# led_mode_ctrl

### Clock distribution, led_mode_ctrl

(6 px per um)
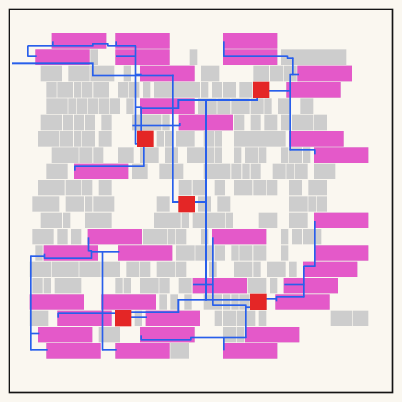

File: config.mk
export PLATFORM = sky130hd
export DESIGN_NAME = led_mode_ctrl
export DESIGN_NICKNAME = d
export VERILOG_FILES = /design/src/rtl/led_mode_ctrl_pkg.sv /design/src/rtl/led_tick_gen.sv /design/src/rtl/led_mode_ctrl.sv
export SDC_FILE = /design/constraint.sdc
export NUM_CORES = 1
export LEC_CHECK = 0
export ABC_AREA = 0
export CAP_MARGIN = 20
export CORE_MARGIN = 3
export CORE_UTILIZATION = 58
export CTS_CLUSTER_SIZE = 20
export DETAILED_ROUTE_END_ITERATION = 16
export PLACE_DENSITY = 0.78
export SYNTH_ARGS = -nofsm -noshare
export SYNTH_HDL_FRONTEND = slang
export SYNTH_HIERARCHICAL = 1
export SYNTH_SLANG_ARGS = --single-unit
File: constraint.sdc
create_clock -name clk -period 3 [get_ports clk]
set_clock_uncertainty 0.05 [all_clocks]
set_input_delay 0.6 -clock clk [delete_from_list [all_inputs] [get_ports clk]]
set_output_delay 0.6 -clock clk [all_outputs]
set_load 0.005 [all_outputs]
File: src/rtl/led_mode_ctrl_pkg.sv
// Shared encodings for the LED mode sequencer: display modes, bounce direction.
// Latency: n/a (types and pure functions only).
// Backpressure: n/a.
package led_mode_ctrl_pkg;

    // Display modes in the order a mode_next pulse cycles through them.
    typedef enum logic [1:0] {
        MODE_OFF    = 2'd0,
        MODE_BLINK  = 2'd1,
        MODE_CHASE  = 2'd2,
        MODE_BOUNCE = 2'd3
    } mode_e;

    // Direction of travel for the lit bit in BOUNCE mode.
    typedef enum logic {
        DIR_LEFT  = 1'b0,
        DIR_RIGHT = 1'b1
    } dir_e;

    // Mode that follows m in the advance order; BOUNCE wraps back to OFF.
    function automatic mode_e next_mode(input mode_e m);
        mode_e nm;
        case (m)
            MODE_OFF:    nm = MODE_BLINK;
            MODE_BLINK:  nm = MODE_CHASE;
            MODE_CHASE:  nm = MODE_BOUNCE;
            MODE_BOUNCE: nm = MODE_OFF;
            default:     nm = MODE_OFF;
        endcase
        return nm;
    endfunction

endpackage

File: src/rtl/led_tick_gen.sv
// Free-running step-rate divider: counts 0..TICK_MAX-1, tick in the last count.
// Latency: tick is combinational from the counter register (same cycle).
// Backpressure: hold freezes the count and masks tick; clear restarts from 0.
module led_tick_gen #(
    parameter int unsigned TICK_MAX = 25_000_000
) (
    input  logic clk,
    input  logic rst_n,
    input  logic hold,
    input  logic clear,
    output logic tick
);

    // A divide-by-one still needs a one-bit register to stay well formed.
    localparam int unsigned CNT_W = (TICK_MAX > 1) ? $clog2(TICK_MAX) : 1;
    localparam logic [CNT_W-1:0] CNT_LAST = CNT_W'(TICK_MAX - 1);
    localparam logic [CNT_W-1:0] CNT_ONE  = CNT_W'(1);

    logic [CNT_W-1:0] cnt_q;
    logic [CNT_W-1:0] cnt_d;
    logic             at_last;

    assign at_last = (cnt_q == CNT_LAST);

    // A clear (mode change) overrides both hold and the tick, so the new mode
    // always gets a full period before its first step.
    assign tick = at_last && !hold && !clear;

    // Next count: clear beats hold, hold beats counting, wrap after the last count.
    always_comb begin
        cnt_d = cnt_q;
        if (clear) begin
            cnt_d = '0;
        end else if (!hold) begin
            cnt_d = at_last ? '0 : (cnt_q + CNT_ONE);
        end
    end

    // Counter register.
    always_ff @(posedge clk or negedge rst_n) begin
        if (!rst_n) begin
            cnt_q <= '0;
        end else begin
            cnt_q <= cnt_d;
        end
    end

endmodule

File: src/rtl/led_mode_ctrl.sv
// LED bank sequencer: four display modes stepped at a fixed tick, pause/advance keys.
// Latency: key pulse sampled at edge N is visible on mode/led/paused from cycle N+1.
// Backpressure: none; pause freezes both the pattern and the tick counter.
module led_mode_ctrl
    import led_mode_ctrl_pkg::*;
#(
    parameter int unsigned TICK_MAX = 25_000_000,
    parameter int unsigned LED_W    = 4
) (
    input  logic             clk,
    input  logic             rst_n,
    input  logic             mode_next,
    input  logic             pause,
    output logic [LED_W-1:0] led,
    output logic [1:0]       mode,
    output logic             paused,
    output logic             step
);

    localparam logic [LED_W-1:0] LED_LSB = LED_W'(1);

    mode_e            mode_q,   mode_d;
    logic [LED_W-1:0] led_q,    led_d;
    dir_e             dir_q,    dir_d;
    logic             paused_q, paused_d;
    logic             step_q,   step_d;
    logic             tick;

    // Step-rate divider; frozen while paused and restarted on every mode change.
    led_tick_gen #(
        .TICK_MAX (TICK_MAX)
    ) u_tick_gen (
        .clk   (clk),
        .rst_n (rst_n),
        .hold  (paused_q),
        .clear (mode_next),
        .tick  (tick)
    );

    // Mode FSM and pattern update. A mode change loads the entry pattern and
    // swallows any coincident tick; pause toggles independently of both.
    always_comb begin
        mode_d   = mode_q;
        led_d    = led_q;
        dir_d    = dir_q;
        step_d   = 1'b0;
        paused_d = paused_q ^ pause;

        if (mode_next) begin
            mode_d = next_mode(mode_q);
            dir_d  = DIR_LEFT;
            case (mode_d)
                MODE_OFF:    led_d = '0;
                MODE_BLINK:  led_d = '1;
                MODE_CHASE:  led_d = LED_LSB;
                MODE_BOUNCE: led_d = LED_LSB;
                default:     led_d = '0;
            endcase
        end else if (tick) begin
            step_d = 1'b1;
            case (mode_q)
                MODE_OFF: begin
                    led_d = '0;
                end
                MODE_BLINK: begin
                    led_d = ~led_q;
                end
                MODE_CHASE: begin
                    led_d = {led_q[LED_W-2:0], led_q[LED_W-1]};
                end
                MODE_BOUNCE: begin
                    // Turn around as soon as the lit bit lands on an end, so
                    // each end position is displayed for exactly one step.
                    if (dir_q == DIR_LEFT) begin
                        led_d = led_q << 1;
                        if (led_d[LED_W-1]) begin
                            dir_d = DIR_RIGHT;
                        end
                    end else begin
                        led_d = led_q >> 1;
                        if (led_d[0]) begin
                            dir_d = DIR_LEFT;
                        end
                    end
                end
                default: begin
                    led_d = '0;
                end
            endcase
        end
    end

    // State and output registers; reset drops any step in flight.
    always_ff @(posedge clk or negedge rst_n) begin
        if (!rst_n) begin
            mode_q   <= MODE_OFF;
            led_q    <= '0;
            dir_q    <= DIR_LEFT;
            paused_q <= 1'b0;
            step_q   <= 1'b0;
        end else begin
            mode_q   <= mode_d;
            led_q    <= led_d;
            dir_q    <= dir_d;
            paused_q <= paused_d;
            step_q   <= step_d;
        end
    end

    assign led    = led_q;
    assign mode   = mode_q;
    assign paused = paused_q;
    assign step   = step_q;

endmodule

# instr_fetch_flat

==> src/rtl/core_pkg.sv <==
// ---------------------------------------------------------------------------
// core_pkg
//   Types and default constants shared by the front end of the core
//   (fetch, decode, branch unit).
//
//   fetch_state_t   fetch-stage control state: IDLE / RUN / HALTED
//   DEF_DATA_WIDTH  default instruction width
//   DEF_ADDR_WIDTH  default instruction-memory word-address width
//   PC_W            byte-PC width for the default address width
//   DEF_HALT_INSN   opcode that stops the fetch stage
//   DEF_RESET_PC    byte PC loaded on reset
// ---------------------------------------------------------------------------
package core_pkg;

  typedef enum logic [1:0] {
    IDLE   = 2'd0,
    RUN    = 2'd1,
    HALTED = 2'd2
  } fetch_state_t;

  localparam int DEF_DATA_WIDTH = 32;
  localparam int DEF_ADDR_WIDTH = 10;
  localparam int PC_W           = DEF_ADDR_WIDTH + 2;

  localparam logic [31:0]     DEF_HALT_INSN = 32'h0000_0073;
  localparam logic [PC_W-1:0] DEF_RESET_PC  = '0;

  // Byte PC of the next sequential instruction; wraps modulo 2^PC_W.
  function automatic logic [PC_W-1:0] next_seq_pc(input logic [PC_W-1:0] pc);
    return pc + PC_W'(4);
  endfunction

endpackage

==> src/rtl/instr_fetch_if.sv <==
// ---------------------------------------------------------------------------
// instr_fetch_if
//   Bus bundle around the fetch stage: the instruction-memory read port,
//   the branch redirect input and the valid/ready channel toward decode.
//
//   imem_addr       word address to instruction memory
//   imem_data       instruction word, returned combinationally
//   redirect_valid  taken branch/jump: flush and restart
//   redirect_pc     new byte PC (low two bits ignored)
//   if_valid        queue head valid toward decode
//   if_ready        decode accepts the head
//   if_instr        head instruction
//   if_pc           head byte PC
//
//   modport master : the fetch stage
//   modport slave  : memory / decode / branch side
// ---------------------------------------------------------------------------
interface instr_fetch_if
  import core_pkg::*;
#(
  parameter int DATA_WIDTH = DEF_DATA_WIDTH,
  parameter int ADDR_WIDTH = DEF_ADDR_WIDTH
);

  logic [ADDR_WIDTH-1:0] imem_addr;
  logic [DATA_WIDTH-1:0] imem_data;
  logic                  redirect_valid;
  logic [ADDR_WIDTH+1:0] redirect_pc;
  logic                  if_valid;
  logic                  if_ready;
  logic [DATA_WIDTH-1:0] if_instr;
  logic [ADDR_WIDTH+1:0] if_pc;

  modport master (
    output imem_addr,
    input  imem_data,
    input  redirect_valid,
    input  redirect_pc,
    output if_valid,
    input  if_ready,
    output if_instr,
    output if_pc
  );

  modport slave (
    input  imem_addr,
    output imem_data,
    output redirect_valid,
    output redirect_pc,
    input  if_valid,
    output if_ready,
    input  if_instr,
    input  if_pc
  );

endinterface

==> src/rtl/fetch_queue.sv <==
// ---------------------------------------------------------------------------
// fetch_queue
//   Small synchronous FIFO holding {pc, instr} pairs between fetch and
//   decode. Pointers carry one extra wrap bit so full and empty are told
//   apart without a separate counter register. The head is read straight
//   out of the storage array so a word written this cycle is visible at
//   the output on the next cycle.
//
//   clk      clock
//   rst_n    asynchronous active-low reset (pointers only)
//   flush    drop every entry; wins over push and pop
//   push     write wr_data at the tail (ignored when full without a pop)
//   pop      retire the head (ignored when empty)
//   wr_data  entry to write
//   rd_data  current head entry (don't-care when empty)
//   count    number of valid entries, 0..DEPTH
//   full     count == DEPTH
// ---------------------------------------------------------------------------
module fetch_queue #(
  parameter  int WIDTH = 44,
  parameter  int DEPTH = 2,
  localparam int PTR_W = $clog2(DEPTH)
) (
  input  logic             clk,
  input  logic             rst_n,
  input  logic             flush,
  input  logic             push,
  input  logic             pop,
  input  logic [WIDTH-1:0] wr_data,
  output logic [WIDTH-1:0] rd_data,
  output logic [PTR_W:0]   count,
  output logic             full
);

  logic [PTR_W:0]   wr_ptr_reg;
  logic [PTR_W:0]   rd_ptr_reg;
  logic [WIDTH-1:0] mem [DEPTH];

  logic [PTR_W-1:0] wr_idx;
  logic [PTR_W-1:0] rd_idx;
  logic             push_ok;
  logic             pop_ok;

  assign wr_idx = wr_ptr_reg[PTR_W-1:0];
  assign rd_idx = rd_ptr_reg[PTR_W-1:0];

  assign count = wr_ptr_reg - rd_ptr_reg;
  // Same slot, opposite lap: the writer is a whole buffer ahead.
  assign full  = (wr_ptr_reg[PTR_W] != rd_ptr_reg[PTR_W]) && (wr_idx == rd_idx);

  // A push into a full queue is fine when the head leaves in the same cycle.
  assign pop_ok  = pop  & (count != '0);
  assign push_ok = push & (~full | pop_ok);

  always_ff @(posedge clk or negedge rst_n) begin
    if (!rst_n) begin
      wr_ptr_reg <= '0;
      rd_ptr_reg <= '0;
    end else if (flush) begin
      wr_ptr_reg <= '0;
      rd_ptr_reg <= '0;
    end else begin
      if (push_ok) wr_ptr_reg <= wr_ptr_reg + 1'b1;
      if (pop_ok)  rd_ptr_reg <= rd_ptr_reg + 1'b1;
    end
  end

  // Storage needs no reset: entries are only observed once counted valid.
  always_ff @(posedge clk) begin
    if (push_ok && !flush) mem[wr_idx] <= wr_data;
  end

  assign rd_data = mem[rd_idx];

endmodule

==> src/rtl/instr_fetch.sv <==
// ---------------------------------------------------------------------------
// instr_fetch
//   Fetch stage directly behind the instruction memory. Owns the PC,
//   drives the memory read address, captures the combinationally returned
//   word and queues {pc, instr} pairs toward decode. Handles branch
//   redirect, fetch enable, the halt opcode and a retired-fetch counter.
//
//   clk        clock
//   rst_n      asynchronous active-low reset
//   fetch_en   1 = new fetches allowed; 0 = stop fetching, queue drains
//   bus        instr_fetch_if.master: imem port, redirect, decode channel
//   halted     state is HALTED (registered)
//   fetch_cnt  instructions accepted by decode, saturating
// ---------------------------------------------------------------------------
module instr_fetch
  import core_pkg::*;
#(
  parameter int                    DATA_WIDTH = DEF_DATA_WIDTH,
  parameter int                    ADDR_WIDTH = DEF_ADDR_WIDTH,
  parameter int                    Q_DEPTH    = 2,
  parameter logic [ADDR_WIDTH+1:0] RESET_PC   = (ADDR_WIDTH+2)'(DEF_RESET_PC),
  parameter logic [DATA_WIDTH-1:0] HALT_INSN  = DATA_WIDTH'(DEF_HALT_INSN)
) (
  input  logic                clk,
  input  logic                rst_n,
  input  logic                fetch_en,
  instr_fetch_if.master       bus,
  output logic                halted,
  output logic [31:0]         fetch_cnt
);

  localparam int PCW   = ADDR_WIDTH + 2;
  localparam int QW    = PCW + DATA_WIDTH;
  localparam int CNT_W = $clog2(Q_DEPTH) + 1;

  fetch_state_t     state_reg;
  logic [PCW-1:0]   pc_reg;
  logic             halted_reg;
  logic [31:0]      fetch_cnt_reg;

  logic [QW-1:0]    q_head;
  logic [CNT_W-1:0] q_count;
  logic             q_full;

  logic             pop;
  logic             push;
  logic             push_is_halt;
  logic             fetch_stop;
  logic [PCW-1:0]   redirect_target;
  logic [PCW-1:0]   pc_inc;
  fetch_state_t     redirect_state;

  // ---------------------------------------------------------------------
  // Datapath toward memory and decode
  // ---------------------------------------------------------------------
  assign bus.imem_addr = pc_reg[ADDR_WIDTH+1:2];

  // A redirect kills the head combinationally so decode never takes a
  // wrong-path instruction in the cycle the branch resolves.
  assign bus.if_valid = (q_count != '0) & ~bus.redirect_valid;
  assign pop          = bus.if_valid & bus.if_ready;

  assign push = (state_reg == RUN) & ~bus.redirect_valid & (~q_full | pop);

  assign push_is_halt    = push & (bus.imem_data == HALT_INSN);
  assign fetch_stop      = ~fetch_en;
  assign redirect_target = bus.redirect_pc & ~PCW'(3);
  assign pc_inc          = pc_reg + PCW'(4);
  assign redirect_state  = fetch_en ? RUN : IDLE;

  assign {bus.if_pc, bus.if_instr} = q_head;

  fetch_queue #(
    .WIDTH (QW),
    .DEPTH (Q_DEPTH)
  ) u_queue (
    .clk     (clk),
    .rst_n   (rst_n),
    .flush   (bus.redirect_valid),
    .push    (push),
    .pop     (pop),
    .wr_data ({pc_reg, bus.imem_data}),
    .rd_data (q_head),
    .count   (q_count),
    .full    (q_full)
  );

  // ---------------------------------------------------------------------
  // Control FSM and PC. Redirect outranks everything; the halt opcode is
  // queued like any other word and then blocks further pushes.
  // ---------------------------------------------------------------------
  always_ff @(posedge clk or negedge rst_n) begin
    if (!rst_n) begin
      state_reg  <= IDLE;
      pc_reg     <= RESET_PC;
      halted_reg <= 1'b0;
    end else if (bus.redirect_valid) begin
      pc_reg     <= redirect_target;
      state_reg  <= redirect_state;
      halted_reg <= 1'b0;
    end else begin
      case (state_reg)
        IDLE: begin
          if (fetch_en) state_reg <= RUN;
        end
        RUN: begin
          // The cycle in which fetch_en drops still fetches.
          if (push) pc_reg <= pc_inc;
          if (push_is_halt) begin
            state_reg  <= HALTED;
            halted_reg <= 1'b1;
          end else if (fetch_stop) begin
            state_reg  <= IDLE;
          end
        end
        HALTED: begin
          state_reg <= HALTED;
        end
        default: begin
          state_reg  <= IDLE;
          halted_reg <= 1'b0;
        end
      endcase
    end
  end

  // ---------------------------------------------------------------------
  // Retired-fetch counter, saturating at all ones
  // ---------------------------------------------------------------------
  always_ff @(posedge clk or negedge rst_n) begin
    if (!rst_n) begin
      fetch_cnt_reg <= '0;
    end else if (pop && !(&fetch_cnt_reg)) begin
      fetch_cnt_reg <= fetch_cnt_reg + 32'd1;
    end
  end

  assign halted    = halted_reg;
  assign fetch_cnt = fetch_cnt_reg;

endmodule

==> src/flat_wrapper.sv <==
// flat-port wrapper written by rule: the top's interface ports become plain ports
module instr_fetch_flat import core_pkg::*;
#(
  parameter int                    DATA_WIDTH = DEF_DATA_WIDTH,
  parameter int                    ADDR_WIDTH = DEF_ADDR_WIDTH,
  parameter int                    Q_DEPTH    = 2,
  parameter logic [ADDR_WIDTH+1:0] RESET_PC   = (ADDR_WIDTH+2)'(DEF_RESET_PC),
  parameter logic [DATA_WIDTH-1:0] HALT_INSN  = DATA_WIDTH'(DEF_HALT_INSN)
)
  (clk, rst_n, fetch_en, halted, fetch_cnt, bus_imem_addr, bus_imem_data, bus_redirect_valid, bus_redirect_pc, bus_if_valid, bus_if_ready, bus_if_instr, bus_if_pc);
  instr_fetch_if #(.DATA_WIDTH(DATA_WIDTH), .ADDR_WIDTH(ADDR_WIDTH)) bus_i ();
  input  logic clk;
  input  logic rst_n;
  input  logic fetch_en;
  output logic halted;
  output logic [31:0] fetch_cnt;
  output wire logic [$bits(bus_i.imem_addr)-1:0] bus_imem_addr;
  input wire logic [$bits(bus_i.imem_data)-1:0] bus_imem_data;
  input wire logic [$bits(bus_i.redirect_valid)-1:0] bus_redirect_valid;
  input wire logic [$bits(bus_i.redirect_pc)-1:0] bus_redirect_pc;
  output wire logic [$bits(bus_i.if_valid)-1:0] bus_if_valid;
  input wire logic [$bits(bus_i.if_ready)-1:0] bus_if_ready;
  output wire logic [$bits(bus_i.if_instr)-1:0] bus_if_instr;
  output wire logic [$bits(bus_i.if_pc)-1:0] bus_if_pc;
  assign bus_imem_addr = bus_i.imem_addr;
  assign bus_i.imem_data = bus_imem_data;
  assign bus_i.redirect_valid = bus_redirect_valid;
  assign bus_i.redirect_pc = bus_redirect_pc;
  assign bus_if_valid = bus_i.if_valid;
  assign bus_i.if_ready = bus_if_ready;
  assign bus_if_instr = bus_i.if_instr;
  assign bus_if_pc = bus_i.if_pc;
  instr_fetch #(.DATA_WIDTH(DATA_WIDTH), .ADDR_WIDTH(ADDR_WIDTH), .Q_DEPTH(Q_DEPTH), .RESET_PC(RESET_PC), .HALT_INSN(HALT_INSN)) u_core (.clk(clk), .rst_n(rst_n), .fetch_en(fetch_en), .bus(bus_i), .halted(halted), .fetch_cnt(fetch_cnt));
endmodule
==> config.mk <==
export PLATFORM = sky130hd
export DESIGN_NAME = instr_fetch_flat
export DESIGN_NICKNAME = d
export VERILOG_FILES = /design/src/rtl/core_pkg.sv /design/src/rtl/instr_fetch_if.sv /design/src/rtl/fetch_queue.sv /design/src/rtl/instr_fetch.sv /design/src/flat_wrapper.sv
export SDC_FILE = /design/constraint.sdc
export NUM_CORES = 1
export LEC_CHECK = 0
export CAP_MARGIN = 0
export CORE_UTILIZATION = 33
export CTS_CLUSTER_SIZE = 12
export DETAILED_ROUTE_END_ITERATION = 12
export SYNTH_ARGS = -nofsm -noshare
export SYNTH_HDL_FRONTEND = slang
export SYNTH_SLANG_ARGS = --single-unit
==> constraint.sdc <==
create_clock -name clk -period 11.25 [get_ports clk]
set_input_delay 1.6875 -clock clk [delete_from_list [all_inputs] [get_ports clk]]
set_output_delay 1.6875 -clock clk [all_outputs]
set_load 0.02 [all_outputs]
# alu_cmd_driver_flat

File: config.mk
export PLATFORM = sky130hd
export DESIGN_NAME = alu_cmd_driver_flat
export DESIGN_NICKNAME = d
export VERILOG_FILES = /design/src/rtl/alu_pkg.sv /design/src/rtl/alu_cmd_driver_if.sv /design/src/rtl/alu_cmd_driver.sv /design/src/flat_wrapper.sv
export SDC_FILE = /design/constraint.sdc
export NUM_CORES = 1
export LEC_CHECK = 0
export CAP_MARGIN = 10
export CORE_MARGIN = 1.5
export CORE_UTILIZATION = 46
export DETAILED_ROUTE_END_ITERATION = 10
export GPL_ROUTABILITY_DRIVEN = 0
export GPL_TIMING_DRIVEN = 1
export PLACE_DENSITY = 0.88
export SYNTH_ARGS = -nofsm -noshare
export SYNTH_HDL_FRONTEND = slang
export SYNTH_SLANG_ARGS = --single-unit
File: constraint.sdc
create_clock -name clk -period 4.7 [get_ports clk]
set_clock_uncertainty 0.05 [all_clocks]
set_input_delay 0.47 -clock clk [delete_from_list [all_inputs] [get_ports clk]]
set_output_delay 0.47 -clock clk [all_outputs]
set_load 0.02 [all_outputs]
File: src/rtl/alu_pkg.sv
// Shared definitions for the 8-bit ALU and its command driver.
// Contents: default widths, opcode encodings and the driver FSM state type.
package alu_pkg;

    localparam int unsigned WIDTH_DEF = 8;
    localparam int unsigned OPW_DEF   = 2;

    localparam logic [OPW_DEF-1:0] OP_ADD = 2'b00;
    localparam logic [OPW_DEF-1:0] OP_SUB = 2'b01;
    localparam logic [OPW_DEF-1:0] OP_MUL = 2'b10;
    localparam logic [OPW_DEF-1:0] OP_DIV = 2'b11;

    typedef enum logic [1:0] {
        IDLE  = 2'd0,
        ISSUE = 2'd1,
        RESP  = 2'd2
    } state_t;

endpackage

File: src/rtl/alu_cmd_driver_if.sv
// Command and result handshakes between a requester and alu_cmd_driver.
// Command side: cmd_valid/cmd_ready with cmd_op, cmd_a, cmd_b, cmd_use_acc.
// Result side:  res_valid/res_ready with res_data, res_err.
// Modports: slave = the driver block, master = the requester.
interface alu_cmd_driver_if
    import alu_pkg::*;
#(
    parameter int unsigned WIDTH = WIDTH_DEF,
    parameter int unsigned OPW   = OPW_DEF
) ();

    logic             cmd_valid;
    logic             cmd_ready;
    logic [OPW-1:0]   cmd_op;
    logic [WIDTH-1:0] cmd_a;
    logic [WIDTH-1:0] cmd_b;
    logic             cmd_use_acc;

    logic             res_valid;
    logic             res_ready;
    logic [WIDTH-1:0] res_data;
    logic             res_err;

    modport slave (
        input  cmd_valid, cmd_op, cmd_a, cmd_b, cmd_use_acc, res_ready,
        output cmd_ready, res_valid, res_data, res_err
    );

    modport master (
        output cmd_valid, cmd_op, cmd_a, cmd_b, cmd_use_acc, res_ready,
        input  cmd_ready, res_valid, res_data, res_err
    );

endinterface

File: src/rtl/alu_cmd_driver.sv
// Sequential initiator for the combinational ALU.
// Ports: clk, rst (async, active-high); bus (alu_cmd_driver_if.slave) carrying
// the command and result handshakes; alu_op/alu_a/alu_b registered ALU inputs;
// alu_f ALU result; acc accumulator holding the last successful result.
// A command is accepted in IDLE, issued to the ALU for one cycle, and its
// result is held in RESP until the consumer takes it. DIV by zero skips the
// ALU and returns res_err=1 with all-ones data.
module alu_cmd_driver
    import alu_pkg::*;
#(
    parameter int unsigned WIDTH = WIDTH_DEF,
    parameter int unsigned OPW   = OPW_DEF
) (
    input  logic             clk,
    input  logic             rst,
    alu_cmd_driver_if.slave  bus,
    output logic [OPW-1:0]   alu_op,
    output logic [WIDTH-1:0] alu_a,
    output logic [WIDTH-1:0] alu_b,
    input  logic [WIDTH-1:0] alu_f,
    output logic [WIDTH-1:0] acc
);

    state_t           state;
    state_t           state_n;
    logic             accept;
    logic             div_zero;
    logic [WIDTH-1:0] operand_a;

    assign div_zero  = (bus.cmd_op == OPW'(OP_DIV)) && (bus.cmd_b == '0);
    assign operand_a = bus.cmd_use_acc ? acc : bus.cmd_a;

    // State register
    always_ff @(posedge clk or posedge rst) begin
        if (rst) begin
            state <= IDLE;
        end else begin
            state <= state_n;
        end
    end

    // Next-state logic
    always_comb begin
        state_n = state;
        case (state)
            IDLE: begin
                if (bus.cmd_valid) begin
                    state_n = div_zero ? RESP : ISSUE;
                end
            end
            ISSUE:   state_n = RESP;
            RESP: begin
                if (bus.res_ready) begin
                    state_n = IDLE;
                end
            end
            default: state_n = IDLE;
        endcase
    end

    // Outputs decoded from state; cmd_ready is held low while rst is asserted
    always_comb begin
        bus.cmd_ready = 1'b0;
        bus.res_valid = 1'b0;
        accept        = 1'b0;
        case (state)
            IDLE: begin
                bus.cmd_ready = ~rst;
                accept        = bus.cmd_valid;
            end
            RESP:    bus.res_valid = 1'b1;
            default: ;
        endcase
    end

    // Datapath: ALU operand registers, result capture and accumulator
    always_ff @(posedge clk or posedge rst) begin
        if (rst) begin
            alu_op       <= '0;
            alu_a        <= '0;
            alu_b        <= '0;
            acc          <= '0;
            bus.res_data <= '0;
            bus.res_err  <= 1'b0;
        end else begin
            if (accept && div_zero) begin
                bus.res_err  <= 1'b1;
                bus.res_data <= '1;
            end else if (accept) begin
                alu_op      <= bus.cmd_op;
                alu_a       <= operand_a;
                alu_b       <= bus.cmd_b;
                bus.res_err <= 1'b0;
            end
            if (state == ISSUE) begin
                bus.res_data <= alu_f;
                acc          <= alu_f;
            end
        end
    end

endmodule

File: src/flat_wrapper.sv
// flat-port wrapper written by rule: the top's interface ports become plain ports
module alu_cmd_driver_flat import alu_pkg::*;
#(
    parameter int unsigned WIDTH = WIDTH_DEF,
    parameter int unsigned OPW   = OPW_DEF
)
  (clk, rst, alu_op, alu_a, alu_b, alu_f, acc, bus_cmd_valid, bus_cmd_op, bus_cmd_a, bus_cmd_b, bus_cmd_use_acc, bus_res_ready, bus_cmd_ready, bus_res_valid, bus_res_data, bus_res_err);
  alu_cmd_driver_if #(.WIDTH(WIDTH), .OPW(OPW)) bus_i ();
  input  logic clk;
  input  logic rst;
  output logic [OPW-1:0] alu_op;
  output logic [WIDTH-1:0] alu_a;
  output logic [WIDTH-1:0] alu_b;
  input  logic [WIDTH-1:0] alu_f;
  output logic [WIDTH-1:0] acc;
  input wire logic [$bits(bus_i.cmd_valid)-1:0] bus_cmd_valid;
  input wire logic [$bits(bus_i.cmd_op)-1:0] bus_cmd_op;
  input wire logic [$bits(bus_i.cmd_a)-1:0] bus_cmd_a;
  input wire logic [$bits(bus_i.cmd_b)-1:0] bus_cmd_b;
  input wire logic [$bits(bus_i.cmd_use_acc)-1:0] bus_cmd_use_acc;
  input wire logic [$bits(bus_i.res_ready)-1:0] bus_res_ready;
  output wire logic [$bits(bus_i.cmd_ready)-1:0] bus_cmd_ready;
  output wire logic [$bits(bus_i.res_valid)-1:0] bus_res_valid;
  output wire logic [$bits(bus_i.res_data)-1:0] bus_res_data;
  output wire logic [$bits(bus_i.res_err)-1:0] bus_res_err;
  assign bus_i.cmd_valid = bus_cmd_valid;
  assign bus_i.cmd_op = bus_cmd_op;
  assign bus_i.cmd_a = bus_cmd_a;
  assign bus_i.cmd_b = bus_cmd_b;
  assign bus_i.cmd_use_acc = bus_cmd_use_acc;
  assign bus_i.res_ready = bus_res_ready;
  assign bus_cmd_ready = bus_i.cmd_ready;
  assign bus_res_valid = bus_i.res_valid;
  assign bus_res_data = bus_i.res_data;
  assign bus_res_err = bus_i.res_err;
  alu_cmd_driver #(.WIDTH(WIDTH), .OPW(OPW)) u_core (.clk(clk), .rst(rst), .bus(bus_i), .alu_op(alu_op), .alu_a(alu_a), .alu_b(alu_b), .alu_f(alu_f), .acc(acc));
endmodule
# serial_adder_seq

[src/rtl/serial_adder_seq_pkg.sv]
// Shared types and constants for the nibble-serial adder.
package serial_adder_seq_pkg;
  localparam int NIBBLE = 4;

  typedef enum logic [1:0] {
    IDLE,
    RUN,
    DONE
  } state_e;
endpackage

[src/rtl/serial_adder_seq_adder4.sv]
// 4-bit carry-lookahead adder: PG generation followed by a flat carry network.
module Adder4
  import serial_adder_seq_pkg::*;
(
  input  logic [NIBBLE-1:0] a,
  input  logic [NIBBLE-1:0] b,
  input  logic              c_in,
  output logic [NIBBLE-1:0] sum,
  output logic              c_out
);
  logic [NIBBLE-1:0] p;
  logic [NIBBLE-1:0] g;
  logic [NIBBLE:0]   c;

  always_comb begin : pg_gen
    p = a ^ b;
    g = a & b;
  end

  always_comb begin : carry_gen
    c[0] = c_in;
    c[1] = g[0] | (p[0] & c_in);
    c[2] = g[1] | (p[1] & g[0])
         | (p[1] & p[0] & c_in);
    c[3] = g[2] | (p[2] & g[1])
         | (p[2] & p[1] & g[0])
         | (p[2] & p[1] & p[0] & c_in);
    c[4] = g[3] | (p[3] & g[2])
         | (p[3] & p[2] & g[1])
         | (p[3] & p[2] & p[1] & g[0])
         | (p[3] & p[2] & p[1] & p[0] & c_in);
  end

  assign sum   = p ^ c[NIBBLE-1:0];
  assign c_out = c[NIBBLE];
endmodule

[src/rtl/serial_adder_seq.sv]
// Nibble-serial adder: one 4-bit CLA slice per cycle, LSB nibble first,
// with a valid/ready operand bundle in and result bundle out.
module serial_adder_seq
  import serial_adder_seq_pkg::*;
#(
  parameter int WIDTH = 16
) (
  input  logic             clock,
  input  logic             reset,
  input  logic             io_in_valid,
  output logic             io_in_ready,
  input  logic [WIDTH-1:0] io_a,
  input  logic [WIDTH-1:0] io_b,
  input  logic             io_cIn,
  output logic             io_out_valid,
  input  logic             io_out_ready,
  output logic [WIDTH-1:0] io_s,
  output logic             io_cOut,
  output logic             io_ovf
);
  localparam int NIBS = WIDTH / NIBBLE;
  localparam int CW   = $clog2(NIBS);
  localparam logic [CW-1:0] LAST = CW'(NIBS - 1);

  state_e           state_q, state_d;
  logic [CW-1:0]    cnt_q, cnt_d;
  logic [WIDTH-1:0] a_q, a_d;
  logic [WIDTH-1:0] b_q, b_d;
  logic [WIDTH-1:0] s_q, s_d;
  logic             carry_q, carry_d;
  logic             ovf_q, ovf_d;

  logic [NIBBLE-1:0] nib_a;
  logic [NIBBLE-1:0] nib_b;
  logic [NIBBLE-1:0] nib_s;
  logic              nib_c;

  assign nib_a = a_q[cnt_q*NIBBLE +: NIBBLE];
  assign nib_b = b_q[cnt_q*NIBBLE +: NIBBLE];

  Adder4 u_adder4 (
    .a     (nib_a),
    .b     (nib_b),
    .c_in  (carry_q),
    .sum   (nib_s),
    .c_out (nib_c)
  );

  always_comb begin
    state_d = state_q;
    cnt_d   = cnt_q;
    a_d     = a_q;
    b_d     = b_q;
    s_d     = s_q;
    carry_d = carry_q;
    ovf_d   = ovf_q;
    unique case (state_q)
      IDLE: begin
        if (io_in_valid) begin
          a_d     = io_a;
          b_d     = io_b;
          carry_d = io_cIn;
          cnt_d   = '0;
          s_d     = '0;
          ovf_d   = 1'b0;
          state_d = RUN;
        end
      end
      RUN: begin
        s_d[cnt_q*NIBBLE +: NIBBLE] = nib_s;
        carry_d = nib_c;
        if (cnt_q == LAST) begin
          // Top nibble's MSB is the result sign bit.
          ovf_d = (a_q[WIDTH-1] == b_q[WIDTH-1])
                & (nib_s[NIBBLE-1] != a_q[WIDTH-1]);
          state_d = DONE;
        end else begin
          cnt_d = cnt_q + 1'b1;
        end
      end
      DONE: begin
        if (io_out_ready) state_d = IDLE;
      end
      default: state_d = IDLE;
    endcase
  end

  always_ff @(posedge clock) begin
    if (!reset) begin
      state_q <= IDLE;
      cnt_q   <= '0;
      a_q     <= '0;
      b_q     <= '0;
      s_q     <= '0;
      carry_q <= 1'b0;
      ovf_q   <= 1'b0;
    end else begin
      state_q <= state_d;
      cnt_q   <= cnt_d;
      a_q     <= a_d;
      b_q     <= b_d;
      s_q     <= s_d;
      carry_q <= carry_d;
      ovf_q   <= ovf_d;
    end
  end

  assign io_in_ready  = (state_q == IDLE);
  assign io_out_valid = (state_q == DONE);
  assign io_s         = s_q;
  assign io_cOut      = carry_q;
  assign io_ovf       = ovf_q;
endmodule

[config.mk]
export PLATFORM = sky130hd
export DESIGN_NAME = serial_adder_seq
export DESIGN_NICKNAME = d
export VERILOG_FILES = /design/src/rtl/serial_adder_seq_pkg.sv /design/src/rtl/serial_adder_seq_adder4.sv /design/src/rtl/serial_adder_seq.sv
export SDC_FILE = /design/constraint.sdc
export NUM_CORES = 1
export LEC_CHECK = 0
export ABC_CLOCK_PERIOD_IN_PS = 4900
export CAP_MARGIN = 20
export CORE_MARGIN = 2
export CORE_UTILIZATION = 25
export CTS_CLUSTER_DIAMETER = 40
export DETAILED_ROUTE_END_ITERATION = 7
export GPL_ROUTABILITY_DRIVEN = 0
export PLACE_DENSITY = 0.53
export SYNTH_ARGS = -nofsm -noshare
export SYNTH_HDL_FRONTEND = slang
export SYNTH_HIERARCHICAL = 1
export SYNTH_SLANG_ARGS = --single-unit
export TNS_END_PERCENT = 30
[constraint.sdc]
create_clock -name clock -period 4.9 [get_ports clock]
set_input_delay 0.735 -clock clock [delete_from_list [all_inputs] [get_ports clock]]
set_output_delay 0.735 -clock clock [all_outputs]
set_load 0.05 [all_outputs]
### Close-up of the layout, instr_fetch_flat

Region (51, 25) to (81, 55) um. Cells in grey, sequential cells in the stronger grey; small squares are vias.
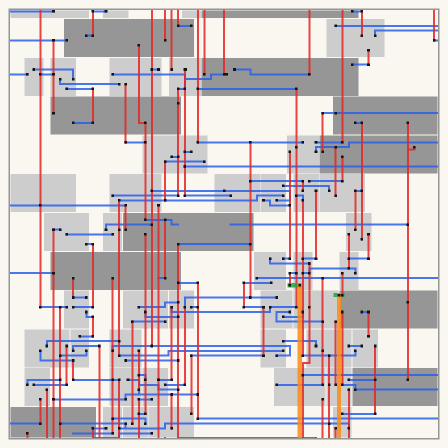
colour	layer
green	met3
blue	met1
orange	met4
red	met2
most frequent	dfrtp_1 (9), nand2_1 (7), o21ai_0 (7)
sequential cells in the window	10
netlist names of flops here include	u_core.pc_reg (8)
cells with their middle in the window	49

### Signal metal coverage by tile, instr_fetch_flat

(3 px per um) The die is cut into 26 by 26 equal tiles; white is low, dark blue is high, scaled to the fullest tile. Values are wire area over tile area, all layers added.
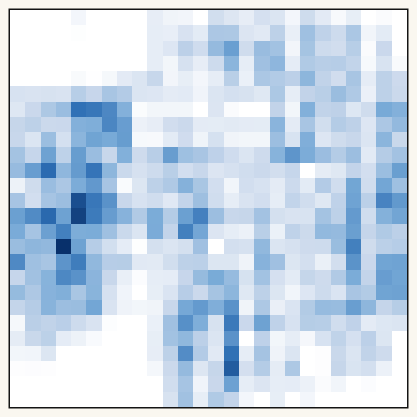
fullest tile	0.48
emptiest ninth of the die	south-west
nearly empty tiles	17%
densest ninth of the die	west

==> reports/metrics.yaml, instr_fetch_flat <==
numPortBuffers: 132
multi_input_comb_cells: 243
crit_top_cell: "clkdlybuf4s50_1"
min_path_cells: 1
maxUsedRoutingLayer: "met4"
routedWlPerCell_um: 16.3
synth_flops: 133
n_all_inverters: 6
hpwl_um: 8380
grt_setup_unrepaired: "false"
finalCritPeriodShare_pct: 42.6
status: "finished clean"
dieHeight_um: 132
synth.top_cell.area_share_pct: 45.0
drive_above_1_share_pct: 15.8
wl_met3_um: 785
ios: 137
firstDrtPassIters: 4
cts_buffers: 17
place_congestion: 0.834
setup_viol: 0
maxCapViolCount: 0
[instr_fetch_flat: metrics by stage]
stage	instances	total power (uW)	utilization (%)	setup WS, ns
after floorplan	394	829	-	5.29
after global placement	737	997	43.2	6.43
after detailed placement	737	1000	43.2	6.43
after CTS	769	1570	46.9	6.43
after global routing	769	1620	46.9	6.36
final	769	1550	46.9	6.45
[instr_fetch_flat: layer usage]
layer | up-vias | GRT usage [%]
met4 | 0 | 5.75
met5 | - | 0
met3 | 12 | 5.42
met2 | 123 | 23.8
li1 | 1749 | -
met1 | 1854 | 19.1
[instr_fetch_flat: power breakdown]
| group | switching, uW | internal, uW | total, uW |
|---|---|---|---|
| clock network | 198 | 368 | 566 |
| registers | 54.7 | 566 | 621 |
| logic | 178 | 189 | 367 |
| total | 431 | 1120 | 1550 |
[instr_fetch_flat: cell families after synthesis]
kind of cell | count (synthesis) | synth area share, %
multiplexers | 44 | 8.81
adder cells (fa/ha/maj) | 3 | 0.669
XOR/XNOR | 45 | 7.27
AND-OR/OR-AND | 20 | 2.23
other | 1 | 0.0669
flip-flops | 133 | 66.8
AND/OR/NAND/NOR | 129 | 12.4
buffers and inverters | 18 | 1.67
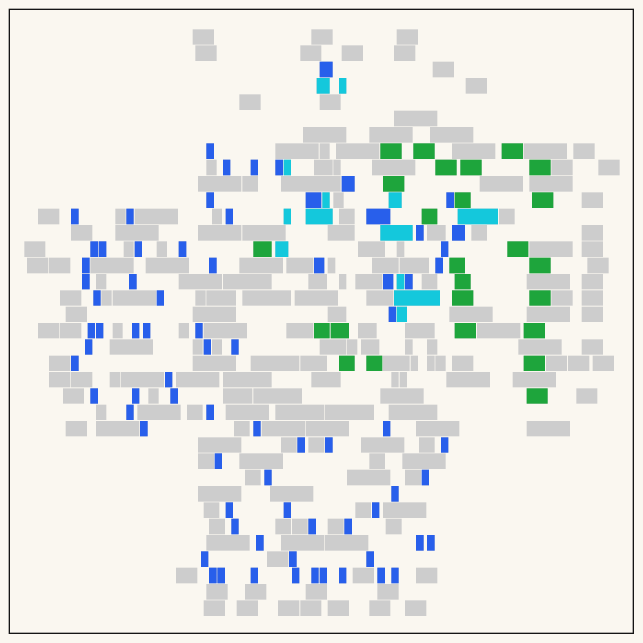
*Gate families picked out, serial_adder_seq*
(6 px per um)
colour	family	cells	most used
green	AND-OR and OR-AND gates	25	a32o_1
blue	NAND gates	77	nand2_1
cyan	NOR gates	13	nor2_1

==> reports/metrics.yaml, serial_adder_seq <==
status: "finished clean"
postSynthCellCount: 258
syn_avg_cell_area_sq_um: 9.65
yosysTopAreaCell: "dfxtp_1"
clock-root-buffer: "clkbuf_8"
tns_ns: 0
ys_sh_adder_pct: 5.83
comb_share_pct: 39.6
dominant_cells: "combinational gates"
routedWlPerCell_um: 13.3
clk_pin_slew_ns: 0.09
vias_per_cell: 4.50
layout_setup_ws_ns: 1.70
regArea_sq_um: 1080
crit_path_top_delay_cell: "dfxtp_1"
ys_seq_share_pct: 43.4
-- serial_adder_seq: registers in the layout, summed over array words and instances (netlist names) --
name	flops
a_q	16
b_q	16
io_s	16
cnt_q	2
state_q	2
io_cOut	1
io_ovf	1
-- serial_adder_seq: cell usage in the layout, fill, tap and decap left out, types with 5 or more instances in the layout --
cell type / count
nor2_1: 5
dfxtp_1: 54
a32o_1: 16
inv_1: 7
nand2_1: 70
mux4_2: 8
clkdlybuf4s50_1: 56
a21oi_1: 19
ha_1: 10
a21o_1: 7
clkbuf_8: 5
a21boi_1: 13
-- serial_adder_seq: metal layers --
| metal | track usage [%] | routed length, um | vias up |
|---|---|---|---|
| met5 | 0 | 0 | - |
| met2 | 18.8 | 2780 | 36 |
| li1 | - | - | 1006 |
| met3 | 3.08 | 229 | 5 |
| met4 | 2.90 | 55 | 0 |
| met1 | 14.3 | 2790 | 934 |
-- serial_adder_seq: final timing paths --
kind | start | end | slack, ns | cells after the start
worst min register to register | b_q[13] | b_q[13] | 0.45 | 2
worst max register to register | cnt_q[0] | io_ovf | 1.70 | 8
worst max-delay path | cnt_q[0] | io_ovf | 1.70 | 8
worst min-delay path | b_q[13] | b_q[13] | 0.45 | 2
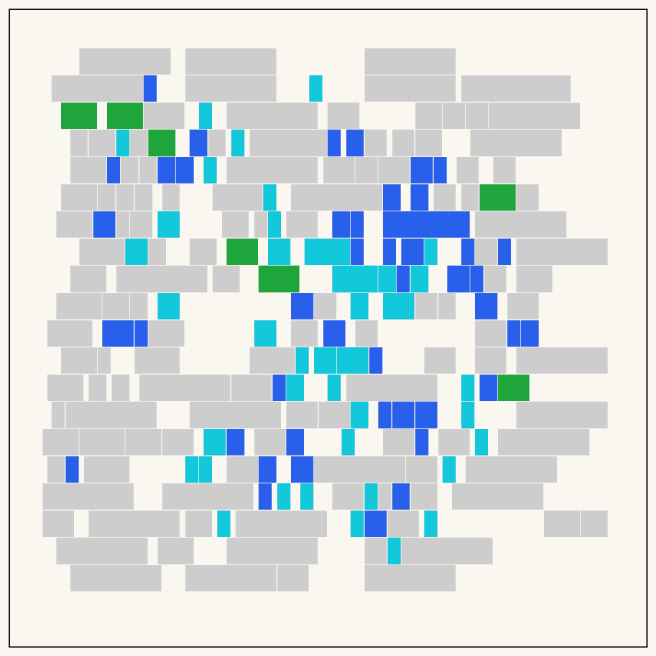
*Gate families picked out, led_mode_ctrl*
(10 px per um)
colour	family	cells
blue	NAND gates	45
cyan	NOR gates	40
green	AND-OR and OR-AND gates	7

### Signal metal coverage by tile, led_mode_ctrl

(6 px per um) The die is cut into 13 by 13 equal tiles; white is low, dark blue is high, scaled to the fullest tile. Values are wire area over tile area, all layers added.
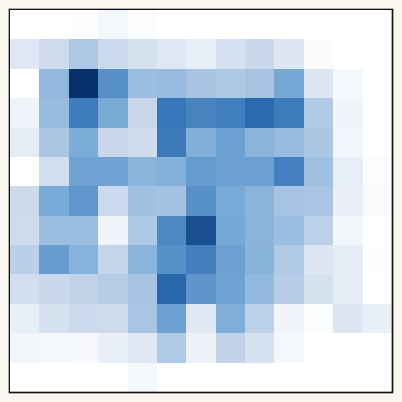
mean over tiles	0.16
tiles over half the peak	18%
emptiest ninth of the die	south-east
nearly empty tiles	23%
fullest tile	0.59

Notes on 'Clock distribution' of led_mode_ctrl above:
[blue] clock wires | length: 394 um
[red] cells driving clock nets | count: 5
[magenta] flip-flops | count: 34
routed clock nets	6

==> reports/metrics.yaml, led_mode_ctrl <==
clk_pin_slew_ns: 0.10
setup_viol: 0
p_leak_uw: 0.000883
syn_avg_cell_area_sq_um: 9.58
die_area_sq_um: 4050
worst_slew_pin_slew_ns: 0.698
async_flop_share_pct: 100
taps: 44
warnings: 31
clk_path_buf_depth: 2
min_path_cells: 1
holdCritPathClass: "flop to flop"
grt_pass1_wl_um: 7020
antenna_found_initial: 0
yosysTopAreaCell: "dfrtp_1"
status: "finished clean"
r2r-end: "led[1]"
dr_total_vias: 1548
flop_cell: "dfrtp_1"
synth.top_cell.area_share_pct: 44.2
tns_ns: 0
gr-total-overflow: 0
cp.depth: 9
cts.sinks: 34
reg2regPathDepth: 9
## led_mode_ctrl: registers in the layout, indices dropped and copies added (netlist names)
signal and cells:
dir_q 1, led 4, mode 2, paused 1, step 1, u_tick_gen/cnt_q 25
## led_mode_ctrl: metal layers
metal,global-route usage (%),share of wire (%)
met1,25.3,42
met2,38.5,51
met3,5.88,4.5
met4,9.43,1.9
met5,0,0
## led_mode_ctrl: kinds of logic (layout without fill, tap and decap cells)
group	Yosys count	count (layout)	synth area share, %
fa+ha+maj	7	7	4.55
mux	3	3	1.69
simple gates	96	96	26.8
compound gates	35	35	12.5
buf+inv	9	26	2.60
xor+xnor	17	17	7.73
flops	34	34	44.2
## led_mode_ctrl: metrics by stage
step | util, % | instance area (sq um) | hold WS (ns)
2_1_floorplan | - | 1930 | 0.254
3_3_place_gp | 67.1 | 2080 | 0.445
3_5_place_dp | 67.1 | 2080 | 0.451
4_1_cts | 69.7 | 2160 | 0.465
5_1_grt | 69.7 | 2160 | 0.486
6_report | 69.7 | 2160 | 0.468
## led_mode_ctrl: power breakdown
part	switching (uW)	internal, uW	leakage, uW
registers	85.0	514	0.000459
logic	186	201	0.000379
clock network	149	194	0.0000443
total	420	909	0.000883
### Signal metal coverage by tile, alu_cmd_driver_flat

(6 px per um) The die is cut into 13 by 13 equal tiles; white is low, dark blue is high, scaled to the fullest tile. Values are wire area over tile area, all layers added.
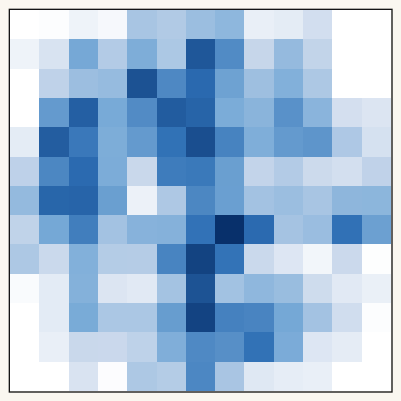
nearly empty tiles	12%
emptiest ninth of the die	south-west
mean over tiles	0.15
tiles over half the peak	31%

### Close-up of the layout, alu_cmd_driver_flat

Region (17, 4) to (47, 34) um. Cells in grey, sequential cells in the stronger grey; small squares are vias.
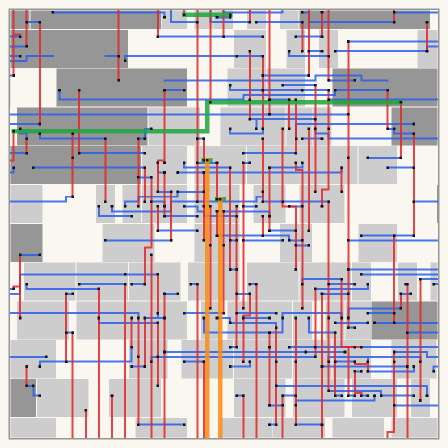
colour	layer
green	met3
orange	met4
blue	met1
red	met2
sequential cells in the window	6
netlist names of flops here include	u_core.alu_op (2)
most frequent	clkdlybuf4s50_1 (21), nand2_1 (7), dfrtp_1 (6)
cells with their middle in the window	64

==> reports/metrics.yaml, alu_cmd_driver_flat <==
reg2reg_slack_ns: 2.58
crit_end: "bus_cmd_ready"
clock_power_share_pct: 13.7
xor_area_share_pct: 0
worstPathRequired_ns: 4.18
p_seq_share_pct: 35.4
postSynthCellCount: 151
routedWlPerCell_um: 13.9
status: "finished clean"
post-cts-setup-buffer-count: 0
wirelength_um: 3680
reg2regPathDepth: 3
synthTopCellsByArea: "dfrtp_1, mux2_2, nand2_1"
crit_type: "flop to primary output"
critPathMaxStageDelay_ns: 0.62
tns_ns: 0
syn_area_sq_um: 1690
area_growth_syn_to_layout_pct: 45.1
min_path_cells: 2
alu_cmd_driver_flat: cell type report:
type                       instances  share of cell area (%)
clock buffer                       5                    1.54
timing repair buffer              68                    27.7
inverter                           4                   0.614
multi-input combinational        101                    28.0
sequential                        37                    37.9
tap                               46                    2.35
clock inverter                     3                    1.89
alu_cmd_driver_flat: registers in the layout (all words and copies together) (netlist names):
name                 count
u_core.acc               8
u_core.alu_a             8
u_core.alu_b             8
u_core.alu_op            2
u_core.bus.res_data      8
u_core.bus.res_err       1
u_core.state             2
alu_cmd_driver_flat: per-layer routing:
metal / wire length, um / GRT usage (%) / vias up
li1: - / - / 648
met1: 1600 / 27.1 / 631
met2: 1780 / 30.0 / 41
met3: 163 / 6.25 / 14
met4: 141 / 13.0 / 0
met5: 0 / 0 / -
alu_cmd_driver_flat: stage by stage:
step / area, sq um / total power [uW] / hold WS [ns] / util, %
6_report: 2440 / 1620 / 0.443 / 71.6
5_1_grt: 2440 / 1730 / 0.487 / 71.6
4_1_cts: 2440 / 1640 / 0.448 / 71.6
3_5_place_dp: 2360 / 1410 / 0.423 / 69.1
3_3_place_gp: 2360 / 1390 / 0.424 / 69.1
2_1_floorplan: 1690 / 1040 / 0.525 / -

# tt_processor_flat

### Gate families picked out, tt_processor_flat

(6 px per um)
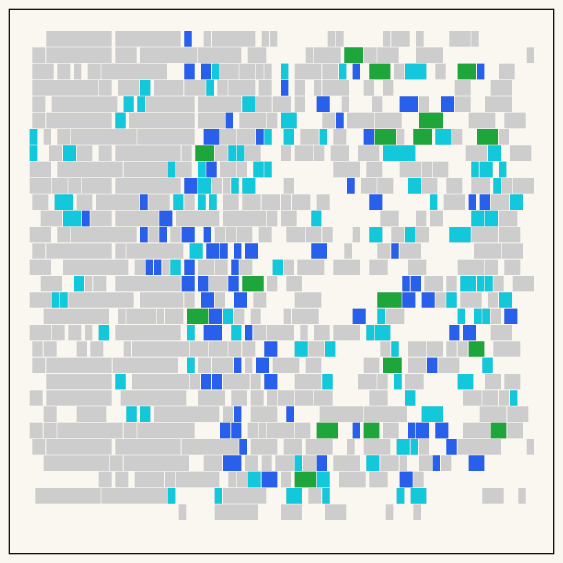

File: config.mk
export PLATFORM = sky130hd
export DESIGN_NAME = tt_processor_flat
export DESIGN_NICKNAME = d
export VERILOG_FILES = /design/src/rtl/tt_processor_if.sv /design/src/rtl/tt_processor.sv /design/src/flat_wrapper.sv
export SDC_FILE = /design/constraint.sdc
export NUM_CORES = 1
export LEC_CHECK = 0
export CORE_MARGIN = 3
export CORE_UTILIZATION = 65
export CTS_BUF_LIST = sky130_fd_sc_hd__clkbuf_2 sky130_fd_sc_hd__clkbuf_4 sky130_fd_sc_hd__clkbuf_8
export DETAILED_ROUTE_END_ITERATION = 12
export PLACE_DENSITY = 0.95
export SLEW_MARGIN = 40
export SYNTH_ARGS = -nofsm -noshare
export SYNTH_HDL_FRONTEND = slang
export SYNTH_SLANG_ARGS = --single-unit
File: constraint.sdc
create_clock -name clk -period 7.2 [get_ports clk]
set_input_delay 1.44 -clock clk [delete_from_list [all_inputs] [get_ports clk]]
set_output_delay 1.44 -clock clk [all_outputs]
set_load 0.02 [all_outputs]
File: src/rtl/tt_processor_if.sv
// Tiny Tapeout user-block pin bundle for tt_processor.
// The master drives the enable, instruction and operand; the slave returns the display.
interface tt_processor_if;
    logic       ena;
    logic [7:0] ui_in;
    logic [7:0] uio_in;
    logic [7:0] uo_out;
    logic [7:0] uio_out;
    logic [7:0] uio_oe;

    modport master (
        output ena, ui_in, uio_in,
        input  uo_out, uio_out, uio_oe
    );

    modport slave (
        input  ena, ui_in, uio_in,
        output uo_out, uio_out, uio_oe
    );
endinterface

File: src/rtl/tt_processor.sv
// 8-bit accumulator processor, one instruction per clock from ui_in.
// Define TT_PROCESSOR_MUL_EN to turn opcode F from CMP into MUL.
module tt_processor (
    input  logic           clk,
    input  logic           rst_n,
    tt_processor_if.slave  bus
);
    localparam logic [3:0] OP_NOP  = 4'h0;
    localparam logic [3:0] OP_LDI  = 4'h1;
    localparam logic [3:0] OP_MOV  = 4'h2;
    localparam logic [3:0] OP_LDR  = 4'h3;
    localparam logic [3:0] OP_ADD  = 4'h4;
    localparam logic [3:0] OP_SUB  = 4'h5;
    localparam logic [3:0] OP_AND  = 4'h6;
    localparam logic [3:0] OP_OR   = 4'h7;
    localparam logic [3:0] OP_XOR  = 4'h8;
    localparam logic [3:0] OP_NOT  = 4'h9;
    localparam logic [3:0] OP_SHL  = 4'hA;
    localparam logic [3:0] OP_SHR  = 4'hB;
    localparam logic [3:0] OP_INC  = 4'hC;
    localparam logic [3:0] OP_DEC  = 4'hD;
    localparam logic [3:0] OP_ADDI = 4'hE;
    localparam logic [3:0] OP_F    = 4'hF;

    logic [7:0] acc;
    logic [7:0] rf [4];
    logic       z_f, c_f, n_f;
    logic       disp_sel;

    logic [3:0] op;
    logic [1:0] rd, rs;
    logic [7:0] imm, src;

    assign op  = bus.ui_in[7:4];
    assign rd  = bus.ui_in[3:2];
    assign rs  = bus.ui_in[1:0];
    assign imm = bus.uio_in;
    assign src = rf[rs];

    logic [8:0]  sum_r, sum_i, diff;
`ifdef TT_PROCESSOR_MUL_EN
    logic [15:0] prod;
    assign prod = acc * src;
`endif

    assign sum_r = {1'b0, acc} + {1'b0, src};
    assign sum_i = {1'b0, acc} + {1'b0, imm};
    assign diff  = {1'b0, acc} - {1'b0, src};

    // res feeds Z/N; acc_wr is separate so CMP can set flags only
    logic [7:0] res;
    logic       acc_wr, zn_wr, c_n, rf_wr, disp_wr;

    always_comb begin
        res     = acc;
        acc_wr  = 1'b0;
        zn_wr   = 1'b0;
        c_n     = c_f;
        rf_wr   = 1'b0;
        disp_wr = 1'b0;
        unique case (op)
            OP_NOP:  disp_wr = 1'b1;
            OP_LDI:  begin res = imm; acc_wr = 1'b1; zn_wr = 1'b1; end
            OP_MOV:  rf_wr = 1'b1;
            OP_LDR:  begin res = src; acc_wr = 1'b1; zn_wr = 1'b1; end
            OP_ADD:  begin
                res = sum_r[7:0]; c_n = sum_r[8];
                acc_wr = 1'b1; zn_wr = 1'b1;
            end
            OP_SUB:  begin
                res = diff[7:0]; c_n = diff[8];
                acc_wr = 1'b1; zn_wr = 1'b1;
            end
            OP_AND:  begin
                res = acc & src; c_n = 1'b0;
                acc_wr = 1'b1; zn_wr = 1'b1;
            end
            OP_OR:   begin
                res = acc | src; c_n = 1'b0;
                acc_wr = 1'b1; zn_wr = 1'b1;
            end
            OP_XOR:  begin
                res = acc ^ src; c_n = 1'b0;
                acc_wr = 1'b1; zn_wr = 1'b1;
            end
            OP_NOT:  begin
                res = ~acc; c_n = 1'b0;
                acc_wr = 1'b1; zn_wr = 1'b1;
            end
            OP_SHL:  begin
                res = {acc[6:0], 1'b0}; c_n = acc[7];
                acc_wr = 1'b1; zn_wr = 1'b1;
            end
            OP_SHR:  begin
                res = {1'b0, acc[7:1]}; c_n = acc[0];
                acc_wr = 1'b1; zn_wr = 1'b1;
            end
            OP_INC:  begin
                res = acc + 8'd1; c_n = (acc == 8'hFF);
                acc_wr = 1'b1; zn_wr = 1'b1;
            end
            OP_DEC:  begin
                res = acc - 8'd1; c_n = (acc == 8'h00);
                acc_wr = 1'b1; zn_wr = 1'b1;
            end
            OP_ADDI: begin
                res = sum_i[7:0]; c_n = sum_i[8];
                acc_wr = 1'b1; zn_wr = 1'b1;
            end
            OP_F:    begin
`ifdef TT_PROCESSOR_MUL_EN
                res = prod[7:0]; c_n = |prod[15:8];
                acc_wr = 1'b1; zn_wr = 1'b1;
`else
                res = diff[7:0]; c_n = diff[8];
                zn_wr = 1'b1;
`endif
            end
            default: ;
        endcase
    end

    always_ff @(posedge clk) begin
        if (rst_n) begin
            acc      <= 8'h00;
            rf[0]    <= 8'h00;
            rf[1]    <= 8'h00;
            rf[2]    <= 8'h00;
            rf[3]    <= 8'h00;
            z_f      <= 1'b0;
            c_f      <= 1'b0;
            n_f      <= 1'b0;
            disp_sel <= 1'b0;
        end else if (bus.ena) begin
            if (acc_wr)  acc      <= res;
            if (rf_wr)   rf[rd]   <= acc;
            if (disp_wr) disp_sel <= bus.ui_in[0];
            if (zn_wr) begin
                z_f <= (res == 8'h00);
                n_f <= res[7];
            end
            c_f <= c_n;
        end
    end

    assign bus.uo_out  = disp_sel ? {5'b0, n_f, c_f, z_f} : acc;
    assign bus.uio_out = 8'h00;
    assign bus.uio_oe  = 8'h00;
endmodule

File: src/flat_wrapper.sv
// flat-port wrapper written by rule: the top's interface ports become plain ports
module tt_processor_flat 
  (clk, rst_n, bus_ena, bus_ui_in, bus_uio_in, bus_uo_out, bus_uio_out, bus_uio_oe);
  tt_processor_if bus_i ();
  input  logic clk;
  input  logic rst_n;
  input wire logic [$bits(bus_i.ena)-1:0] bus_ena;
  input wire logic [$bits(bus_i.ui_in)-1:0] bus_ui_in;
  input wire logic [$bits(bus_i.uio_in)-1:0] bus_uio_in;
  output wire logic [$bits(bus_i.uo_out)-1:0] bus_uo_out;
  output wire logic [$bits(bus_i.uio_out)-1:0] bus_uio_out;
  output wire logic [$bits(bus_i.uio_oe)-1:0] bus_uio_oe;
  assign bus_i.ena = bus_ena;
  assign bus_i.ui_in = bus_ui_in;
  assign bus_i.uio_in = bus_uio_in;
  assign bus_uo_out = bus_i.uo_out;
  assign bus_uio_out = bus_i.uio_out;
  assign bus_uio_oe = bus_i.uio_oe;
  tt_processor u_core (.clk(clk), .rst_n(rst_n), .bus(bus_i));
endmodule
# blk_ed83e0_flat

<file path="src/rtl/blk_ed83e0_if.sv">
// Byte-in / Avalon-ST-out stream bundle for the dmaster bytes-to-packets decoder.
// The slave modport is the decoder's view; the master modport is the surrounding environment.
interface blk_ed83e0_if #(
  parameter int unsigned CHANNEL_WIDTH = 8
);
  logic                     in_ready;
  logic                     in_valid;
  logic [7:0]               in_data;
  logic                     out_ready;
  logic                     out_valid;
  logic [7:0]               out_data;
  logic [CHANNEL_WIDTH-1:0] out_channel;
  logic                     out_startofpacket;
  logic                     out_endofpacket;

  modport master (
    input  in_ready,
    output in_valid,
    output in_data,
    output out_ready,
    input  out_valid,
    input  out_data,
    input  out_channel,
    input  out_startofpacket,
    input  out_endofpacket
  );

  modport slave (
    output in_ready,
    input  in_valid,
    input  in_data,
    input  out_ready,
    output out_valid,
    output out_data,
    output out_channel,
    output out_startofpacket,
    output out_endofpacket
  );
endinterface

</file>
<file path="src/rtl/blk_ed83e0.sv">
// Decodes the JTAG debug-master byte stream (SOP/EOP/channel/escape markers) into an
// Avalon-ST packet stream through a single registered output stage.
module blk_ed83e0 #(
  parameter int unsigned CHANNEL_WIDTH = 8
) (
  input logic        clk,
  input logic        reset_n,
  blk_ed83e0_if.slave bus
);
  localparam logic [7:0] SopChar  = 8'h7A;
  localparam logic [7:0] EopChar  = 8'h7B;
  localparam logic [7:0] ChanChar = 8'h7C;
  localparam logic [7:0] EscChar  = 8'h7D;

  logic                     sop_pend_q, sop_pend_d;
  logic                     eop_pend_q, eop_pend_d;
  logic                     chan_pend_q, chan_pend_d;
  logic                     esc_pend_q, esc_pend_d;
  logic [CHANNEL_WIDTH-1:0] chan_q, chan_d;

  logic                     out_valid_q, out_valid_d;
  logic [7:0]               out_data_q, out_data_d;
  logic [CHANNEL_WIDTH-1:0] out_channel_q, out_channel_d;
  logic                     out_sop_q, out_sop_d;
  logic                     out_eop_q, out_eop_d;

  logic       in_ready;
  logic       accept;
  logic       is_lit;
  logic [7:0] literal;

  assign in_ready = ~out_valid_q | bus.out_ready;
  assign accept   = bus.in_valid & in_ready;

  always_comb begin
    sop_pend_d    = sop_pend_q;
    eop_pend_d    = eop_pend_q;
    chan_pend_d   = chan_pend_q;
    esc_pend_d    = esc_pend_q;
    chan_d        = chan_q;
    out_valid_d   = out_valid_q & ~bus.out_ready;
    out_data_d    = out_data_q;
    out_channel_d = out_channel_q;
    out_sop_d     = out_sop_q;
    out_eop_d     = out_eop_q;
    literal       = bus.in_data;
    is_lit        = 1'b0;

    if (accept) begin
      if (esc_pend_q) begin
        // Escaped bytes are always data, even when they decode to a marker code.
        literal    = bus.in_data ^ 8'h20;
        esc_pend_d = 1'b0;
        is_lit     = 1'b1;
      end else begin
        case (bus.in_data)
          SopChar:  sop_pend_d  = 1'b1;
          EopChar:  eop_pend_d  = 1'b1;
          ChanChar: chan_pend_d = 1'b1;
          EscChar:  esc_pend_d  = 1'b1;
          default:  is_lit      = 1'b1;
        endcase
      end

      if (is_lit) begin
        if (chan_pend_q) begin
          chan_d      = literal[CHANNEL_WIDTH-1:0];
          chan_pend_d = 1'b0;
        end else begin
          out_valid_d   = 1'b1;
          out_data_d    = literal;
          out_channel_d = chan_q;
          out_sop_d     = sop_pend_q;
          out_eop_d     = eop_pend_q;
          sop_pend_d    = 1'b0;
          eop_pend_d    = 1'b0;
        end
      end
    end
  end

  always_ff @(posedge clk) begin
    if (!reset_n) begin
      sop_pend_q    <= 1'b0;
      eop_pend_q    <= 1'b0;
      chan_pend_q   <= 1'b0;
      esc_pend_q    <= 1'b0;
      chan_q        <= '0;
      out_valid_q   <= 1'b0;
      out_data_q    <= 8'h00;
      out_channel_q <= '0;
      out_sop_q     <= 1'b0;
      out_eop_q     <= 1'b0;
    end else begin
      sop_pend_q    <= sop_pend_d;
      eop_pend_q    <= eop_pend_d;
      chan_pend_q   <= chan_pend_d;
      esc_pend_q    <= esc_pend_d;
      chan_q        <= chan_d;
      out_valid_q   <= out_valid_d;
      out_data_q    <= out_data_d;
      out_channel_q <= out_channel_d;
      out_sop_q     <= out_sop_d;
      out_eop_q     <= out_eop_d;
    end
  end

  assign bus.in_ready          = in_ready;
  assign bus.out_valid         = out_valid_q;
  assign bus.out_data          = out_data_q;
  assign bus.out_channel       = out_channel_q;
  assign bus.out_startofpacket = out_sop_q;
  assign bus.out_endofpacket   = out_eop_q;
endmodule

</file>
<file path="src/flat_wrapper.sv">
// flat-port wrapper written by rule: the top's interface ports become plain ports
module blk_ed83e0_flat 
#(
  parameter int unsigned CHANNEL_WIDTH = 8
)
  (clk, reset_n, bus_in_ready, bus_in_valid, bus_in_data, bus_out_ready, bus_out_valid, bus_out_data, bus_out_channel, bus_out_startofpacket, bus_out_endofpacket);
  blk_ed83e0_if #(.CHANNEL_WIDTH(CHANNEL_WIDTH)) bus_i ();
  input logic clk;
  input logic reset_n;
  output wire logic [$bits(bus_i.in_ready)-1:0] bus_in_ready;
  input wire logic [$bits(bus_i.in_valid)-1:0] bus_in_valid;
  input wire logic [$bits(bus_i.in_data)-1:0] bus_in_data;
  input wire logic [$bits(bus_i.out_ready)-1:0] bus_out_ready;
  output wire logic [$bits(bus_i.out_valid)-1:0] bus_out_valid;
  output wire logic [$bits(bus_i.out_data)-1:0] bus_out_data;
  output wire logic [$bits(bus_i.out_channel)-1:0] bus_out_channel;
  output wire logic [$bits(bus_i.out_startofpacket)-1:0] bus_out_startofpacket;
  output wire logic [$bits(bus_i.out_endofpacket)-1:0] bus_out_endofpacket;
  assign bus_in_ready = bus_i.in_ready;
  assign bus_i.in_valid = bus_in_valid;
  assign bus_i.in_data = bus_in_data;
  assign bus_i.out_ready = bus_out_ready;
  assign bus_out_valid = bus_i.out_valid;
  assign bus_out_data = bus_i.out_data;
  assign bus_out_channel = bus_i.out_channel;
  assign bus_out_startofpacket = bus_i.out_startofpacket;
  assign bus_out_endofpacket = bus_i.out_endofpacket;
  blk_ed83e0 #(.CHANNEL_WIDTH(CHANNEL_WIDTH)) u_core (.clk(clk), .reset_n(reset_n), .bus(bus_i));
endmodule
</file>
<file path="config.mk">
export PLATFORM = sky130hd
export DESIGN_NAME = blk_ed83e0_flat
export DESIGN_NICKNAME = d
export VERILOG_FILES = /design/src/rtl/blk_ed83e0_if.sv /design/src/rtl/blk_ed83e0.sv /design/src/flat_wrapper.sv
export SDC_FILE = /design/constraint.sdc
export NUM_CORES = 1
export LEC_CHECK = 0
export ABC_AREA = 1
export CAP_MARGIN = 20
export CORE_ASPECT_RATIO = 1.4
export CORE_UTILIZATION = 46
export DETAILED_ROUTE_END_ITERATION = 10
export PLACE_DENSITY = 0.79
export SLEW_MARGIN = 0
export SYNTH_ARGS = -nofsm -noshare
export SYNTH_HDL_FRONTEND = slang
export SYNTH_SLANG_ARGS = --single-unit
export TNS_END_PERCENT = 5
</file>
<file path="constraint.sdc">
create_clock -name clk -period 1.5 [get_ports clk]
set_input_delay 0.15 -clock clk [delete_from_list [all_inputs] [get_ports clk]]
set_output_delay 0.15 -clock clk [all_outputs]
set_load 0.01 [all_outputs]
</file>
# seq_detect_param

$ cat config.mk
export PLATFORM = sky130hd
export DESIGN_NAME = seq_detect_param
export DESIGN_NICKNAME = d
export VERILOG_FILES = /design/src/rtl/seq_detect_param.sv
export SDC_FILE = /design/constraint.sdc
export NUM_CORES = 1
export LEC_CHECK = 0
export CAP_MARGIN = 20
export CORE_MARGIN = 10
export CORE_UTILIZATION = 40
export CTS_CLUSTER_DIAMETER = 50
export DETAILED_ROUTE_END_ITERATION = 8
export GPL_TIMING_DRIVEN = 0
export PLACE_DENSITY = 0.69
export SYNTH_ARGS = -nofsm -noshare
export SYNTH_HDL_FRONTEND = slang
export SYNTH_SLANG_ARGS = --single-unit
$ cat constraint.sdc
create_clock -name clk -period 2.2 [get_ports clk]
set_input_delay 0.33 -clock clk [delete_from_list [all_inputs] [get_ports clk]]
set_output_delay 0.33 -clock clk [all_outputs]
set_load 0.01 [all_outputs]
$ cat src/rtl/seq_detect_param.sv
// Parametrised Moore serial-pattern detector with elaboration-time KMP next-state table,
// input-enable gating and a saturating match counter.
//
// state   | meaning
// S0      | no pattern prefix matched yet
// Sk      | last k accepted bits equal the first k pattern bits (0 < k < PATTERN_W)
// S_MATCH | full pattern just accepted (k = PATTERN_W); detect is high
module seq_detect_param #(
  parameter int                   PATTERN_W = 4,
  parameter logic [PATTERN_W-1:0] PATTERN   = 4'b1101,
  parameter bit                   OVERLAP   = 1'b1,
  parameter int                   CNT_W     = 8
) (
  input  logic             clk,
  input  logic             rst,
  input  logic             x,
  input  logic             en,
  input  logic             clr_count,
  output logic             detect,
  output logic [CNT_W-1:0] match_count,
  output logic             sat
);

  localparam int SW     = $clog2(PATTERN_W + 1);
  localparam int N_ST   = 1 << SW;
  localparam int TBL_W  = 2 * N_ST * SW;

  localparam logic [SW-1:0] S0      = '0;
  localparam logic [SW-1:0] S_MATCH = SW'(PATTERN_W);

  // Pattern bit in arrival order: index 0 is the first bit received.
  function automatic logic pat_bit(input int i);
    return PATTERN[PATTERN_W-1-i];
  endfunction

  function automatic logic [SW-1:0] kmp_next(input int s, input logic b);
    logic [PATTERN_W:0] hist;
    int                 len;
    int                 best;
    logic               ok;
    hist = '0;
    for (int j = 0; j < PATTERN_W; j++) begin
      if (j < s) hist[j] = pat_bit(j);
    end
    hist[s] = b;
    len     = s + 1;
    best    = 0;
    for (int k = 1; k <= PATTERN_W; k++) begin
      if (k <= len) begin
        ok = 1'b1;
        for (int m = 0; m < PATTERN_W; m++) begin
          if (m < k && hist[len-k+m] != pat_bit(m)) ok = 1'b0;
        end
        if (ok) best = k;
      end
    end
    return SW'(best);
  endfunction

  // Entry (2*s + b) holds the successor of state s on bit b; unreachable codes fall back to S0.
  function automatic logic [TBL_W-1:0] build_tbl();
    logic [TBL_W-1:0] t;
    int               sr;
    t = '0;
    for (int s = 0; s < N_ST; s++) begin
      for (int b = 0; b < 2; b++) begin
        if (s <= PATTERN_W) begin
          sr = (s == PATTERN_W && !OVERLAP) ? 0 : s;
          t[(2*s+b)*SW +: SW] = kmp_next(sr, 1'(b));
        end else begin
          t[(2*s+b)*SW +: SW] = S0;
        end
      end
    end
    return t;
  endfunction

  localparam logic [TBL_W-1:0] NEXT_TBL = build_tbl();

  logic [SW-1:0]    r_state;
  logic [SW-1:0]    w_state_nxt;
  logic             w_hit;
  logic [CNT_W-1:0] r_count;

  always_ff @(posedge clk or negedge rst) begin
    if (!rst) r_state <= S0;
    else      r_state <= w_state_nxt;
  end

  always_comb begin
    w_state_nxt = r_state;
    w_hit       = 1'b0;
    if (en) begin
      w_state_nxt = NEXT_TBL[int'({r_state, x})*SW +: SW];
      w_hit       = (w_state_nxt == S_MATCH);
    end
  end

  // A match on the clearing edge counts as the first match after the clear.
  always_ff @(posedge clk or negedge rst) begin
    if (!rst) begin
      r_count <= '0;
    end else if (w_hit) begin
      if (clr_count)     r_count <= CNT_W'(1);
      else if (!(&r_count)) r_count <= r_count + CNT_W'(1);
    end else if (clr_count) begin
      r_count <= '0;
    end
  end

  assign detect      = (r_state == S_MATCH);
  assign match_count = r_count;
  assign sat         = &r_count;

endmodule

# datapath_unit_flat

File: config.mk
export PLATFORM = sky130hd
export DESIGN_NAME = datapath_unit_flat
export DESIGN_NICKNAME = d
export VERILOG_FILES = /design/src/rtl/datapath_unit_if.sv /design/src/rtl/datapath_unit.sv /design/src/flat_wrapper.sv
export SDC_FILE = /design/constraint.sdc
export NUM_CORES = 1
export LEC_CHECK = 0
export CORE_UTILIZATION = 57
export DETAILED_ROUTE_END_ITERATION = 6
export PLACE_DENSITY = 0.81
export SLEW_MARGIN = 15
export SYNTH_ARGS = -nofsm -noshare
export SYNTH_HDL_FRONTEND = slang
export SYNTH_SLANG_ARGS = --single-unit
File: constraint.sdc
create_clock -name i_clk -period 3.55 [get_ports i_clk]
set_clock_uncertainty 0.05 [all_clocks]
set_input_delay 0.71 -clock i_clk [delete_from_list [all_inputs] [get_ports i_clk]]
set_output_delay 0.71 -clock i_clk [all_outputs]
set_load 0.05 [all_outputs]
File: src/rtl/datapath_unit_if.sv
// ============================================================================
//  Module      : datapath_unit_if
//  Description : Memory bus between the datapath and an asynchronous-read
//                memory. The datapath drives address, write data and write
//                enable; the memory returns read data for the current address.
//  Revision    : 1.0 - initial release
// ============================================================================
`default_nettype none

interface datapath_unit_if;
    logic [7:0] mem_addr;
    logic [7:0] mem_wdata;
    logic       mem_we;
    logic [7:0] mem_rdata;

    modport master (
        output mem_addr,
        output mem_wdata,
        output mem_we,
        input  mem_rdata
    );

    modport slave (
        input  mem_addr,
        input  mem_wdata,
        input  mem_we,
        output mem_rdata
    );
endinterface

`default_nettype wire

File: src/rtl/datapath_unit.sv
// ============================================================================
//  Module      : datapath_unit
//  Description : Register-transfer datapath executing single-cycle
//                micro-commands from the CPU control unit. Holds PC, SP, IR,
//                MA, MD, A, AP, R, the Z/C flags, an 8-bit ALU, the memory
//                port and the IN/OUT ports.
//  Revision    : 1.0 - initial release
// ============================================================================
`default_nettype none

module datapath_unit #(
    parameter logic [7:0] PC_INIT = 8'h00,
    parameter logic [7:0] SP_INIT = 8'hFF
) (
    input  wire logic          i_clk,
    input  wire logic          i_rstn,
    input  wire logic [3:0]    i_transfer_cmd,
    input  wire logic          i_inc_pc,
    input  wire logic [1:0]    i_inc_dec_sp,
    input  wire logic          i_alu_calculate,
    input  wire logic          i_sel_ap,
    input  wire logic          i_reset_ir,
    datapath_unit_if.master    mem,
    input  wire logic [7:0]    i_in,
    output logic      [7:0]    o_out,
    output logic               o_out_valid,
    output logic      [7:0]    o_ir,
    output logic               o_flag_z,
    output logic               o_flag_c
);

    // Micro-command encoding
    localparam logic [3:0] c_cmd_ma_pc    = 4'h1;
    localparam logic [3:0] c_cmd_md_mem   = 4'h2;
    localparam logic [3:0] c_cmd_ir_md    = 4'h3;
    localparam logic [3:0] c_cmd_ma_md    = 4'h4;
    localparam logic [3:0] c_cmd_acc_md   = 4'h5;
    localparam logic [3:0] c_cmd_ma_ap    = 4'h6;
    localparam logic [3:0] c_cmd_ma_sp    = 4'h7;
    localparam logic [3:0] c_cmd_md_acc   = 4'h8;
    localparam logic [3:0] c_cmd_mem_wr   = 4'h9;
    localparam logic [3:0] c_cmd_acc_r    = 4'hA;
    localparam logic [3:0] c_cmd_jump     = 4'hB;
    localparam logic [3:0] c_cmd_a_in     = 4'hC;
    localparam logic [3:0] c_cmd_out_a    = 4'hD;
    localparam logic [3:0] c_cmd_pc_ap    = 4'hE;
    localparam logic [3:0] c_cmd_md_pc    = 4'hF;

    // ALU operation selected by IR[7:4]
    localparam logic [3:0] c_alu_add = 4'h3;
    localparam logic [3:0] c_alu_sub = 4'h4;
    localparam logic [3:0] c_alu_not = 4'h5;
    localparam logic [3:0] c_alu_and = 4'h6;
    localparam logic [3:0] c_alu_or  = 4'h7;
    localparam logic [3:0] c_alu_xor = 4'h8;
    localparam logic [3:0] c_alu_shl = 4'h9;

    // Conditional-jump opcodes
    localparam logic [7:0] c_op_jz = 8'hA5;
    localparam logic [7:0] c_op_jc = 8'hA9;

    logic [7:0] pc_q, pc_d;
    logic [7:0] sp_q, sp_d;
    logic [7:0] ir_q, ir_d;
    logic [7:0] ma_q, ma_d;
    logic [7:0] md_q, md_d;
    logic [7:0] a_q,  a_d;
    logic [7:0] ap_q, ap_d;
    logic [7:0] r_q,  r_d;
    logic [7:0] out_q, out_d;
    logic       out_valid_q, out_valid_d;
    logic       z_q, z_d;
    logic       c_q, c_d;

    logic [8:0] w_alu_wide;
    logic [7:0] w_alu_res;
    logic       w_alu_c;
    logic       w_jump;

    // ALU: always operates on A and MD; pass-through opcodes clear C like the logic ops
    always_comb begin
        w_alu_wide = 9'h000;
        w_alu_res  = a_q;
        w_alu_c    = 1'b0;
        case (ir_q[7:4])
            c_alu_add: begin
                w_alu_wide = {1'b0, a_q} + {1'b0, md_q};
                w_alu_res  = w_alu_wide[7:0];
                w_alu_c    = w_alu_wide[8];
            end
            c_alu_sub: begin
                // bit 8 of the 9-bit difference is the borrow (A < MD)
                w_alu_wide = {1'b0, a_q} - {1'b0, md_q};
                w_alu_res  = w_alu_wide[7:0];
                w_alu_c    = w_alu_wide[8];
            end
            c_alu_not: w_alu_res = ~a_q;
            c_alu_and: w_alu_res = a_q & md_q;
            c_alu_or:  w_alu_res = a_q | md_q;
            c_alu_xor: w_alu_res = a_q ^ md_q;
            c_alu_shl: begin
                w_alu_res = {a_q[6:0], 1'b0};
                w_alu_c   = a_q[7];
            end
            default: w_alu_res = a_q;
        endcase
    end

    // Jump condition from the current IR and the flags registered before this edge
    always_comb begin
        case (ir_q)
            c_op_jz: w_jump = z_q;
            c_op_jc: w_jump = c_q;
            default: w_jump = 1'b1;
        endcase
    end

    // Next-state decode of the micro-command and the side-band controls
    always_comb begin
        pc_d        = i_inc_pc ? pc_q + 8'd1 : pc_q;
        sp_d        = sp_q;
        ir_d        = ir_q;
        ma_d        = ma_q;
        md_d        = md_q;
        a_d         = a_q;
        ap_d        = ap_q;
        r_d         = r_q;
        out_d       = out_q;
        out_valid_d = (i_transfer_cmd == c_cmd_out_a);
        z_d         = z_q;
        c_d         = c_q;

        case (i_transfer_cmd)
            c_cmd_ma_pc:  ma_d = pc_q;
            c_cmd_md_mem: md_d = mem.mem_rdata;
            c_cmd_ir_md:  ir_d = md_q;
            c_cmd_ma_md:  ma_d = md_q;
            c_cmd_acc_md: begin
                if (i_sel_ap) ap_d = md_q;
                else          a_d  = md_q;
            end
            c_cmd_ma_ap:  ma_d = ap_q;
            c_cmd_ma_sp:  ma_d = sp_q;
            c_cmd_md_acc: md_d = i_sel_ap ? ap_q : a_q;
            c_cmd_acc_r: begin
                if (i_sel_ap) ap_d = r_q;
                else          a_d  = r_q;
            end
            // a taken jump replaces any PC increment requested this cycle
            c_cmd_jump:   if (w_jump) pc_d = md_q;
            c_cmd_a_in:   a_d   = i_in;
            c_cmd_out_a:  out_d = a_q;
            c_cmd_pc_ap:  pc_d  = ap_q;
            c_cmd_md_pc:  md_d  = pc_q;
            default: ;
        endcase

        if (i_reset_ir) ir_d = 8'h00;

        case (i_inc_dec_sp)
            2'b01:   sp_d = sp_q + 8'd1;
            2'b10:   sp_d = sp_q - 8'd1;
            default: sp_d = sp_q;
        endcase

        if (i_alu_calculate) begin
            r_d = w_alu_res;
            z_d = (w_alu_res == 8'h00);
            c_d = w_alu_c;
        end
    end

    // Architectural register file with asynchronous active-low reset
    always_ff @(posedge i_clk or negedge i_rstn) begin
        if (!i_rstn) begin
            pc_q        <= PC_INIT;
            sp_q        <= SP_INIT;
            ir_q        <= 8'h00;
            ma_q        <= 8'h00;
            md_q        <= 8'h00;
            a_q         <= 8'h00;
            ap_q        <= 8'h00;
            r_q         <= 8'h00;
            out_q       <= 8'h00;
            out_valid_q <= 1'b0;
            z_q         <= 1'b0;
            c_q         <= 1'b0;
        end else begin
            pc_q        <= pc_d;
            sp_q        <= sp_d;
            ir_q        <= ir_d;
            ma_q        <= ma_d;
            md_q        <= md_d;
            a_q         <= a_d;
            ap_q        <= ap_d;
            r_q         <= r_d;
            out_q       <= out_d;
            out_valid_q <= out_valid_d;
            z_q         <= z_d;
            c_q         <= c_d;
        end
    end

    // Write enable is gated by reset so an in-flight write is dropped at once
    assign mem.mem_we    = i_rstn & (i_transfer_cmd == c_cmd_mem_wr);
    assign mem.mem_addr  = ma_q;
    assign mem.mem_wdata = md_q;
    assign o_out         = out_q;
    assign o_out_valid   = out_valid_q;
    assign o_ir          = ir_q;
    assign o_flag_z      = z_q;
    assign o_flag_c      = c_q;

endmodule

`default_nettype wire

File: src/flat_wrapper.sv
// flat-port wrapper written by rule: the top's interface ports become plain ports
module datapath_unit_flat 
#(
    parameter logic [7:0] PC_INIT = 8'h00,
    parameter logic [7:0] SP_INIT = 8'hFF
)
  (i_clk, i_rstn, i_transfer_cmd, i_inc_pc, i_inc_dec_sp, i_alu_calculate, i_sel_ap, i_reset_ir, i_in, o_out, o_out_valid, o_ir, o_flag_z, o_flag_c, mem_mem_addr, mem_mem_wdata, mem_mem_we, mem_mem_rdata);
  datapath_unit_if mem_i ();
  input  wire logic i_clk;
  input  wire logic i_rstn;
  input  wire logic [3:0] i_transfer_cmd;
  input  wire logic i_inc_pc;
  input  wire logic [1:0] i_inc_dec_sp;
  input  wire logic i_alu_calculate;
  input  wire logic i_sel_ap;
  input  wire logic i_reset_ir;
  input  wire logic [7:0] i_in;
  output logic      [7:0] o_out;
  output logic o_out_valid;
  output logic      [7:0] o_ir;
  output logic o_flag_z;
  output logic o_flag_c;
  output wire logic [$bits(mem_i.mem_addr)-1:0] mem_mem_addr;
  output wire logic [$bits(mem_i.mem_wdata)-1:0] mem_mem_wdata;
  output wire logic [$bits(mem_i.mem_we)-1:0] mem_mem_we;
  input wire logic [$bits(mem_i.mem_rdata)-1:0] mem_mem_rdata;
  assign mem_mem_addr = mem_i.mem_addr;
  assign mem_mem_wdata = mem_i.mem_wdata;
  assign mem_mem_we = mem_i.mem_we;
  assign mem_i.mem_rdata = mem_mem_rdata;
  datapath_unit #(.PC_INIT(PC_INIT), .SP_INIT(SP_INIT)) u_core (.i_clk(i_clk), .i_rstn(i_rstn), .i_transfer_cmd(i_transfer_cmd), .i_inc_pc(i_inc_pc), .i_inc_dec_sp(i_inc_dec_sp), .i_alu_calculate(i_alu_calculate), .i_sel_ap(i_sel_ap), .i_reset_ir(i_reset_ir), .mem(mem_i), .i_in(i_in), .o_out(o_out), .o_out_valid(o_out_valid), .o_ir(o_ir), .o_flag_z(o_flag_z), .o_flag_c(o_flag_c));
endmodule

==> notes/layouts.md <==
Pictures saved along the way, in no particular order.

Signal metal coverage by tile.
shot_01.png
(6 px per um) The die is cut into 12 by 12 equal tiles; white is low, dark blue is high, scaled to the fullest tile. Values are wire area over tile area, all layers added.
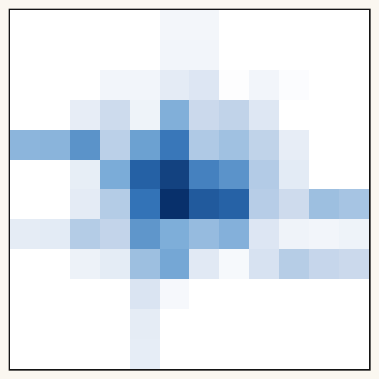
shot_02.png
(4 px per um) The die is cut into 20 by 20 equal tiles; white is low, dark blue is high, scaled to the fullest tile. Values are wire area over tile area, all layers added.
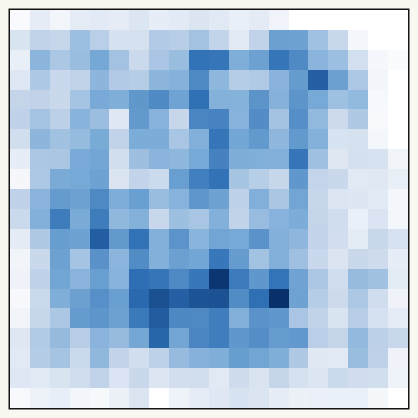
shot_03.png
(4 px per um) The die is cut into 18 by 18 equal tiles; white is low, dark blue is high, scaled to the fullest tile. Values are wire area over tile area, all layers added.
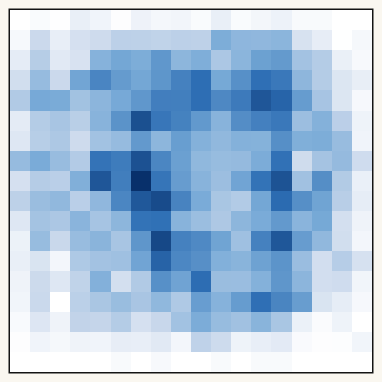
shot_04.png
(6 px per um) The die is cut into 10 by 14 equal tiles; white is low, dark blue is high, scaled to the fullest tile. Values are wire area over tile area, all layers added.
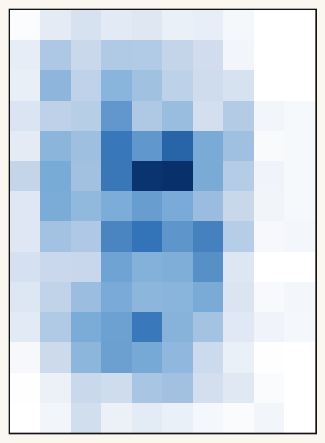
tt_processor_flat -> shot_03.png
datapath_unit_flat -> shot_02.png
seq_detect_param -> shot_01.png
blk_ed83e0_flat -> shot_04.png
The one with the largest die is shot_02.png.

### Close-up of the layout, tt_processor_flat

Region (30, 12) to (60, 42) um. Cells in grey, sequential cells in the stronger grey; small squares are vias.
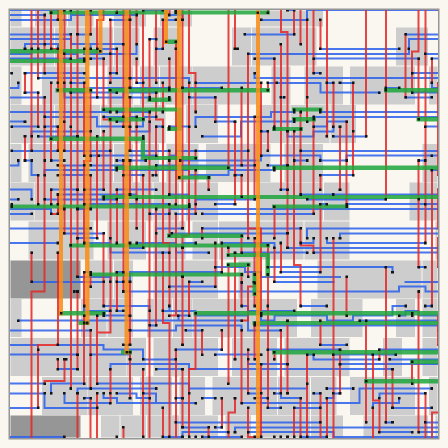
colour	layer
orange	met4
red	met2
green	met3
blue	met1
cells with their middle in the window	86
most frequent	ha_1 (13), nand2_1 (6)
netlist names of flops here include	u_core.acc (1)
sequential cells in the window	1

### Routing congestion map, tt_processor_flat

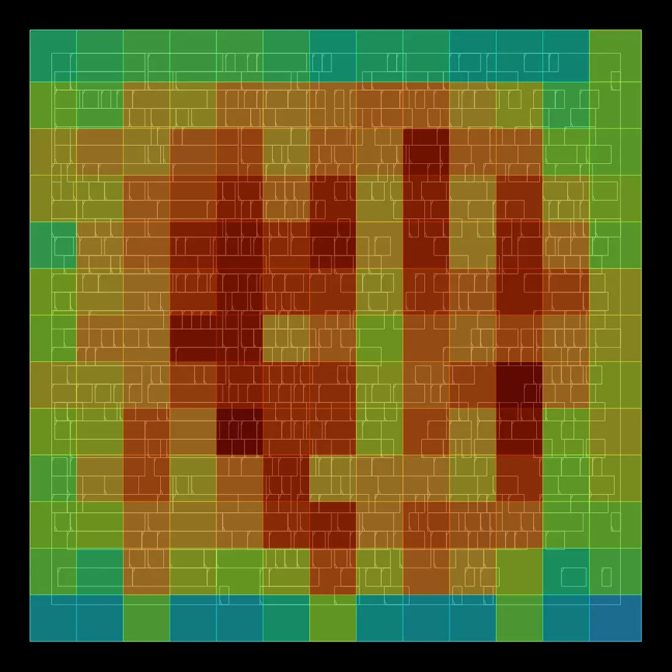
met3 GRT Util: 4.08%
met1 Use GR: 44.3%

## Picture notes: 'Gate families picked out' of tt_processor_flat
colour	family	cells
blue	NAND gates	76
green	AND-OR and OR-AND gates	17
cyan	NOR gates	94

==> reports/metrics.yaml, tt_processor_flat <==
nClkBuffers: 5
regArea_sq_um: 1200
grt_max_degree: 44
crit_path_top_delay_cell: "clkdlybuf4s50_1"
critPathTopFamily: "AND-OR/OR-AND gates"
synth_cell_types: 73
synth.top_cell.area_share_pct: 20.7
hold_viol: 0
lay_top_count: "nor2_1"
area_growth_syn_to_layout_pct: 5.39
firstDrtPassIters: 7
drive_above_1_share_pct: 6.06
p_clk_uw: 147
status: "finished clean"
grt_usage_pct: 33.6
hpwl_um: 10300
insertion_delay_ns: 0.30
syn_avg_cell_area_sq_um: 8.52
clk_pin_slew_ns: 0.08
slew_viol_final: 0
nonClkBufAreaFrac_pct: 6.45
htreeDepth: 2
seq_power_uw: 306
drt_iter0_markers: 502
taps: 96
clk_path_buf_depth: 2
-- tt_processor_flat: cell usage after synthesis, drive strengths merged, types with 10 or more instances --
library cell	n
nand2	29
nor2b	11
ha	33
and2	25
nand4	10
clkbuf	27
a211oi	14
dfxtp	12
a21oi	35
nand3	17
edfxtp	32
inv	21
nor3	23
nand2b	13
buf	30
nor2	41
o21ai	23
-- tt_processor_flat: sequential cells by signal, indices dropped and copies added (netlist names) --
signal,flops
u_core.z_f,1
u_core.disp_sel,1
u_core.n_f,1
u_core.acc,8
u_core.rf,32
u_core.c_f,1
-- tt_processor_flat: worst paths after layout --
kind	startpoint	endpoint	slack, ns	cells past startpoint
worst max-delay path	bus_ui_in[0]	u_core.z_f	1.90	12
worst min-delay path	u_core.c_f	u_core.c_f	0.51	2
worst max register to register	u_core.rf[0][0]	u_core.z_f	3.59	11
worst min register to register	u_core.c_f	u_core.c_f	0.51	2
-- tt_processor_flat: metal layers --
layer  wire, um  up-vias  global-route usage, %
li1           -     2004                      -
met1       5390     2052                   44.3
met2       6450      310                   54.2
met3       1380       55                   4.08
met4        607        0                   17.6
met5          0        -                      0
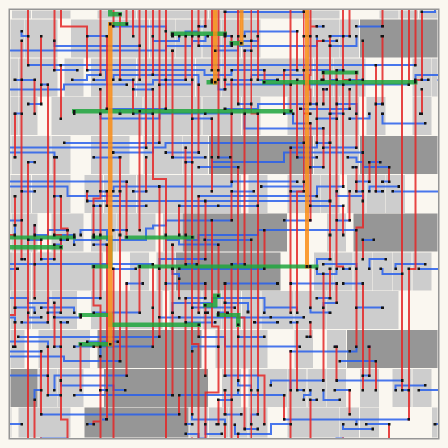
*Close-up of the layout, blk_ed83e0_flat*
Region (10, 6) to (40, 36) um. Cells in grey, sequential cells in the stronger grey; small squares are vias.
colour	layer
green	met3
orange	met4
blue	met1
red	met2
most frequent	inv_1 (24), nand2_1 (20), dfxtp_1 (10)
sequential cells in the window	10
netlist names of flops here include	u_core.chan_q (4), u_core.bus.out_channel (2)
cells with their middle in the window	108

==> reports/metrics.yaml, blk_ed83e0_flat <==
dominant_cells: "combinational gates"
status: "finished clean"
holdBufCountCts: 0
period_minus_slack_ns: 1.47
flop_cell: "dfxtp_1"
grt_max_degree: 21
maxCapViolCount: 0
hpwl_um: 2320
worstPathRequired_ns: 1.71
min_path_cells: 3
cp.depth: 8
place_congestion: 0.920
ys_seq_share_pct: 40.3
drt_iter0_markers: 90
cts_buffers: 5
crit_type: "primary input to flop"
p_leak_uw: 0.00116
cp_num_buf_inv: 3
dp.cells: 320
crit_path_top_delay_cell: "clkdlybuf4s50_1"
==> blk_ed83e0_flat: kinds of logic (layout without fill, tap and decap cells) <==
logic type             count (synthesis)  count (layout)  share of synthesized area [%]
AND-OR/OR-AND                         14              14                           4.63
XOR/XNOR                               1               1                          0.569
buffers and inverters                 73             130                           19.3
flip-flops                            31              31                           40.3
AND/OR/NAND/NOR                      119             122                           35.2
==> blk_ed83e0_flat: stage by stage <==
stage          setup TNS [ns]  instance area [sq um]
2_1_floorplan               0                   1540
3_3_place_gp            -7.64                   2000
3_5_place_dp            -8.17                   2000
4_1_cts                     0                   2110
5_1_grt               -0.0132                   2270
6_report                    0                   2270
==> blk_ed83e0_flat: per-layer routing <==
| metal | share of wire, % | global-route usage (%) | wire (um) |
|---|---|---|---|
| met4 | 2.8 | 8.33 | 119 |
| met3 | 5.6 | 4.58 | 241 |
| met2 | 53 | 35.2 | 2280 |
| met1 | 39 | 23.5 | 1660 |
| met5 | 0 | 0 | 0 |
==> blk_ed83e0_flat: worst min-delay path: stages <==
cell            delay (ns)
dlymetal6s2s_1        0.16
nand3_1               0.09
a21oi_1               0.06
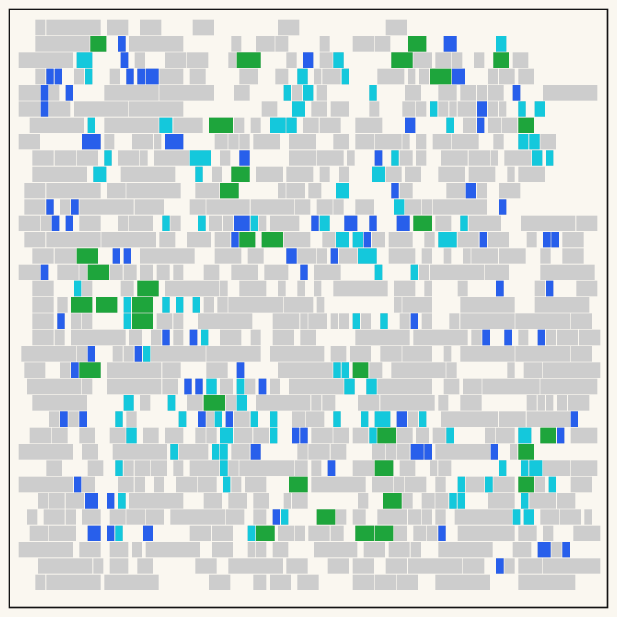
*Gate families picked out, datapath_unit_flat*
(6 px per um)
colour	family	cells	where
green	AND-OR and OR-AND gates	34	all over the die
blue	NAND gates	85	all over the die
cyan	NOR gates	96	all over the die

==> reports/metrics.yaml, datapath_unit_flat <==
status: "finished clean"
netlist_top_cells_count: "dfrtp_1, a21oi_1, nand2_1"
ys_chip_area_sq_um: 5420
critical_path.startpoint_type: "flop"
mux_share_pct: 5.29
slew_viol_final: 0
xor_area_share_pct: 2.59
area_growth_syn_to_layout_pct: 19.5
taps: 129
drt_iter0_markers: 677
design_area_sq_um: 6470
top_usage_layer: "met2"
seq_share_pct: 29.2
flop_cell: "dfrtp_1"
cp_num_buf_inv: 1
layout_setup_ws_ns: 0.456
routedWlPerCell_um: 20.5
vias_per_cell: 6.47
hold_viol: 0
cts_buffers: 9
period_minus_slack_ns: 3.09
peakVddDrop_v: 0.000426
ios: 64
grt_use_met3_pct: 6.75
crit_path_top_delay_cell: "or4_1"
clk_pin_slew_ns: 0.10
-- datapath_unit_flat: power by group through the flow --
stage          combinational (uW)  clock [uW]  sequential (uW)
3_5_place_dp                 1970           0             1490
2_1_floorplan                1090           0             1650
4_1_cts                      1980         646             1480
5_1_grt                      2170         679             1520
3_3_place_gp                 1930           0             1480
6_report                     2010         645             1490
-- datapath_unit_flat: cells in the final DEF (no fill, tap or decap), types with 19 or more instances in the layout --
master | synthesis | routed
dfrtp_1 | 67 | 67
a21oi_1 | 66 | 66
nand2_1 | 64 | 64
nor2_1 | 62 | 62
clkdlybuf4s50_1 | 0 | 61
o21ai_0 | 52 | 52
inv_1 | 34 | 34
ha_1 | 32 | 32
buf_4 | 1 | 31
mux2i_1 | 23 | 23
o22ai_1 | 23 | 23
nor3_1 | 19 | 19
-- datapath_unit_flat: cell families (layout without fill, tap and decap cells) --
family                   count (synthesis)  count (layout)
adder cells (fa/ha/maj)                 35              35
AND-OR/OR-AND                          222             222
multiplexers                            28              28
AND/OR/NAND/NOR                        199             199
buffers and inverters                   72             144
flip-flops                              75              75
XOR/XNOR                                16              16
### Close-up of the layout, seq_detect_param

Region (15, 3) to (45, 33) um. Cells in grey, sequential cells in the stronger grey; small squares are vias.
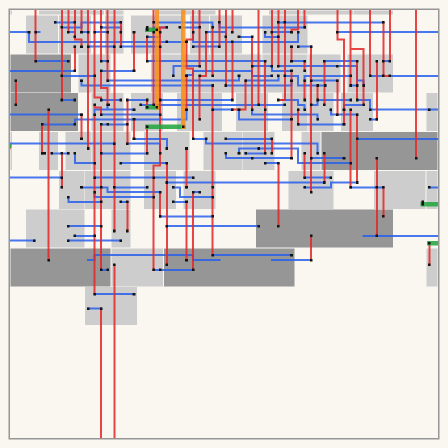
colour	layer
orange	met4
red	met2
blue	met1
green	met3
netlist names of flops here include	r_state (3), match_count (2)
sequential cells in the window	5
most frequent	a31oi_1 (4), dfrtp_1 (4)
cells with their middle in the window	42

### Gate families picked out, seq_detect_param

(10 px per um)
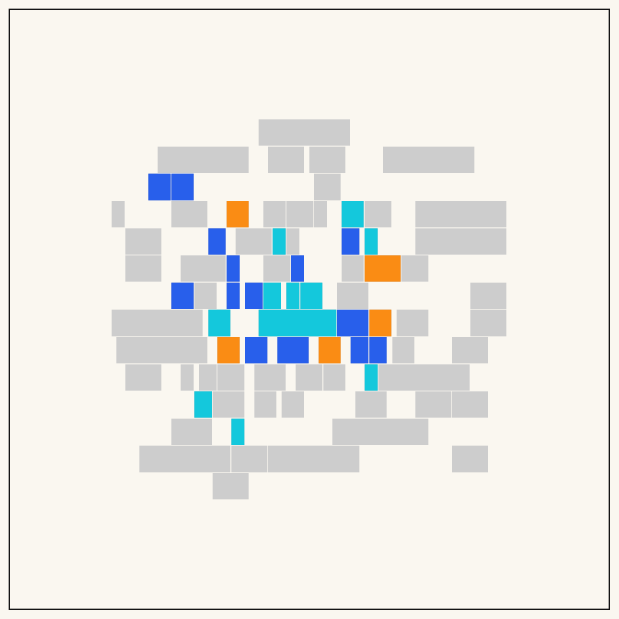
colour	family	cells
blue	NAND gates	14
cyan	NOR gates	11
orange	AND and OR gates	5

==> reports/metrics.yaml, seq_detect_param <==
status: "finished clean"
syn_avg_cell_area_sq_um: 9.78
fp_util_pct: 42.2
critPathTopFamily: "buffers and inverters"
period_minus_slack_ns: 2.07
crit_path_top_delay_cell: "clkdlybuf4s50_1"
drt_iter0_markers: 15
htreeDepth: 1
grt_util_met1_pct: 10.9
stdcell_count: 98
power_uw: 552
ys_seq_share_pct: 43.3
fp.coreArea_sq_um: 1510
dieHeight_um: 59.9
grt_use_met3_pct: 4.45
warnings: 26
cp-end-kind: "primary output"
post-cts-setup-buffer-count: 0
first_global_vias: 585
reg2reg_slack_ns: 0.61
grt_setup_unrepaired: "false"
clock_power_share_pct: 24.7
synth_cell_types: 29
-- seq_detect_param: state kept, by name (all words and copies together), names as in the netlist --
register and count:
match_count 8, r_state 3
-- seq_detect_param: Yosys cell counts --
library cell,instances
xor2_1,1
nand2b_1,3
nor4_4,1
a211oi_1,2
mux2_2,1
nor3_1,2
ha_1,1
nor4_1,1
and3_1,2
a31oi_1,6
inv_1,2
buf_1,1
mux2i_1,1
xnor2_1,2
nand4b_1,1
nor2b_1,2
nor2_1,5
o21ba_2,1
dfrtp_1,11
a311oi_1,2
nand2_1,3
o21bai_1,2
and4b_1,1
or2_2,2
nand3_1,5
o22ai_1,1
nand2b_2,1
nand4_1,1
o21ai_0,1
-- seq_detect_param: logic make-up (layout without fill, tap and decap cells) --
logic type | after synthesis | count (layout) | synth area share, %
AOI/OAI and AO/OA | 15 | 15 | 16.7
DFF | 11 | 11 | 43.3
and+or+nand+nor | 30 | 30 | 28.7
adders and majority gates | 1 | 1 | 1.97
xor gates and xnor gates | 3 | 3 | 4.13
muxes | 2 | 2 | 3.35
buffers and inverters | 3 | 20 | 1.77

# bsg_round_robin_n_to_1_ordered

### Close-up of the layout, bsg_round_robin_n_to_1_ordered

Region (13, 2) to (43, 32) um. Cells in grey, sequential cells in the stronger grey; small squares are vias.
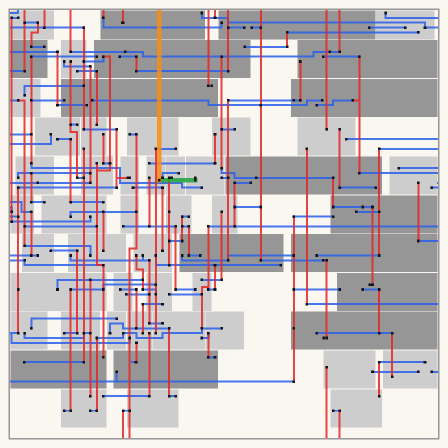

--- src/rtl/bsg_round_robin_n_to_1_ordered.sv ---
// Ordered n-to-1 collector: dequeues input channels strictly in round-robin turn
// (burst_len_p items per turn) into a 2-entry registered output buffer with a channel tag.
module bsg_round_robin_n_to_1_ordered #(
  // Defaults exist only so the module elaborates standalone; instantiators set all three.
  parameter int width_p     = 8,
  parameter int num_in_p    = 2,
  parameter int burst_len_p = 1
) (
  input  logic                                          clk_i,
  input  logic                                          reset_i,
  input  logic [num_in_p*width_p-1:0]                   data_i,
  input  logic [num_in_p-1:0]                           v_i,
  output logic [num_in_p-1:0]                           yumi_o,
  output logic [width_p-1:0]                            data_o,
  output logic [((num_in_p > 1) ? $clog2(num_in_p) : 1)-1:0] tag_o,
  output logic                                          v_o,
  input  logic                                          ready_and_i
);

  localparam int ptr_w_lp  = (num_in_p > 1) ? $clog2(num_in_p) : 1;
  localparam int beat_w_lp = (burst_len_p > 1) ? $clog2(burst_len_p) : 1;

  logic [ptr_w_lp-1:0] r_ptr;
  logic [1:0]          r_count;
  logic                r_head;
  logic                r_tail;
  logic [width_p-1:0]  r_data [2];
  logic [ptr_w_lp-1:0] r_tag  [2];

  logic                w_space;
  logic                w_cur_v;
  logic [width_p-1:0]  w_cur_data;
  logic                w_enq;
  logic                w_deq;
  logic                w_last_beat;

  // Select the current channel by compare rather than indexing, so a
  // non-power-of-2 channel count never reads past the last channel.
  always_comb begin
    w_cur_v    = 1'b0;
    w_cur_data = '0;
    for (int k = 0; k < num_in_p; k++) begin
      if (r_ptr == ptr_w_lp'(k)) begin
        w_cur_v    = v_i[k];
        w_cur_data = data_i[k*width_p +: width_p];
      end
    end
  end

  // Space comes only from registered count: ready_and_i never reaches yumi_o.
  assign w_space = (r_count != 2'd2);
  assign w_enq   = ~reset_i & w_space & w_cur_v;
  assign w_deq   = (r_count != 2'd0) & ready_and_i;

  always_comb begin
    yumi_o = '0;
    for (int k = 0; k < num_in_p; k++) begin
      yumi_o[k] = w_enq & (r_ptr == ptr_w_lp'(k));
    end
  end

  if (burst_len_p == 1) begin : g_no_beat
    assign w_last_beat = 1'b1;
  end else begin : g_beat
    logic [beat_w_lp-1:0] r_beat;

    always_ff @(posedge clk_i) begin
      if (reset_i) begin
        r_beat <= '0;
      end else if (w_enq) begin
        if (w_last_beat) r_beat <= '0;
        else             r_beat <= r_beat + 1'b1;
      end
    end

    assign w_last_beat = (r_beat == beat_w_lp'(burst_len_p - 1));
  end

  if (num_in_p == 1) begin : g_single
    assign r_ptr = '0;
  end else begin : g_multi
    always_ff @(posedge clk_i) begin
      if (reset_i) begin
        r_ptr <= '0;
      end else if (w_enq && w_last_beat) begin
        r_ptr <= (r_ptr == ptr_w_lp'(num_in_p - 1)) ? '0 : r_ptr + 1'b1;
      end
    end
  end

  always_ff @(posedge clk_i) begin
    if (reset_i) begin
      r_count <= 2'd0;
      r_head  <= 1'b0;
      r_tail  <= 1'b0;
    end else begin
      if (w_enq) r_tail <= ~r_tail;
      if (w_deq) r_head <= ~r_head;
      case ({w_enq, w_deq})
        2'b10:   r_count <= r_count + 2'd1;
        2'b01:   r_count <= r_count - 2'd1;
        default: r_count <= r_count;
      endcase
    end
  end

  // Payload storage needs no reset; validity is tracked by r_count alone.
  always_ff @(posedge clk_i) begin
    if (w_enq) begin
      r_data[r_tail] <= w_cur_data;
      r_tag[r_tail]  <= r_ptr;
    end
  end

  assign v_o    = ~reset_i & (r_count != 2'd0);
  assign data_o = r_data[r_head];
  assign tag_o  = r_tag[r_head];

`ifndef SYNTHESIS
  int r_stuck [num_in_p];

  always_ff @(posedge clk_i) begin
    if (!reset_i) begin
      assert ($onehot0(yumi_o)) else $error("yumi_o has more than one bit set");
      assert (r_count <= 2'd2) else $error("buffer count exceeds 2");
    end
  end

  // A channel left valid out of turn for long usually means the distributor and
  // collector disagree on order.
  always_ff @(posedge clk_i) begin
    for (int k = 0; k < num_in_p; k++) begin
      if (reset_i || !v_i[k] || (r_ptr == ptr_w_lp'(k))) begin
        r_stuck[k] <= 0;
      end else begin
        r_stuck[k] <= r_stuck[k] + 1;
        if (r_stuck[k] == 1000) $warning("channel %0d valid out of turn for 1000 cycles", k);
      end
    end
  end
`endif

endmodule

--- config.mk ---
export PLATFORM = sky130hd
export DESIGN_NAME = bsg_round_robin_n_to_1_ordered
export DESIGN_NICKNAME = d
export VERILOG_FILES = /design/src/rtl/bsg_round_robin_n_to_1_ordered.sv
export SDC_FILE = /design/constraint.sdc
export NUM_CORES = 1
export LEC_CHECK = 0
export CORE_MARGIN = 2
export CORE_UTILIZATION = 40
export DETAILED_ROUTE_END_ITERATION = 7
export PLACE_DENSITY = 0.75
export RECOVER_POWER = 50
export SYNTH_ARGS = -nofsm -noshare
export SYNTH_HDL_FRONTEND = slang
export SYNTH_SLANG_ARGS = --single-unit
--- constraint.sdc ---
create_clock -name clk_i -period 2 [get_ports clk_i]
set_clock_uncertainty 0.1 [all_clocks]
set_input_delay 0.3 -clock clk_i [delete_from_list [all_inputs] [get_ports clk_i]]
set_output_delay 0.3 -clock clk_i [all_outputs]
set_load 0.05 [all_outputs]
# vid_stream_src

==> src/rtl/vid_pkg.sv <==
// vid_pkg: shared mode encodings, FSM state type and elaboration helpers
// for the video stream source.
package vid_pkg;

    localparam logic MODE_CONT   = 1'b0;
    localparam logic MODE_SINGLE = 1'b1;

    typedef enum logic [1:0] {
        ST_IDLE  = 2'd0,
        ST_RUN   = 2'd1,
        ST_DRAIN = 2'd2
    } vid_state_t;

    // Ceil log2, floored at 1 so a single-value range still gets one bit.
    function automatic int clog2(input int value);
        int r;
        r = 0;
        for (int unsigned i = 0; i < 31; i++)
            if ((64'd1 << i) < 64'(value)) r = int'(i) + 1;
        return (r < 1) ? 1 : r;
    endfunction

    function automatic int h_total(input int sync, input int back, input int disp, input int front);
        return sync + back + disp + front;
    endfunction

    function automatic int v_total(input int sync, input int back, input int disp, input int front);
        return sync + back + disp + front;
    endfunction

endpackage

==> src/rtl/vid_delay_line.sv <==
// vid_delay_line: DEPTH-stage shift register of WIDTH bits, async active-low reset to 0.
module vid_delay_line #(
    parameter int WIDTH = 8,
    parameter int DEPTH = 3
) (
    input  logic             clk,
    input  logic             rst_n,
    input  logic [WIDTH-1:0] i_d,
    output logic [WIDTH-1:0] o_q
);

    logic [DEPTH*WIDTH-1:0] r_sr;

    if (DEPTH == 1) begin : g_one
        always_ff @(posedge clk or negedge rst_n) begin
            if (!rst_n) r_sr <= '0;
            else        r_sr <= i_d;
        end
    end else begin : g_multi
        always_ff @(posedge clk or negedge rst_n) begin
            if (!rst_n) r_sr <= '0;
            else        r_sr <= {r_sr[(DEPTH-1)*WIDTH-1:0], i_d};
        end
    end

    assign o_q = r_sr[DEPTH*WIDTH-1 -: WIDTH];

endmodule

==> src/rtl/vid_stream_src.sv <==
// vid_stream_src: vsync/href timing generator with fixed-latency frame-memory fetch of
// NCH pixel channels. Define VID_TPG_EN to add the tpg_sel test-pattern input.
module vid_stream_src
    import vid_pkg::*;
#(
    parameter int H_DISP  = 640,
    parameter int V_DISP  = 480,
    parameter int H_SYNC  = 5,
    parameter int H_BACK  = 5,
    parameter int H_FRONT = 5,
    parameter int V_SYNC  = 1,
    parameter int V_BACK  = 0,
    parameter int V_FRONT = 1,
    parameter int NCH     = 2,
    parameter int PIX_W   = 24,
    parameter int ADDR_W  = 20,
    parameter int RD_LAT  = 1
) (
    input  logic                      clk,
    input  logic                      rst_n,
    input  logic                      start,
    input  logic                      stop,
    input  logic                      mode,
`ifdef VID_TPG_EN
    input  logic                      tpg_sel,
`endif
    output logic                      rd_en,
    output logic [ADDR_W-1:0]         rd_addr,
    input  logic [NCH*PIX_W-1:0]      rd_data,
    output logic                      vsync,
    output logic                      href,
    output logic                      clken,
    output logic [clog2(H_DISP)-1:0]  pix_x,
    output logic [clog2(V_DISP)-1:0]  pix_y,
    output logic [NCH*PIX_W-1:0]      pix_data,
    output logic                      busy,
    output logic                      frame_done,
    output logic [15:0]               frame_cnt
);

    localparam int H_TOT = h_total(H_SYNC, H_BACK, H_DISP, H_FRONT);
    localparam int V_TOT = v_total(V_SYNC, V_BACK, V_DISP, V_FRONT);
    localparam int HW    = clog2(H_TOT);
    localparam int VW    = clog2(V_TOT);
    localparam int XW    = clog2(H_DISP);
    localparam int YW    = clog2(V_DISP);
    localparam int HOFF  = H_SYNC + H_BACK;
    localparam int VOFF  = V_SYNC + V_BACK;
    localparam int DW    = clog2(RD_LAT + 3);
    localparam int DL_W  = 2 + XW + YW;
`ifdef VID_TPG_EN
    localparam int TAG_W = 1 + XW + YW;
`else
    localparam int TAG_W = 1;
`endif

    vid_state_t            r_state;
    logic [HW-1:0]         r_hcnt;
    logic [VW-1:0]         r_vcnt;
    logic [DW-1:0]         r_drain;
    logic                  r_mode;
    logic                  r_stop_pend;
    logic                  r_rd_en;
    logic [ADDR_W-1:0]     r_rd_addr;
    logic [NCH*PIX_W-1:0]  r_pix_data;
    logic                  r_frame_done;
    logic [15:0]           r_frame_cnt;

    logic                  w_run;
    logic                  w_eof;
    logic                  w_active;
    logic                  w_vs;
    logic                  w_rd_req;
    logic                  w_last;
    logic [XW-1:0]         w_x;
    logic [YW-1:0]         w_y;
    logic [DL_W-1:0]       w_dl_q;
    logic [TAG_W-1:0]      w_tag_d;
    logic [TAG_W-1:0]      w_tag_q;
    logic [NCH*PIX_W-1:0]  w_src_data;

    // Timing inputs are gated by RUN, so DRAIN shifts zeros in and the outputs idle low.
    assign w_run    = (r_state == ST_RUN);
    assign w_eof    = (r_hcnt == HW'(H_TOT - 1)) && (r_vcnt == VW'(V_TOT - 1));
    assign w_active = w_run
                   && (int'(r_hcnt) >= HOFF) && (int'(r_hcnt) < HOFF + H_DISP)
                   && (int'(r_vcnt) >= VOFF) && (int'(r_vcnt) < VOFF + V_DISP);
    assign w_vs     = w_run && (int'(r_vcnt) >= V_SYNC);
    assign w_x      = w_active ? XW'(int'(r_hcnt) - HOFF) : '0;
    assign w_y      = w_active ? YW'(int'(r_vcnt) - VOFF) : '0;

`ifdef VID_TPG_EN
    logic                  r_tpg;
    logic [PIX_W-1:0]      w_pat;
    assign w_rd_req   = w_active && !r_tpg;
    assign w_tag_d    = {w_active, w_x, w_y};
    assign w_pat      = PIX_W'({8'(w_tag_q[YW +: XW]), 8'(w_tag_q[0 +: YW]), r_frame_cnt[7:0]});
    assign w_src_data = r_tpg ? {NCH{w_pat}} : rd_data;

    always_ff @(posedge clk or negedge rst_n) begin
        if (!rst_n)                         r_tpg <= 1'b0;
        else if (r_state == ST_IDLE && start) r_tpg <= tpg_sel;
    end
`else
    assign w_rd_req   = w_active;
    assign w_tag_d    = w_active;
    assign w_src_data = rd_data;
`endif

    always_ff @(posedge clk or negedge rst_n) begin
        if (!rst_n) begin
            r_state     <= ST_IDLE;
            r_hcnt      <= '0;
            r_vcnt      <= '0;
            r_drain     <= '0;
            r_mode      <= MODE_CONT;
            r_stop_pend <= 1'b0;
        end else begin
            case (r_state)
                ST_IDLE: begin
                    if (start) begin
                        r_state     <= ST_RUN;
                        r_mode      <= mode;
                        r_hcnt      <= '0;
                        r_vcnt      <= '0;
                        r_stop_pend <= 1'b0;
                    end
                end
                ST_RUN: begin
                    if (stop) r_stop_pend <= 1'b1;
                    if (w_eof && (r_mode == MODE_SINGLE || r_stop_pend || stop)) begin
                        r_state <= ST_DRAIN;
                        r_drain <= '0;
                    end else if (r_hcnt == HW'(H_TOT - 1)) begin
                        r_hcnt <= '0;
                        r_vcnt <= (r_vcnt == VW'(V_TOT - 1)) ? '0 : r_vcnt + VW'(1);
                    end else begin
                        r_hcnt <= r_hcnt + HW'(1);
                    end
                end
                ST_DRAIN: begin
                    if (r_drain == DW'(RD_LAT + 1)) begin
                        r_state     <= ST_IDLE;
                        r_stop_pend <= 1'b0;
                    end else begin
                        r_drain <= r_drain + DW'(1);
                    end
                end
                default: r_state <= ST_IDLE;
            endcase
        end
    end

    always_ff @(posedge clk or negedge rst_n) begin
        if (!rst_n) begin
            r_rd_en   <= 1'b0;
            r_rd_addr <= '0;
        end else begin
            r_rd_en   <= w_rd_req;
            r_rd_addr <= ADDR_W'(int'(w_y) * H_DISP + int'(w_x));
        end
    end

    vid_delay_line #(.WIDTH(DL_W), .DEPTH(RD_LAT + 2)) u_timing_dly (
        .clk   (clk),
        .rst_n (rst_n),
        .i_d   ({w_vs, w_active, w_x, w_y}),
        .o_q   (w_dl_q)
    );

    // Tag arrives with rd_data so the output register can blank/pattern in the same edge as href.
    vid_delay_line #(.WIDTH(TAG_W), .DEPTH(RD_LAT + 1)) u_tag_dly (
        .clk   (clk),
        .rst_n (rst_n),
        .i_d   (w_tag_d),
        .o_q   (w_tag_q)
    );

    assign w_last = href && (pix_y == YW'(V_DISP - 1)) && (pix_x == XW'(H_DISP - 1));

    always_ff @(posedge clk or negedge rst_n) begin
        if (!rst_n) begin
            r_pix_data   <= '0;
            r_frame_done <= 1'b0;
            r_frame_cnt  <= '0;
        end else begin
            r_pix_data   <= w_tag_q[TAG_W-1] ? w_src_data : '0;
            r_frame_done <= w_last;
            if (w_last) r_frame_cnt <= r_frame_cnt + 16'd1;
        end
    end

    assign vsync      = w_dl_q[DL_W-1];
    assign href       = w_dl_q[DL_W-2];
    assign pix_x      = w_dl_q[YW +: XW];
    assign pix_y      = w_dl_q[0 +: YW];
    assign clken      = href;
    assign rd_en      = r_rd_en;
    assign rd_addr    = r_rd_addr;
    assign pix_data   = r_pix_data;
    assign busy       = (r_state != ST_IDLE);
    assign frame_done = r_frame_done;
    assign frame_cnt  = r_frame_cnt;

endmodule
==> config.mk <==
export PLATFORM = sky130hd
export DESIGN_NAME = vid_stream_src
export DESIGN_NICKNAME = d
export VERILOG_FILES = /design/src/rtl/vid_pkg.sv /design/src/rtl/vid_delay_line.sv /design/src/rtl/vid_stream_src.sv
export SDC_FILE = /design/constraint.sdc
export NUM_CORES = 1
export LEC_CHECK = 0
export CORE_AREA = 3 3 118 120
export DETAILED_ROUTE_END_ITERATION = 8
export DIE_AREA = 0 0 121 123
export PLACE_DENSITY = 0.86
export REMOVE_ABC_BUFFERS = 1
export SYNTH_ARGS = -nofsm -noshare
export SYNTH_HDL_FRONTEND = slang
export SYNTH_SLANG_ARGS = --single-unit
==> constraint.sdc <==
create_clock -name clk -period 10 [get_ports clk]
set_clock_uncertainty 0.2 [all_clocks]
set_input_delay 1 -clock clk [delete_from_list [all_inputs] [get_ports clk]]
set_output_delay 1 -clock clk [all_outputs]
set_load 0.05 [all_outputs]
# neuron_sequencer

[config.mk]
export PLATFORM = sky130hd
export DESIGN_NAME = neuron_sequencer
export DESIGN_NICKNAME = d
export VERILOG_FILES = /design/src/rtl/neuron_sequencer.sv
export SDC_FILE = /design/constraint.sdc
export NUM_CORES = 2
export LEC_CHECK = 0
export ABC_AREA = 1
export CAP_MARGIN = 30
export CORE_UTILIZATION = 45
export CTS_CLUSTER_SIZE = 14
export DETAILED_ROUTE_END_ITERATION = 8
export GPL_TIMING_DRIVEN = 0
export HOLD_SLACK_MARGIN = 0.12
export MAX_ROUTING_LAYER = met4
export SETUP_SLACK_MARGIN = 0.3
export SYNTH_ARGS = -nofsm -noshare
export SYNTH_HDL_FRONTEND = slang
export SYNTH_SLANG_ARGS = --single-unit
[constraint.sdc]
create_clock -name clk -period 3.62 [get_ports clk]
set_clock_uncertainty 0.05 [all_clocks]
set_input_delay 0.905 -clock clk [delete_from_list [all_inputs] [get_ports clk]]
set_output_delay 0.905 -clock clk [all_outputs]
set_load 0.05 [all_outputs]
[src/rtl/neuron_sequencer.sv]
`default_nettype none
// ==========================================================================
// neuron_sequencer : 17.15 fixed-point neuron, bias + sum(x*w), clamped ReLU
// Revision 1.0
// ==========================================================================
module neuron_sequencer #(
  parameter int N_INPUTS  = 4,
  parameter int FRAC_BITS = 15
) (
  input  logic               clk,
  input  logic               rst,
  input  logic               start,
  input  logic signed [31:0] bias,
  input  logic               in_valid,
  output logic               in_ready,
  input  logic signed [31:0] x,
  input  logic signed [31:0] w,
  output logic               out_valid,
  input  logic               out_ready,
  output logic signed [31:0] y,
  output logic               busy,
  output logic               sat
);

  typedef enum logic [1:0] {
    S_IDLE     = 2'd0,
    S_ACCUM    = 2'd1,
    S_ACTIVATE = 2'd2,
    S_OUTPUT   = 2'd3
  } state_t;

  localparam logic signed [63:0] C_ACC_MAX64 = 64'sh0000_7FFF_FFFF_FFFF;
  localparam logic signed [63:0] C_ACC_MIN64 = -64'sh0000_8000_0000_0000;
  localparam logic signed [47:0] C_ACC_MAX   = 48'sh7FFF_FFFF_FFFF;
  localparam logic signed [47:0] C_ACC_MIN   = -48'sh8000_0000_0000;
  localparam logic signed [47:0] C_I32_MAX   = 48'sh0000_7FFF_FFFF;
  localparam logic signed [47:0] C_I32_MIN   = -48'sh0000_8000_0000;
  localparam logic signed [47:0] C_ONE       = 48'sh0000_0000_8000;
  localparam logic        [7:0]  C_LAST      = 8'(N_INPUTS - 1);

  state_t             state_q, state_d;
  logic signed [47:0] acc_q, acc_d;
  logic        [7:0]  count_q, count_d;
  logic               sat_q, sat_d;
  logic signed [31:0] y_q, y_d;

  logic signed [63:0] prod;
  logic signed [63:0] prod_sh;
  logic signed [63:0] sum_wide;
  logic signed [47:0] acc_sum;

  // A single term can reach +2^47, so the running sum saturates at the
  // 48-bit bounds instead of wrapping; a wrap would flip the ReLU decision.
  always_comb begin
    prod     = 64'(x) * 64'(w);
    prod_sh  = prod >>> FRAC_BITS;
    sum_wide = {{16{acc_q[47]}}, acc_q} + prod_sh;
    if (sum_wide > C_ACC_MAX64) begin
      acc_sum = C_ACC_MAX;
    end else if (sum_wide < C_ACC_MIN64) begin
      acc_sum = C_ACC_MIN;
    end else begin
      acc_sum = sum_wide[47:0];
    end
  end

  always_comb begin
    state_d = state_q;
    acc_d   = acc_q;
    count_d = count_q;
    sat_d   = sat_q;
    y_d     = y_q;
    case (state_q)
      S_IDLE: begin
        if (start) begin
          acc_d   = {{16{bias[31]}}, bias};
          count_d = 8'd0;
          sat_d   = 1'b0;
          state_d = S_ACCUM;
        end
      end
      S_ACCUM: begin
        if (in_valid) begin
          acc_d   = acc_sum;
          count_d = count_q + 8'd1;
          if ((acc_sum > C_I32_MAX) || (acc_sum < C_I32_MIN)) begin
            sat_d = 1'b1;
          end
          if (count_q == C_LAST) begin
            state_d = S_ACTIVATE;
          end
        end
      end
      S_ACTIVATE: begin
        if (acc_q < 48'sd0) begin
          y_d = 32'sd0;
        end else if (acc_q > C_ONE) begin
          y_d = 32'sh0000_8000;
        end else begin
          y_d = acc_q[31:0];
        end
        state_d = S_OUTPUT;
      end
      S_OUTPUT: begin
        if (out_ready) begin
          state_d = S_IDLE;
        end
      end
      default: state_d = S_IDLE;
    endcase
  end

  always_ff @(posedge clk or posedge rst) begin
    if (rst) begin
      state_q <= S_IDLE;
      acc_q   <= '0;
      count_q <= '0;
      sat_q   <= 1'b0;
      y_q     <= '0;
    end else begin
      state_q <= state_d;
      acc_q   <= acc_d;
      count_q <= count_d;
      sat_q   <= sat_d;
      y_q     <= y_d;
    end
  end

  assign in_ready  = (state_q == S_ACCUM);
  assign out_valid = (state_q == S_OUTPUT);
  assign busy      = (state_q != S_IDLE);
  assign sat       = sat_q;
  assign y         = y_q;

endmodule
`default_nettype wire

### The metal 4 layer, neuron_sequencer

(1.5 px per um) Supply wires on this layer in grey.
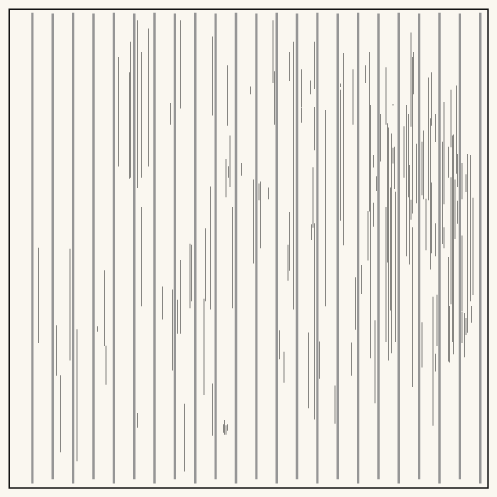
nets with wire on the layer	110
wire length on this layer	6790 um

==> reports/metrics.yaml, neuron_sequencer <==
status: "complete, but fails checks"
violations: "negative setup slack"
clkCellAreaFrac_pct: 0.585
dominant_cells: "combinational gates"
wirelength_um: 167000
grt_pass1_wl_um: 252000
crit_path_top_delay_cell: "fa_2"
worstPathArrival_ns: 10.18
layout_setup_ws_ns: -6.35
flop_cell: "dfrtp_1"
setup_viol: 49
grt_usage_pct: 34.6
clk_pin_slew_ns: 0.09
antenna_found_initial: 3
neuron_sequencer: timing repair:
| action | CTS | global route |
|---|---|---|
| setup endpoints to repair | 49 | 54 |
| pin swaps | 67 | 131 |
| hold buffers | 0 | 0 |
| setup buffers | 61 | 71 |
| resized | 1033 | 473 |
| gates cloned | 2 | 6 |
neuron_sequencer: flip-flops by register name, indices dropped and copies added (netlist names):
register and flops:
y 32, acc_q 48, sat 1, count_q 8
state_q 2
neuron_sequencer: through the flow:
stage	util [%]	cell area, sq um
floorplan	-	45400
global placement	49.0	48300
detailed placement	49.2	48600
CTS	52.8	52100
global route	54.8	54100
finish	54.8	54100
neuron_sequencer: per-layer routing:
metal / share of wire [%] / global-route usage, %
met1: 40 / 45.5
met2: 47 / 54.8
met3: 8.6 / 5.67
met4: 4.1 / 10.9
met5: 0 / -
neuron_sequencer: path summary, 6_finish.rpt:
path,end
setup / recovery,sat
hold / removal,count_q[7]
setup reg to reg,sat
hold reg to reg,count_q[7]
max in group asynchronous,acc_q[26]
min in group asynchronous,y[23]
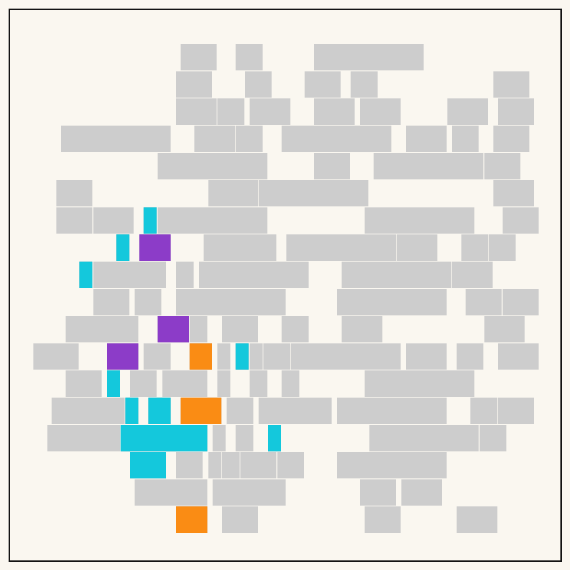
*Gate families picked out, bsg_round_robin_n_to_1_ordered*
(10 px per um)
colour	family	cells
cyan	NOR gates	10
orange	AND and OR gates	3
purple	XOR/XNOR gates	3

Notes on 'Close-up of the layout' of bsg_round_robin_n_to_1_ordered above:
colour	layer
green	met3
blue	met1
orange	met4
red	met2
netlist names of flops here include	r_data (9)
cells with their middle in the window	53
most frequent	edfxtp_1 (10), buf_4 (5)
sequential cells in the window	14

==> reports/metrics.yaml, bsg_round_robin_n_to_1_ordered <==
seq_share_pct: 44.4
critPathLaunch: "v_i[0]"
nets: 136
slew_viol_final: 0
ys_sh_adder_pct: 1.20
status: "finished clean"
grt_use_met3_pct: 2.69
grt_setup_unrepaired: "false"
fp_nets: 95
worstPathRequired_ns: 2.15
worstHoldStart: "r_tail"
first_global_vias: 672
die_x_um: 55.0
logic_area_sq_um: 377
grt_util_met1_pct: 16.9
cp_num_buf_inv: 1
dominant_cells: "flip-flops and latches"
==> bsg_round_robin_n_to_1_ordered: sequential cells by signal (all words and copies together), names as in the netlist, named ones only <==
name / cells
r_data: 16
r_count: 2
r_tag: 2
r_head: 1
r_ptr: 1
r_tail: 1
==> bsg_round_robin_n_to_1_ordered: synthesized netlist by cell type (all sizes together) <==
library cell	number	area (sq um)
xnor2	2	17.5
or3	2	17.5
dfxtp	6	120
o211ai	1	7.51
nor3	1	5.00
xor2	1	8.76
buf	2	10.0
a21oi	2	10.0
inv	3	11.3
nor4b	1	8.76
or3b	1	8.76
o21a	1	7.51
nor2b	1	6.26
nand2	1	3.75
mux2	17	191
nor2	7	26.3
mux2i	1	10.0
edfxtp	18	541
o21ai	3	15.0
ha	1	12.5
clkbuf	1	3.75
### Gate families picked out, vid_stream_src

(4 px per um)
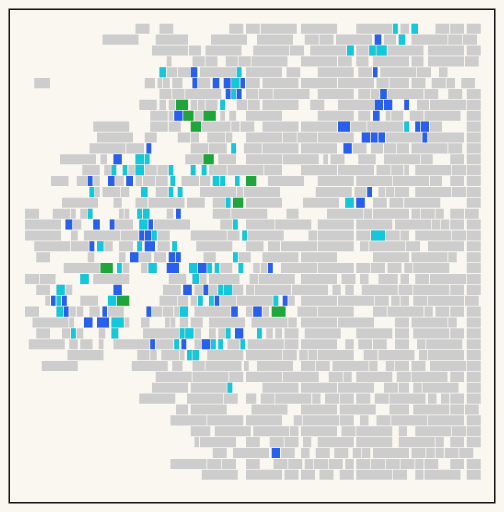
colour	family	cells	most used
cyan	NOR gates	75	nor2_1
blue	NAND gates	64	nand2_1
green	AND-OR and OR-AND gates	10	a21o_1

==> reports/metrics.yaml, vid_stream_src <==
holdBufCountCts: 0
holdCritPathClass: "flop to flop"
syn_area_sq_um: 6940
dr_total_vias: 4944
simple_gate_share_pct: 16.1
layout_setup_ws_ns: 4.81
grt_usage_pct: 23.1
hpwl_um: 11500
cts_buffers: 17
synth_cell_types: 58
die_area_sq_um: 14900
worstPathArrival_ns: 5.28
cts.sinks: 166
cp.depth: 13
place_area_sq_um: 8480
xor_area_share_pct: 5.63
reg2regPathDepth: 13
worst_slew_pin_slew_ns: 1.15
post-cts-setup-buffer-count: 0
htreeDepth: 4
status: "finished clean"
synth.top_cell.area_share_pct: 59.9
cp_num_buf_inv: 0
timing.fmax_mhz: 193
synth.most_common_cell: "dfrtp_1"
wirelength_um: 16700
crit_path_top_delay_cell: "a2111oi_0"
drcViolationCount: 0
area_growth_syn_to_layout_pct: 30.6
-- vid_stream_src: worst paths after layout --
path / slack, ns / startpoint / endpoint
max reg2reg: 4.81 / r_vcnt[3] / rd_addr[17]
min: 0.14 / u_timing_dly.r_sr[8] / u_timing_dly.r_sr[29]
max: 4.81 / r_vcnt[3] / rd_addr[17]
min in group asynchronous: 0.41 / rst_n / r_vcnt[3]
max in group asynchronous: 7.66 / rst_n / u_timing_dly.r_sr[50]
min reg2reg: 0.14 / u_timing_dly.r_sr[8] / u_timing_dly.r_sr[29]
-- vid_stream_src: area by class of cell --
type                    count  area (sq um)
flip-flops and latches    166          4150
fillers                   834          4030
multi-input cells         357          2410
repair buffers            162          1620
clock buffers              24           512
well taps                 176           220
inverters                  19          71.3
clock inverters             8          62.6
diodes                      3          7.51
-- vid_stream_src: metal layers --
metal	vias to the layer above	global-route usage (%)	share of wire, %
met5	-	0	0
met3	38	6.13	6.7
met2	227	42.3	53
met4	0	9.14	2.6
met1	2448	25.7	37
li1	2231	-	-

# calc_sequencer

### Gate families picked out, calc_sequencer

(4 px per um)
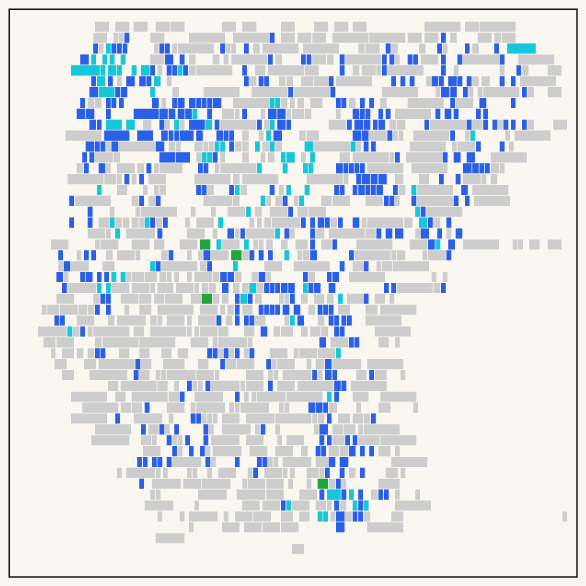

[src/rtl/calc_pkg.sv]
// Shared scancodes, operator/state encodings, widths and small helpers for the calculator.
// Optional macro DIV_EN adds the divide key, the DIV state and the divider constants.
package calc_pkg;

  localparam int unsigned OPW         = 7;
  localparam int unsigned RESW        = 14;
  localparam int unsigned BCDW        = 16;
  localparam int unsigned CONV_CYCLES = 14;
  localparam int unsigned CNTW        = 4;
  localparam int unsigned MAX_DIGITS  = 2;
  localparam int unsigned DIGW        = 2;
`ifdef DIV_EN
  localparam int unsigned DIV_CYCLES  = 7;
  localparam int unsigned DIVCNTW     = 3;
`endif

  localparam logic [7:0] KEY_0     = 8'h45;
  localparam logic [7:0] KEY_1     = 8'h16;
  localparam logic [7:0] KEY_2     = 8'h1E;
  localparam logic [7:0] KEY_3     = 8'h26;
  localparam logic [7:0] KEY_4     = 8'h25;
  localparam logic [7:0] KEY_5     = 8'h2E;
  localparam logic [7:0] KEY_6     = 8'h36;
  localparam logic [7:0] KEY_7     = 8'h3D;
  localparam logic [7:0] KEY_8     = 8'h3E;
  localparam logic [7:0] KEY_9     = 8'h46;
  localparam logic [7:0] KEY_ADD   = 8'h79;
  localparam logic [7:0] KEY_SUB   = 8'h7B;
  localparam logic [7:0] KEY_MUL   = 8'h22;
  localparam logic [7:0] KEY_ENTER = 8'h5A;
  localparam logic [7:0] KEY_ESC   = 8'h76;
`ifdef DIV_EN
  localparam logic [7:0] KEY_DIV   = 8'h4A;
`endif

  typedef enum logic [1:0] {
    OP_ADD = 2'b00,
    OP_SUB = 2'b01,
    OP_MUL = 2'b10,
    OP_DIV = 2'b11
  } op_e;

  typedef enum logic [2:0] {
    ST_ENTER_A,
    ST_ENTER_B,
    ST_CALC,
    ST_CONVERT,
    ST_SHOW
`ifdef DIV_EN
    , ST_DIV
`endif
  } state_e;

  typedef struct packed {
    logic       hit;
    logic [3:0] val;
  } digit_t;

  typedef struct packed {
    logic hit;
    op_e  op;
  } opkey_t;

  function automatic digit_t decode_digit(input logic [7:0] code);
    digit_t d;
    d.hit = 1'b1;
    d.val = 4'd0;
    case (code)
      KEY_0: d.val = 4'd0;
      KEY_1: d.val = 4'd1;
      KEY_2: d.val = 4'd2;
      KEY_3: d.val = 4'd3;
      KEY_4: d.val = 4'd4;
      KEY_5: d.val = 4'd5;
      KEY_6: d.val = 4'd6;
      KEY_7: d.val = 4'd7;
      KEY_8: d.val = 4'd8;
      KEY_9: d.val = 4'd9;
      default: d.hit = 1'b0;
    endcase
    return d;
  endfunction

  function automatic opkey_t decode_op(input logic [7:0] code);
    opkey_t o;
    o.hit = 1'b1;
    o.op  = OP_ADD;
    case (code)
      KEY_ADD: o.op = OP_ADD;
      KEY_SUB: o.op = OP_SUB;
      KEY_MUL: o.op = OP_MUL;
`ifdef DIV_EN
      KEY_DIV: o.op = OP_DIV;
`endif
      default: o.hit = 1'b0;
    endcase
    return o;
  endfunction

  function automatic logic [OPW-1:0] push_digit(input logic [OPW-1:0] v, input logic [3:0] d);
    return OPW'(v * OPW'(10)) + OPW'(d);
  endfunction

  // Entry display: the first digit lands in the units, a second shifts it to the tens.
  function automatic logic [BCDW-1:0] show_operand(input logic [BCDW-1:0] cur,
                                                   input logic [DIGW-1:0] cnt,
                                                   input logic [3:0]      d);
    if (cnt == '0) return BCDW'(d);
    return {8'h00, cur[3:0], d};
  endfunction

  // Double-dabble correction: add 3 to every BCD digit of 5 or more before the shift.
  function automatic logic [BCDW-1:0] dd_adjust(input logic [BCDW-1:0] b);
    logic [BCDW-1:0] r;
    r = b;
    for (int i = 0; i < 4; i++) begin
      if (b[4*i +: 4] >= 4'd5) r[4*i +: 4] = b[4*i +: 4] + 4'd3;
    end
    return r;
  endfunction

endpackage

[src/rtl/bin2bcd_seq.sv]
// Iterative double-dabble: 14-bit binary to four BCD digits, one bit per clock.
// The first shift happens on the start edge, so done_o rises CONV_CYCLES cycles after start_i.
module bin2bcd_seq
  import calc_pkg::*;
(
  input  logic            clk,
  input  logic            reset,
  input  logic            start_i,
  input  logic [RESW-1:0] bin_i,
  output logic            done_o,
  output logic [BCDW-1:0] bcd_o
);

  logic            run_q;
  logic            done_q;
  logic [CNTW-1:0] cnt_q;
  logic [RESW-1:0] bin_q;
  logic [BCDW-1:0] bcd_q;
  logic [BCDW-1:0] adj_c;

  assign adj_c  = dd_adjust(bcd_q);
  assign done_o = done_q;
  assign bcd_o  = bcd_q;

  always_ff @(posedge clk or posedge reset) begin
    if (reset) begin
      run_q  <= 1'b0;
      done_q <= 1'b0;
      cnt_q  <= '0;
      bin_q  <= '0;
      bcd_q  <= '0;
    end else begin
      done_q <= 1'b0;
      if (start_i) begin
        bcd_q <= BCDW'(bin_i[RESW-1]);
        bin_q <= {bin_i[RESW-2:0], 1'b0};
        cnt_q <= CNTW'(CONV_CYCLES - 1);
        run_q <= 1'b1;
      end else if (run_q) begin
        bcd_q <= {adj_c[BCDW-2:0], bin_q[RESW-1]};
        bin_q <= {bin_q[RESW-2:0], 1'b0};
        cnt_q <= cnt_q - CNTW'(1);
        if (cnt_q == CNTW'(1)) begin
          run_q  <= 1'b0;
          done_q <= 1'b1;
        end
      end
    end
  end

endmodule

[src/rtl/calc_sequencer.sv]
// Keystroke calculator sequencer: two 2-digit operands, operator, Enter, BCD result.
// Optional macro DIV_EN enables the divide key and a 7-cycle restoring divider.
module calc_sequencer
  import calc_pkg::*;
(
  input  logic        clk,
  input  logic        reset,
  input  logic [7:0]  key_code,
  input  logic        key_valid,
  output logic [15:0] bcd,
  output logic        neg,
  output logic [1:0]  op,
  output logic        busy,
  output logic        result_valid,
  output logic        err
);

  state_e          state_q;
  logic [OPW-1:0]  a_q;
  logic [OPW-1:0]  b_q;
  logic [DIGW-1:0] acnt_q;
  logic [DIGW-1:0] bcnt_q;
  op_e             op_q;
  logic [BCDW-1:0] bcd_q;
  logic            neg_q;
  logic            busy_q;
  logic            rv_q;

  logic            key_c;
  digit_t          dig_c;
  opkey_t          opk_c;
  logic [RESW-1:0] res_c;
  logic            neg_c;
  logic            conv_start_c;
  logic [RESW-1:0] conv_bin_c;
  logic            conv_done;
  logic [BCDW-1:0] conv_bcd;

  assign key_c = key_valid && !busy_q;
  assign dig_c = decode_digit(key_code);
  assign opk_c = decode_op(key_code);

  // Add/sub/mul result magnitude and sign, consumed in CALC.
  always_comb begin
    res_c = '0;
    neg_c = 1'b0;
    case (op_q)
      OP_ADD: res_c = RESW'(a_q) + RESW'(b_q);
      OP_SUB: begin
        if (a_q >= b_q) begin
          res_c = RESW'(a_q - b_q);
        end else begin
          res_c = RESW'(b_q - a_q);
          neg_c = 1'b1;
        end
      end
      OP_MUL: res_c = RESW'(a_q) * RESW'(b_q);
      default: res_c = '0;
    endcase
  end

`ifdef DIV_EN
  logic [OPW-1:0]     rem_q;
  logic [OPW-1:0]     dvd_q;
  logic [DIVCNTW-1:0] dcnt_q;
  logic               err_q;
  logic [OPW-1:0]     rem_in_c;
  logic [OPW-1:0]     dvd_in_c;
  logic [OPW:0]       trial_c;
  logic [OPW-1:0]     rem_n_c;
  logic [OPW-1:0]     dvd_n_c;

  // One restoring-division step; CALC seeds it from A so the first step overlaps CALC.
  always_comb begin
    rem_in_c = (state_q == ST_CALC) ? '0 : rem_q;
    dvd_in_c = (state_q == ST_CALC) ? a_q : dvd_q;
    trial_c  = {rem_in_c, dvd_in_c[OPW-1]};
    rem_n_c  = trial_c[OPW-1:0];
    dvd_n_c  = {dvd_in_c[OPW-2:0], 1'b0};
    if (trial_c >= {1'b0, b_q}) begin
      rem_n_c = OPW'(trial_c - {1'b0, b_q});
      dvd_n_c = {dvd_in_c[OPW-2:0], 1'b1};
    end
  end

  assign err = err_q;
`else
  assign err = 1'b0;
`endif

  always_comb begin
    conv_start_c = 1'b0;
    conv_bin_c   = res_c;
    if (state_q == ST_CALC && op_q != OP_DIV) conv_start_c = 1'b1;
`ifdef DIV_EN
    if (state_q == ST_DIV && dcnt_q == '0) begin
      conv_start_c = 1'b1;
      conv_bin_c   = RESW'(dvd_q);
    end
`endif
  end

  bin2bcd_seq u_bin2bcd (
    .clk     (clk),
    .reset   (reset),
    .start_i (conv_start_c),
    .bin_i   (conv_bin_c),
    .done_o  (conv_done),
    .bcd_o   (conv_bcd)
  );

  always_ff @(posedge clk or posedge reset) begin
    if (reset) begin
      state_q <= ST_ENTER_A;
      a_q     <= '0;
      b_q     <= '0;
      acnt_q  <= '0;
      bcnt_q  <= '0;
      op_q    <= OP_ADD;
      bcd_q   <= '0;
      neg_q   <= 1'b0;
      busy_q  <= 1'b0;
      rv_q    <= 1'b0;
`ifdef DIV_EN
      rem_q   <= '0;
      dvd_q   <= '0;
      dcnt_q  <= '0;
      err_q   <= 1'b0;
`endif
    end else begin
      rv_q <= 1'b0;
      if (key_c && key_code == KEY_ESC) begin
        state_q <= ST_ENTER_A;
        a_q     <= '0;
        b_q     <= '0;
        acnt_q  <= '0;
        bcnt_q  <= '0;
        op_q    <= OP_ADD;
        bcd_q   <= '0;
        neg_q   <= 1'b0;
`ifdef DIV_EN
        err_q   <= 1'b0;
`endif
      end else begin
        case (state_q)
          ST_ENTER_A: begin
            if (key_c && dig_c.hit) begin
              if (acnt_q < DIGW'(MAX_DIGITS)) begin
                a_q    <= push_digit(a_q, dig_c.val);
                acnt_q <= acnt_q + DIGW'(1);
                bcd_q  <= show_operand(bcd_q, acnt_q, dig_c.val);
              end
            end else if (key_c && opk_c.hit && acnt_q != '0) begin
              op_q    <= opk_c.op;
              bcd_q   <= '0;
              state_q <= ST_ENTER_B;
            end
          end
          ST_ENTER_B: begin
            if (key_c && dig_c.hit) begin
              if (bcnt_q < DIGW'(MAX_DIGITS)) begin
                b_q    <= push_digit(b_q, dig_c.val);
                bcnt_q <= bcnt_q + DIGW'(1);
                bcd_q  <= show_operand(bcd_q, bcnt_q, dig_c.val);
              end
            end else if (key_c && opk_c.hit && bcnt_q == '0) begin
              op_q <= opk_c.op;
            end else if (key_c && key_code == KEY_ENTER && bcnt_q != '0) begin
              state_q <= ST_CALC;
              busy_q  <= 1'b1;
            end
          end
          ST_CALC: begin
            neg_q   <= neg_c;
            state_q <= ST_CONVERT;
`ifdef DIV_EN
            if (op_q == OP_DIV) begin
              // Divide by zero bypasses the datapath and reports straight away.
              if (b_q == '0) begin
                state_q <= ST_SHOW;
                bcd_q   <= '0;
                err_q   <= 1'b1;
                rv_q    <= 1'b1;
                busy_q  <= 1'b0;
              end else begin
                state_q <= ST_DIV;
                rem_q   <= rem_n_c;
                dvd_q   <= dvd_n_c;
                dcnt_q  <= DIVCNTW'(DIV_CYCLES - 1);
              end
            end
`endif
          end
`ifdef DIV_EN
          ST_DIV: begin
            if (dcnt_q != '0) begin
              rem_q  <= rem_n_c;
              dvd_q  <= dvd_n_c;
              dcnt_q <= dcnt_q - DIVCNTW'(1);
            end else begin
              state_q <= ST_CONVERT;
            end
          end
`endif
          ST_CONVERT: begin
            if (conv_done) begin
              bcd_q   <= conv_bcd;
              rv_q    <= 1'b1;
              busy_q  <= 1'b0;
              state_q <= ST_SHOW;
            end
          end
          ST_SHOW: begin
            if (key_c && dig_c.hit) begin
              state_q <= ST_ENTER_A;
              a_q     <= OPW'(dig_c.val);
              acnt_q  <= DIGW'(1);
              b_q     <= '0;
              bcnt_q  <= '0;
              op_q    <= OP_ADD;
              bcd_q   <= BCDW'(dig_c.val);
              neg_q   <= 1'b0;
`ifdef DIV_EN
              err_q   <= 1'b0;
`endif
            end
          end
          default: state_q <= ST_ENTER_A;
        endcase
      end
    end
  end

  assign bcd          = bcd_q;
  assign neg          = neg_q;
  assign op           = op_q;
  assign busy         = busy_q;
  assign result_valid = rv_q;

endmodule

[config.mk]
export PLATFORM = sky130hd
export DESIGN_NAME = calc_sequencer
export DESIGN_NICKNAME = d
export VERILOG_FILES = /design/src/rtl/calc_pkg.sv /design/src/rtl/bin2bcd_seq.sv /design/src/rtl/calc_sequencer.sv
export SDC_FILE = /design/constraint.sdc
export NUM_CORES = 1
export LEC_CHECK = 0
export ABC_AREA = 1
export ABC_CLOCK_PERIOD_IN_PS = 4100
export CORE_MARGIN = 2
export CORE_UTILIZATION = 40
export DETAILED_ROUTE_END_ITERATION = 8
export PLACE_DENSITY = 0.71
export SYNTH_ARGS = -nofsm -noshare
export SYNTH_HDL_FRONTEND = slang
export SYNTH_HIERARCHICAL = 1
export SYNTH_SLANG_ARGS = --single-unit
[constraint.sdc]
create_clock -name clk -period 4.1 [get_ports clk]
set_input_delay 0.615 -clock clk [delete_from_list [all_inputs] [get_ports clk]]
set_output_delay 0.615 -clock clk [all_outputs]
set_load 0.01 [all_outputs]
# icache_direct

**src/rtl/cpu_types_pkg.sv**
```systemverilog
// Shared CPU types: instruction-cache geometry, frame layout and FSM states.
package cpu_types_pkg;

  typedef logic [31:0] word_t;

  localparam int ICACHE_IDX_W = 4;
  localparam int ICACHE_TAG_W = 26;

  // One cache frame: a single instruction word with its tag and valid bit.
  typedef struct packed {
    logic                    valid;
    logic [ICACHE_TAG_W-1:0] tag;
    word_t                   data;
  } icache_frame_t;

  typedef enum logic {
    IDLE = 1'b0,
    FILL = 1'b1
  } icache_state_t;

endpackage

```
**src/rtl/icache_direct.sv**
```systemverilog
// Direct-mapped, one-word-per-frame instruction cache between the fetch port
// and the memory controller's instruction port. Hits are served in the same
// cycle; a miss performs a single-word fill and stalls fetch until it lands.
module icache_direct
  import cpu_types_pkg::*;
#(
  parameter int IDX_W = ICACHE_IDX_W,
  parameter int TAG_W = ICACHE_TAG_W   // must equal 32 - IDX_W - 2
) (
  input  logic        CLK,
  input  logic        nRST,
  input  logic        imemREN,
  input  logic [31:0] imemaddr,
  output logic        ihit,
  output logic [31:0] imemload,
  output logic        iREN,
  output logic [31:0] iaddr,
  input  logic        iwait,
  input  logic [31:0] iload
);

  localparam int FRAMES = 1 << IDX_W;

  // Valid bits are reset; tag and data are only meaningful once valid is set.
  logic [FRAMES-1:0] valid_q;
  logic [TAG_W-1:0]  tag_q  [FRAMES];
  word_t             data_q [FRAMES];

  icache_state_t state, state_next;
  word_t         miss_addr;

  logic [TAG_W-1:0] req_tag, fill_tag;
  logic [IDX_W-1:0] req_idx, fill_idx;
  icache_frame_t    lookup;
  logic             hit;
  logic             miss_capture;
  logic             fill_done;
  logic             unused_offset;

  assign req_tag       = imemaddr[31 -: TAG_W];
  assign req_idx       = imemaddr[IDX_W+1:2];
  assign fill_tag      = miss_addr[31 -: TAG_W];
  assign fill_idx      = miss_addr[IDX_W+1:2];
  assign unused_offset = ^imemaddr[1:0];

  // Read the frame selected by the current fetch address.
  always_comb begin
    lookup       = '0;
    lookup.valid = valid_q[req_idx];
    lookup.tag   = tag_q[req_idx];
    lookup.data  = data_q[req_idx];
  end

  // Next-state and output decode; a miss stalls fetch until the fill returns.
  always_comb begin
    state_next   = state;
    hit          = 1'b0;
    ihit         = 1'b0;
    imemload     = '0;
    iREN         = 1'b0;
    iaddr        = '0;
    miss_capture = 1'b0;
    fill_done    = 1'b0;
    case (state)
      IDLE: begin
        hit      = imemREN & lookup.valid & (lookup.tag == req_tag);
        ihit     = hit;
        imemload = hit ? lookup.data : '0;
        if (imemREN && !hit) begin
          miss_capture = 1'b1;
          state_next   = FILL;
        end
      end
      FILL: begin
        // The fill always completes to the captured address, even if the
        // datapath redirects or drops its request meanwhile.
        iREN  = 1'b1;
        iaddr = miss_addr;
        if (!iwait) begin
          fill_done  = 1'b1;
          state_next = IDLE;
        end
      end
      default: state_next = IDLE;
    endcase
  end

  // State register and miss address capture.
  always_ff @(posedge CLK or negedge nRST) begin
    if (!nRST) begin
      state     <= IDLE;
      miss_addr <= '0;
    end else begin
      state <= state_next;
      if (miss_capture) begin
        miss_addr <= {imemaddr[31:2], 2'b00};
      end
    end
  end

  // Valid bits: cleared on reset, set when a fill completes.
  always_ff @(posedge CLK or negedge nRST) begin
    if (!nRST) begin
      valid_q <= '0;
    end else if (fill_done) begin
      valid_q[fill_idx] <= 1'b1;
    end
  end

  // Tag and data storage written by the completing fill.
  always_ff @(posedge CLK) begin
    if (fill_done) begin
      tag_q[fill_idx]  <= fill_tag;
      data_q[fill_idx] <= iload;
    end
  end

endmodule

```
**config.mk**
```make
export PLATFORM = sky130hd
export DESIGN_NAME = icache_direct
export DESIGN_NICKNAME = d
export VERILOG_FILES = /design/src/rtl/cpu_types_pkg.sv /design/src/rtl/icache_direct.sv
export SDC_FILE = /design/constraint.sdc
export NUM_CORES = 1
export LEC_CHECK = 0
export CAP_MARGIN = 5
export CORE_ASPECT_RATIO = 1.25
export CORE_MARGIN = 3
export CORE_UTILIZATION = 56
export DETAILED_ROUTE_END_ITERATION = 16
export PLACE_DENSITY = 0.85
export SLEW_MARGIN = 0
export SYNTH_ARGS = -nofsm -noshare
export SYNTH_HDL_FRONTEND = slang
export SYNTH_SLANG_ARGS = --single-unit
```
**constraint.sdc**
```tcl
create_clock -name CLK -period 13.7 [get_ports CLK]
set_input_delay 2.74 -clock CLK [delete_from_list [all_inputs] [get_ports CLK]]
set_output_delay 2.74 -clock CLK [all_outputs]
set_load 0.03 [all_outputs]
```
### The metal 4 layer, calc_sequencer

(3 px per um) Supply wires on this layer in grey.
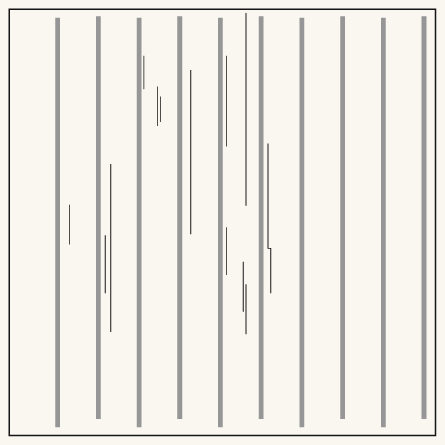
main direction	vertical
longest straight run	63.9 um

## Picture notes: 'Gate families picked out' of calc_sequencer
colour	family	cells	most used
green	AND-OR and OR-AND gates	4	a21o_1
blue	NAND gates	394	nand2_1
cyan	NOR gates	82	nor2_1

==> reports/metrics.yaml, calc_sequencer <==
netlist_top_cells_count: "nand2_1, inv_1, ha_1"
fp.coreArea_sq_um: 18600
ios: 33
cp-end-kind: "flop"
reg2reg_slack_ns: -0.04
area_growth_syn_to_layout_pct: 13.2
cts-resized-gates: 10
violations: "negative setup slack"
wl_met3_um: 636
maxCapViolCount: 0
synth.most_common_cell: "nand2_1"
setup_viol: 1
synth_cell_types: 43
synthTopCellsByArea: "dfrtp_1, nand2_1, ha_1"
regArea_sq_um: 1930
simple_gate_share_pct: 27.7
crit_type: "flop to flop"
layout_setup_ws_ns: -0.0393
grt_max_degree: 43
status: "complete, but fails checks"
postSynthCellCount: 1061
power_uw: 1600
crit_chain: "ha_2 > fa_1 > inv_1 > fa_1 > inv_2 > fa_1 > inv_1 > fa_1 > inv_2 > ha_4 > nand2_2 > a31oi_1 > nor2_1 > o21ai_2 > nand2_1 > nand2_2 > nand2_1 > nand2_1 > o21ai_1 > nand2_1 > o221ai_2"
yosysTopAreaCell: "dfrtp_1"
fp_util_pct: 40.6
synth_flops: 77
xor_area_share_pct: 1.74
grt_setup_unrepaired: "true"
lay_top_count: "nand2_1"
hold_viol: 0
-- calc_sequencer: power breakdown --
part / total, uW / switching, uW / leakage, uW / internal [uW]
sequential: 760 / 0.442 / 0.00102 / 760
clock: 792 / 367 / 0.000134 / 425
combinational: 48.5 / 32.6 / 0.00352 / 15.9
-- calc_sequencer: worst max-delay path, delay by kind of cell, from the launching register on --
kind | cells | cell delay (ns)
AND-OR/OR-AND | 4 | 0.49
adder cells (fa/ha/maj) | 6 | 2.43
buffers and inverters | 4 | 0.19
flip-flops | 1 | 0.39
AND/OR/NAND/NOR | 7 | 0.51
-- calc_sequencer: final cells by class --
type / count / share of cell area, %
Inverter: 190 / 8.35
Multi-Input combinational cell: 763 / 56.4
Tap cell: 234 / 3.42
Timing Repair Buffer: 57 / 5.90
Clock buffer: 9 / 2.63
Sequential cell: 77 / 22.5
Clock inverter: 7 / 0.759
### Signal metal coverage by tile, icache_direct

(1 px per um) The die is cut into 24 by 30 equal tiles; white is low, dark blue is high, scaled to the fullest tile. Values are wire area over tile area, all layers added.
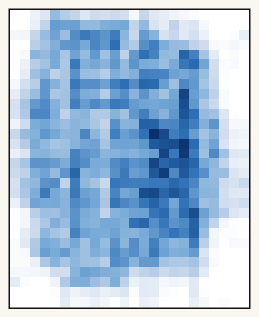
densest ninth of the die	centre
nearly empty tiles	12%
fullest tile	0.59
emptiest ninth of the die	south-east
mean over tiles	0.22

==> reports/metrics.yaml, icache_direct <==
cts.sinks: 975
ys_sh_adder_pct: 0
synth.logic.top_family: "multiplexers"
xor_area_share_pct: 0.898
crit_end: "imemload[6]"
p_sw_uw: 1480
num_antenna_cells: 3
status: "finished clean"
swShare_pct: 22.8
syn_area_sq_um: 38000
clk_path_buf_depth: 3
hpwl_um: 46400
clock_skew_ns: 0.0292
postSynthCellCount: 1681
grt_max_degree: 116
fp_util_pct: 56.7
comb_power_share_pct: 7.9
firstDrtPassIters: 7
timing.fmax_mhz: 90.1
min_path_cells: 1
slew_viol_final: 0
place_congestion: 0.746
die_area_sq_um: 71100
syn_avg_cell_area_sq_um: 22.6
crit_chain: "buf_6 > buf_4 > nand2_1 > o22ai_1 > a31o_2 > xor2_1 > nand2_1 > nor4_1 > and4_2 > and2_1 > clkdlybuf4s50_1"
internal-power_uw: 5000
worstHoldStart: "valid_q[15]"
peakVddDrop_v: 0.000110
## icache_direct: routing by layer
layer / vias up / global-route usage, %
li1: 7336 / -
met1: 9747 / 35.6
met2: 1311 / 43.8
met3: 293 / 4.75
met4: 2 / 12.7
met5: - / 0
## icache_direct: state kept, by name, indices dropped and copies added (netlist names)
signal     count
data_q       512
miss_addr     30
state          1
tag_q        416
valid_q       16
## icache_direct: Yosys cell counts, types with 8 or more instances
cell,number,area (sq um)
and2_1,65,407
buf_1,11,41.3
buf_2,20,100
buf_4,14,105
buf_6,8,90.1
clkbuf_1,32,120
dfrtp_1,47,1180
edfxtp_1,928,27900
mux2_4,29,435
mux2i_1,75,751
mux4_2,247,5560
nand2_1,13,48.8
nor2_1,20,75.1
nor3_1,10,50.1
or2_2,17,106
xnor2_1,26,228
xor2_1,13,114
## icache_direct: power by group through the flow
stage	Combinational [uW]	Sequential, uW	Clock [uW]
after floorplan	324	3580	0
after global placement	489	3600	0
after detailed placement	503	3620	0
after CTS	512	3570	2420
after global routing	537	3580	2530
final	509	3570	2400

# io_port_bridge_flat

### Gate families picked out, io_port_bridge_flat

(4 px per um)
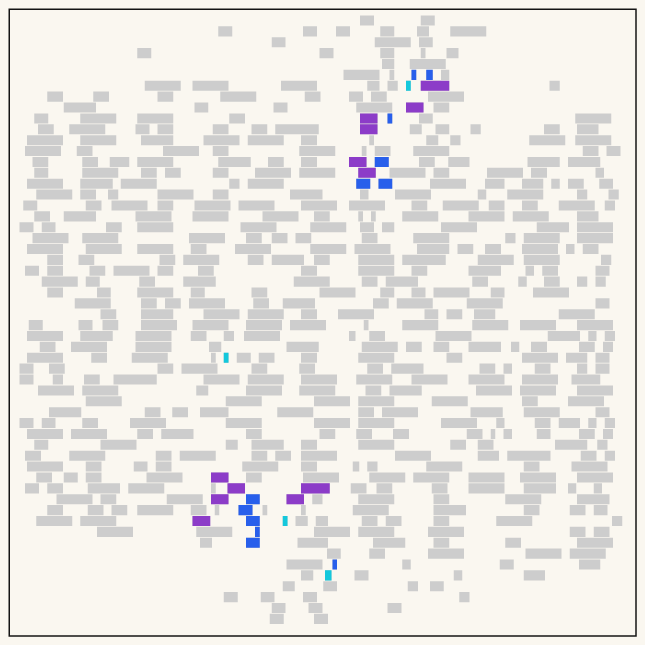

## src/rtl/io_port_bridge_if.sv

```systemverilog
// Port-side bundle of the I/O bridge: host push/drain channels plus the processor IN/OUT strobes.
// Both host channels use valid/ready: a word moves on a rising clk1 edge where valid and ready are both high.
// The valid side holds its word stable until that edge, and ready never depends on valid.
interface io_port_bridge_if #(
  parameter int DATA_WIDTH = 16,
  parameter int IN_DEPTH   = 4,
  parameter int OUT_DEPTH  = 4
);
  localparam int IAW = $clog2(IN_DEPTH);
  localparam int OAW = $clog2(OUT_DEPTH);

  logic [DATA_WIDTH-1:0] hostInData;
  logic                  hostInValid;
  logic                  hostInReady;
  logic                  inRead;
  logic [DATA_WIDTH-1:0] inputPort;
  logic                  outWrite;
  logic [DATA_WIDTH-1:0] outputPort;
  logic [DATA_WIDTH-1:0] hostOutData;
  logic                  hostOutValid;
  logic                  hostOutReady;
  logic [IAW:0]          inCount;
  logic [OAW:0]          outCount;
  logic                  inUnderflow;
  logic                  outOverflow;
  logic                  clearFlags;

  modport slave (
    input  hostInData, hostInValid, inRead, outWrite, outputPort, hostOutReady, clearFlags,
    output hostInReady, inputPort, hostOutData, hostOutValid, inCount, outCount,
           inUnderflow, outOverflow
  );

  modport master (
    output hostInData, hostInValid, inRead, outWrite, outputPort, hostOutReady, clearFlags,
    input  hostInReady, inputPort, hostOutData, hostOutValid, inCount, outCount,
           inUnderflow, outOverflow
  );
endinterface

```

## src/rtl/io_port_bridge.sv

```systemverilog
// External end of the processor's I/O ports: host->IN FIFO with registered inputPort,
// OUT->host FIFO with first-word fall-through head, and sticky misuse flags.
module io_port_bridge #(
  parameter int DATA_WIDTH = 16,
  parameter int IN_DEPTH   = 4,
  parameter int OUT_DEPTH  = 4
) (
  input  logic               clk1,
  input  logic               resetN,
  io_port_bridge_if.slave    bus
);
  localparam int IAW = $clog2(IN_DEPTH);
  localparam int OAW = $clog2(OUT_DEPTH);
  localparam logic [IAW:0] IN_FULL  = (IAW+1)'(IN_DEPTH);
  localparam logic [OAW:0] OUT_FULL = (OAW+1)'(OUT_DEPTH);

  logic [DATA_WIDTH-1:0] in_mem_q  [IN_DEPTH];
  logic [DATA_WIDTH-1:0] out_mem_q [OUT_DEPTH];
  logic [IAW-1:0]        in_wr_q, in_wr_d, in_rd_q, in_rd_d;
  logic [OAW-1:0]        out_wr_q, out_wr_d, out_rd_q, out_rd_d;
  logic [IAW:0]          in_cnt_q, in_cnt_d;
  logic [OAW:0]          out_cnt_q, out_cnt_d;
  logic [DATA_WIDTH-1:0] in_port_q, in_port_d;
  logic                  in_unf_q, in_unf_d, out_ovf_q, out_ovf_d;
  logic                  in_push, in_pop, in_empty, out_push, out_pop, out_full;

  // Ready comes from the count alone, so a full input FIFO stays closed even while IN drains it.
  assign in_empty = (in_cnt_q == '0);
  assign in_push  = bus.hostInValid && (in_cnt_q != IN_FULL);
  assign in_pop   = bus.inRead && !in_empty;
  assign out_full = (out_cnt_q == OUT_FULL);
  assign out_pop  = (out_cnt_q != '0) && bus.hostOutReady;
  assign out_push = bus.outWrite && (!out_full || out_pop);

  always_comb begin
    in_wr_d   = in_wr_q;
    in_rd_d   = in_rd_q;
    in_cnt_d  = in_cnt_q;
    in_port_d = in_port_q;
    out_wr_d  = out_wr_q;
    out_rd_d  = out_rd_q;
    out_cnt_d = out_cnt_q;
    in_unf_d  = bus.clearFlags ? 1'b0 : in_unf_q;
    out_ovf_d = bus.clearFlags ? 1'b0 : out_ovf_q;

    if (in_push) in_wr_d = in_wr_q + 1'b1;
    if (in_pop) begin
      in_rd_d   = in_rd_q + 1'b1;
      in_port_d = in_mem_q[in_rd_q];
    end
    if (in_push && !in_pop)      in_cnt_d = in_cnt_q + 1'b1;
    else if (!in_push && in_pop) in_cnt_d = in_cnt_q - 1'b1;
    if (bus.inRead && in_empty)  in_unf_d = 1'b1;

    if (out_push) out_wr_d = out_wr_q + 1'b1;
    if (out_pop)  out_rd_d = out_rd_q + 1'b1;
    if (out_push && !out_pop)      out_cnt_d = out_cnt_q + 1'b1;
    else if (!out_push && out_pop) out_cnt_d = out_cnt_q - 1'b1;
    if (bus.outWrite && out_full && !out_pop) out_ovf_d = 1'b1;
  end

  always_ff @(posedge clk1 or negedge resetN) begin
    if (!resetN) begin
      in_wr_q   <= '0;
      in_rd_q   <= '0;
      in_cnt_q  <= '0;
      in_port_q <= '0;
      out_wr_q  <= '0;
      out_rd_q  <= '0;
      out_cnt_q <= '0;
      in_unf_q  <= 1'b0;
      out_ovf_q <= 1'b0;
      for (int i = 0; i < IN_DEPTH; i++)  in_mem_q[i]  <= '0;
      for (int i = 0; i < OUT_DEPTH; i++) out_mem_q[i] <= '0;
    end else begin
      in_wr_q   <= in_wr_d;
      in_rd_q   <= in_rd_d;
      in_cnt_q  <= in_cnt_d;
      in_port_q <= in_port_d;
      out_wr_q  <= out_wr_d;
      out_rd_q  <= out_rd_d;
      out_cnt_q <= out_cnt_d;
      in_unf_q  <= in_unf_d;
      out_ovf_q <= out_ovf_d;
      if (in_push)  in_mem_q[in_wr_q]   <= bus.hostInData;
      if (out_push) out_mem_q[out_wr_q] <= bus.outputPort;
    end
  end

  assign bus.hostInReady  = (in_cnt_q != IN_FULL);
  assign bus.inputPort    = in_port_q;
  assign bus.inCount      = in_cnt_q;
  assign bus.outCount     = out_cnt_q;
  assign bus.hostOutValid = (out_cnt_q != '0);
  assign bus.hostOutData  = (out_cnt_q != '0) ? out_mem_q[out_rd_q] : '0;
  assign bus.inUnderflow  = in_unf_q;
  assign bus.outOverflow  = out_ovf_q;
endmodule

```

## src/flat_wrapper.sv

```systemverilog
// flat-port wrapper written by rule: the top's interface ports become plain ports
module io_port_bridge_flat 
#(
  parameter int DATA_WIDTH = 16,
  parameter int IN_DEPTH   = 4,
  parameter int OUT_DEPTH  = 4
)
  (clk1, resetN, bus_hostInData, bus_hostInValid, bus_inRead, bus_outWrite, bus_outputPort, bus_hostOutReady, bus_clearFlags, bus_hostInReady, bus_inputPort, bus_hostOutData, bus_hostOutValid, bus_inCount, bus_outCount, bus_inUnderflow, bus_outOverflow);
  io_port_bridge_if #(.DATA_WIDTH(DATA_WIDTH), .IN_DEPTH(IN_DEPTH), .OUT_DEPTH(OUT_DEPTH)) bus_i ();
  input  logic clk1;
  input  logic resetN;
  input wire logic [$bits(bus_i.hostInData)-1:0] bus_hostInData;
  input wire logic [$bits(bus_i.hostInValid)-1:0] bus_hostInValid;
  input wire logic [$bits(bus_i.inRead)-1:0] bus_inRead;
  input wire logic [$bits(bus_i.outWrite)-1:0] bus_outWrite;
  input wire logic [$bits(bus_i.outputPort)-1:0] bus_outputPort;
  input wire logic [$bits(bus_i.hostOutReady)-1:0] bus_hostOutReady;
  input wire logic [$bits(bus_i.clearFlags)-1:0] bus_clearFlags;
  output wire logic [$bits(bus_i.hostInReady)-1:0] bus_hostInReady;
  output wire logic [$bits(bus_i.inputPort)-1:0] bus_inputPort;
  output wire logic [$bits(bus_i.hostOutData)-1:0] bus_hostOutData;
  output wire logic [$bits(bus_i.hostOutValid)-1:0] bus_hostOutValid;
  output wire logic [$bits(bus_i.inCount)-1:0] bus_inCount;
  output wire logic [$bits(bus_i.outCount)-1:0] bus_outCount;
  output wire logic [$bits(bus_i.inUnderflow)-1:0] bus_inUnderflow;
  output wire logic [$bits(bus_i.outOverflow)-1:0] bus_outOverflow;
  assign bus_i.hostInData = bus_hostInData;
  assign bus_i.hostInValid = bus_hostInValid;
  assign bus_i.inRead = bus_inRead;
  assign bus_i.outWrite = bus_outWrite;
  assign bus_i.outputPort = bus_outputPort;
  assign bus_i.hostOutReady = bus_hostOutReady;
  assign bus_i.clearFlags = bus_clearFlags;
  assign bus_hostInReady = bus_i.hostInReady;
  assign bus_inputPort = bus_i.inputPort;
  assign bus_hostOutData = bus_i.hostOutData;
  assign bus_hostOutValid = bus_i.hostOutValid;
  assign bus_inCount = bus_i.inCount;
  assign bus_outCount = bus_i.outCount;
  assign bus_inUnderflow = bus_i.inUnderflow;
  assign bus_outOverflow = bus_i.outOverflow;
  io_port_bridge #(.DATA_WIDTH(DATA_WIDTH), .IN_DEPTH(IN_DEPTH), .OUT_DEPTH(OUT_DEPTH)) u_core (.clk1(clk1), .resetN(resetN), .bus(bus_i));
endmodule
```

## config.mk

```make
export PLATFORM = sky130hd
export DESIGN_NAME = io_port_bridge_flat
export DESIGN_NICKNAME = d
export VERILOG_FILES = /design/src/rtl/io_port_bridge_if.sv /design/src/rtl/io_port_bridge.sv /design/src/flat_wrapper.sv
export SDC_FILE = /design/constraint.sdc
export NUM_CORES = 1
export LEC_CHECK = 0
export CELL_PAD_IN_SITES_DETAIL_PLACEMENT = 2
export CELL_PAD_IN_SITES_GLOBAL_PLACEMENT = 2
export CORE_UTILIZATION = 30
export DETAILED_ROUTE_END_ITERATION = 8
export PLACE_DENSITY = 0.63
export REMOVE_ABC_BUFFERS = 1
export SLEW_MARGIN = 10
export SYNTH_ARGS = -nofsm -noshare
export SYNTH_HDL_FRONTEND = slang
export SYNTH_SLANG_ARGS = --single-unit
export TNS_END_PERCENT = 10
```

## constraint.sdc

```tcl
create_clock -name clk1 -period 3.1 [get_ports clk1]
set_input_delay 0.465 -clock clk1 [delete_from_list [all_inputs] [get_ports clk1]]
set_output_delay 0.465 -clock clk1 [all_outputs]
set_load 0.05 [all_outputs]
```

# multicycle_ctrl

## src/rtl/multicycle_ctrl.sv

```systemverilog
// multicycle_ctrl: main control FSM for the multi-cycle MIPS datapath.
// Sequences FETCH/DECODE/EXEC/MEM/WB, waits on memory ready, flags illegal opcodes and stall timeouts.
module multicycle_ctrl #(
  parameter logic [5:0] OP_RTYPE  = 6'b000000,
  parameter logic [5:0] OP_ADDI   = 6'b001000,
  parameter logic [5:0] OP_LW     = 6'b101100,
  parameter logic [5:0] OP_SW     = 6'b101101,
  parameter logic [5:0] OP_BEQ    = 6'b001010,
  parameter logic [5:0] OP_BNE    = 6'b001011,
  parameter logic [5:0] OP_J      = 6'b000010,
  parameter int         STALL_MAX = 15
) (
  input  logic       clk_i,
  input  logic       rst_i,
  input  logic [5:0] opcode_i,
  input  logic       mem_ready_i,
  output logic [1:0] ALUOp_o,
  output logic       ALUSrcA_o,
  output logic [1:0] ALUSrcB_o,
  output logic       IorD_o,
  output logic       mem_read_o,
  output logic       mem_write_o,
  output logic       ir_write_o,
  output logic       reg_write_o,
  output logic       reg_dst_o,
  output logic       mem_to_reg_o,
  output logic       pc_write_o,
  output logic       pc_write_cond_o,
  output logic       branch_ne_o,
  output logic [1:0] pc_src_o,
  output logic [3:0] state_o,
  output logic       retire_o,
  output logic       illegal_o,
  output logic       bus_err_o
);
  localparam int CW = $clog2(STALL_MAX + 1);
  typedef enum logic [3:0] {
    FETCH = 4'd0, DECODE = 4'd1, MEM_ADDR = 4'd2, MEM_RD = 4'd3, MEM_WB = 4'd4, MEM_WR = 4'd5,
    R_EXEC = 4'd6, R_WB = 4'd7, I_EXEC = 4'd8, I_WB = 4'd9, BRANCH = 4'd10, JUMP = 4'd11
  } state_t;
  state_t state, next_state;
  logic [CW-1:0] cnt;
  logic mem_st, timeout;
  always_ff @(posedge clk_i or posedge rst_i)
    if (rst_i) begin
      state <= FETCH;
      cnt   <= '0;
    end else begin
      state <= next_state;
      cnt   <= (!mem_st || mem_ready_i || timeout || next_state != state) ? '0 : cnt + 1'b1;
    end
  always_comb begin
    mem_st          = state inside {FETCH, MEM_RD, MEM_WR};
    timeout         = mem_st && !mem_ready_i && cnt == CW'(STALL_MAX - 1);
    next_state      = state;
    ALUOp_o         = 2'b01;
    ALUSrcA_o       = 1'b0;
    ALUSrcB_o       = 2'b00;
    IorD_o          = 1'b0;
    mem_read_o      = 1'b0;
    mem_write_o     = 1'b0;
    ir_write_o      = 1'b0;
    reg_write_o     = 1'b0;
    reg_dst_o       = 1'b0;
    mem_to_reg_o    = 1'b0;
    pc_write_o      = 1'b0;
    pc_write_cond_o = 1'b0;
    branch_ne_o     = 1'b0;
    pc_src_o        = 2'b00;
    retire_o        = 1'b0;
    illegal_o       = 1'b0;
    case (state)
      FETCH: begin
        mem_read_o = 1'b1;
        ALUSrcB_o  = 2'b01;
        ir_write_o = mem_ready_i;
        pc_write_o = mem_ready_i;
        next_state = mem_ready_i ? DECODE : FETCH;
      end
      DECODE: begin
        ALUSrcB_o = 2'b11;
        if (opcode_i == OP_LW || opcode_i == OP_SW) next_state = MEM_ADDR;
        else if (opcode_i == OP_RTYPE) next_state = R_EXEC;
        else if (opcode_i == OP_ADDI) next_state = I_EXEC;
        else if (opcode_i == OP_BEQ || opcode_i == OP_BNE) next_state = BRANCH;
        else if (opcode_i == OP_J) next_state = JUMP;
        else begin
          next_state = FETCH;
          illegal_o  = 1'b1;
        end
      end
      MEM_ADDR: begin
        ALUSrcA_o  = 1'b1;
        ALUSrcB_o  = 2'b10;
        next_state = (opcode_i == OP_SW) ? MEM_WR : MEM_RD;
      end
      MEM_RD: begin
        IorD_o     = 1'b1;
        mem_read_o = 1'b1;
        next_state = mem_ready_i ? MEM_WB : MEM_RD;
      end
      MEM_WB: begin
        reg_write_o  = 1'b1;
        mem_to_reg_o = 1'b1;
        retire_o     = 1'b1;
        next_state   = FETCH;
      end
      MEM_WR: begin
        IorD_o      = 1'b1;
        mem_write_o = 1'b1;
        retire_o    = mem_ready_i;
        next_state  = mem_ready_i ? FETCH : MEM_WR;
      end
      R_EXEC: begin
        ALUSrcA_o  = 1'b1;
        ALUOp_o    = 2'b00;
        next_state = R_WB;
      end
      R_WB: begin
        reg_write_o = 1'b1;
        reg_dst_o   = 1'b1;
        retire_o    = 1'b1;
        next_state  = FETCH;
      end
      I_EXEC: begin
        ALUSrcA_o  = 1'b1;
        ALUSrcB_o  = 2'b10;
        next_state = I_WB;
      end
      I_WB: begin
        reg_write_o = 1'b1;
        retire_o    = 1'b1;
        next_state  = FETCH;
      end
      BRANCH: begin
        ALUSrcA_o       = 1'b1;
        branch_ne_o     = opcode_i == OP_BNE;
        ALUOp_o         = branch_ne_o ? 2'b11 : 2'b10;
        pc_write_cond_o = 1'b1;
        pc_src_o        = 2'b01;
        retire_o        = 1'b1;
        next_state      = FETCH;
      end
      JUMP: begin
        pc_write_o = 1'b1;
        pc_src_o   = 2'b10;
        retire_o   = 1'b1;
        next_state = FETCH;
      end
      default: next_state = FETCH;
    endcase
    // a timeout abandons the access: restart at FETCH with no retire or IR/PC update
    if (timeout) begin
      next_state = FETCH;
      retire_o   = 1'b0;
      ir_write_o = 1'b0;
      pc_write_o = 1'b0;
    end
    bus_err_o = timeout;
    state_o   = state;
    // reset forces every output low combinationally, not only after the next edge
    if (rst_i) begin
      {ALUOp_o, ALUSrcA_o, ALUSrcB_o, IorD_o, mem_read_o, mem_write_o, ir_write_o} = '0;
      {reg_write_o, reg_dst_o, mem_to_reg_o, pc_write_o, pc_write_cond_o} = '0;
      {branch_ne_o, pc_src_o, state_o, retire_o, illegal_o, bus_err_o} = '0;
    end
  end
endmodule

```

## config.mk

```make
export PLATFORM = sky130hd
export DESIGN_NAME = multicycle_ctrl
export DESIGN_NICKNAME = d
export VERILOG_FILES = /design/src/rtl/multicycle_ctrl.sv
export SDC_FILE = /design/constraint.sdc
export NUM_CORES = 1
export LEC_CHECK = 0
export CAP_MARGIN = 20
export CORE_MARGIN = 2
export CORE_UTILIZATION = 47
export CTS_BUF_LIST = sky130_fd_sc_hd__clkbuf_4
export DETAILED_ROUTE_END_ITERATION = 16
export GPL_TIMING_DRIVEN = 0
export PLACE_DENSITY_LB_ADDON = 0.12
export SYNTH_ARGS = -nofsm -noshare
export SYNTH_HDL_FRONTEND = slang
export SYNTH_SLANG_ARGS = --single-unit
```

## constraint.sdc

```tcl
create_clock -name clk_i -period 1.9 [get_ports clk_i]
set_clock_uncertainty 0.2 [all_clocks]
set_input_delay 0.19 -clock clk_i [delete_from_list [all_inputs] [get_ports clk_i]]
set_output_delay 0.19 -clock clk_i [all_outputs]
set_load 0.01 [all_outputs]
```

# text_mem_loader

[config.mk]
export PLATFORM = sky130hd
export DESIGN_NAME = text_mem_loader
export DESIGN_NICKNAME = d
export VERILOG_FILES = /design/src/rtl/text_mem_loader.sv
export SDC_FILE = /design/constraint.sdc
export NUM_CORES = 1
export LEC_CHECK = 0
export CAP_MARGIN = 10
export CORE_MARGIN = 2
export CORE_UTILIZATION = 50
export DETAILED_ROUTE_END_ITERATION = 8
export DONT_BUFFER_PORTS = 1
export PLACE_DENSITY = 0.69
export SYNTH_ARGS = -nofsm -noshare
export SYNTH_HDL_FRONTEND = slang
export SYNTH_SLANG_ARGS = --single-unit
[constraint.sdc]
create_clock -name clk -period 3 [get_ports clk]
set_input_delay 0.6 -clock clk [delete_from_list [all_inputs] [get_ports clk]]
set_output_delay 0.6 -clock clk [all_outputs]
set_load 0.1 [all_outputs]
[src/rtl/text_mem_loader.sv]
// -----------------------------------------------------------------------------
// text_mem_loader
//
// Purpose:
//   Write-side counterpart of the instruction ROM. Takes a byte stream (for
//   example from a UART receiver) and checks a framed program image. It
//   assembles little-endian 32-bit words and drives the text-memory write port.
//   The core is held in reset while an image is being loaded.
//
//   Frame layout:
//     SYNC_BYTE, LEN_LO, LEN_HI, 4*N data bytes, CSUM
//   N is a 16-bit word count. CSUM is the 8-bit sum (mod 256) of the data bytes.
//
// Ports:
//   clk         in   1           system clock
//   rst_n       in   1           asynchronous active-low reset
//   rx_data     in   8           received byte, valid when rx_valid=1
//   rx_valid    in   1           one-cycle strobe per byte, always accepted
//   w_en        out  1           text-memory write enable, one pulse per word
//   w_addr      out  ADDR_WIDTH  word address of the write
//   w_data      out  32          word to write
//   core_rst_n  out  1           core reset hold (0 = core held in reset)
//   busy        out  1           frame in progress (LEN_LO..CSUM)
//   done        out  1           last frame loaded, checksum matched (sticky)
//   err         out  1           last frame failed (sticky)
//   err_code    out  2           01 checksum, 10 length overflow, 11 timeout
// -----------------------------------------------------------------------------
module text_mem_loader #(
  parameter int unsigned ADDR_WIDTH  = 12,
  parameter logic [31:0] BASE_ADDR   = 32'h0000_0800,
  parameter logic [7:0]  SYNC_BYTE   = 8'hA5,
  parameter int unsigned TIMEOUT_CYC = 1000000
) (
  input  logic                  clk,
  input  logic                  rst_n,
  input  logic [7:0]            rx_data,
  input  logic                  rx_valid,
  output logic                  w_en,
  output logic [ADDR_WIDTH-1:0] w_addr,
  output logic [31:0]           w_data,
  output logic                  core_rst_n,
  output logic                  busy,
  output logic                  done,
  output logic                  err,
  output logic [1:0]            err_code
);

  // Word index of the first loaded word, and how many words fit above it.
  localparam logic [31:0] MEM_WORDS   = 32'd1 << ADDR_WIDTH;
  localparam logic [31:0] BASE_WORD_W = {2'b00, BASE_ADDR[31:2]} & (MEM_WORDS - 32'd1);
  localparam logic [31:0] AVAIL_WORDS = MEM_WORDS - BASE_WORD_W;
  localparam logic [ADDR_WIDTH-1:0] BASE_WORD = BASE_WORD_W[ADDR_WIDTH-1:0];

  // Timeout fires when the idle counter would step from TO_LAST to TIMEOUT_CYC.
  localparam bit          TO_EN   = (TIMEOUT_CYC != 0);
  localparam logic [31:0] TO_LAST = TIMEOUT_CYC - 32'd1;

  localparam logic [1:0] CODE_NONE  = 2'b00;
  localparam logic [1:0] CODE_CSUM  = 2'b01;
  localparam logic [1:0] CODE_LEN   = 2'b10;
  localparam logic [1:0] CODE_TOUT  = 2'b11;

  typedef enum logic [2:0] {
    S_IDLE   = 3'd0,
    S_LEN_LO = 3'd1,
    S_LEN_HI = 3'd2,
    S_DATA   = 3'd3,
    S_CSUM   = 3'd4,
    S_DONE   = 3'd5,
    S_ERROR  = 3'd6
  } state_t;

  state_t                  state_r;
  state_t                  state_nxt_s;
  logic [1:0]              err_code_r;
  logic [1:0]              err_code_nxt_s;

  logic [15:0]             len_r;
  logic [15:0]             word_cnt_r;
  logic [1:0]              byte_cnt_r;
  logic [7:0]              csum_r;
  logic [23:0]             asm_r;
  logic [31:0]             idle_cnt_r;

  logic                    w_en_r;
  logic [ADDR_WIDTH-1:0]   w_addr_r;
  logic [31:0]             w_data_r;
  logic                    core_rst_n_r;

  logic [15:0]             len_full_s;
  logic                    in_frame_s;
  logic                    timeout_s;
  logic                    last_byte_s;
  logic                    last_word_s;
  logic                    enter_len_lo_s;
  logic                    busy_s;
  logic                    done_s;
  logic                    err_s;
  logic                    core_run_s;

  // Decode helpers shared by the next-state logic and the datapath.
  always_comb begin
    len_full_s     = {rx_data, len_r[7:0]};
    in_frame_s     = (state_r == S_LEN_LO) || (state_r == S_LEN_HI) ||
                     (state_r == S_DATA)   || (state_r == S_CSUM);
    // A byte arriving on the expiry cycle wins over the timeout.
    timeout_s      = TO_EN && in_frame_s && !rx_valid && (idle_cnt_r == TO_LAST);
    last_byte_s    = (byte_cnt_r == 2'd3);
    last_word_s    = ((word_cnt_r + 16'd1) == len_r);
    enter_len_lo_s = (state_r != S_LEN_LO) && (state_nxt_s == S_LEN_LO);
  end

  // State register together with the error code it carries.
  always_ff @(posedge clk or negedge rst_n) begin
    if (!rst_n) begin
      state_r    <= S_IDLE;
      err_code_r <= CODE_NONE;
    end else begin
      state_r    <= state_nxt_s;
      err_code_r <= err_code_nxt_s;
    end
  end

  // Next-state logic: frame parsing, length/checksum checks and timeout.
  always_comb begin
    state_nxt_s    = state_r;
    err_code_nxt_s = err_code_r;
    case (state_r)
      S_IDLE: begin
        if (rx_valid && (rx_data == SYNC_BYTE)) begin
          state_nxt_s = S_LEN_LO;
        end else begin
          state_nxt_s = S_IDLE;
        end
      end
      S_LEN_LO: begin
        if (rx_valid) begin
          state_nxt_s = S_LEN_HI;
        end else if (timeout_s) begin
          state_nxt_s    = S_ERROR;
          err_code_nxt_s = CODE_TOUT;
        end else begin
          state_nxt_s = S_LEN_LO;
        end
      end
      S_LEN_HI: begin
        if (rx_valid) begin
          // Widened compare so the limit can equal 2**16 words.
          if ({16'd0, len_full_s} > AVAIL_WORDS) begin
            state_nxt_s    = S_ERROR;
            err_code_nxt_s = CODE_LEN;
          end else if (len_full_s == 16'd0) begin
            state_nxt_s = S_CSUM;
          end else begin
            state_nxt_s = S_DATA;
          end
        end else if (timeout_s) begin
          state_nxt_s    = S_ERROR;
          err_code_nxt_s = CODE_TOUT;
        end else begin
          state_nxt_s = S_LEN_HI;
        end
      end
      S_DATA: begin
        if (rx_valid) begin
          if (last_byte_s && last_word_s) begin
            state_nxt_s = S_CSUM;
          end else begin
            state_nxt_s = S_DATA;
          end
        end else if (timeout_s) begin
          state_nxt_s    = S_ERROR;
          err_code_nxt_s = CODE_TOUT;
        end else begin
          state_nxt_s = S_DATA;
        end
      end
      S_CSUM: begin
        if (rx_valid) begin
          if (rx_data == csum_r) begin
            state_nxt_s = S_DONE;
          end else begin
            state_nxt_s    = S_ERROR;
            err_code_nxt_s = CODE_CSUM;
          end
        end else if (timeout_s) begin
          state_nxt_s    = S_ERROR;
          err_code_nxt_s = CODE_TOUT;
        end else begin
          state_nxt_s = S_CSUM;
        end
      end
      S_DONE, S_ERROR: begin
        // Sticky until a new frame starts; the restart clears the code.
        if (rx_valid && (rx_data == SYNC_BYTE)) begin
          state_nxt_s    = S_LEN_LO;
          err_code_nxt_s = CODE_NONE;
        end else begin
          state_nxt_s = state_r;
        end
      end
      default: begin
        state_nxt_s    = S_IDLE;
        err_code_nxt_s = CODE_NONE;
      end
    endcase
  end

  // Output decode of the current state.
  always_comb begin
    busy_s     = 1'b0;
    done_s     = 1'b0;
    err_s      = 1'b0;
    core_run_s = 1'b0;
    case (state_r)
      S_IDLE:   core_run_s = 1'b1;
      S_LEN_LO: busy_s     = 1'b1;
      S_LEN_HI: busy_s     = 1'b1;
      S_DATA:   busy_s     = 1'b1;
      S_CSUM:   busy_s     = 1'b1;
      S_DONE: begin
        done_s     = 1'b1;
        core_run_s = 1'b1;
      end
      S_ERROR:  err_s      = 1'b1;
      default: begin
        busy_s     = 1'b0;
        core_run_s = 1'b1;
      end
    endcase
  end

  // Length latch, byte/word counters, checksum and word assembly.
  always_ff @(posedge clk or negedge rst_n) begin
    if (!rst_n) begin
      len_r      <= 16'd0;
      word_cnt_r <= 16'd0;
      byte_cnt_r <= 2'd0;
      csum_r     <= 8'd0;
      asm_r      <= 24'd0;
    end else if (enter_len_lo_s) begin
      word_cnt_r <= 16'd0;
      byte_cnt_r <= 2'd0;
      csum_r     <= 8'd0;
    end else if (rx_valid) begin
      case (state_r)
        S_LEN_LO: len_r[7:0]  <= rx_data;
        S_LEN_HI: len_r[15:8] <= rx_data;
        S_DATA: begin
          csum_r     <= csum_r + rx_data;
          byte_cnt_r <= byte_cnt_r + 2'd1;
          case (byte_cnt_r)
            2'd0:    asm_r[7:0]   <= rx_data;
            2'd1:    asm_r[15:8]  <= rx_data;
            2'd2:    asm_r[23:16] <= rx_data;
            // Fourth byte goes straight to the write port.
            default: word_cnt_r   <= word_cnt_r + 16'd1;
          endcase
        end
        default: begin
          len_r <= len_r;
        end
      endcase
    end else begin
      len_r <= len_r;
    end
  end

  // Idle-cycle counter for the inter-byte timeout.
  always_ff @(posedge clk or negedge rst_n) begin
    if (!rst_n) begin
      idle_cnt_r <= 32'd0;
    end else if (!in_frame_s || rx_valid) begin
      idle_cnt_r <= 32'd0;
    end else if (TO_EN) begin
      idle_cnt_r <= idle_cnt_r + 32'd1;
    end else begin
      idle_cnt_r <= idle_cnt_r;
    end
  end

  // Text-memory write port: address/data hold their last values between pulses.
  always_ff @(posedge clk or negedge rst_n) begin
    if (!rst_n) begin
      w_en_r   <= 1'b0;
      w_addr_r <= '0;
      w_data_r <= 32'd0;
    end else if ((state_r == S_DATA) && rx_valid && last_byte_s) begin
      w_en_r   <= 1'b1;
      w_addr_r <= BASE_WORD + word_cnt_r[ADDR_WIDTH-1:0];
      w_data_r <= {rx_data, asm_r};
    end else begin
      w_en_r   <= 1'b0;
    end
  end

  // Core reset hold follows the state one cycle later.
  always_ff @(posedge clk or negedge rst_n) begin
    if (!rst_n) begin
      core_rst_n_r <= 1'b1;
    end else begin
      core_rst_n_r <= core_run_s;
    end
  end

  assign w_en       = w_en_r;
  assign w_addr     = w_addr_r;
  assign w_data     = w_data_r;
  assign core_rst_n = core_rst_n_r;
  assign busy       = busy_s;
  assign done       = done_s;
  assign err        = err_s;
  assign err_code   = err_code_r;

endmodule

# instr_encoder_loader

**src/rtl/instr_encoder_loader.sv**
```systemverilog
// RV32I subset encoder that streams instruction words into instruction memory.
// Optional ENC_RANGE_CHECK_EN enables immediate range/alignment checking.
module instr_encoder_loader #(
    parameter int ADDR_WIDTH = 8
) (
    input  logic                  clk,
    input  logic                  rst_n,
    input  logic                  start,
    input  logic                  in_valid,
    output logic                  in_ready,
    input  logic [3:0]            in_op,
    input  logic [4:0]            in_rd,
    input  logic [4:0]            in_rs1,
    input  logic [4:0]            in_rs2,
    input  logic [31:0]           in_imm,
    input  logic                  in_last,
    output logic                  imem_we,
    output logic [ADDR_WIDTH-1:0] imem_addr,
    output logic [31:0]           imem_wdata,
    output logic                  busy,
    output logic                  done,
    output logic                  err,
    output logic [1:0]            err_code,
    output logic [ADDR_WIDTH-2:0] instr_count
);

    typedef enum logic [1:0] {S_IDLE, S_LOAD, S_WRITE, S_DONE} state_t;

    localparam logic [ADDR_WIDTH-1:0] ADDR_STEP = 4;
    localparam logic [ADDR_WIDTH-2:0] CNT_ONE = 1;
    localparam logic [ADDR_WIDTH-1:0] LAST_ADDR = {{(ADDR_WIDTH-2){1'b1}}, 2'b00};

    state_t                state_q, state_d;
    logic [ADDR_WIDTH-1:0] addr_q, addr_d;
    logic [ADDR_WIDTH-1:0] waddr_q, waddr_d;
    logic [31:0]           wdata_q, wdata_d;
    logic                  last_q, last_d;
    logic                  err_q, err_d;
    logic [1:0]            code_q, code_d;
    logic [ADDR_WIDTH-2:0] cnt_q, cnt_d;
    logic                  we_q, we_d;
    logic                  rdy_q, rdy_d;
    logic                  busy_q, busy_d;
    logic                  done_q, done_d;

    logic [31:0] enc_word;
    logic        bad_op;
    logic        bad_imm;

`ifdef ENC_RANGE_CHECK_EN
    logic i_ok, b_ok, j_ok, u_ok;
    assign i_ok = (&in_imm[31:11]) | ~(|in_imm[31:11]);
    assign b_ok = ((&in_imm[31:12]) | ~(|in_imm[31:12])) & ~in_imm[0];
    assign j_ok = ((&in_imm[31:20]) | ~(|in_imm[31:20])) & ~in_imm[0];
    assign u_ok = ~(|in_imm[31:20]);
`else
    // Upper immediate bits only matter when range checking is built in.
    logic unused_imm;
    assign unused_imm = ^in_imm[31:21];
`endif

    always_comb begin
        enc_word = '0;
        bad_op   = 1'b0;
        bad_imm  = 1'b0;
        case (in_op)
            4'd0: enc_word = {7'b0, in_rs2, in_rs1, 3'b000, in_rd, 7'b0110011};
            4'd1: enc_word = {in_imm[11:0], in_rs1, 3'b000, in_rd, 7'b0010011};
            4'd2: enc_word = {in_imm[11:0], in_rs1, 3'b100, in_rd, 7'b0000011};
            4'd3: enc_word = {in_imm[11:5], in_rs2, in_rs1, 3'b000,
                              in_imm[4:0], 7'b0100011};
            4'd4: enc_word = {in_imm[19:0], in_rd, 7'b0110111};
            4'd5: enc_word = {in_imm[12], in_imm[10:5], in_rs2, in_rs1, 3'b001,
                              in_imm[4:1], in_imm[11], 7'b1100011};
            4'd6: enc_word = {in_imm[12], in_imm[10:5], in_rs2, in_rs1, 3'b111,
                              in_imm[4:1], in_imm[11], 7'b1100011};
            4'd7: enc_word = {in_imm[11:0], in_rs1, 3'b000, in_rd, 7'b1100111};
            4'd8: enc_word = {in_imm[20], in_imm[10:1], in_imm[11], in_imm[19:12],
                              in_rd, 7'b1101111};
            default: bad_op = 1'b1;
        endcase
`ifdef ENC_RANGE_CHECK_EN
        case (in_op)
            4'd1, 4'd2, 4'd3, 4'd7: bad_imm = ~i_ok;
            4'd4:                   bad_imm = ~u_ok;
            4'd5, 4'd6:             bad_imm = ~b_ok;
            4'd8:                   bad_imm = ~j_ok;
            default:                bad_imm = 1'b0;
        endcase
`endif
    end

    always_comb begin
        state_d = state_q;
        addr_d  = addr_q;
        waddr_d = waddr_q;
        wdata_d = wdata_q;
        last_d  = last_q;
        err_d   = err_q;
        code_d  = code_q;
        cnt_d   = cnt_q;
        case (state_q)
            S_IDLE, S_DONE: begin
                if (start) begin
                    state_d = S_LOAD;
                    addr_d  = '0;
                    cnt_d   = '0;
                    err_d   = 1'b0;
                    code_d  = 2'b00;
                end
            end
            S_LOAD: begin
                if (in_valid) begin
                    last_d = in_last;
                    if (bad_op || bad_imm) begin
                        err_d = 1'b1;
                        if (!err_q) code_d = bad_op ? 2'b01 : 2'b10;
                        state_d = in_last ? S_DONE : S_LOAD;
                    end else begin
                        wdata_d = enc_word;
                        waddr_d = addr_q;
                        state_d = S_WRITE;
                    end
                end
            end
            S_WRITE: begin
                addr_d = addr_q + ADDR_STEP;
                cnt_d  = cnt_q + CNT_ONE;
                if (last_q) begin
                    state_d = S_DONE;
                end else if (addr_q == LAST_ADDR) begin
                    // Memory full with more words pending: stop rather than wrap.
                    err_d = 1'b1;
                    if (!err_q) code_d = 2'b11;
                    state_d = S_DONE;
                end else begin
                    state_d = S_LOAD;
                end
            end
            default: state_d = S_IDLE;
        endcase
        we_d   = (state_d == S_WRITE);
        rdy_d  = (state_d == S_LOAD);
        busy_d = (state_d == S_LOAD) || (state_d == S_WRITE);
        done_d = (state_d == S_DONE);
    end

    always_ff @(posedge clk or negedge rst_n) begin
        if (!rst_n) begin
            state_q <= S_IDLE;
            addr_q  <= '0;
            waddr_q <= '0;
            wdata_q <= '0;
            last_q  <= 1'b0;
            err_q   <= 1'b0;
            code_q  <= 2'b00;
            cnt_q   <= '0;
            we_q    <= 1'b0;
            rdy_q   <= 1'b0;
            busy_q  <= 1'b0;
            done_q  <= 1'b0;
        end else begin
            state_q <= state_d;
            addr_q  <= addr_d;
            waddr_q <= waddr_d;
            wdata_q <= wdata_d;
            last_q  <= last_d;
            err_q   <= err_d;
            code_q  <= code_d;
            cnt_q   <= cnt_d;
            we_q    <= we_d;
            rdy_q   <= rdy_d;
            busy_q  <= busy_d;
            done_q  <= done_d;
        end
    end

    assign in_ready    = rdy_q;
    assign imem_we     = we_q;
    assign imem_addr   = waddr_q;
    assign imem_wdata  = wdata_q;
    assign busy        = busy_q;
    assign done        = done_q;
    assign err         = err_q;
    assign err_code    = code_q;
    assign instr_count = cnt_q;

endmodule
```
**config.mk**
```make
export PLATFORM = sky130hd
export DESIGN_NAME = instr_encoder_loader
export DESIGN_NICKNAME = d
export VERILOG_FILES = /design/src/rtl/instr_encoder_loader.sv
export SDC_FILE = /design/constraint.sdc
export NUM_CORES = 1
export LEC_CHECK = 0
export ABC_AREA = 0
export CORE_MARGIN = 3
export CORE_UTILIZATION = 47
export CTS_CLUSTER_SIZE = 14
export DETAILED_ROUTE_END_ITERATION = 16
export GPL_TIMING_DRIVEN = 0
export PLACE_DENSITY = 0.82
export SYNTH_ARGS = -nofsm -noshare
export SYNTH_HDL_FRONTEND = slang
export SYNTH_SLANG_ARGS = --single-unit
```
**constraint.sdc**
```tcl
create_clock -name clk -period 2.1 [get_ports clk]
set_clock_uncertainty 0.05 [all_clocks]
set_input_delay 0.42 -clock clk [delete_from_list [all_inputs] [get_ports clk]]
set_output_delay 0.42 -clock clk [all_outputs]
set_load 0.05 [all_outputs]
```
### Signal metal coverage by tile, instr_encoder_loader

(4 px per um) The die is cut into 18 by 18 equal tiles; white is low, dark blue is high, scaled to the fullest tile. Values are wire area over tile area, all layers added.
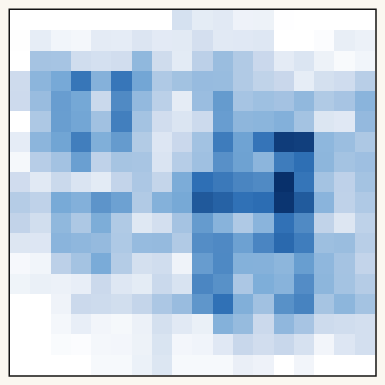
tiles over half the peak	19%
emptiest ninth of the die	south-west
densest ninth of the die	east
fullest tile	0.66
mean over tiles	0.20

==> reports/metrics.yaml, instr_encoder_loader <==
flop_cell: "dfrtp_1"
area_growth_syn_to_layout_pct: 38.8
status: "finished clean"
n_all_inverters: 8
yosysWarnings: 0
timing.fmax_mhz: 491
crit_type: "flop to primary output"
cts-resized-gates: 3
num_antenna_cells: 0
dp.cells: 542
tns_ns: 0
holdPathEnd: "imem_wdata[3]"
grt_max_degree: 42
synth-edff-count: 0
slew_headroom_pct: 63.7
clk_path_buf_depth: 2
crit_end: "err"
nets: 522
clk_pin_slew_ns: 0.06
numPortBuffers: 93
p_leak_uw: 0.00209
synth.top_cell.area_share_pct: 43.9
cp-end-kind: "primary output"
synth_flops: 60
worst_slew_pin_slew_ns: 0.542
fp.coreArea_sq_um: 6910
ys_cells: 351
place_congestion: 0.886
netlist_top_cells_count: "dfrtp_1, nand2_1, nor2_1"
synthTopCellsByArea: "dfrtp_1, nand2_1, nor2_1"
[instr_encoder_loader: state kept, by name, indices dropped and copies added, names as in the netlist]
register,count
done,1
imem_we,1
imem_addr,6
addr_q,6
err,1
err_code,2
busy,1
instr_count,7
imem_wdata,31
last_q,1
in_ready,1
state_q,2
[instr_encoder_loader: metrics by stage]
stage | instance area [sq um] | power, uW
2_1_floorplan | 3420 | 4140
5_1_grt | 4750 | 6770
3_5_place_dp | 4490 | 5310
3_3_place_gp | 4480 | 5250
6_report | 4750 | 6450
4_1_cts | 4700 | 6400
[instr_encoder_loader: logic make-up after synthesis]
| kind of cell | count (synthesis) | share of synthesized area, % |
|---|---|---|
| and+or+nand+nor | 118 | 16.9 |
| xor gates and xnor gates | 4 | 1.46 |
| adders and majority gates | 9 | 3.22 |
| AOI/OAI and AO/OA | 111 | 24.5 |
| muxes | 8 | 2.45 |
| DFF | 60 | 43.9 |
| other | 1 | 0.110 |
| buffers and inverters | 40 | 7.42 |
[instr_encoder_loader: report_power, final]
group          internal, uW  switching, uW  leakage [uW]  total (uW)
clock                   604            468      0.000105        1070
sequential             1580            266      0.000751        1840
combinational          1250           2290       0.00123        3540
total                  3430           3020       0.00209        6450
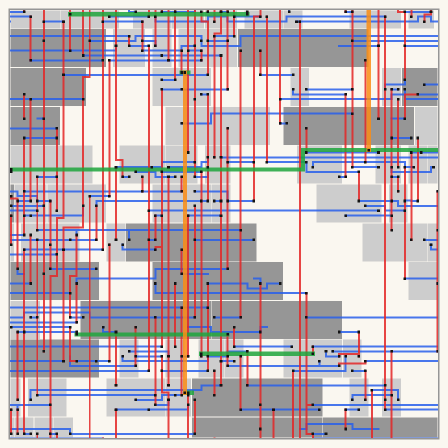
*Close-up of the layout, text_mem_loader*
Region (48, 23) to (78, 53) um. Cells in grey, sequential cells in the stronger grey; small squares are vias.
colour	layer
blue	met1
orange	met4
green	met3
red	met2
most frequent	nand2_1 (13), dfrtp_1 (13), mux2_2 (7)
netlist names of flops here include	len_r (6), w_data (3), asm_r (2)
sequential cells in the window	13
cells with their middle in the window	54

==> reports/metrics.yaml, text_mem_loader <==
r2r-end: "csum_r[7]"
dr_total_vias: 5423
hold_viol: 148
synth.top_cell.area_share_pct: 50.1
stdcell_count: 953
swShare_pct: 29.5
cp_num_buf_inv: 0
clock-root-buffer: "clkbuf_16"
slew_viol_final: 0
peakVddDrop_v: 0.000415
netlist_top_cells_count: "nand2_1, dfrtp_1, nor2_1"
yosysWarnings: 0
regArea_sq_um: 3730
clock_skew_ns: 0.00995
use_met2_pct: 34.1
lay_top_cells: "nand2_1, dfrtp_1, nor2_1"
logic_area_sq_um: 3400
status: "complete, but fails checks"
syn_area_sq_um: 7390
finish.utilization_pct: 56.0
violations: "negative hold slack"
cts_tree: "built"
holdWs_ns: -0.133
dp.cells: 921
async_flop_share_pct: 100
setup_viol: 0
critPathTopFamily: "simple AND/OR/NAND/NOR gates"
==> text_mem_loader: cells by family after synthesis <==
group | Yosys count | share of synthesized area (%)
buffers and inverters | 53 | 3.56
and+or+nand+nor | 352 | 22.1
muxes | 34 | 5.17
xor gates and xnor gates | 68 | 8.06
adders and majority gates | 15 | 2.64
AOI/OAI and AO/OA | 91 | 8.01
DFF | 149 | 50.5
==> text_mem_loader: power by group through the flow <==
stage          Combinational (uW)  Sequential, uW  Clock [uW]
5_1_grt                       791            2350        2250
2_1_floorplan                 661            2290           0
6_report                      731            2330        2120
3_5_place_dp                  726            2360           0
4_1_cts                       730            2330        2160
3_3_place_gp                  712            2360           0
==> text_mem_loader: registers in the layout (all words and copies together), names as in the netlist, 3 cells and up <==
register	cells
csum_r	8
asm_r	24
len_r	16
w_addr	12
state_r	3
idle_cnt_r	32
w_data	32
word_cnt_r	16
==> text_mem_loader: cell type report <==
type                            instances  share of cell area [%]
Clock buffer                           20                    5.51
Multi-Input combinational cell        560                    41.9
Clock inverter                         12                    1.79
Tap cell                              184                    2.84
Timing Repair Buffer                   11                    1.17
Sequential cell                       149                    46.0
Inverter                               17                   0.787
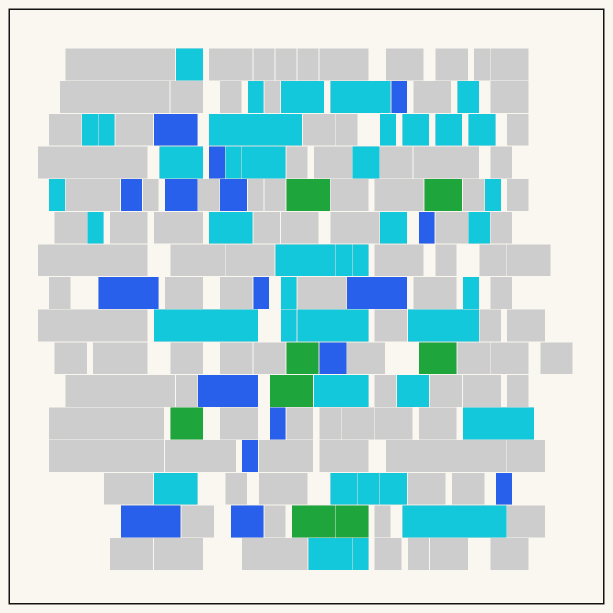
*Gate families picked out, multicycle_ctrl*
(12 px per um)
colour	family	cells	most used
cyan	NOR gates	41	nor2_1
green	AND-OR and OR-AND gates	8	a21o_1
blue	NAND gates	17	nand2_1

### Routing congestion map, multicycle_ctrl

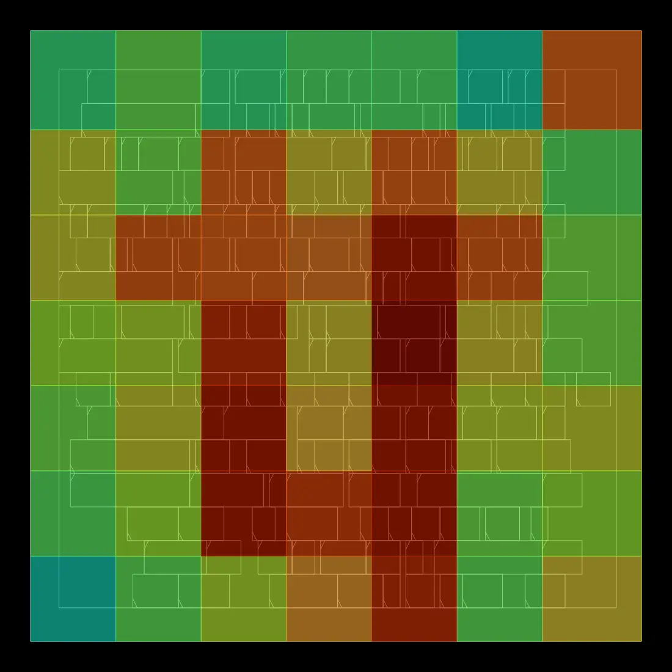
layer with the highest usage: met2
final core occ: 79.5%

==> reports/metrics.yaml, multicycle_ctrl <==
status: "complete, but fails checks"
violations: "negative setup slack"
drt_iter0_markers: 21
drcViolationCount: 0
synth.top_cell.area_share_pct: 20.6
reg2reg_slack_ns: 0.07
cts.sinks: 8
synth_cell_types: 51
n_all_inverters: 4
grt_pass1_wl_um: 4960
cts_tree: "built"
peakVddDrop_v: 0.000706
synth-edff-count: 0
comb_share_pct: 53.2
critPathTopFamily: "buffers and inverters"
area_growth_syn_to_layout_pct: 60.9
firstDrtPassIters: 4
nonClkBufAreaFrac_pct: 29.2
setup_viol: 3
ys_seq_share_pct: 20.6
signal_buffers: 58
die_area_sq_um: 2440
fp_util_pct: 49.4
layout_setup_ws_ns: -0.0978
logic_area_sq_um: 831
critPathMaxStageDelay_ns: 0.44
multicycle_ctrl: stage by stage:
step | instances | TNS, ns | power [uW] | setup slack (ns) | cell area (sq um)
after floorplan | 121 | 0 | 856 | 0.212 | 970
after global placement | 179 | -3.35 | 1130 | -0.478 | 1310
after detailed placement | 179 | -3.79 | 1150 | -0.478 | 1310
after CTS | 196 | -0.358 | 1420 | -0.161 | 1470
after global routing | 198 | -0.675 | 1740 | -0.140 | 1560
final | 198 | -0.164 | 1620 | -0.0978 | 1560
multicycle_ctrl: flip-flops by register name, summed over array words and instances (netlist names):
| signal | cells |
|---|---|
| cnt | 4 |
| state | 4 |
multicycle_ctrl: what timing repair did:
action	4_1_cts	5_1_grt
buffers inserted	13	4
endpoints found under the hold margin	8	0
resized	100	27
hold buffers	1	0
endpoints found under the setup margin	24	18
pin swaps	8	5
multicycle_ctrl: kinds of logic (layout without fill, tap and decap cells):
group	after synthesis	after routing	synth area share, %
compound gates	26	26	22.5
xor+xnor	4	4	3.61
fa+ha+maj	2	2	2.58
buf+inv	15	65	8.26
flops	8	8	20.6
mux	1	1	1.16
simple gates	65	65	41.3
### The metal 4 layer, io_port_bridge_flat

(3 px per um) Supply wires on this layer in grey.
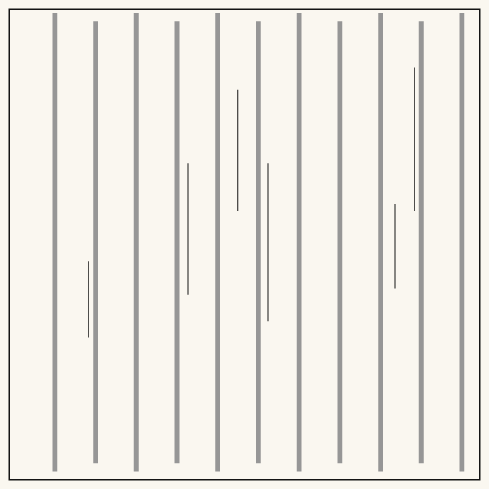
wire length on this layer	237 um
main direction	vertical
share of all routed wire	1.4%
nets with wire on the layer	3
longest straight run	52.4 um

### Close-up of the layout, io_port_bridge_flat

Region (63, 32) to (93, 62) um. Cells in grey, sequential cells in the stronger grey; small squares are vias.
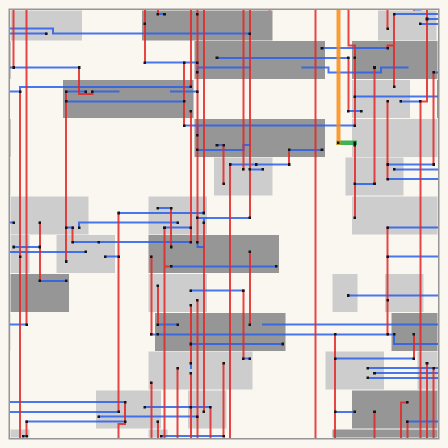
colour	layer
red	met2
green	met3
orange	met4
blue	met1
netlist names of flops here include	u_core.out_mem_q (3), u_core.bus.inputPort (2), u_core.in_mem_q (2)
cells with their middle in the window	25
most frequent	mux2_2 (8), dfrtp_1 (8), clkbuf_16 (3)
sequential cells in the window	8

## Picture notes: 'Gate families picked out' of io_port_bridge_flat
colour	family	cells	most used
cyan	NOR gates	4	nor2_1
blue	NAND gates	12	nand3_2
purple	adder and majority cells	12	ha_1

==> reports/metrics.yaml, io_port_bridge_flat <==
hold_viol: 3
p_sw_uw: 4380
aoi_share_pct: 0.333
r2r-end: "u_core.bus.inCount[1]"
status: "complete, but fails checks"
dr_wl_met2_um: 9000
peakVddDrop_v: 0.000623
reg2regPathDepth: 7
p_leak_uw: 0.00371
p_seq_share_pct: 33.7
violations: "negative hold slack"
r2r-start: "u_core.bus.inCount[0]"
synth-edff-count: 0
holdWs_ns: -0.00131
signal_buffers: 88
## io_port_bridge_flat: registers in the layout, indices dropped and copies added (netlist names)
name                    flops
u_core.in_mem_q            64
u_core.in_wr_q              2
u_core.bus.inputPort       16
u_core.bus.outCount         3
u_core.bus.outOverflow      1
u_core.out_wr_q             2
u_core.bus.inUnderflow      1
u_core.in_rd_q              2
u_core.out_mem_q           64
u_core.bus.inCount          3
u_core.out_rd_q             2
## io_port_bridge_flat: worst max-delay path: stages (launching register included)
cell             delay, ns
dfrtp_1               0.48
or3b_2                0.61
clkdlybuf4s50_1       0.74
## io_port_bridge_flat: cell usage in the layout (no fill, tap or decap), drive strengths merged, types with 2 or more instances in the layout
master,n
nand2,4
xor2,5
clkinvlp,5
mux2,148
fa,2
mux4,32
clkbuf,20
ha,10
clkdlybuf4s50,63
nand3,8
buf,25
dfrtp,160
and2,16
bufinv,4
inv,14
nor2,3
xnor2,7
## io_port_bridge_flat: power by group through the flow
stage,Sequential [uW],Combinational (uW),Clock (uW)
floorplan,4290,3380,0
global placement,3830,5340,0
detailed placement,3940,5490,0
global route,4070,5770,2430
finish,3900,5400,2280
CTS,3930,5510,2350


==> notes/layouts.md <==
Pictures saved along the way, in no particular order.

Clock distribution.
(a)
(4 px per um)
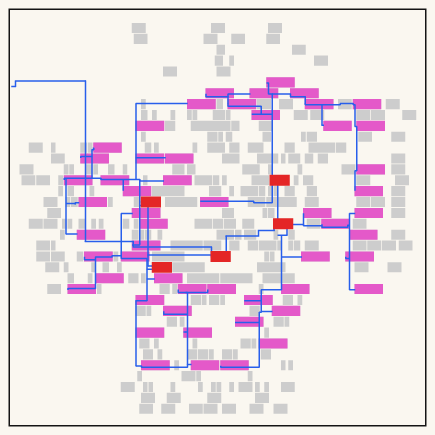
(b)
(6 px per um)
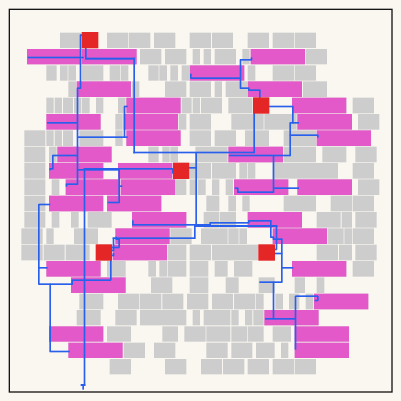
(c)
(6 px per um)
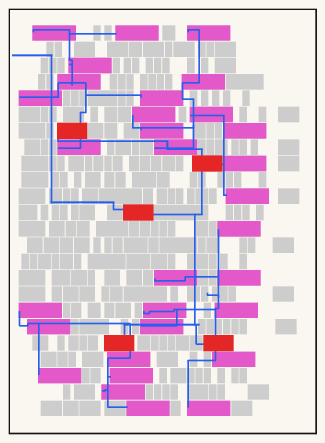
(d)
(3 px per um)
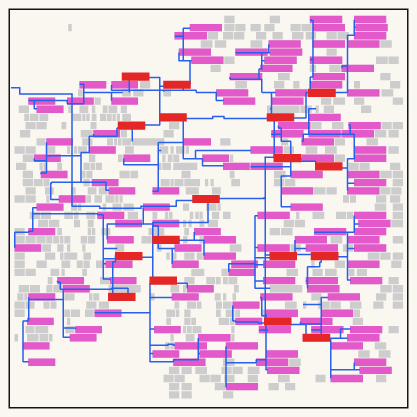
(e)
(6 px per um)
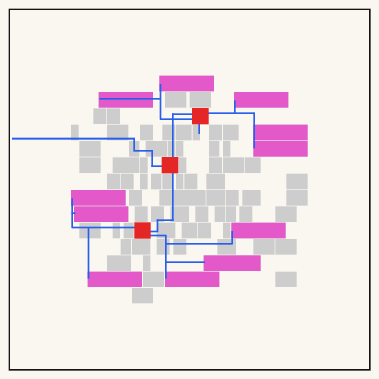
(f)
(6 px per um)
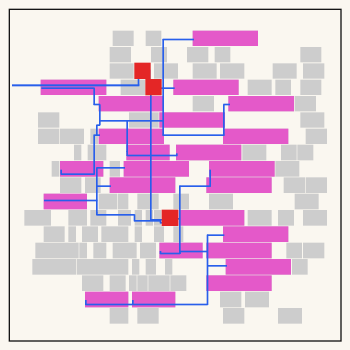
(a) -> serial_adder_seq
(b) -> alu_cmd_driver_flat
(f) -> bsg_round_robin_n_to_1_ordered
(e) -> seq_detect_param
(d) -> instr_fetch_flat
(c) -> blk_ed83e0_flat


==> gallery <==
Signal metal coverage by tile.
image #1
(3 px per um) The die is cut into 25 by 25 equal tiles; white is low, dark blue is high, scaled to the fullest tile. Values are wire area over tile area, all layers added.
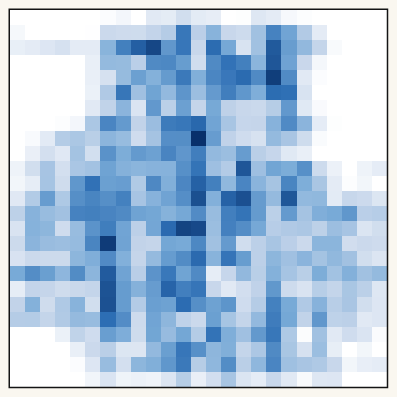
image #2
(2 px per um) The die is cut into 31 by 31 equal tiles; white is low, dark blue is high, scaled to the fullest tile. Values are wire area over tile area, all layers added.
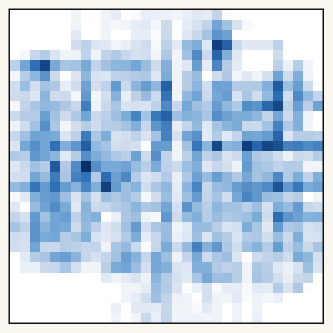
image #3
(8 px per um) The die is cut into 10 by 10 equal tiles; white is low, dark blue is high, scaled to the fullest tile. Values are wire area over tile area, all layers added.
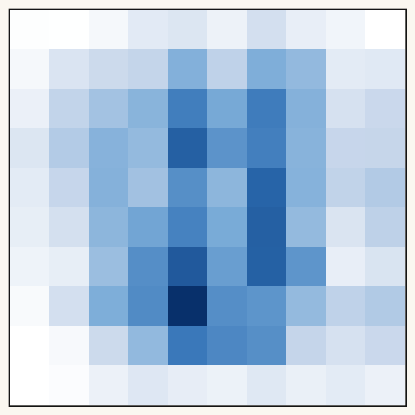
image #4
(3 px per um) The die is cut into 24 by 25 equal tiles; white is low, dark blue is high, scaled to the fullest tile. Values are wire area over tile area, all layers added.
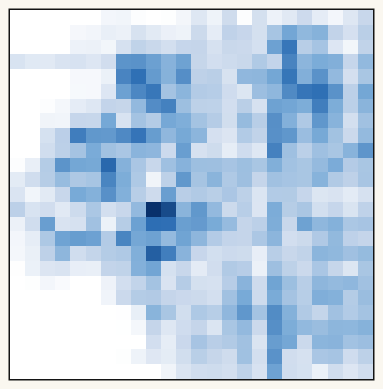
image #5
(1 px per um) The die is cut into 32 by 32 equal tiles; white is low, dark blue is high, scaled to the fullest tile. Values are wire area over tile area, all layers added.
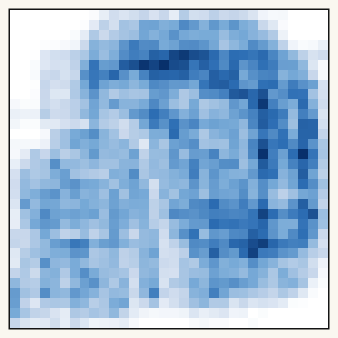
image #6
(3 px per um) The die is cut into 28 by 28 equal tiles; white is low, dark blue is high, scaled to the fullest tile. Values are wire area over tile area, all layers added.
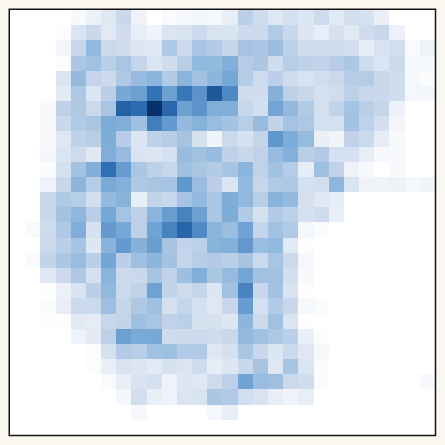
calc_sequencer is image #6.
vid_stream_src is image #4.
io_port_bridge_flat is image #2.
multicycle_ctrl is image #3.
text_mem_loader is image #1.
neuron_sequencer is image #5.
- largest die: image #5
- smallest die: image #3

Key to image #2:
emptiest ninth of the die	south-west
nearly empty tiles	18%
fullest tile	0.39
tiles over half the peak	16%
mean over tiles	0.11

No activity file was given, so power comes from the tool's default toggle rates.
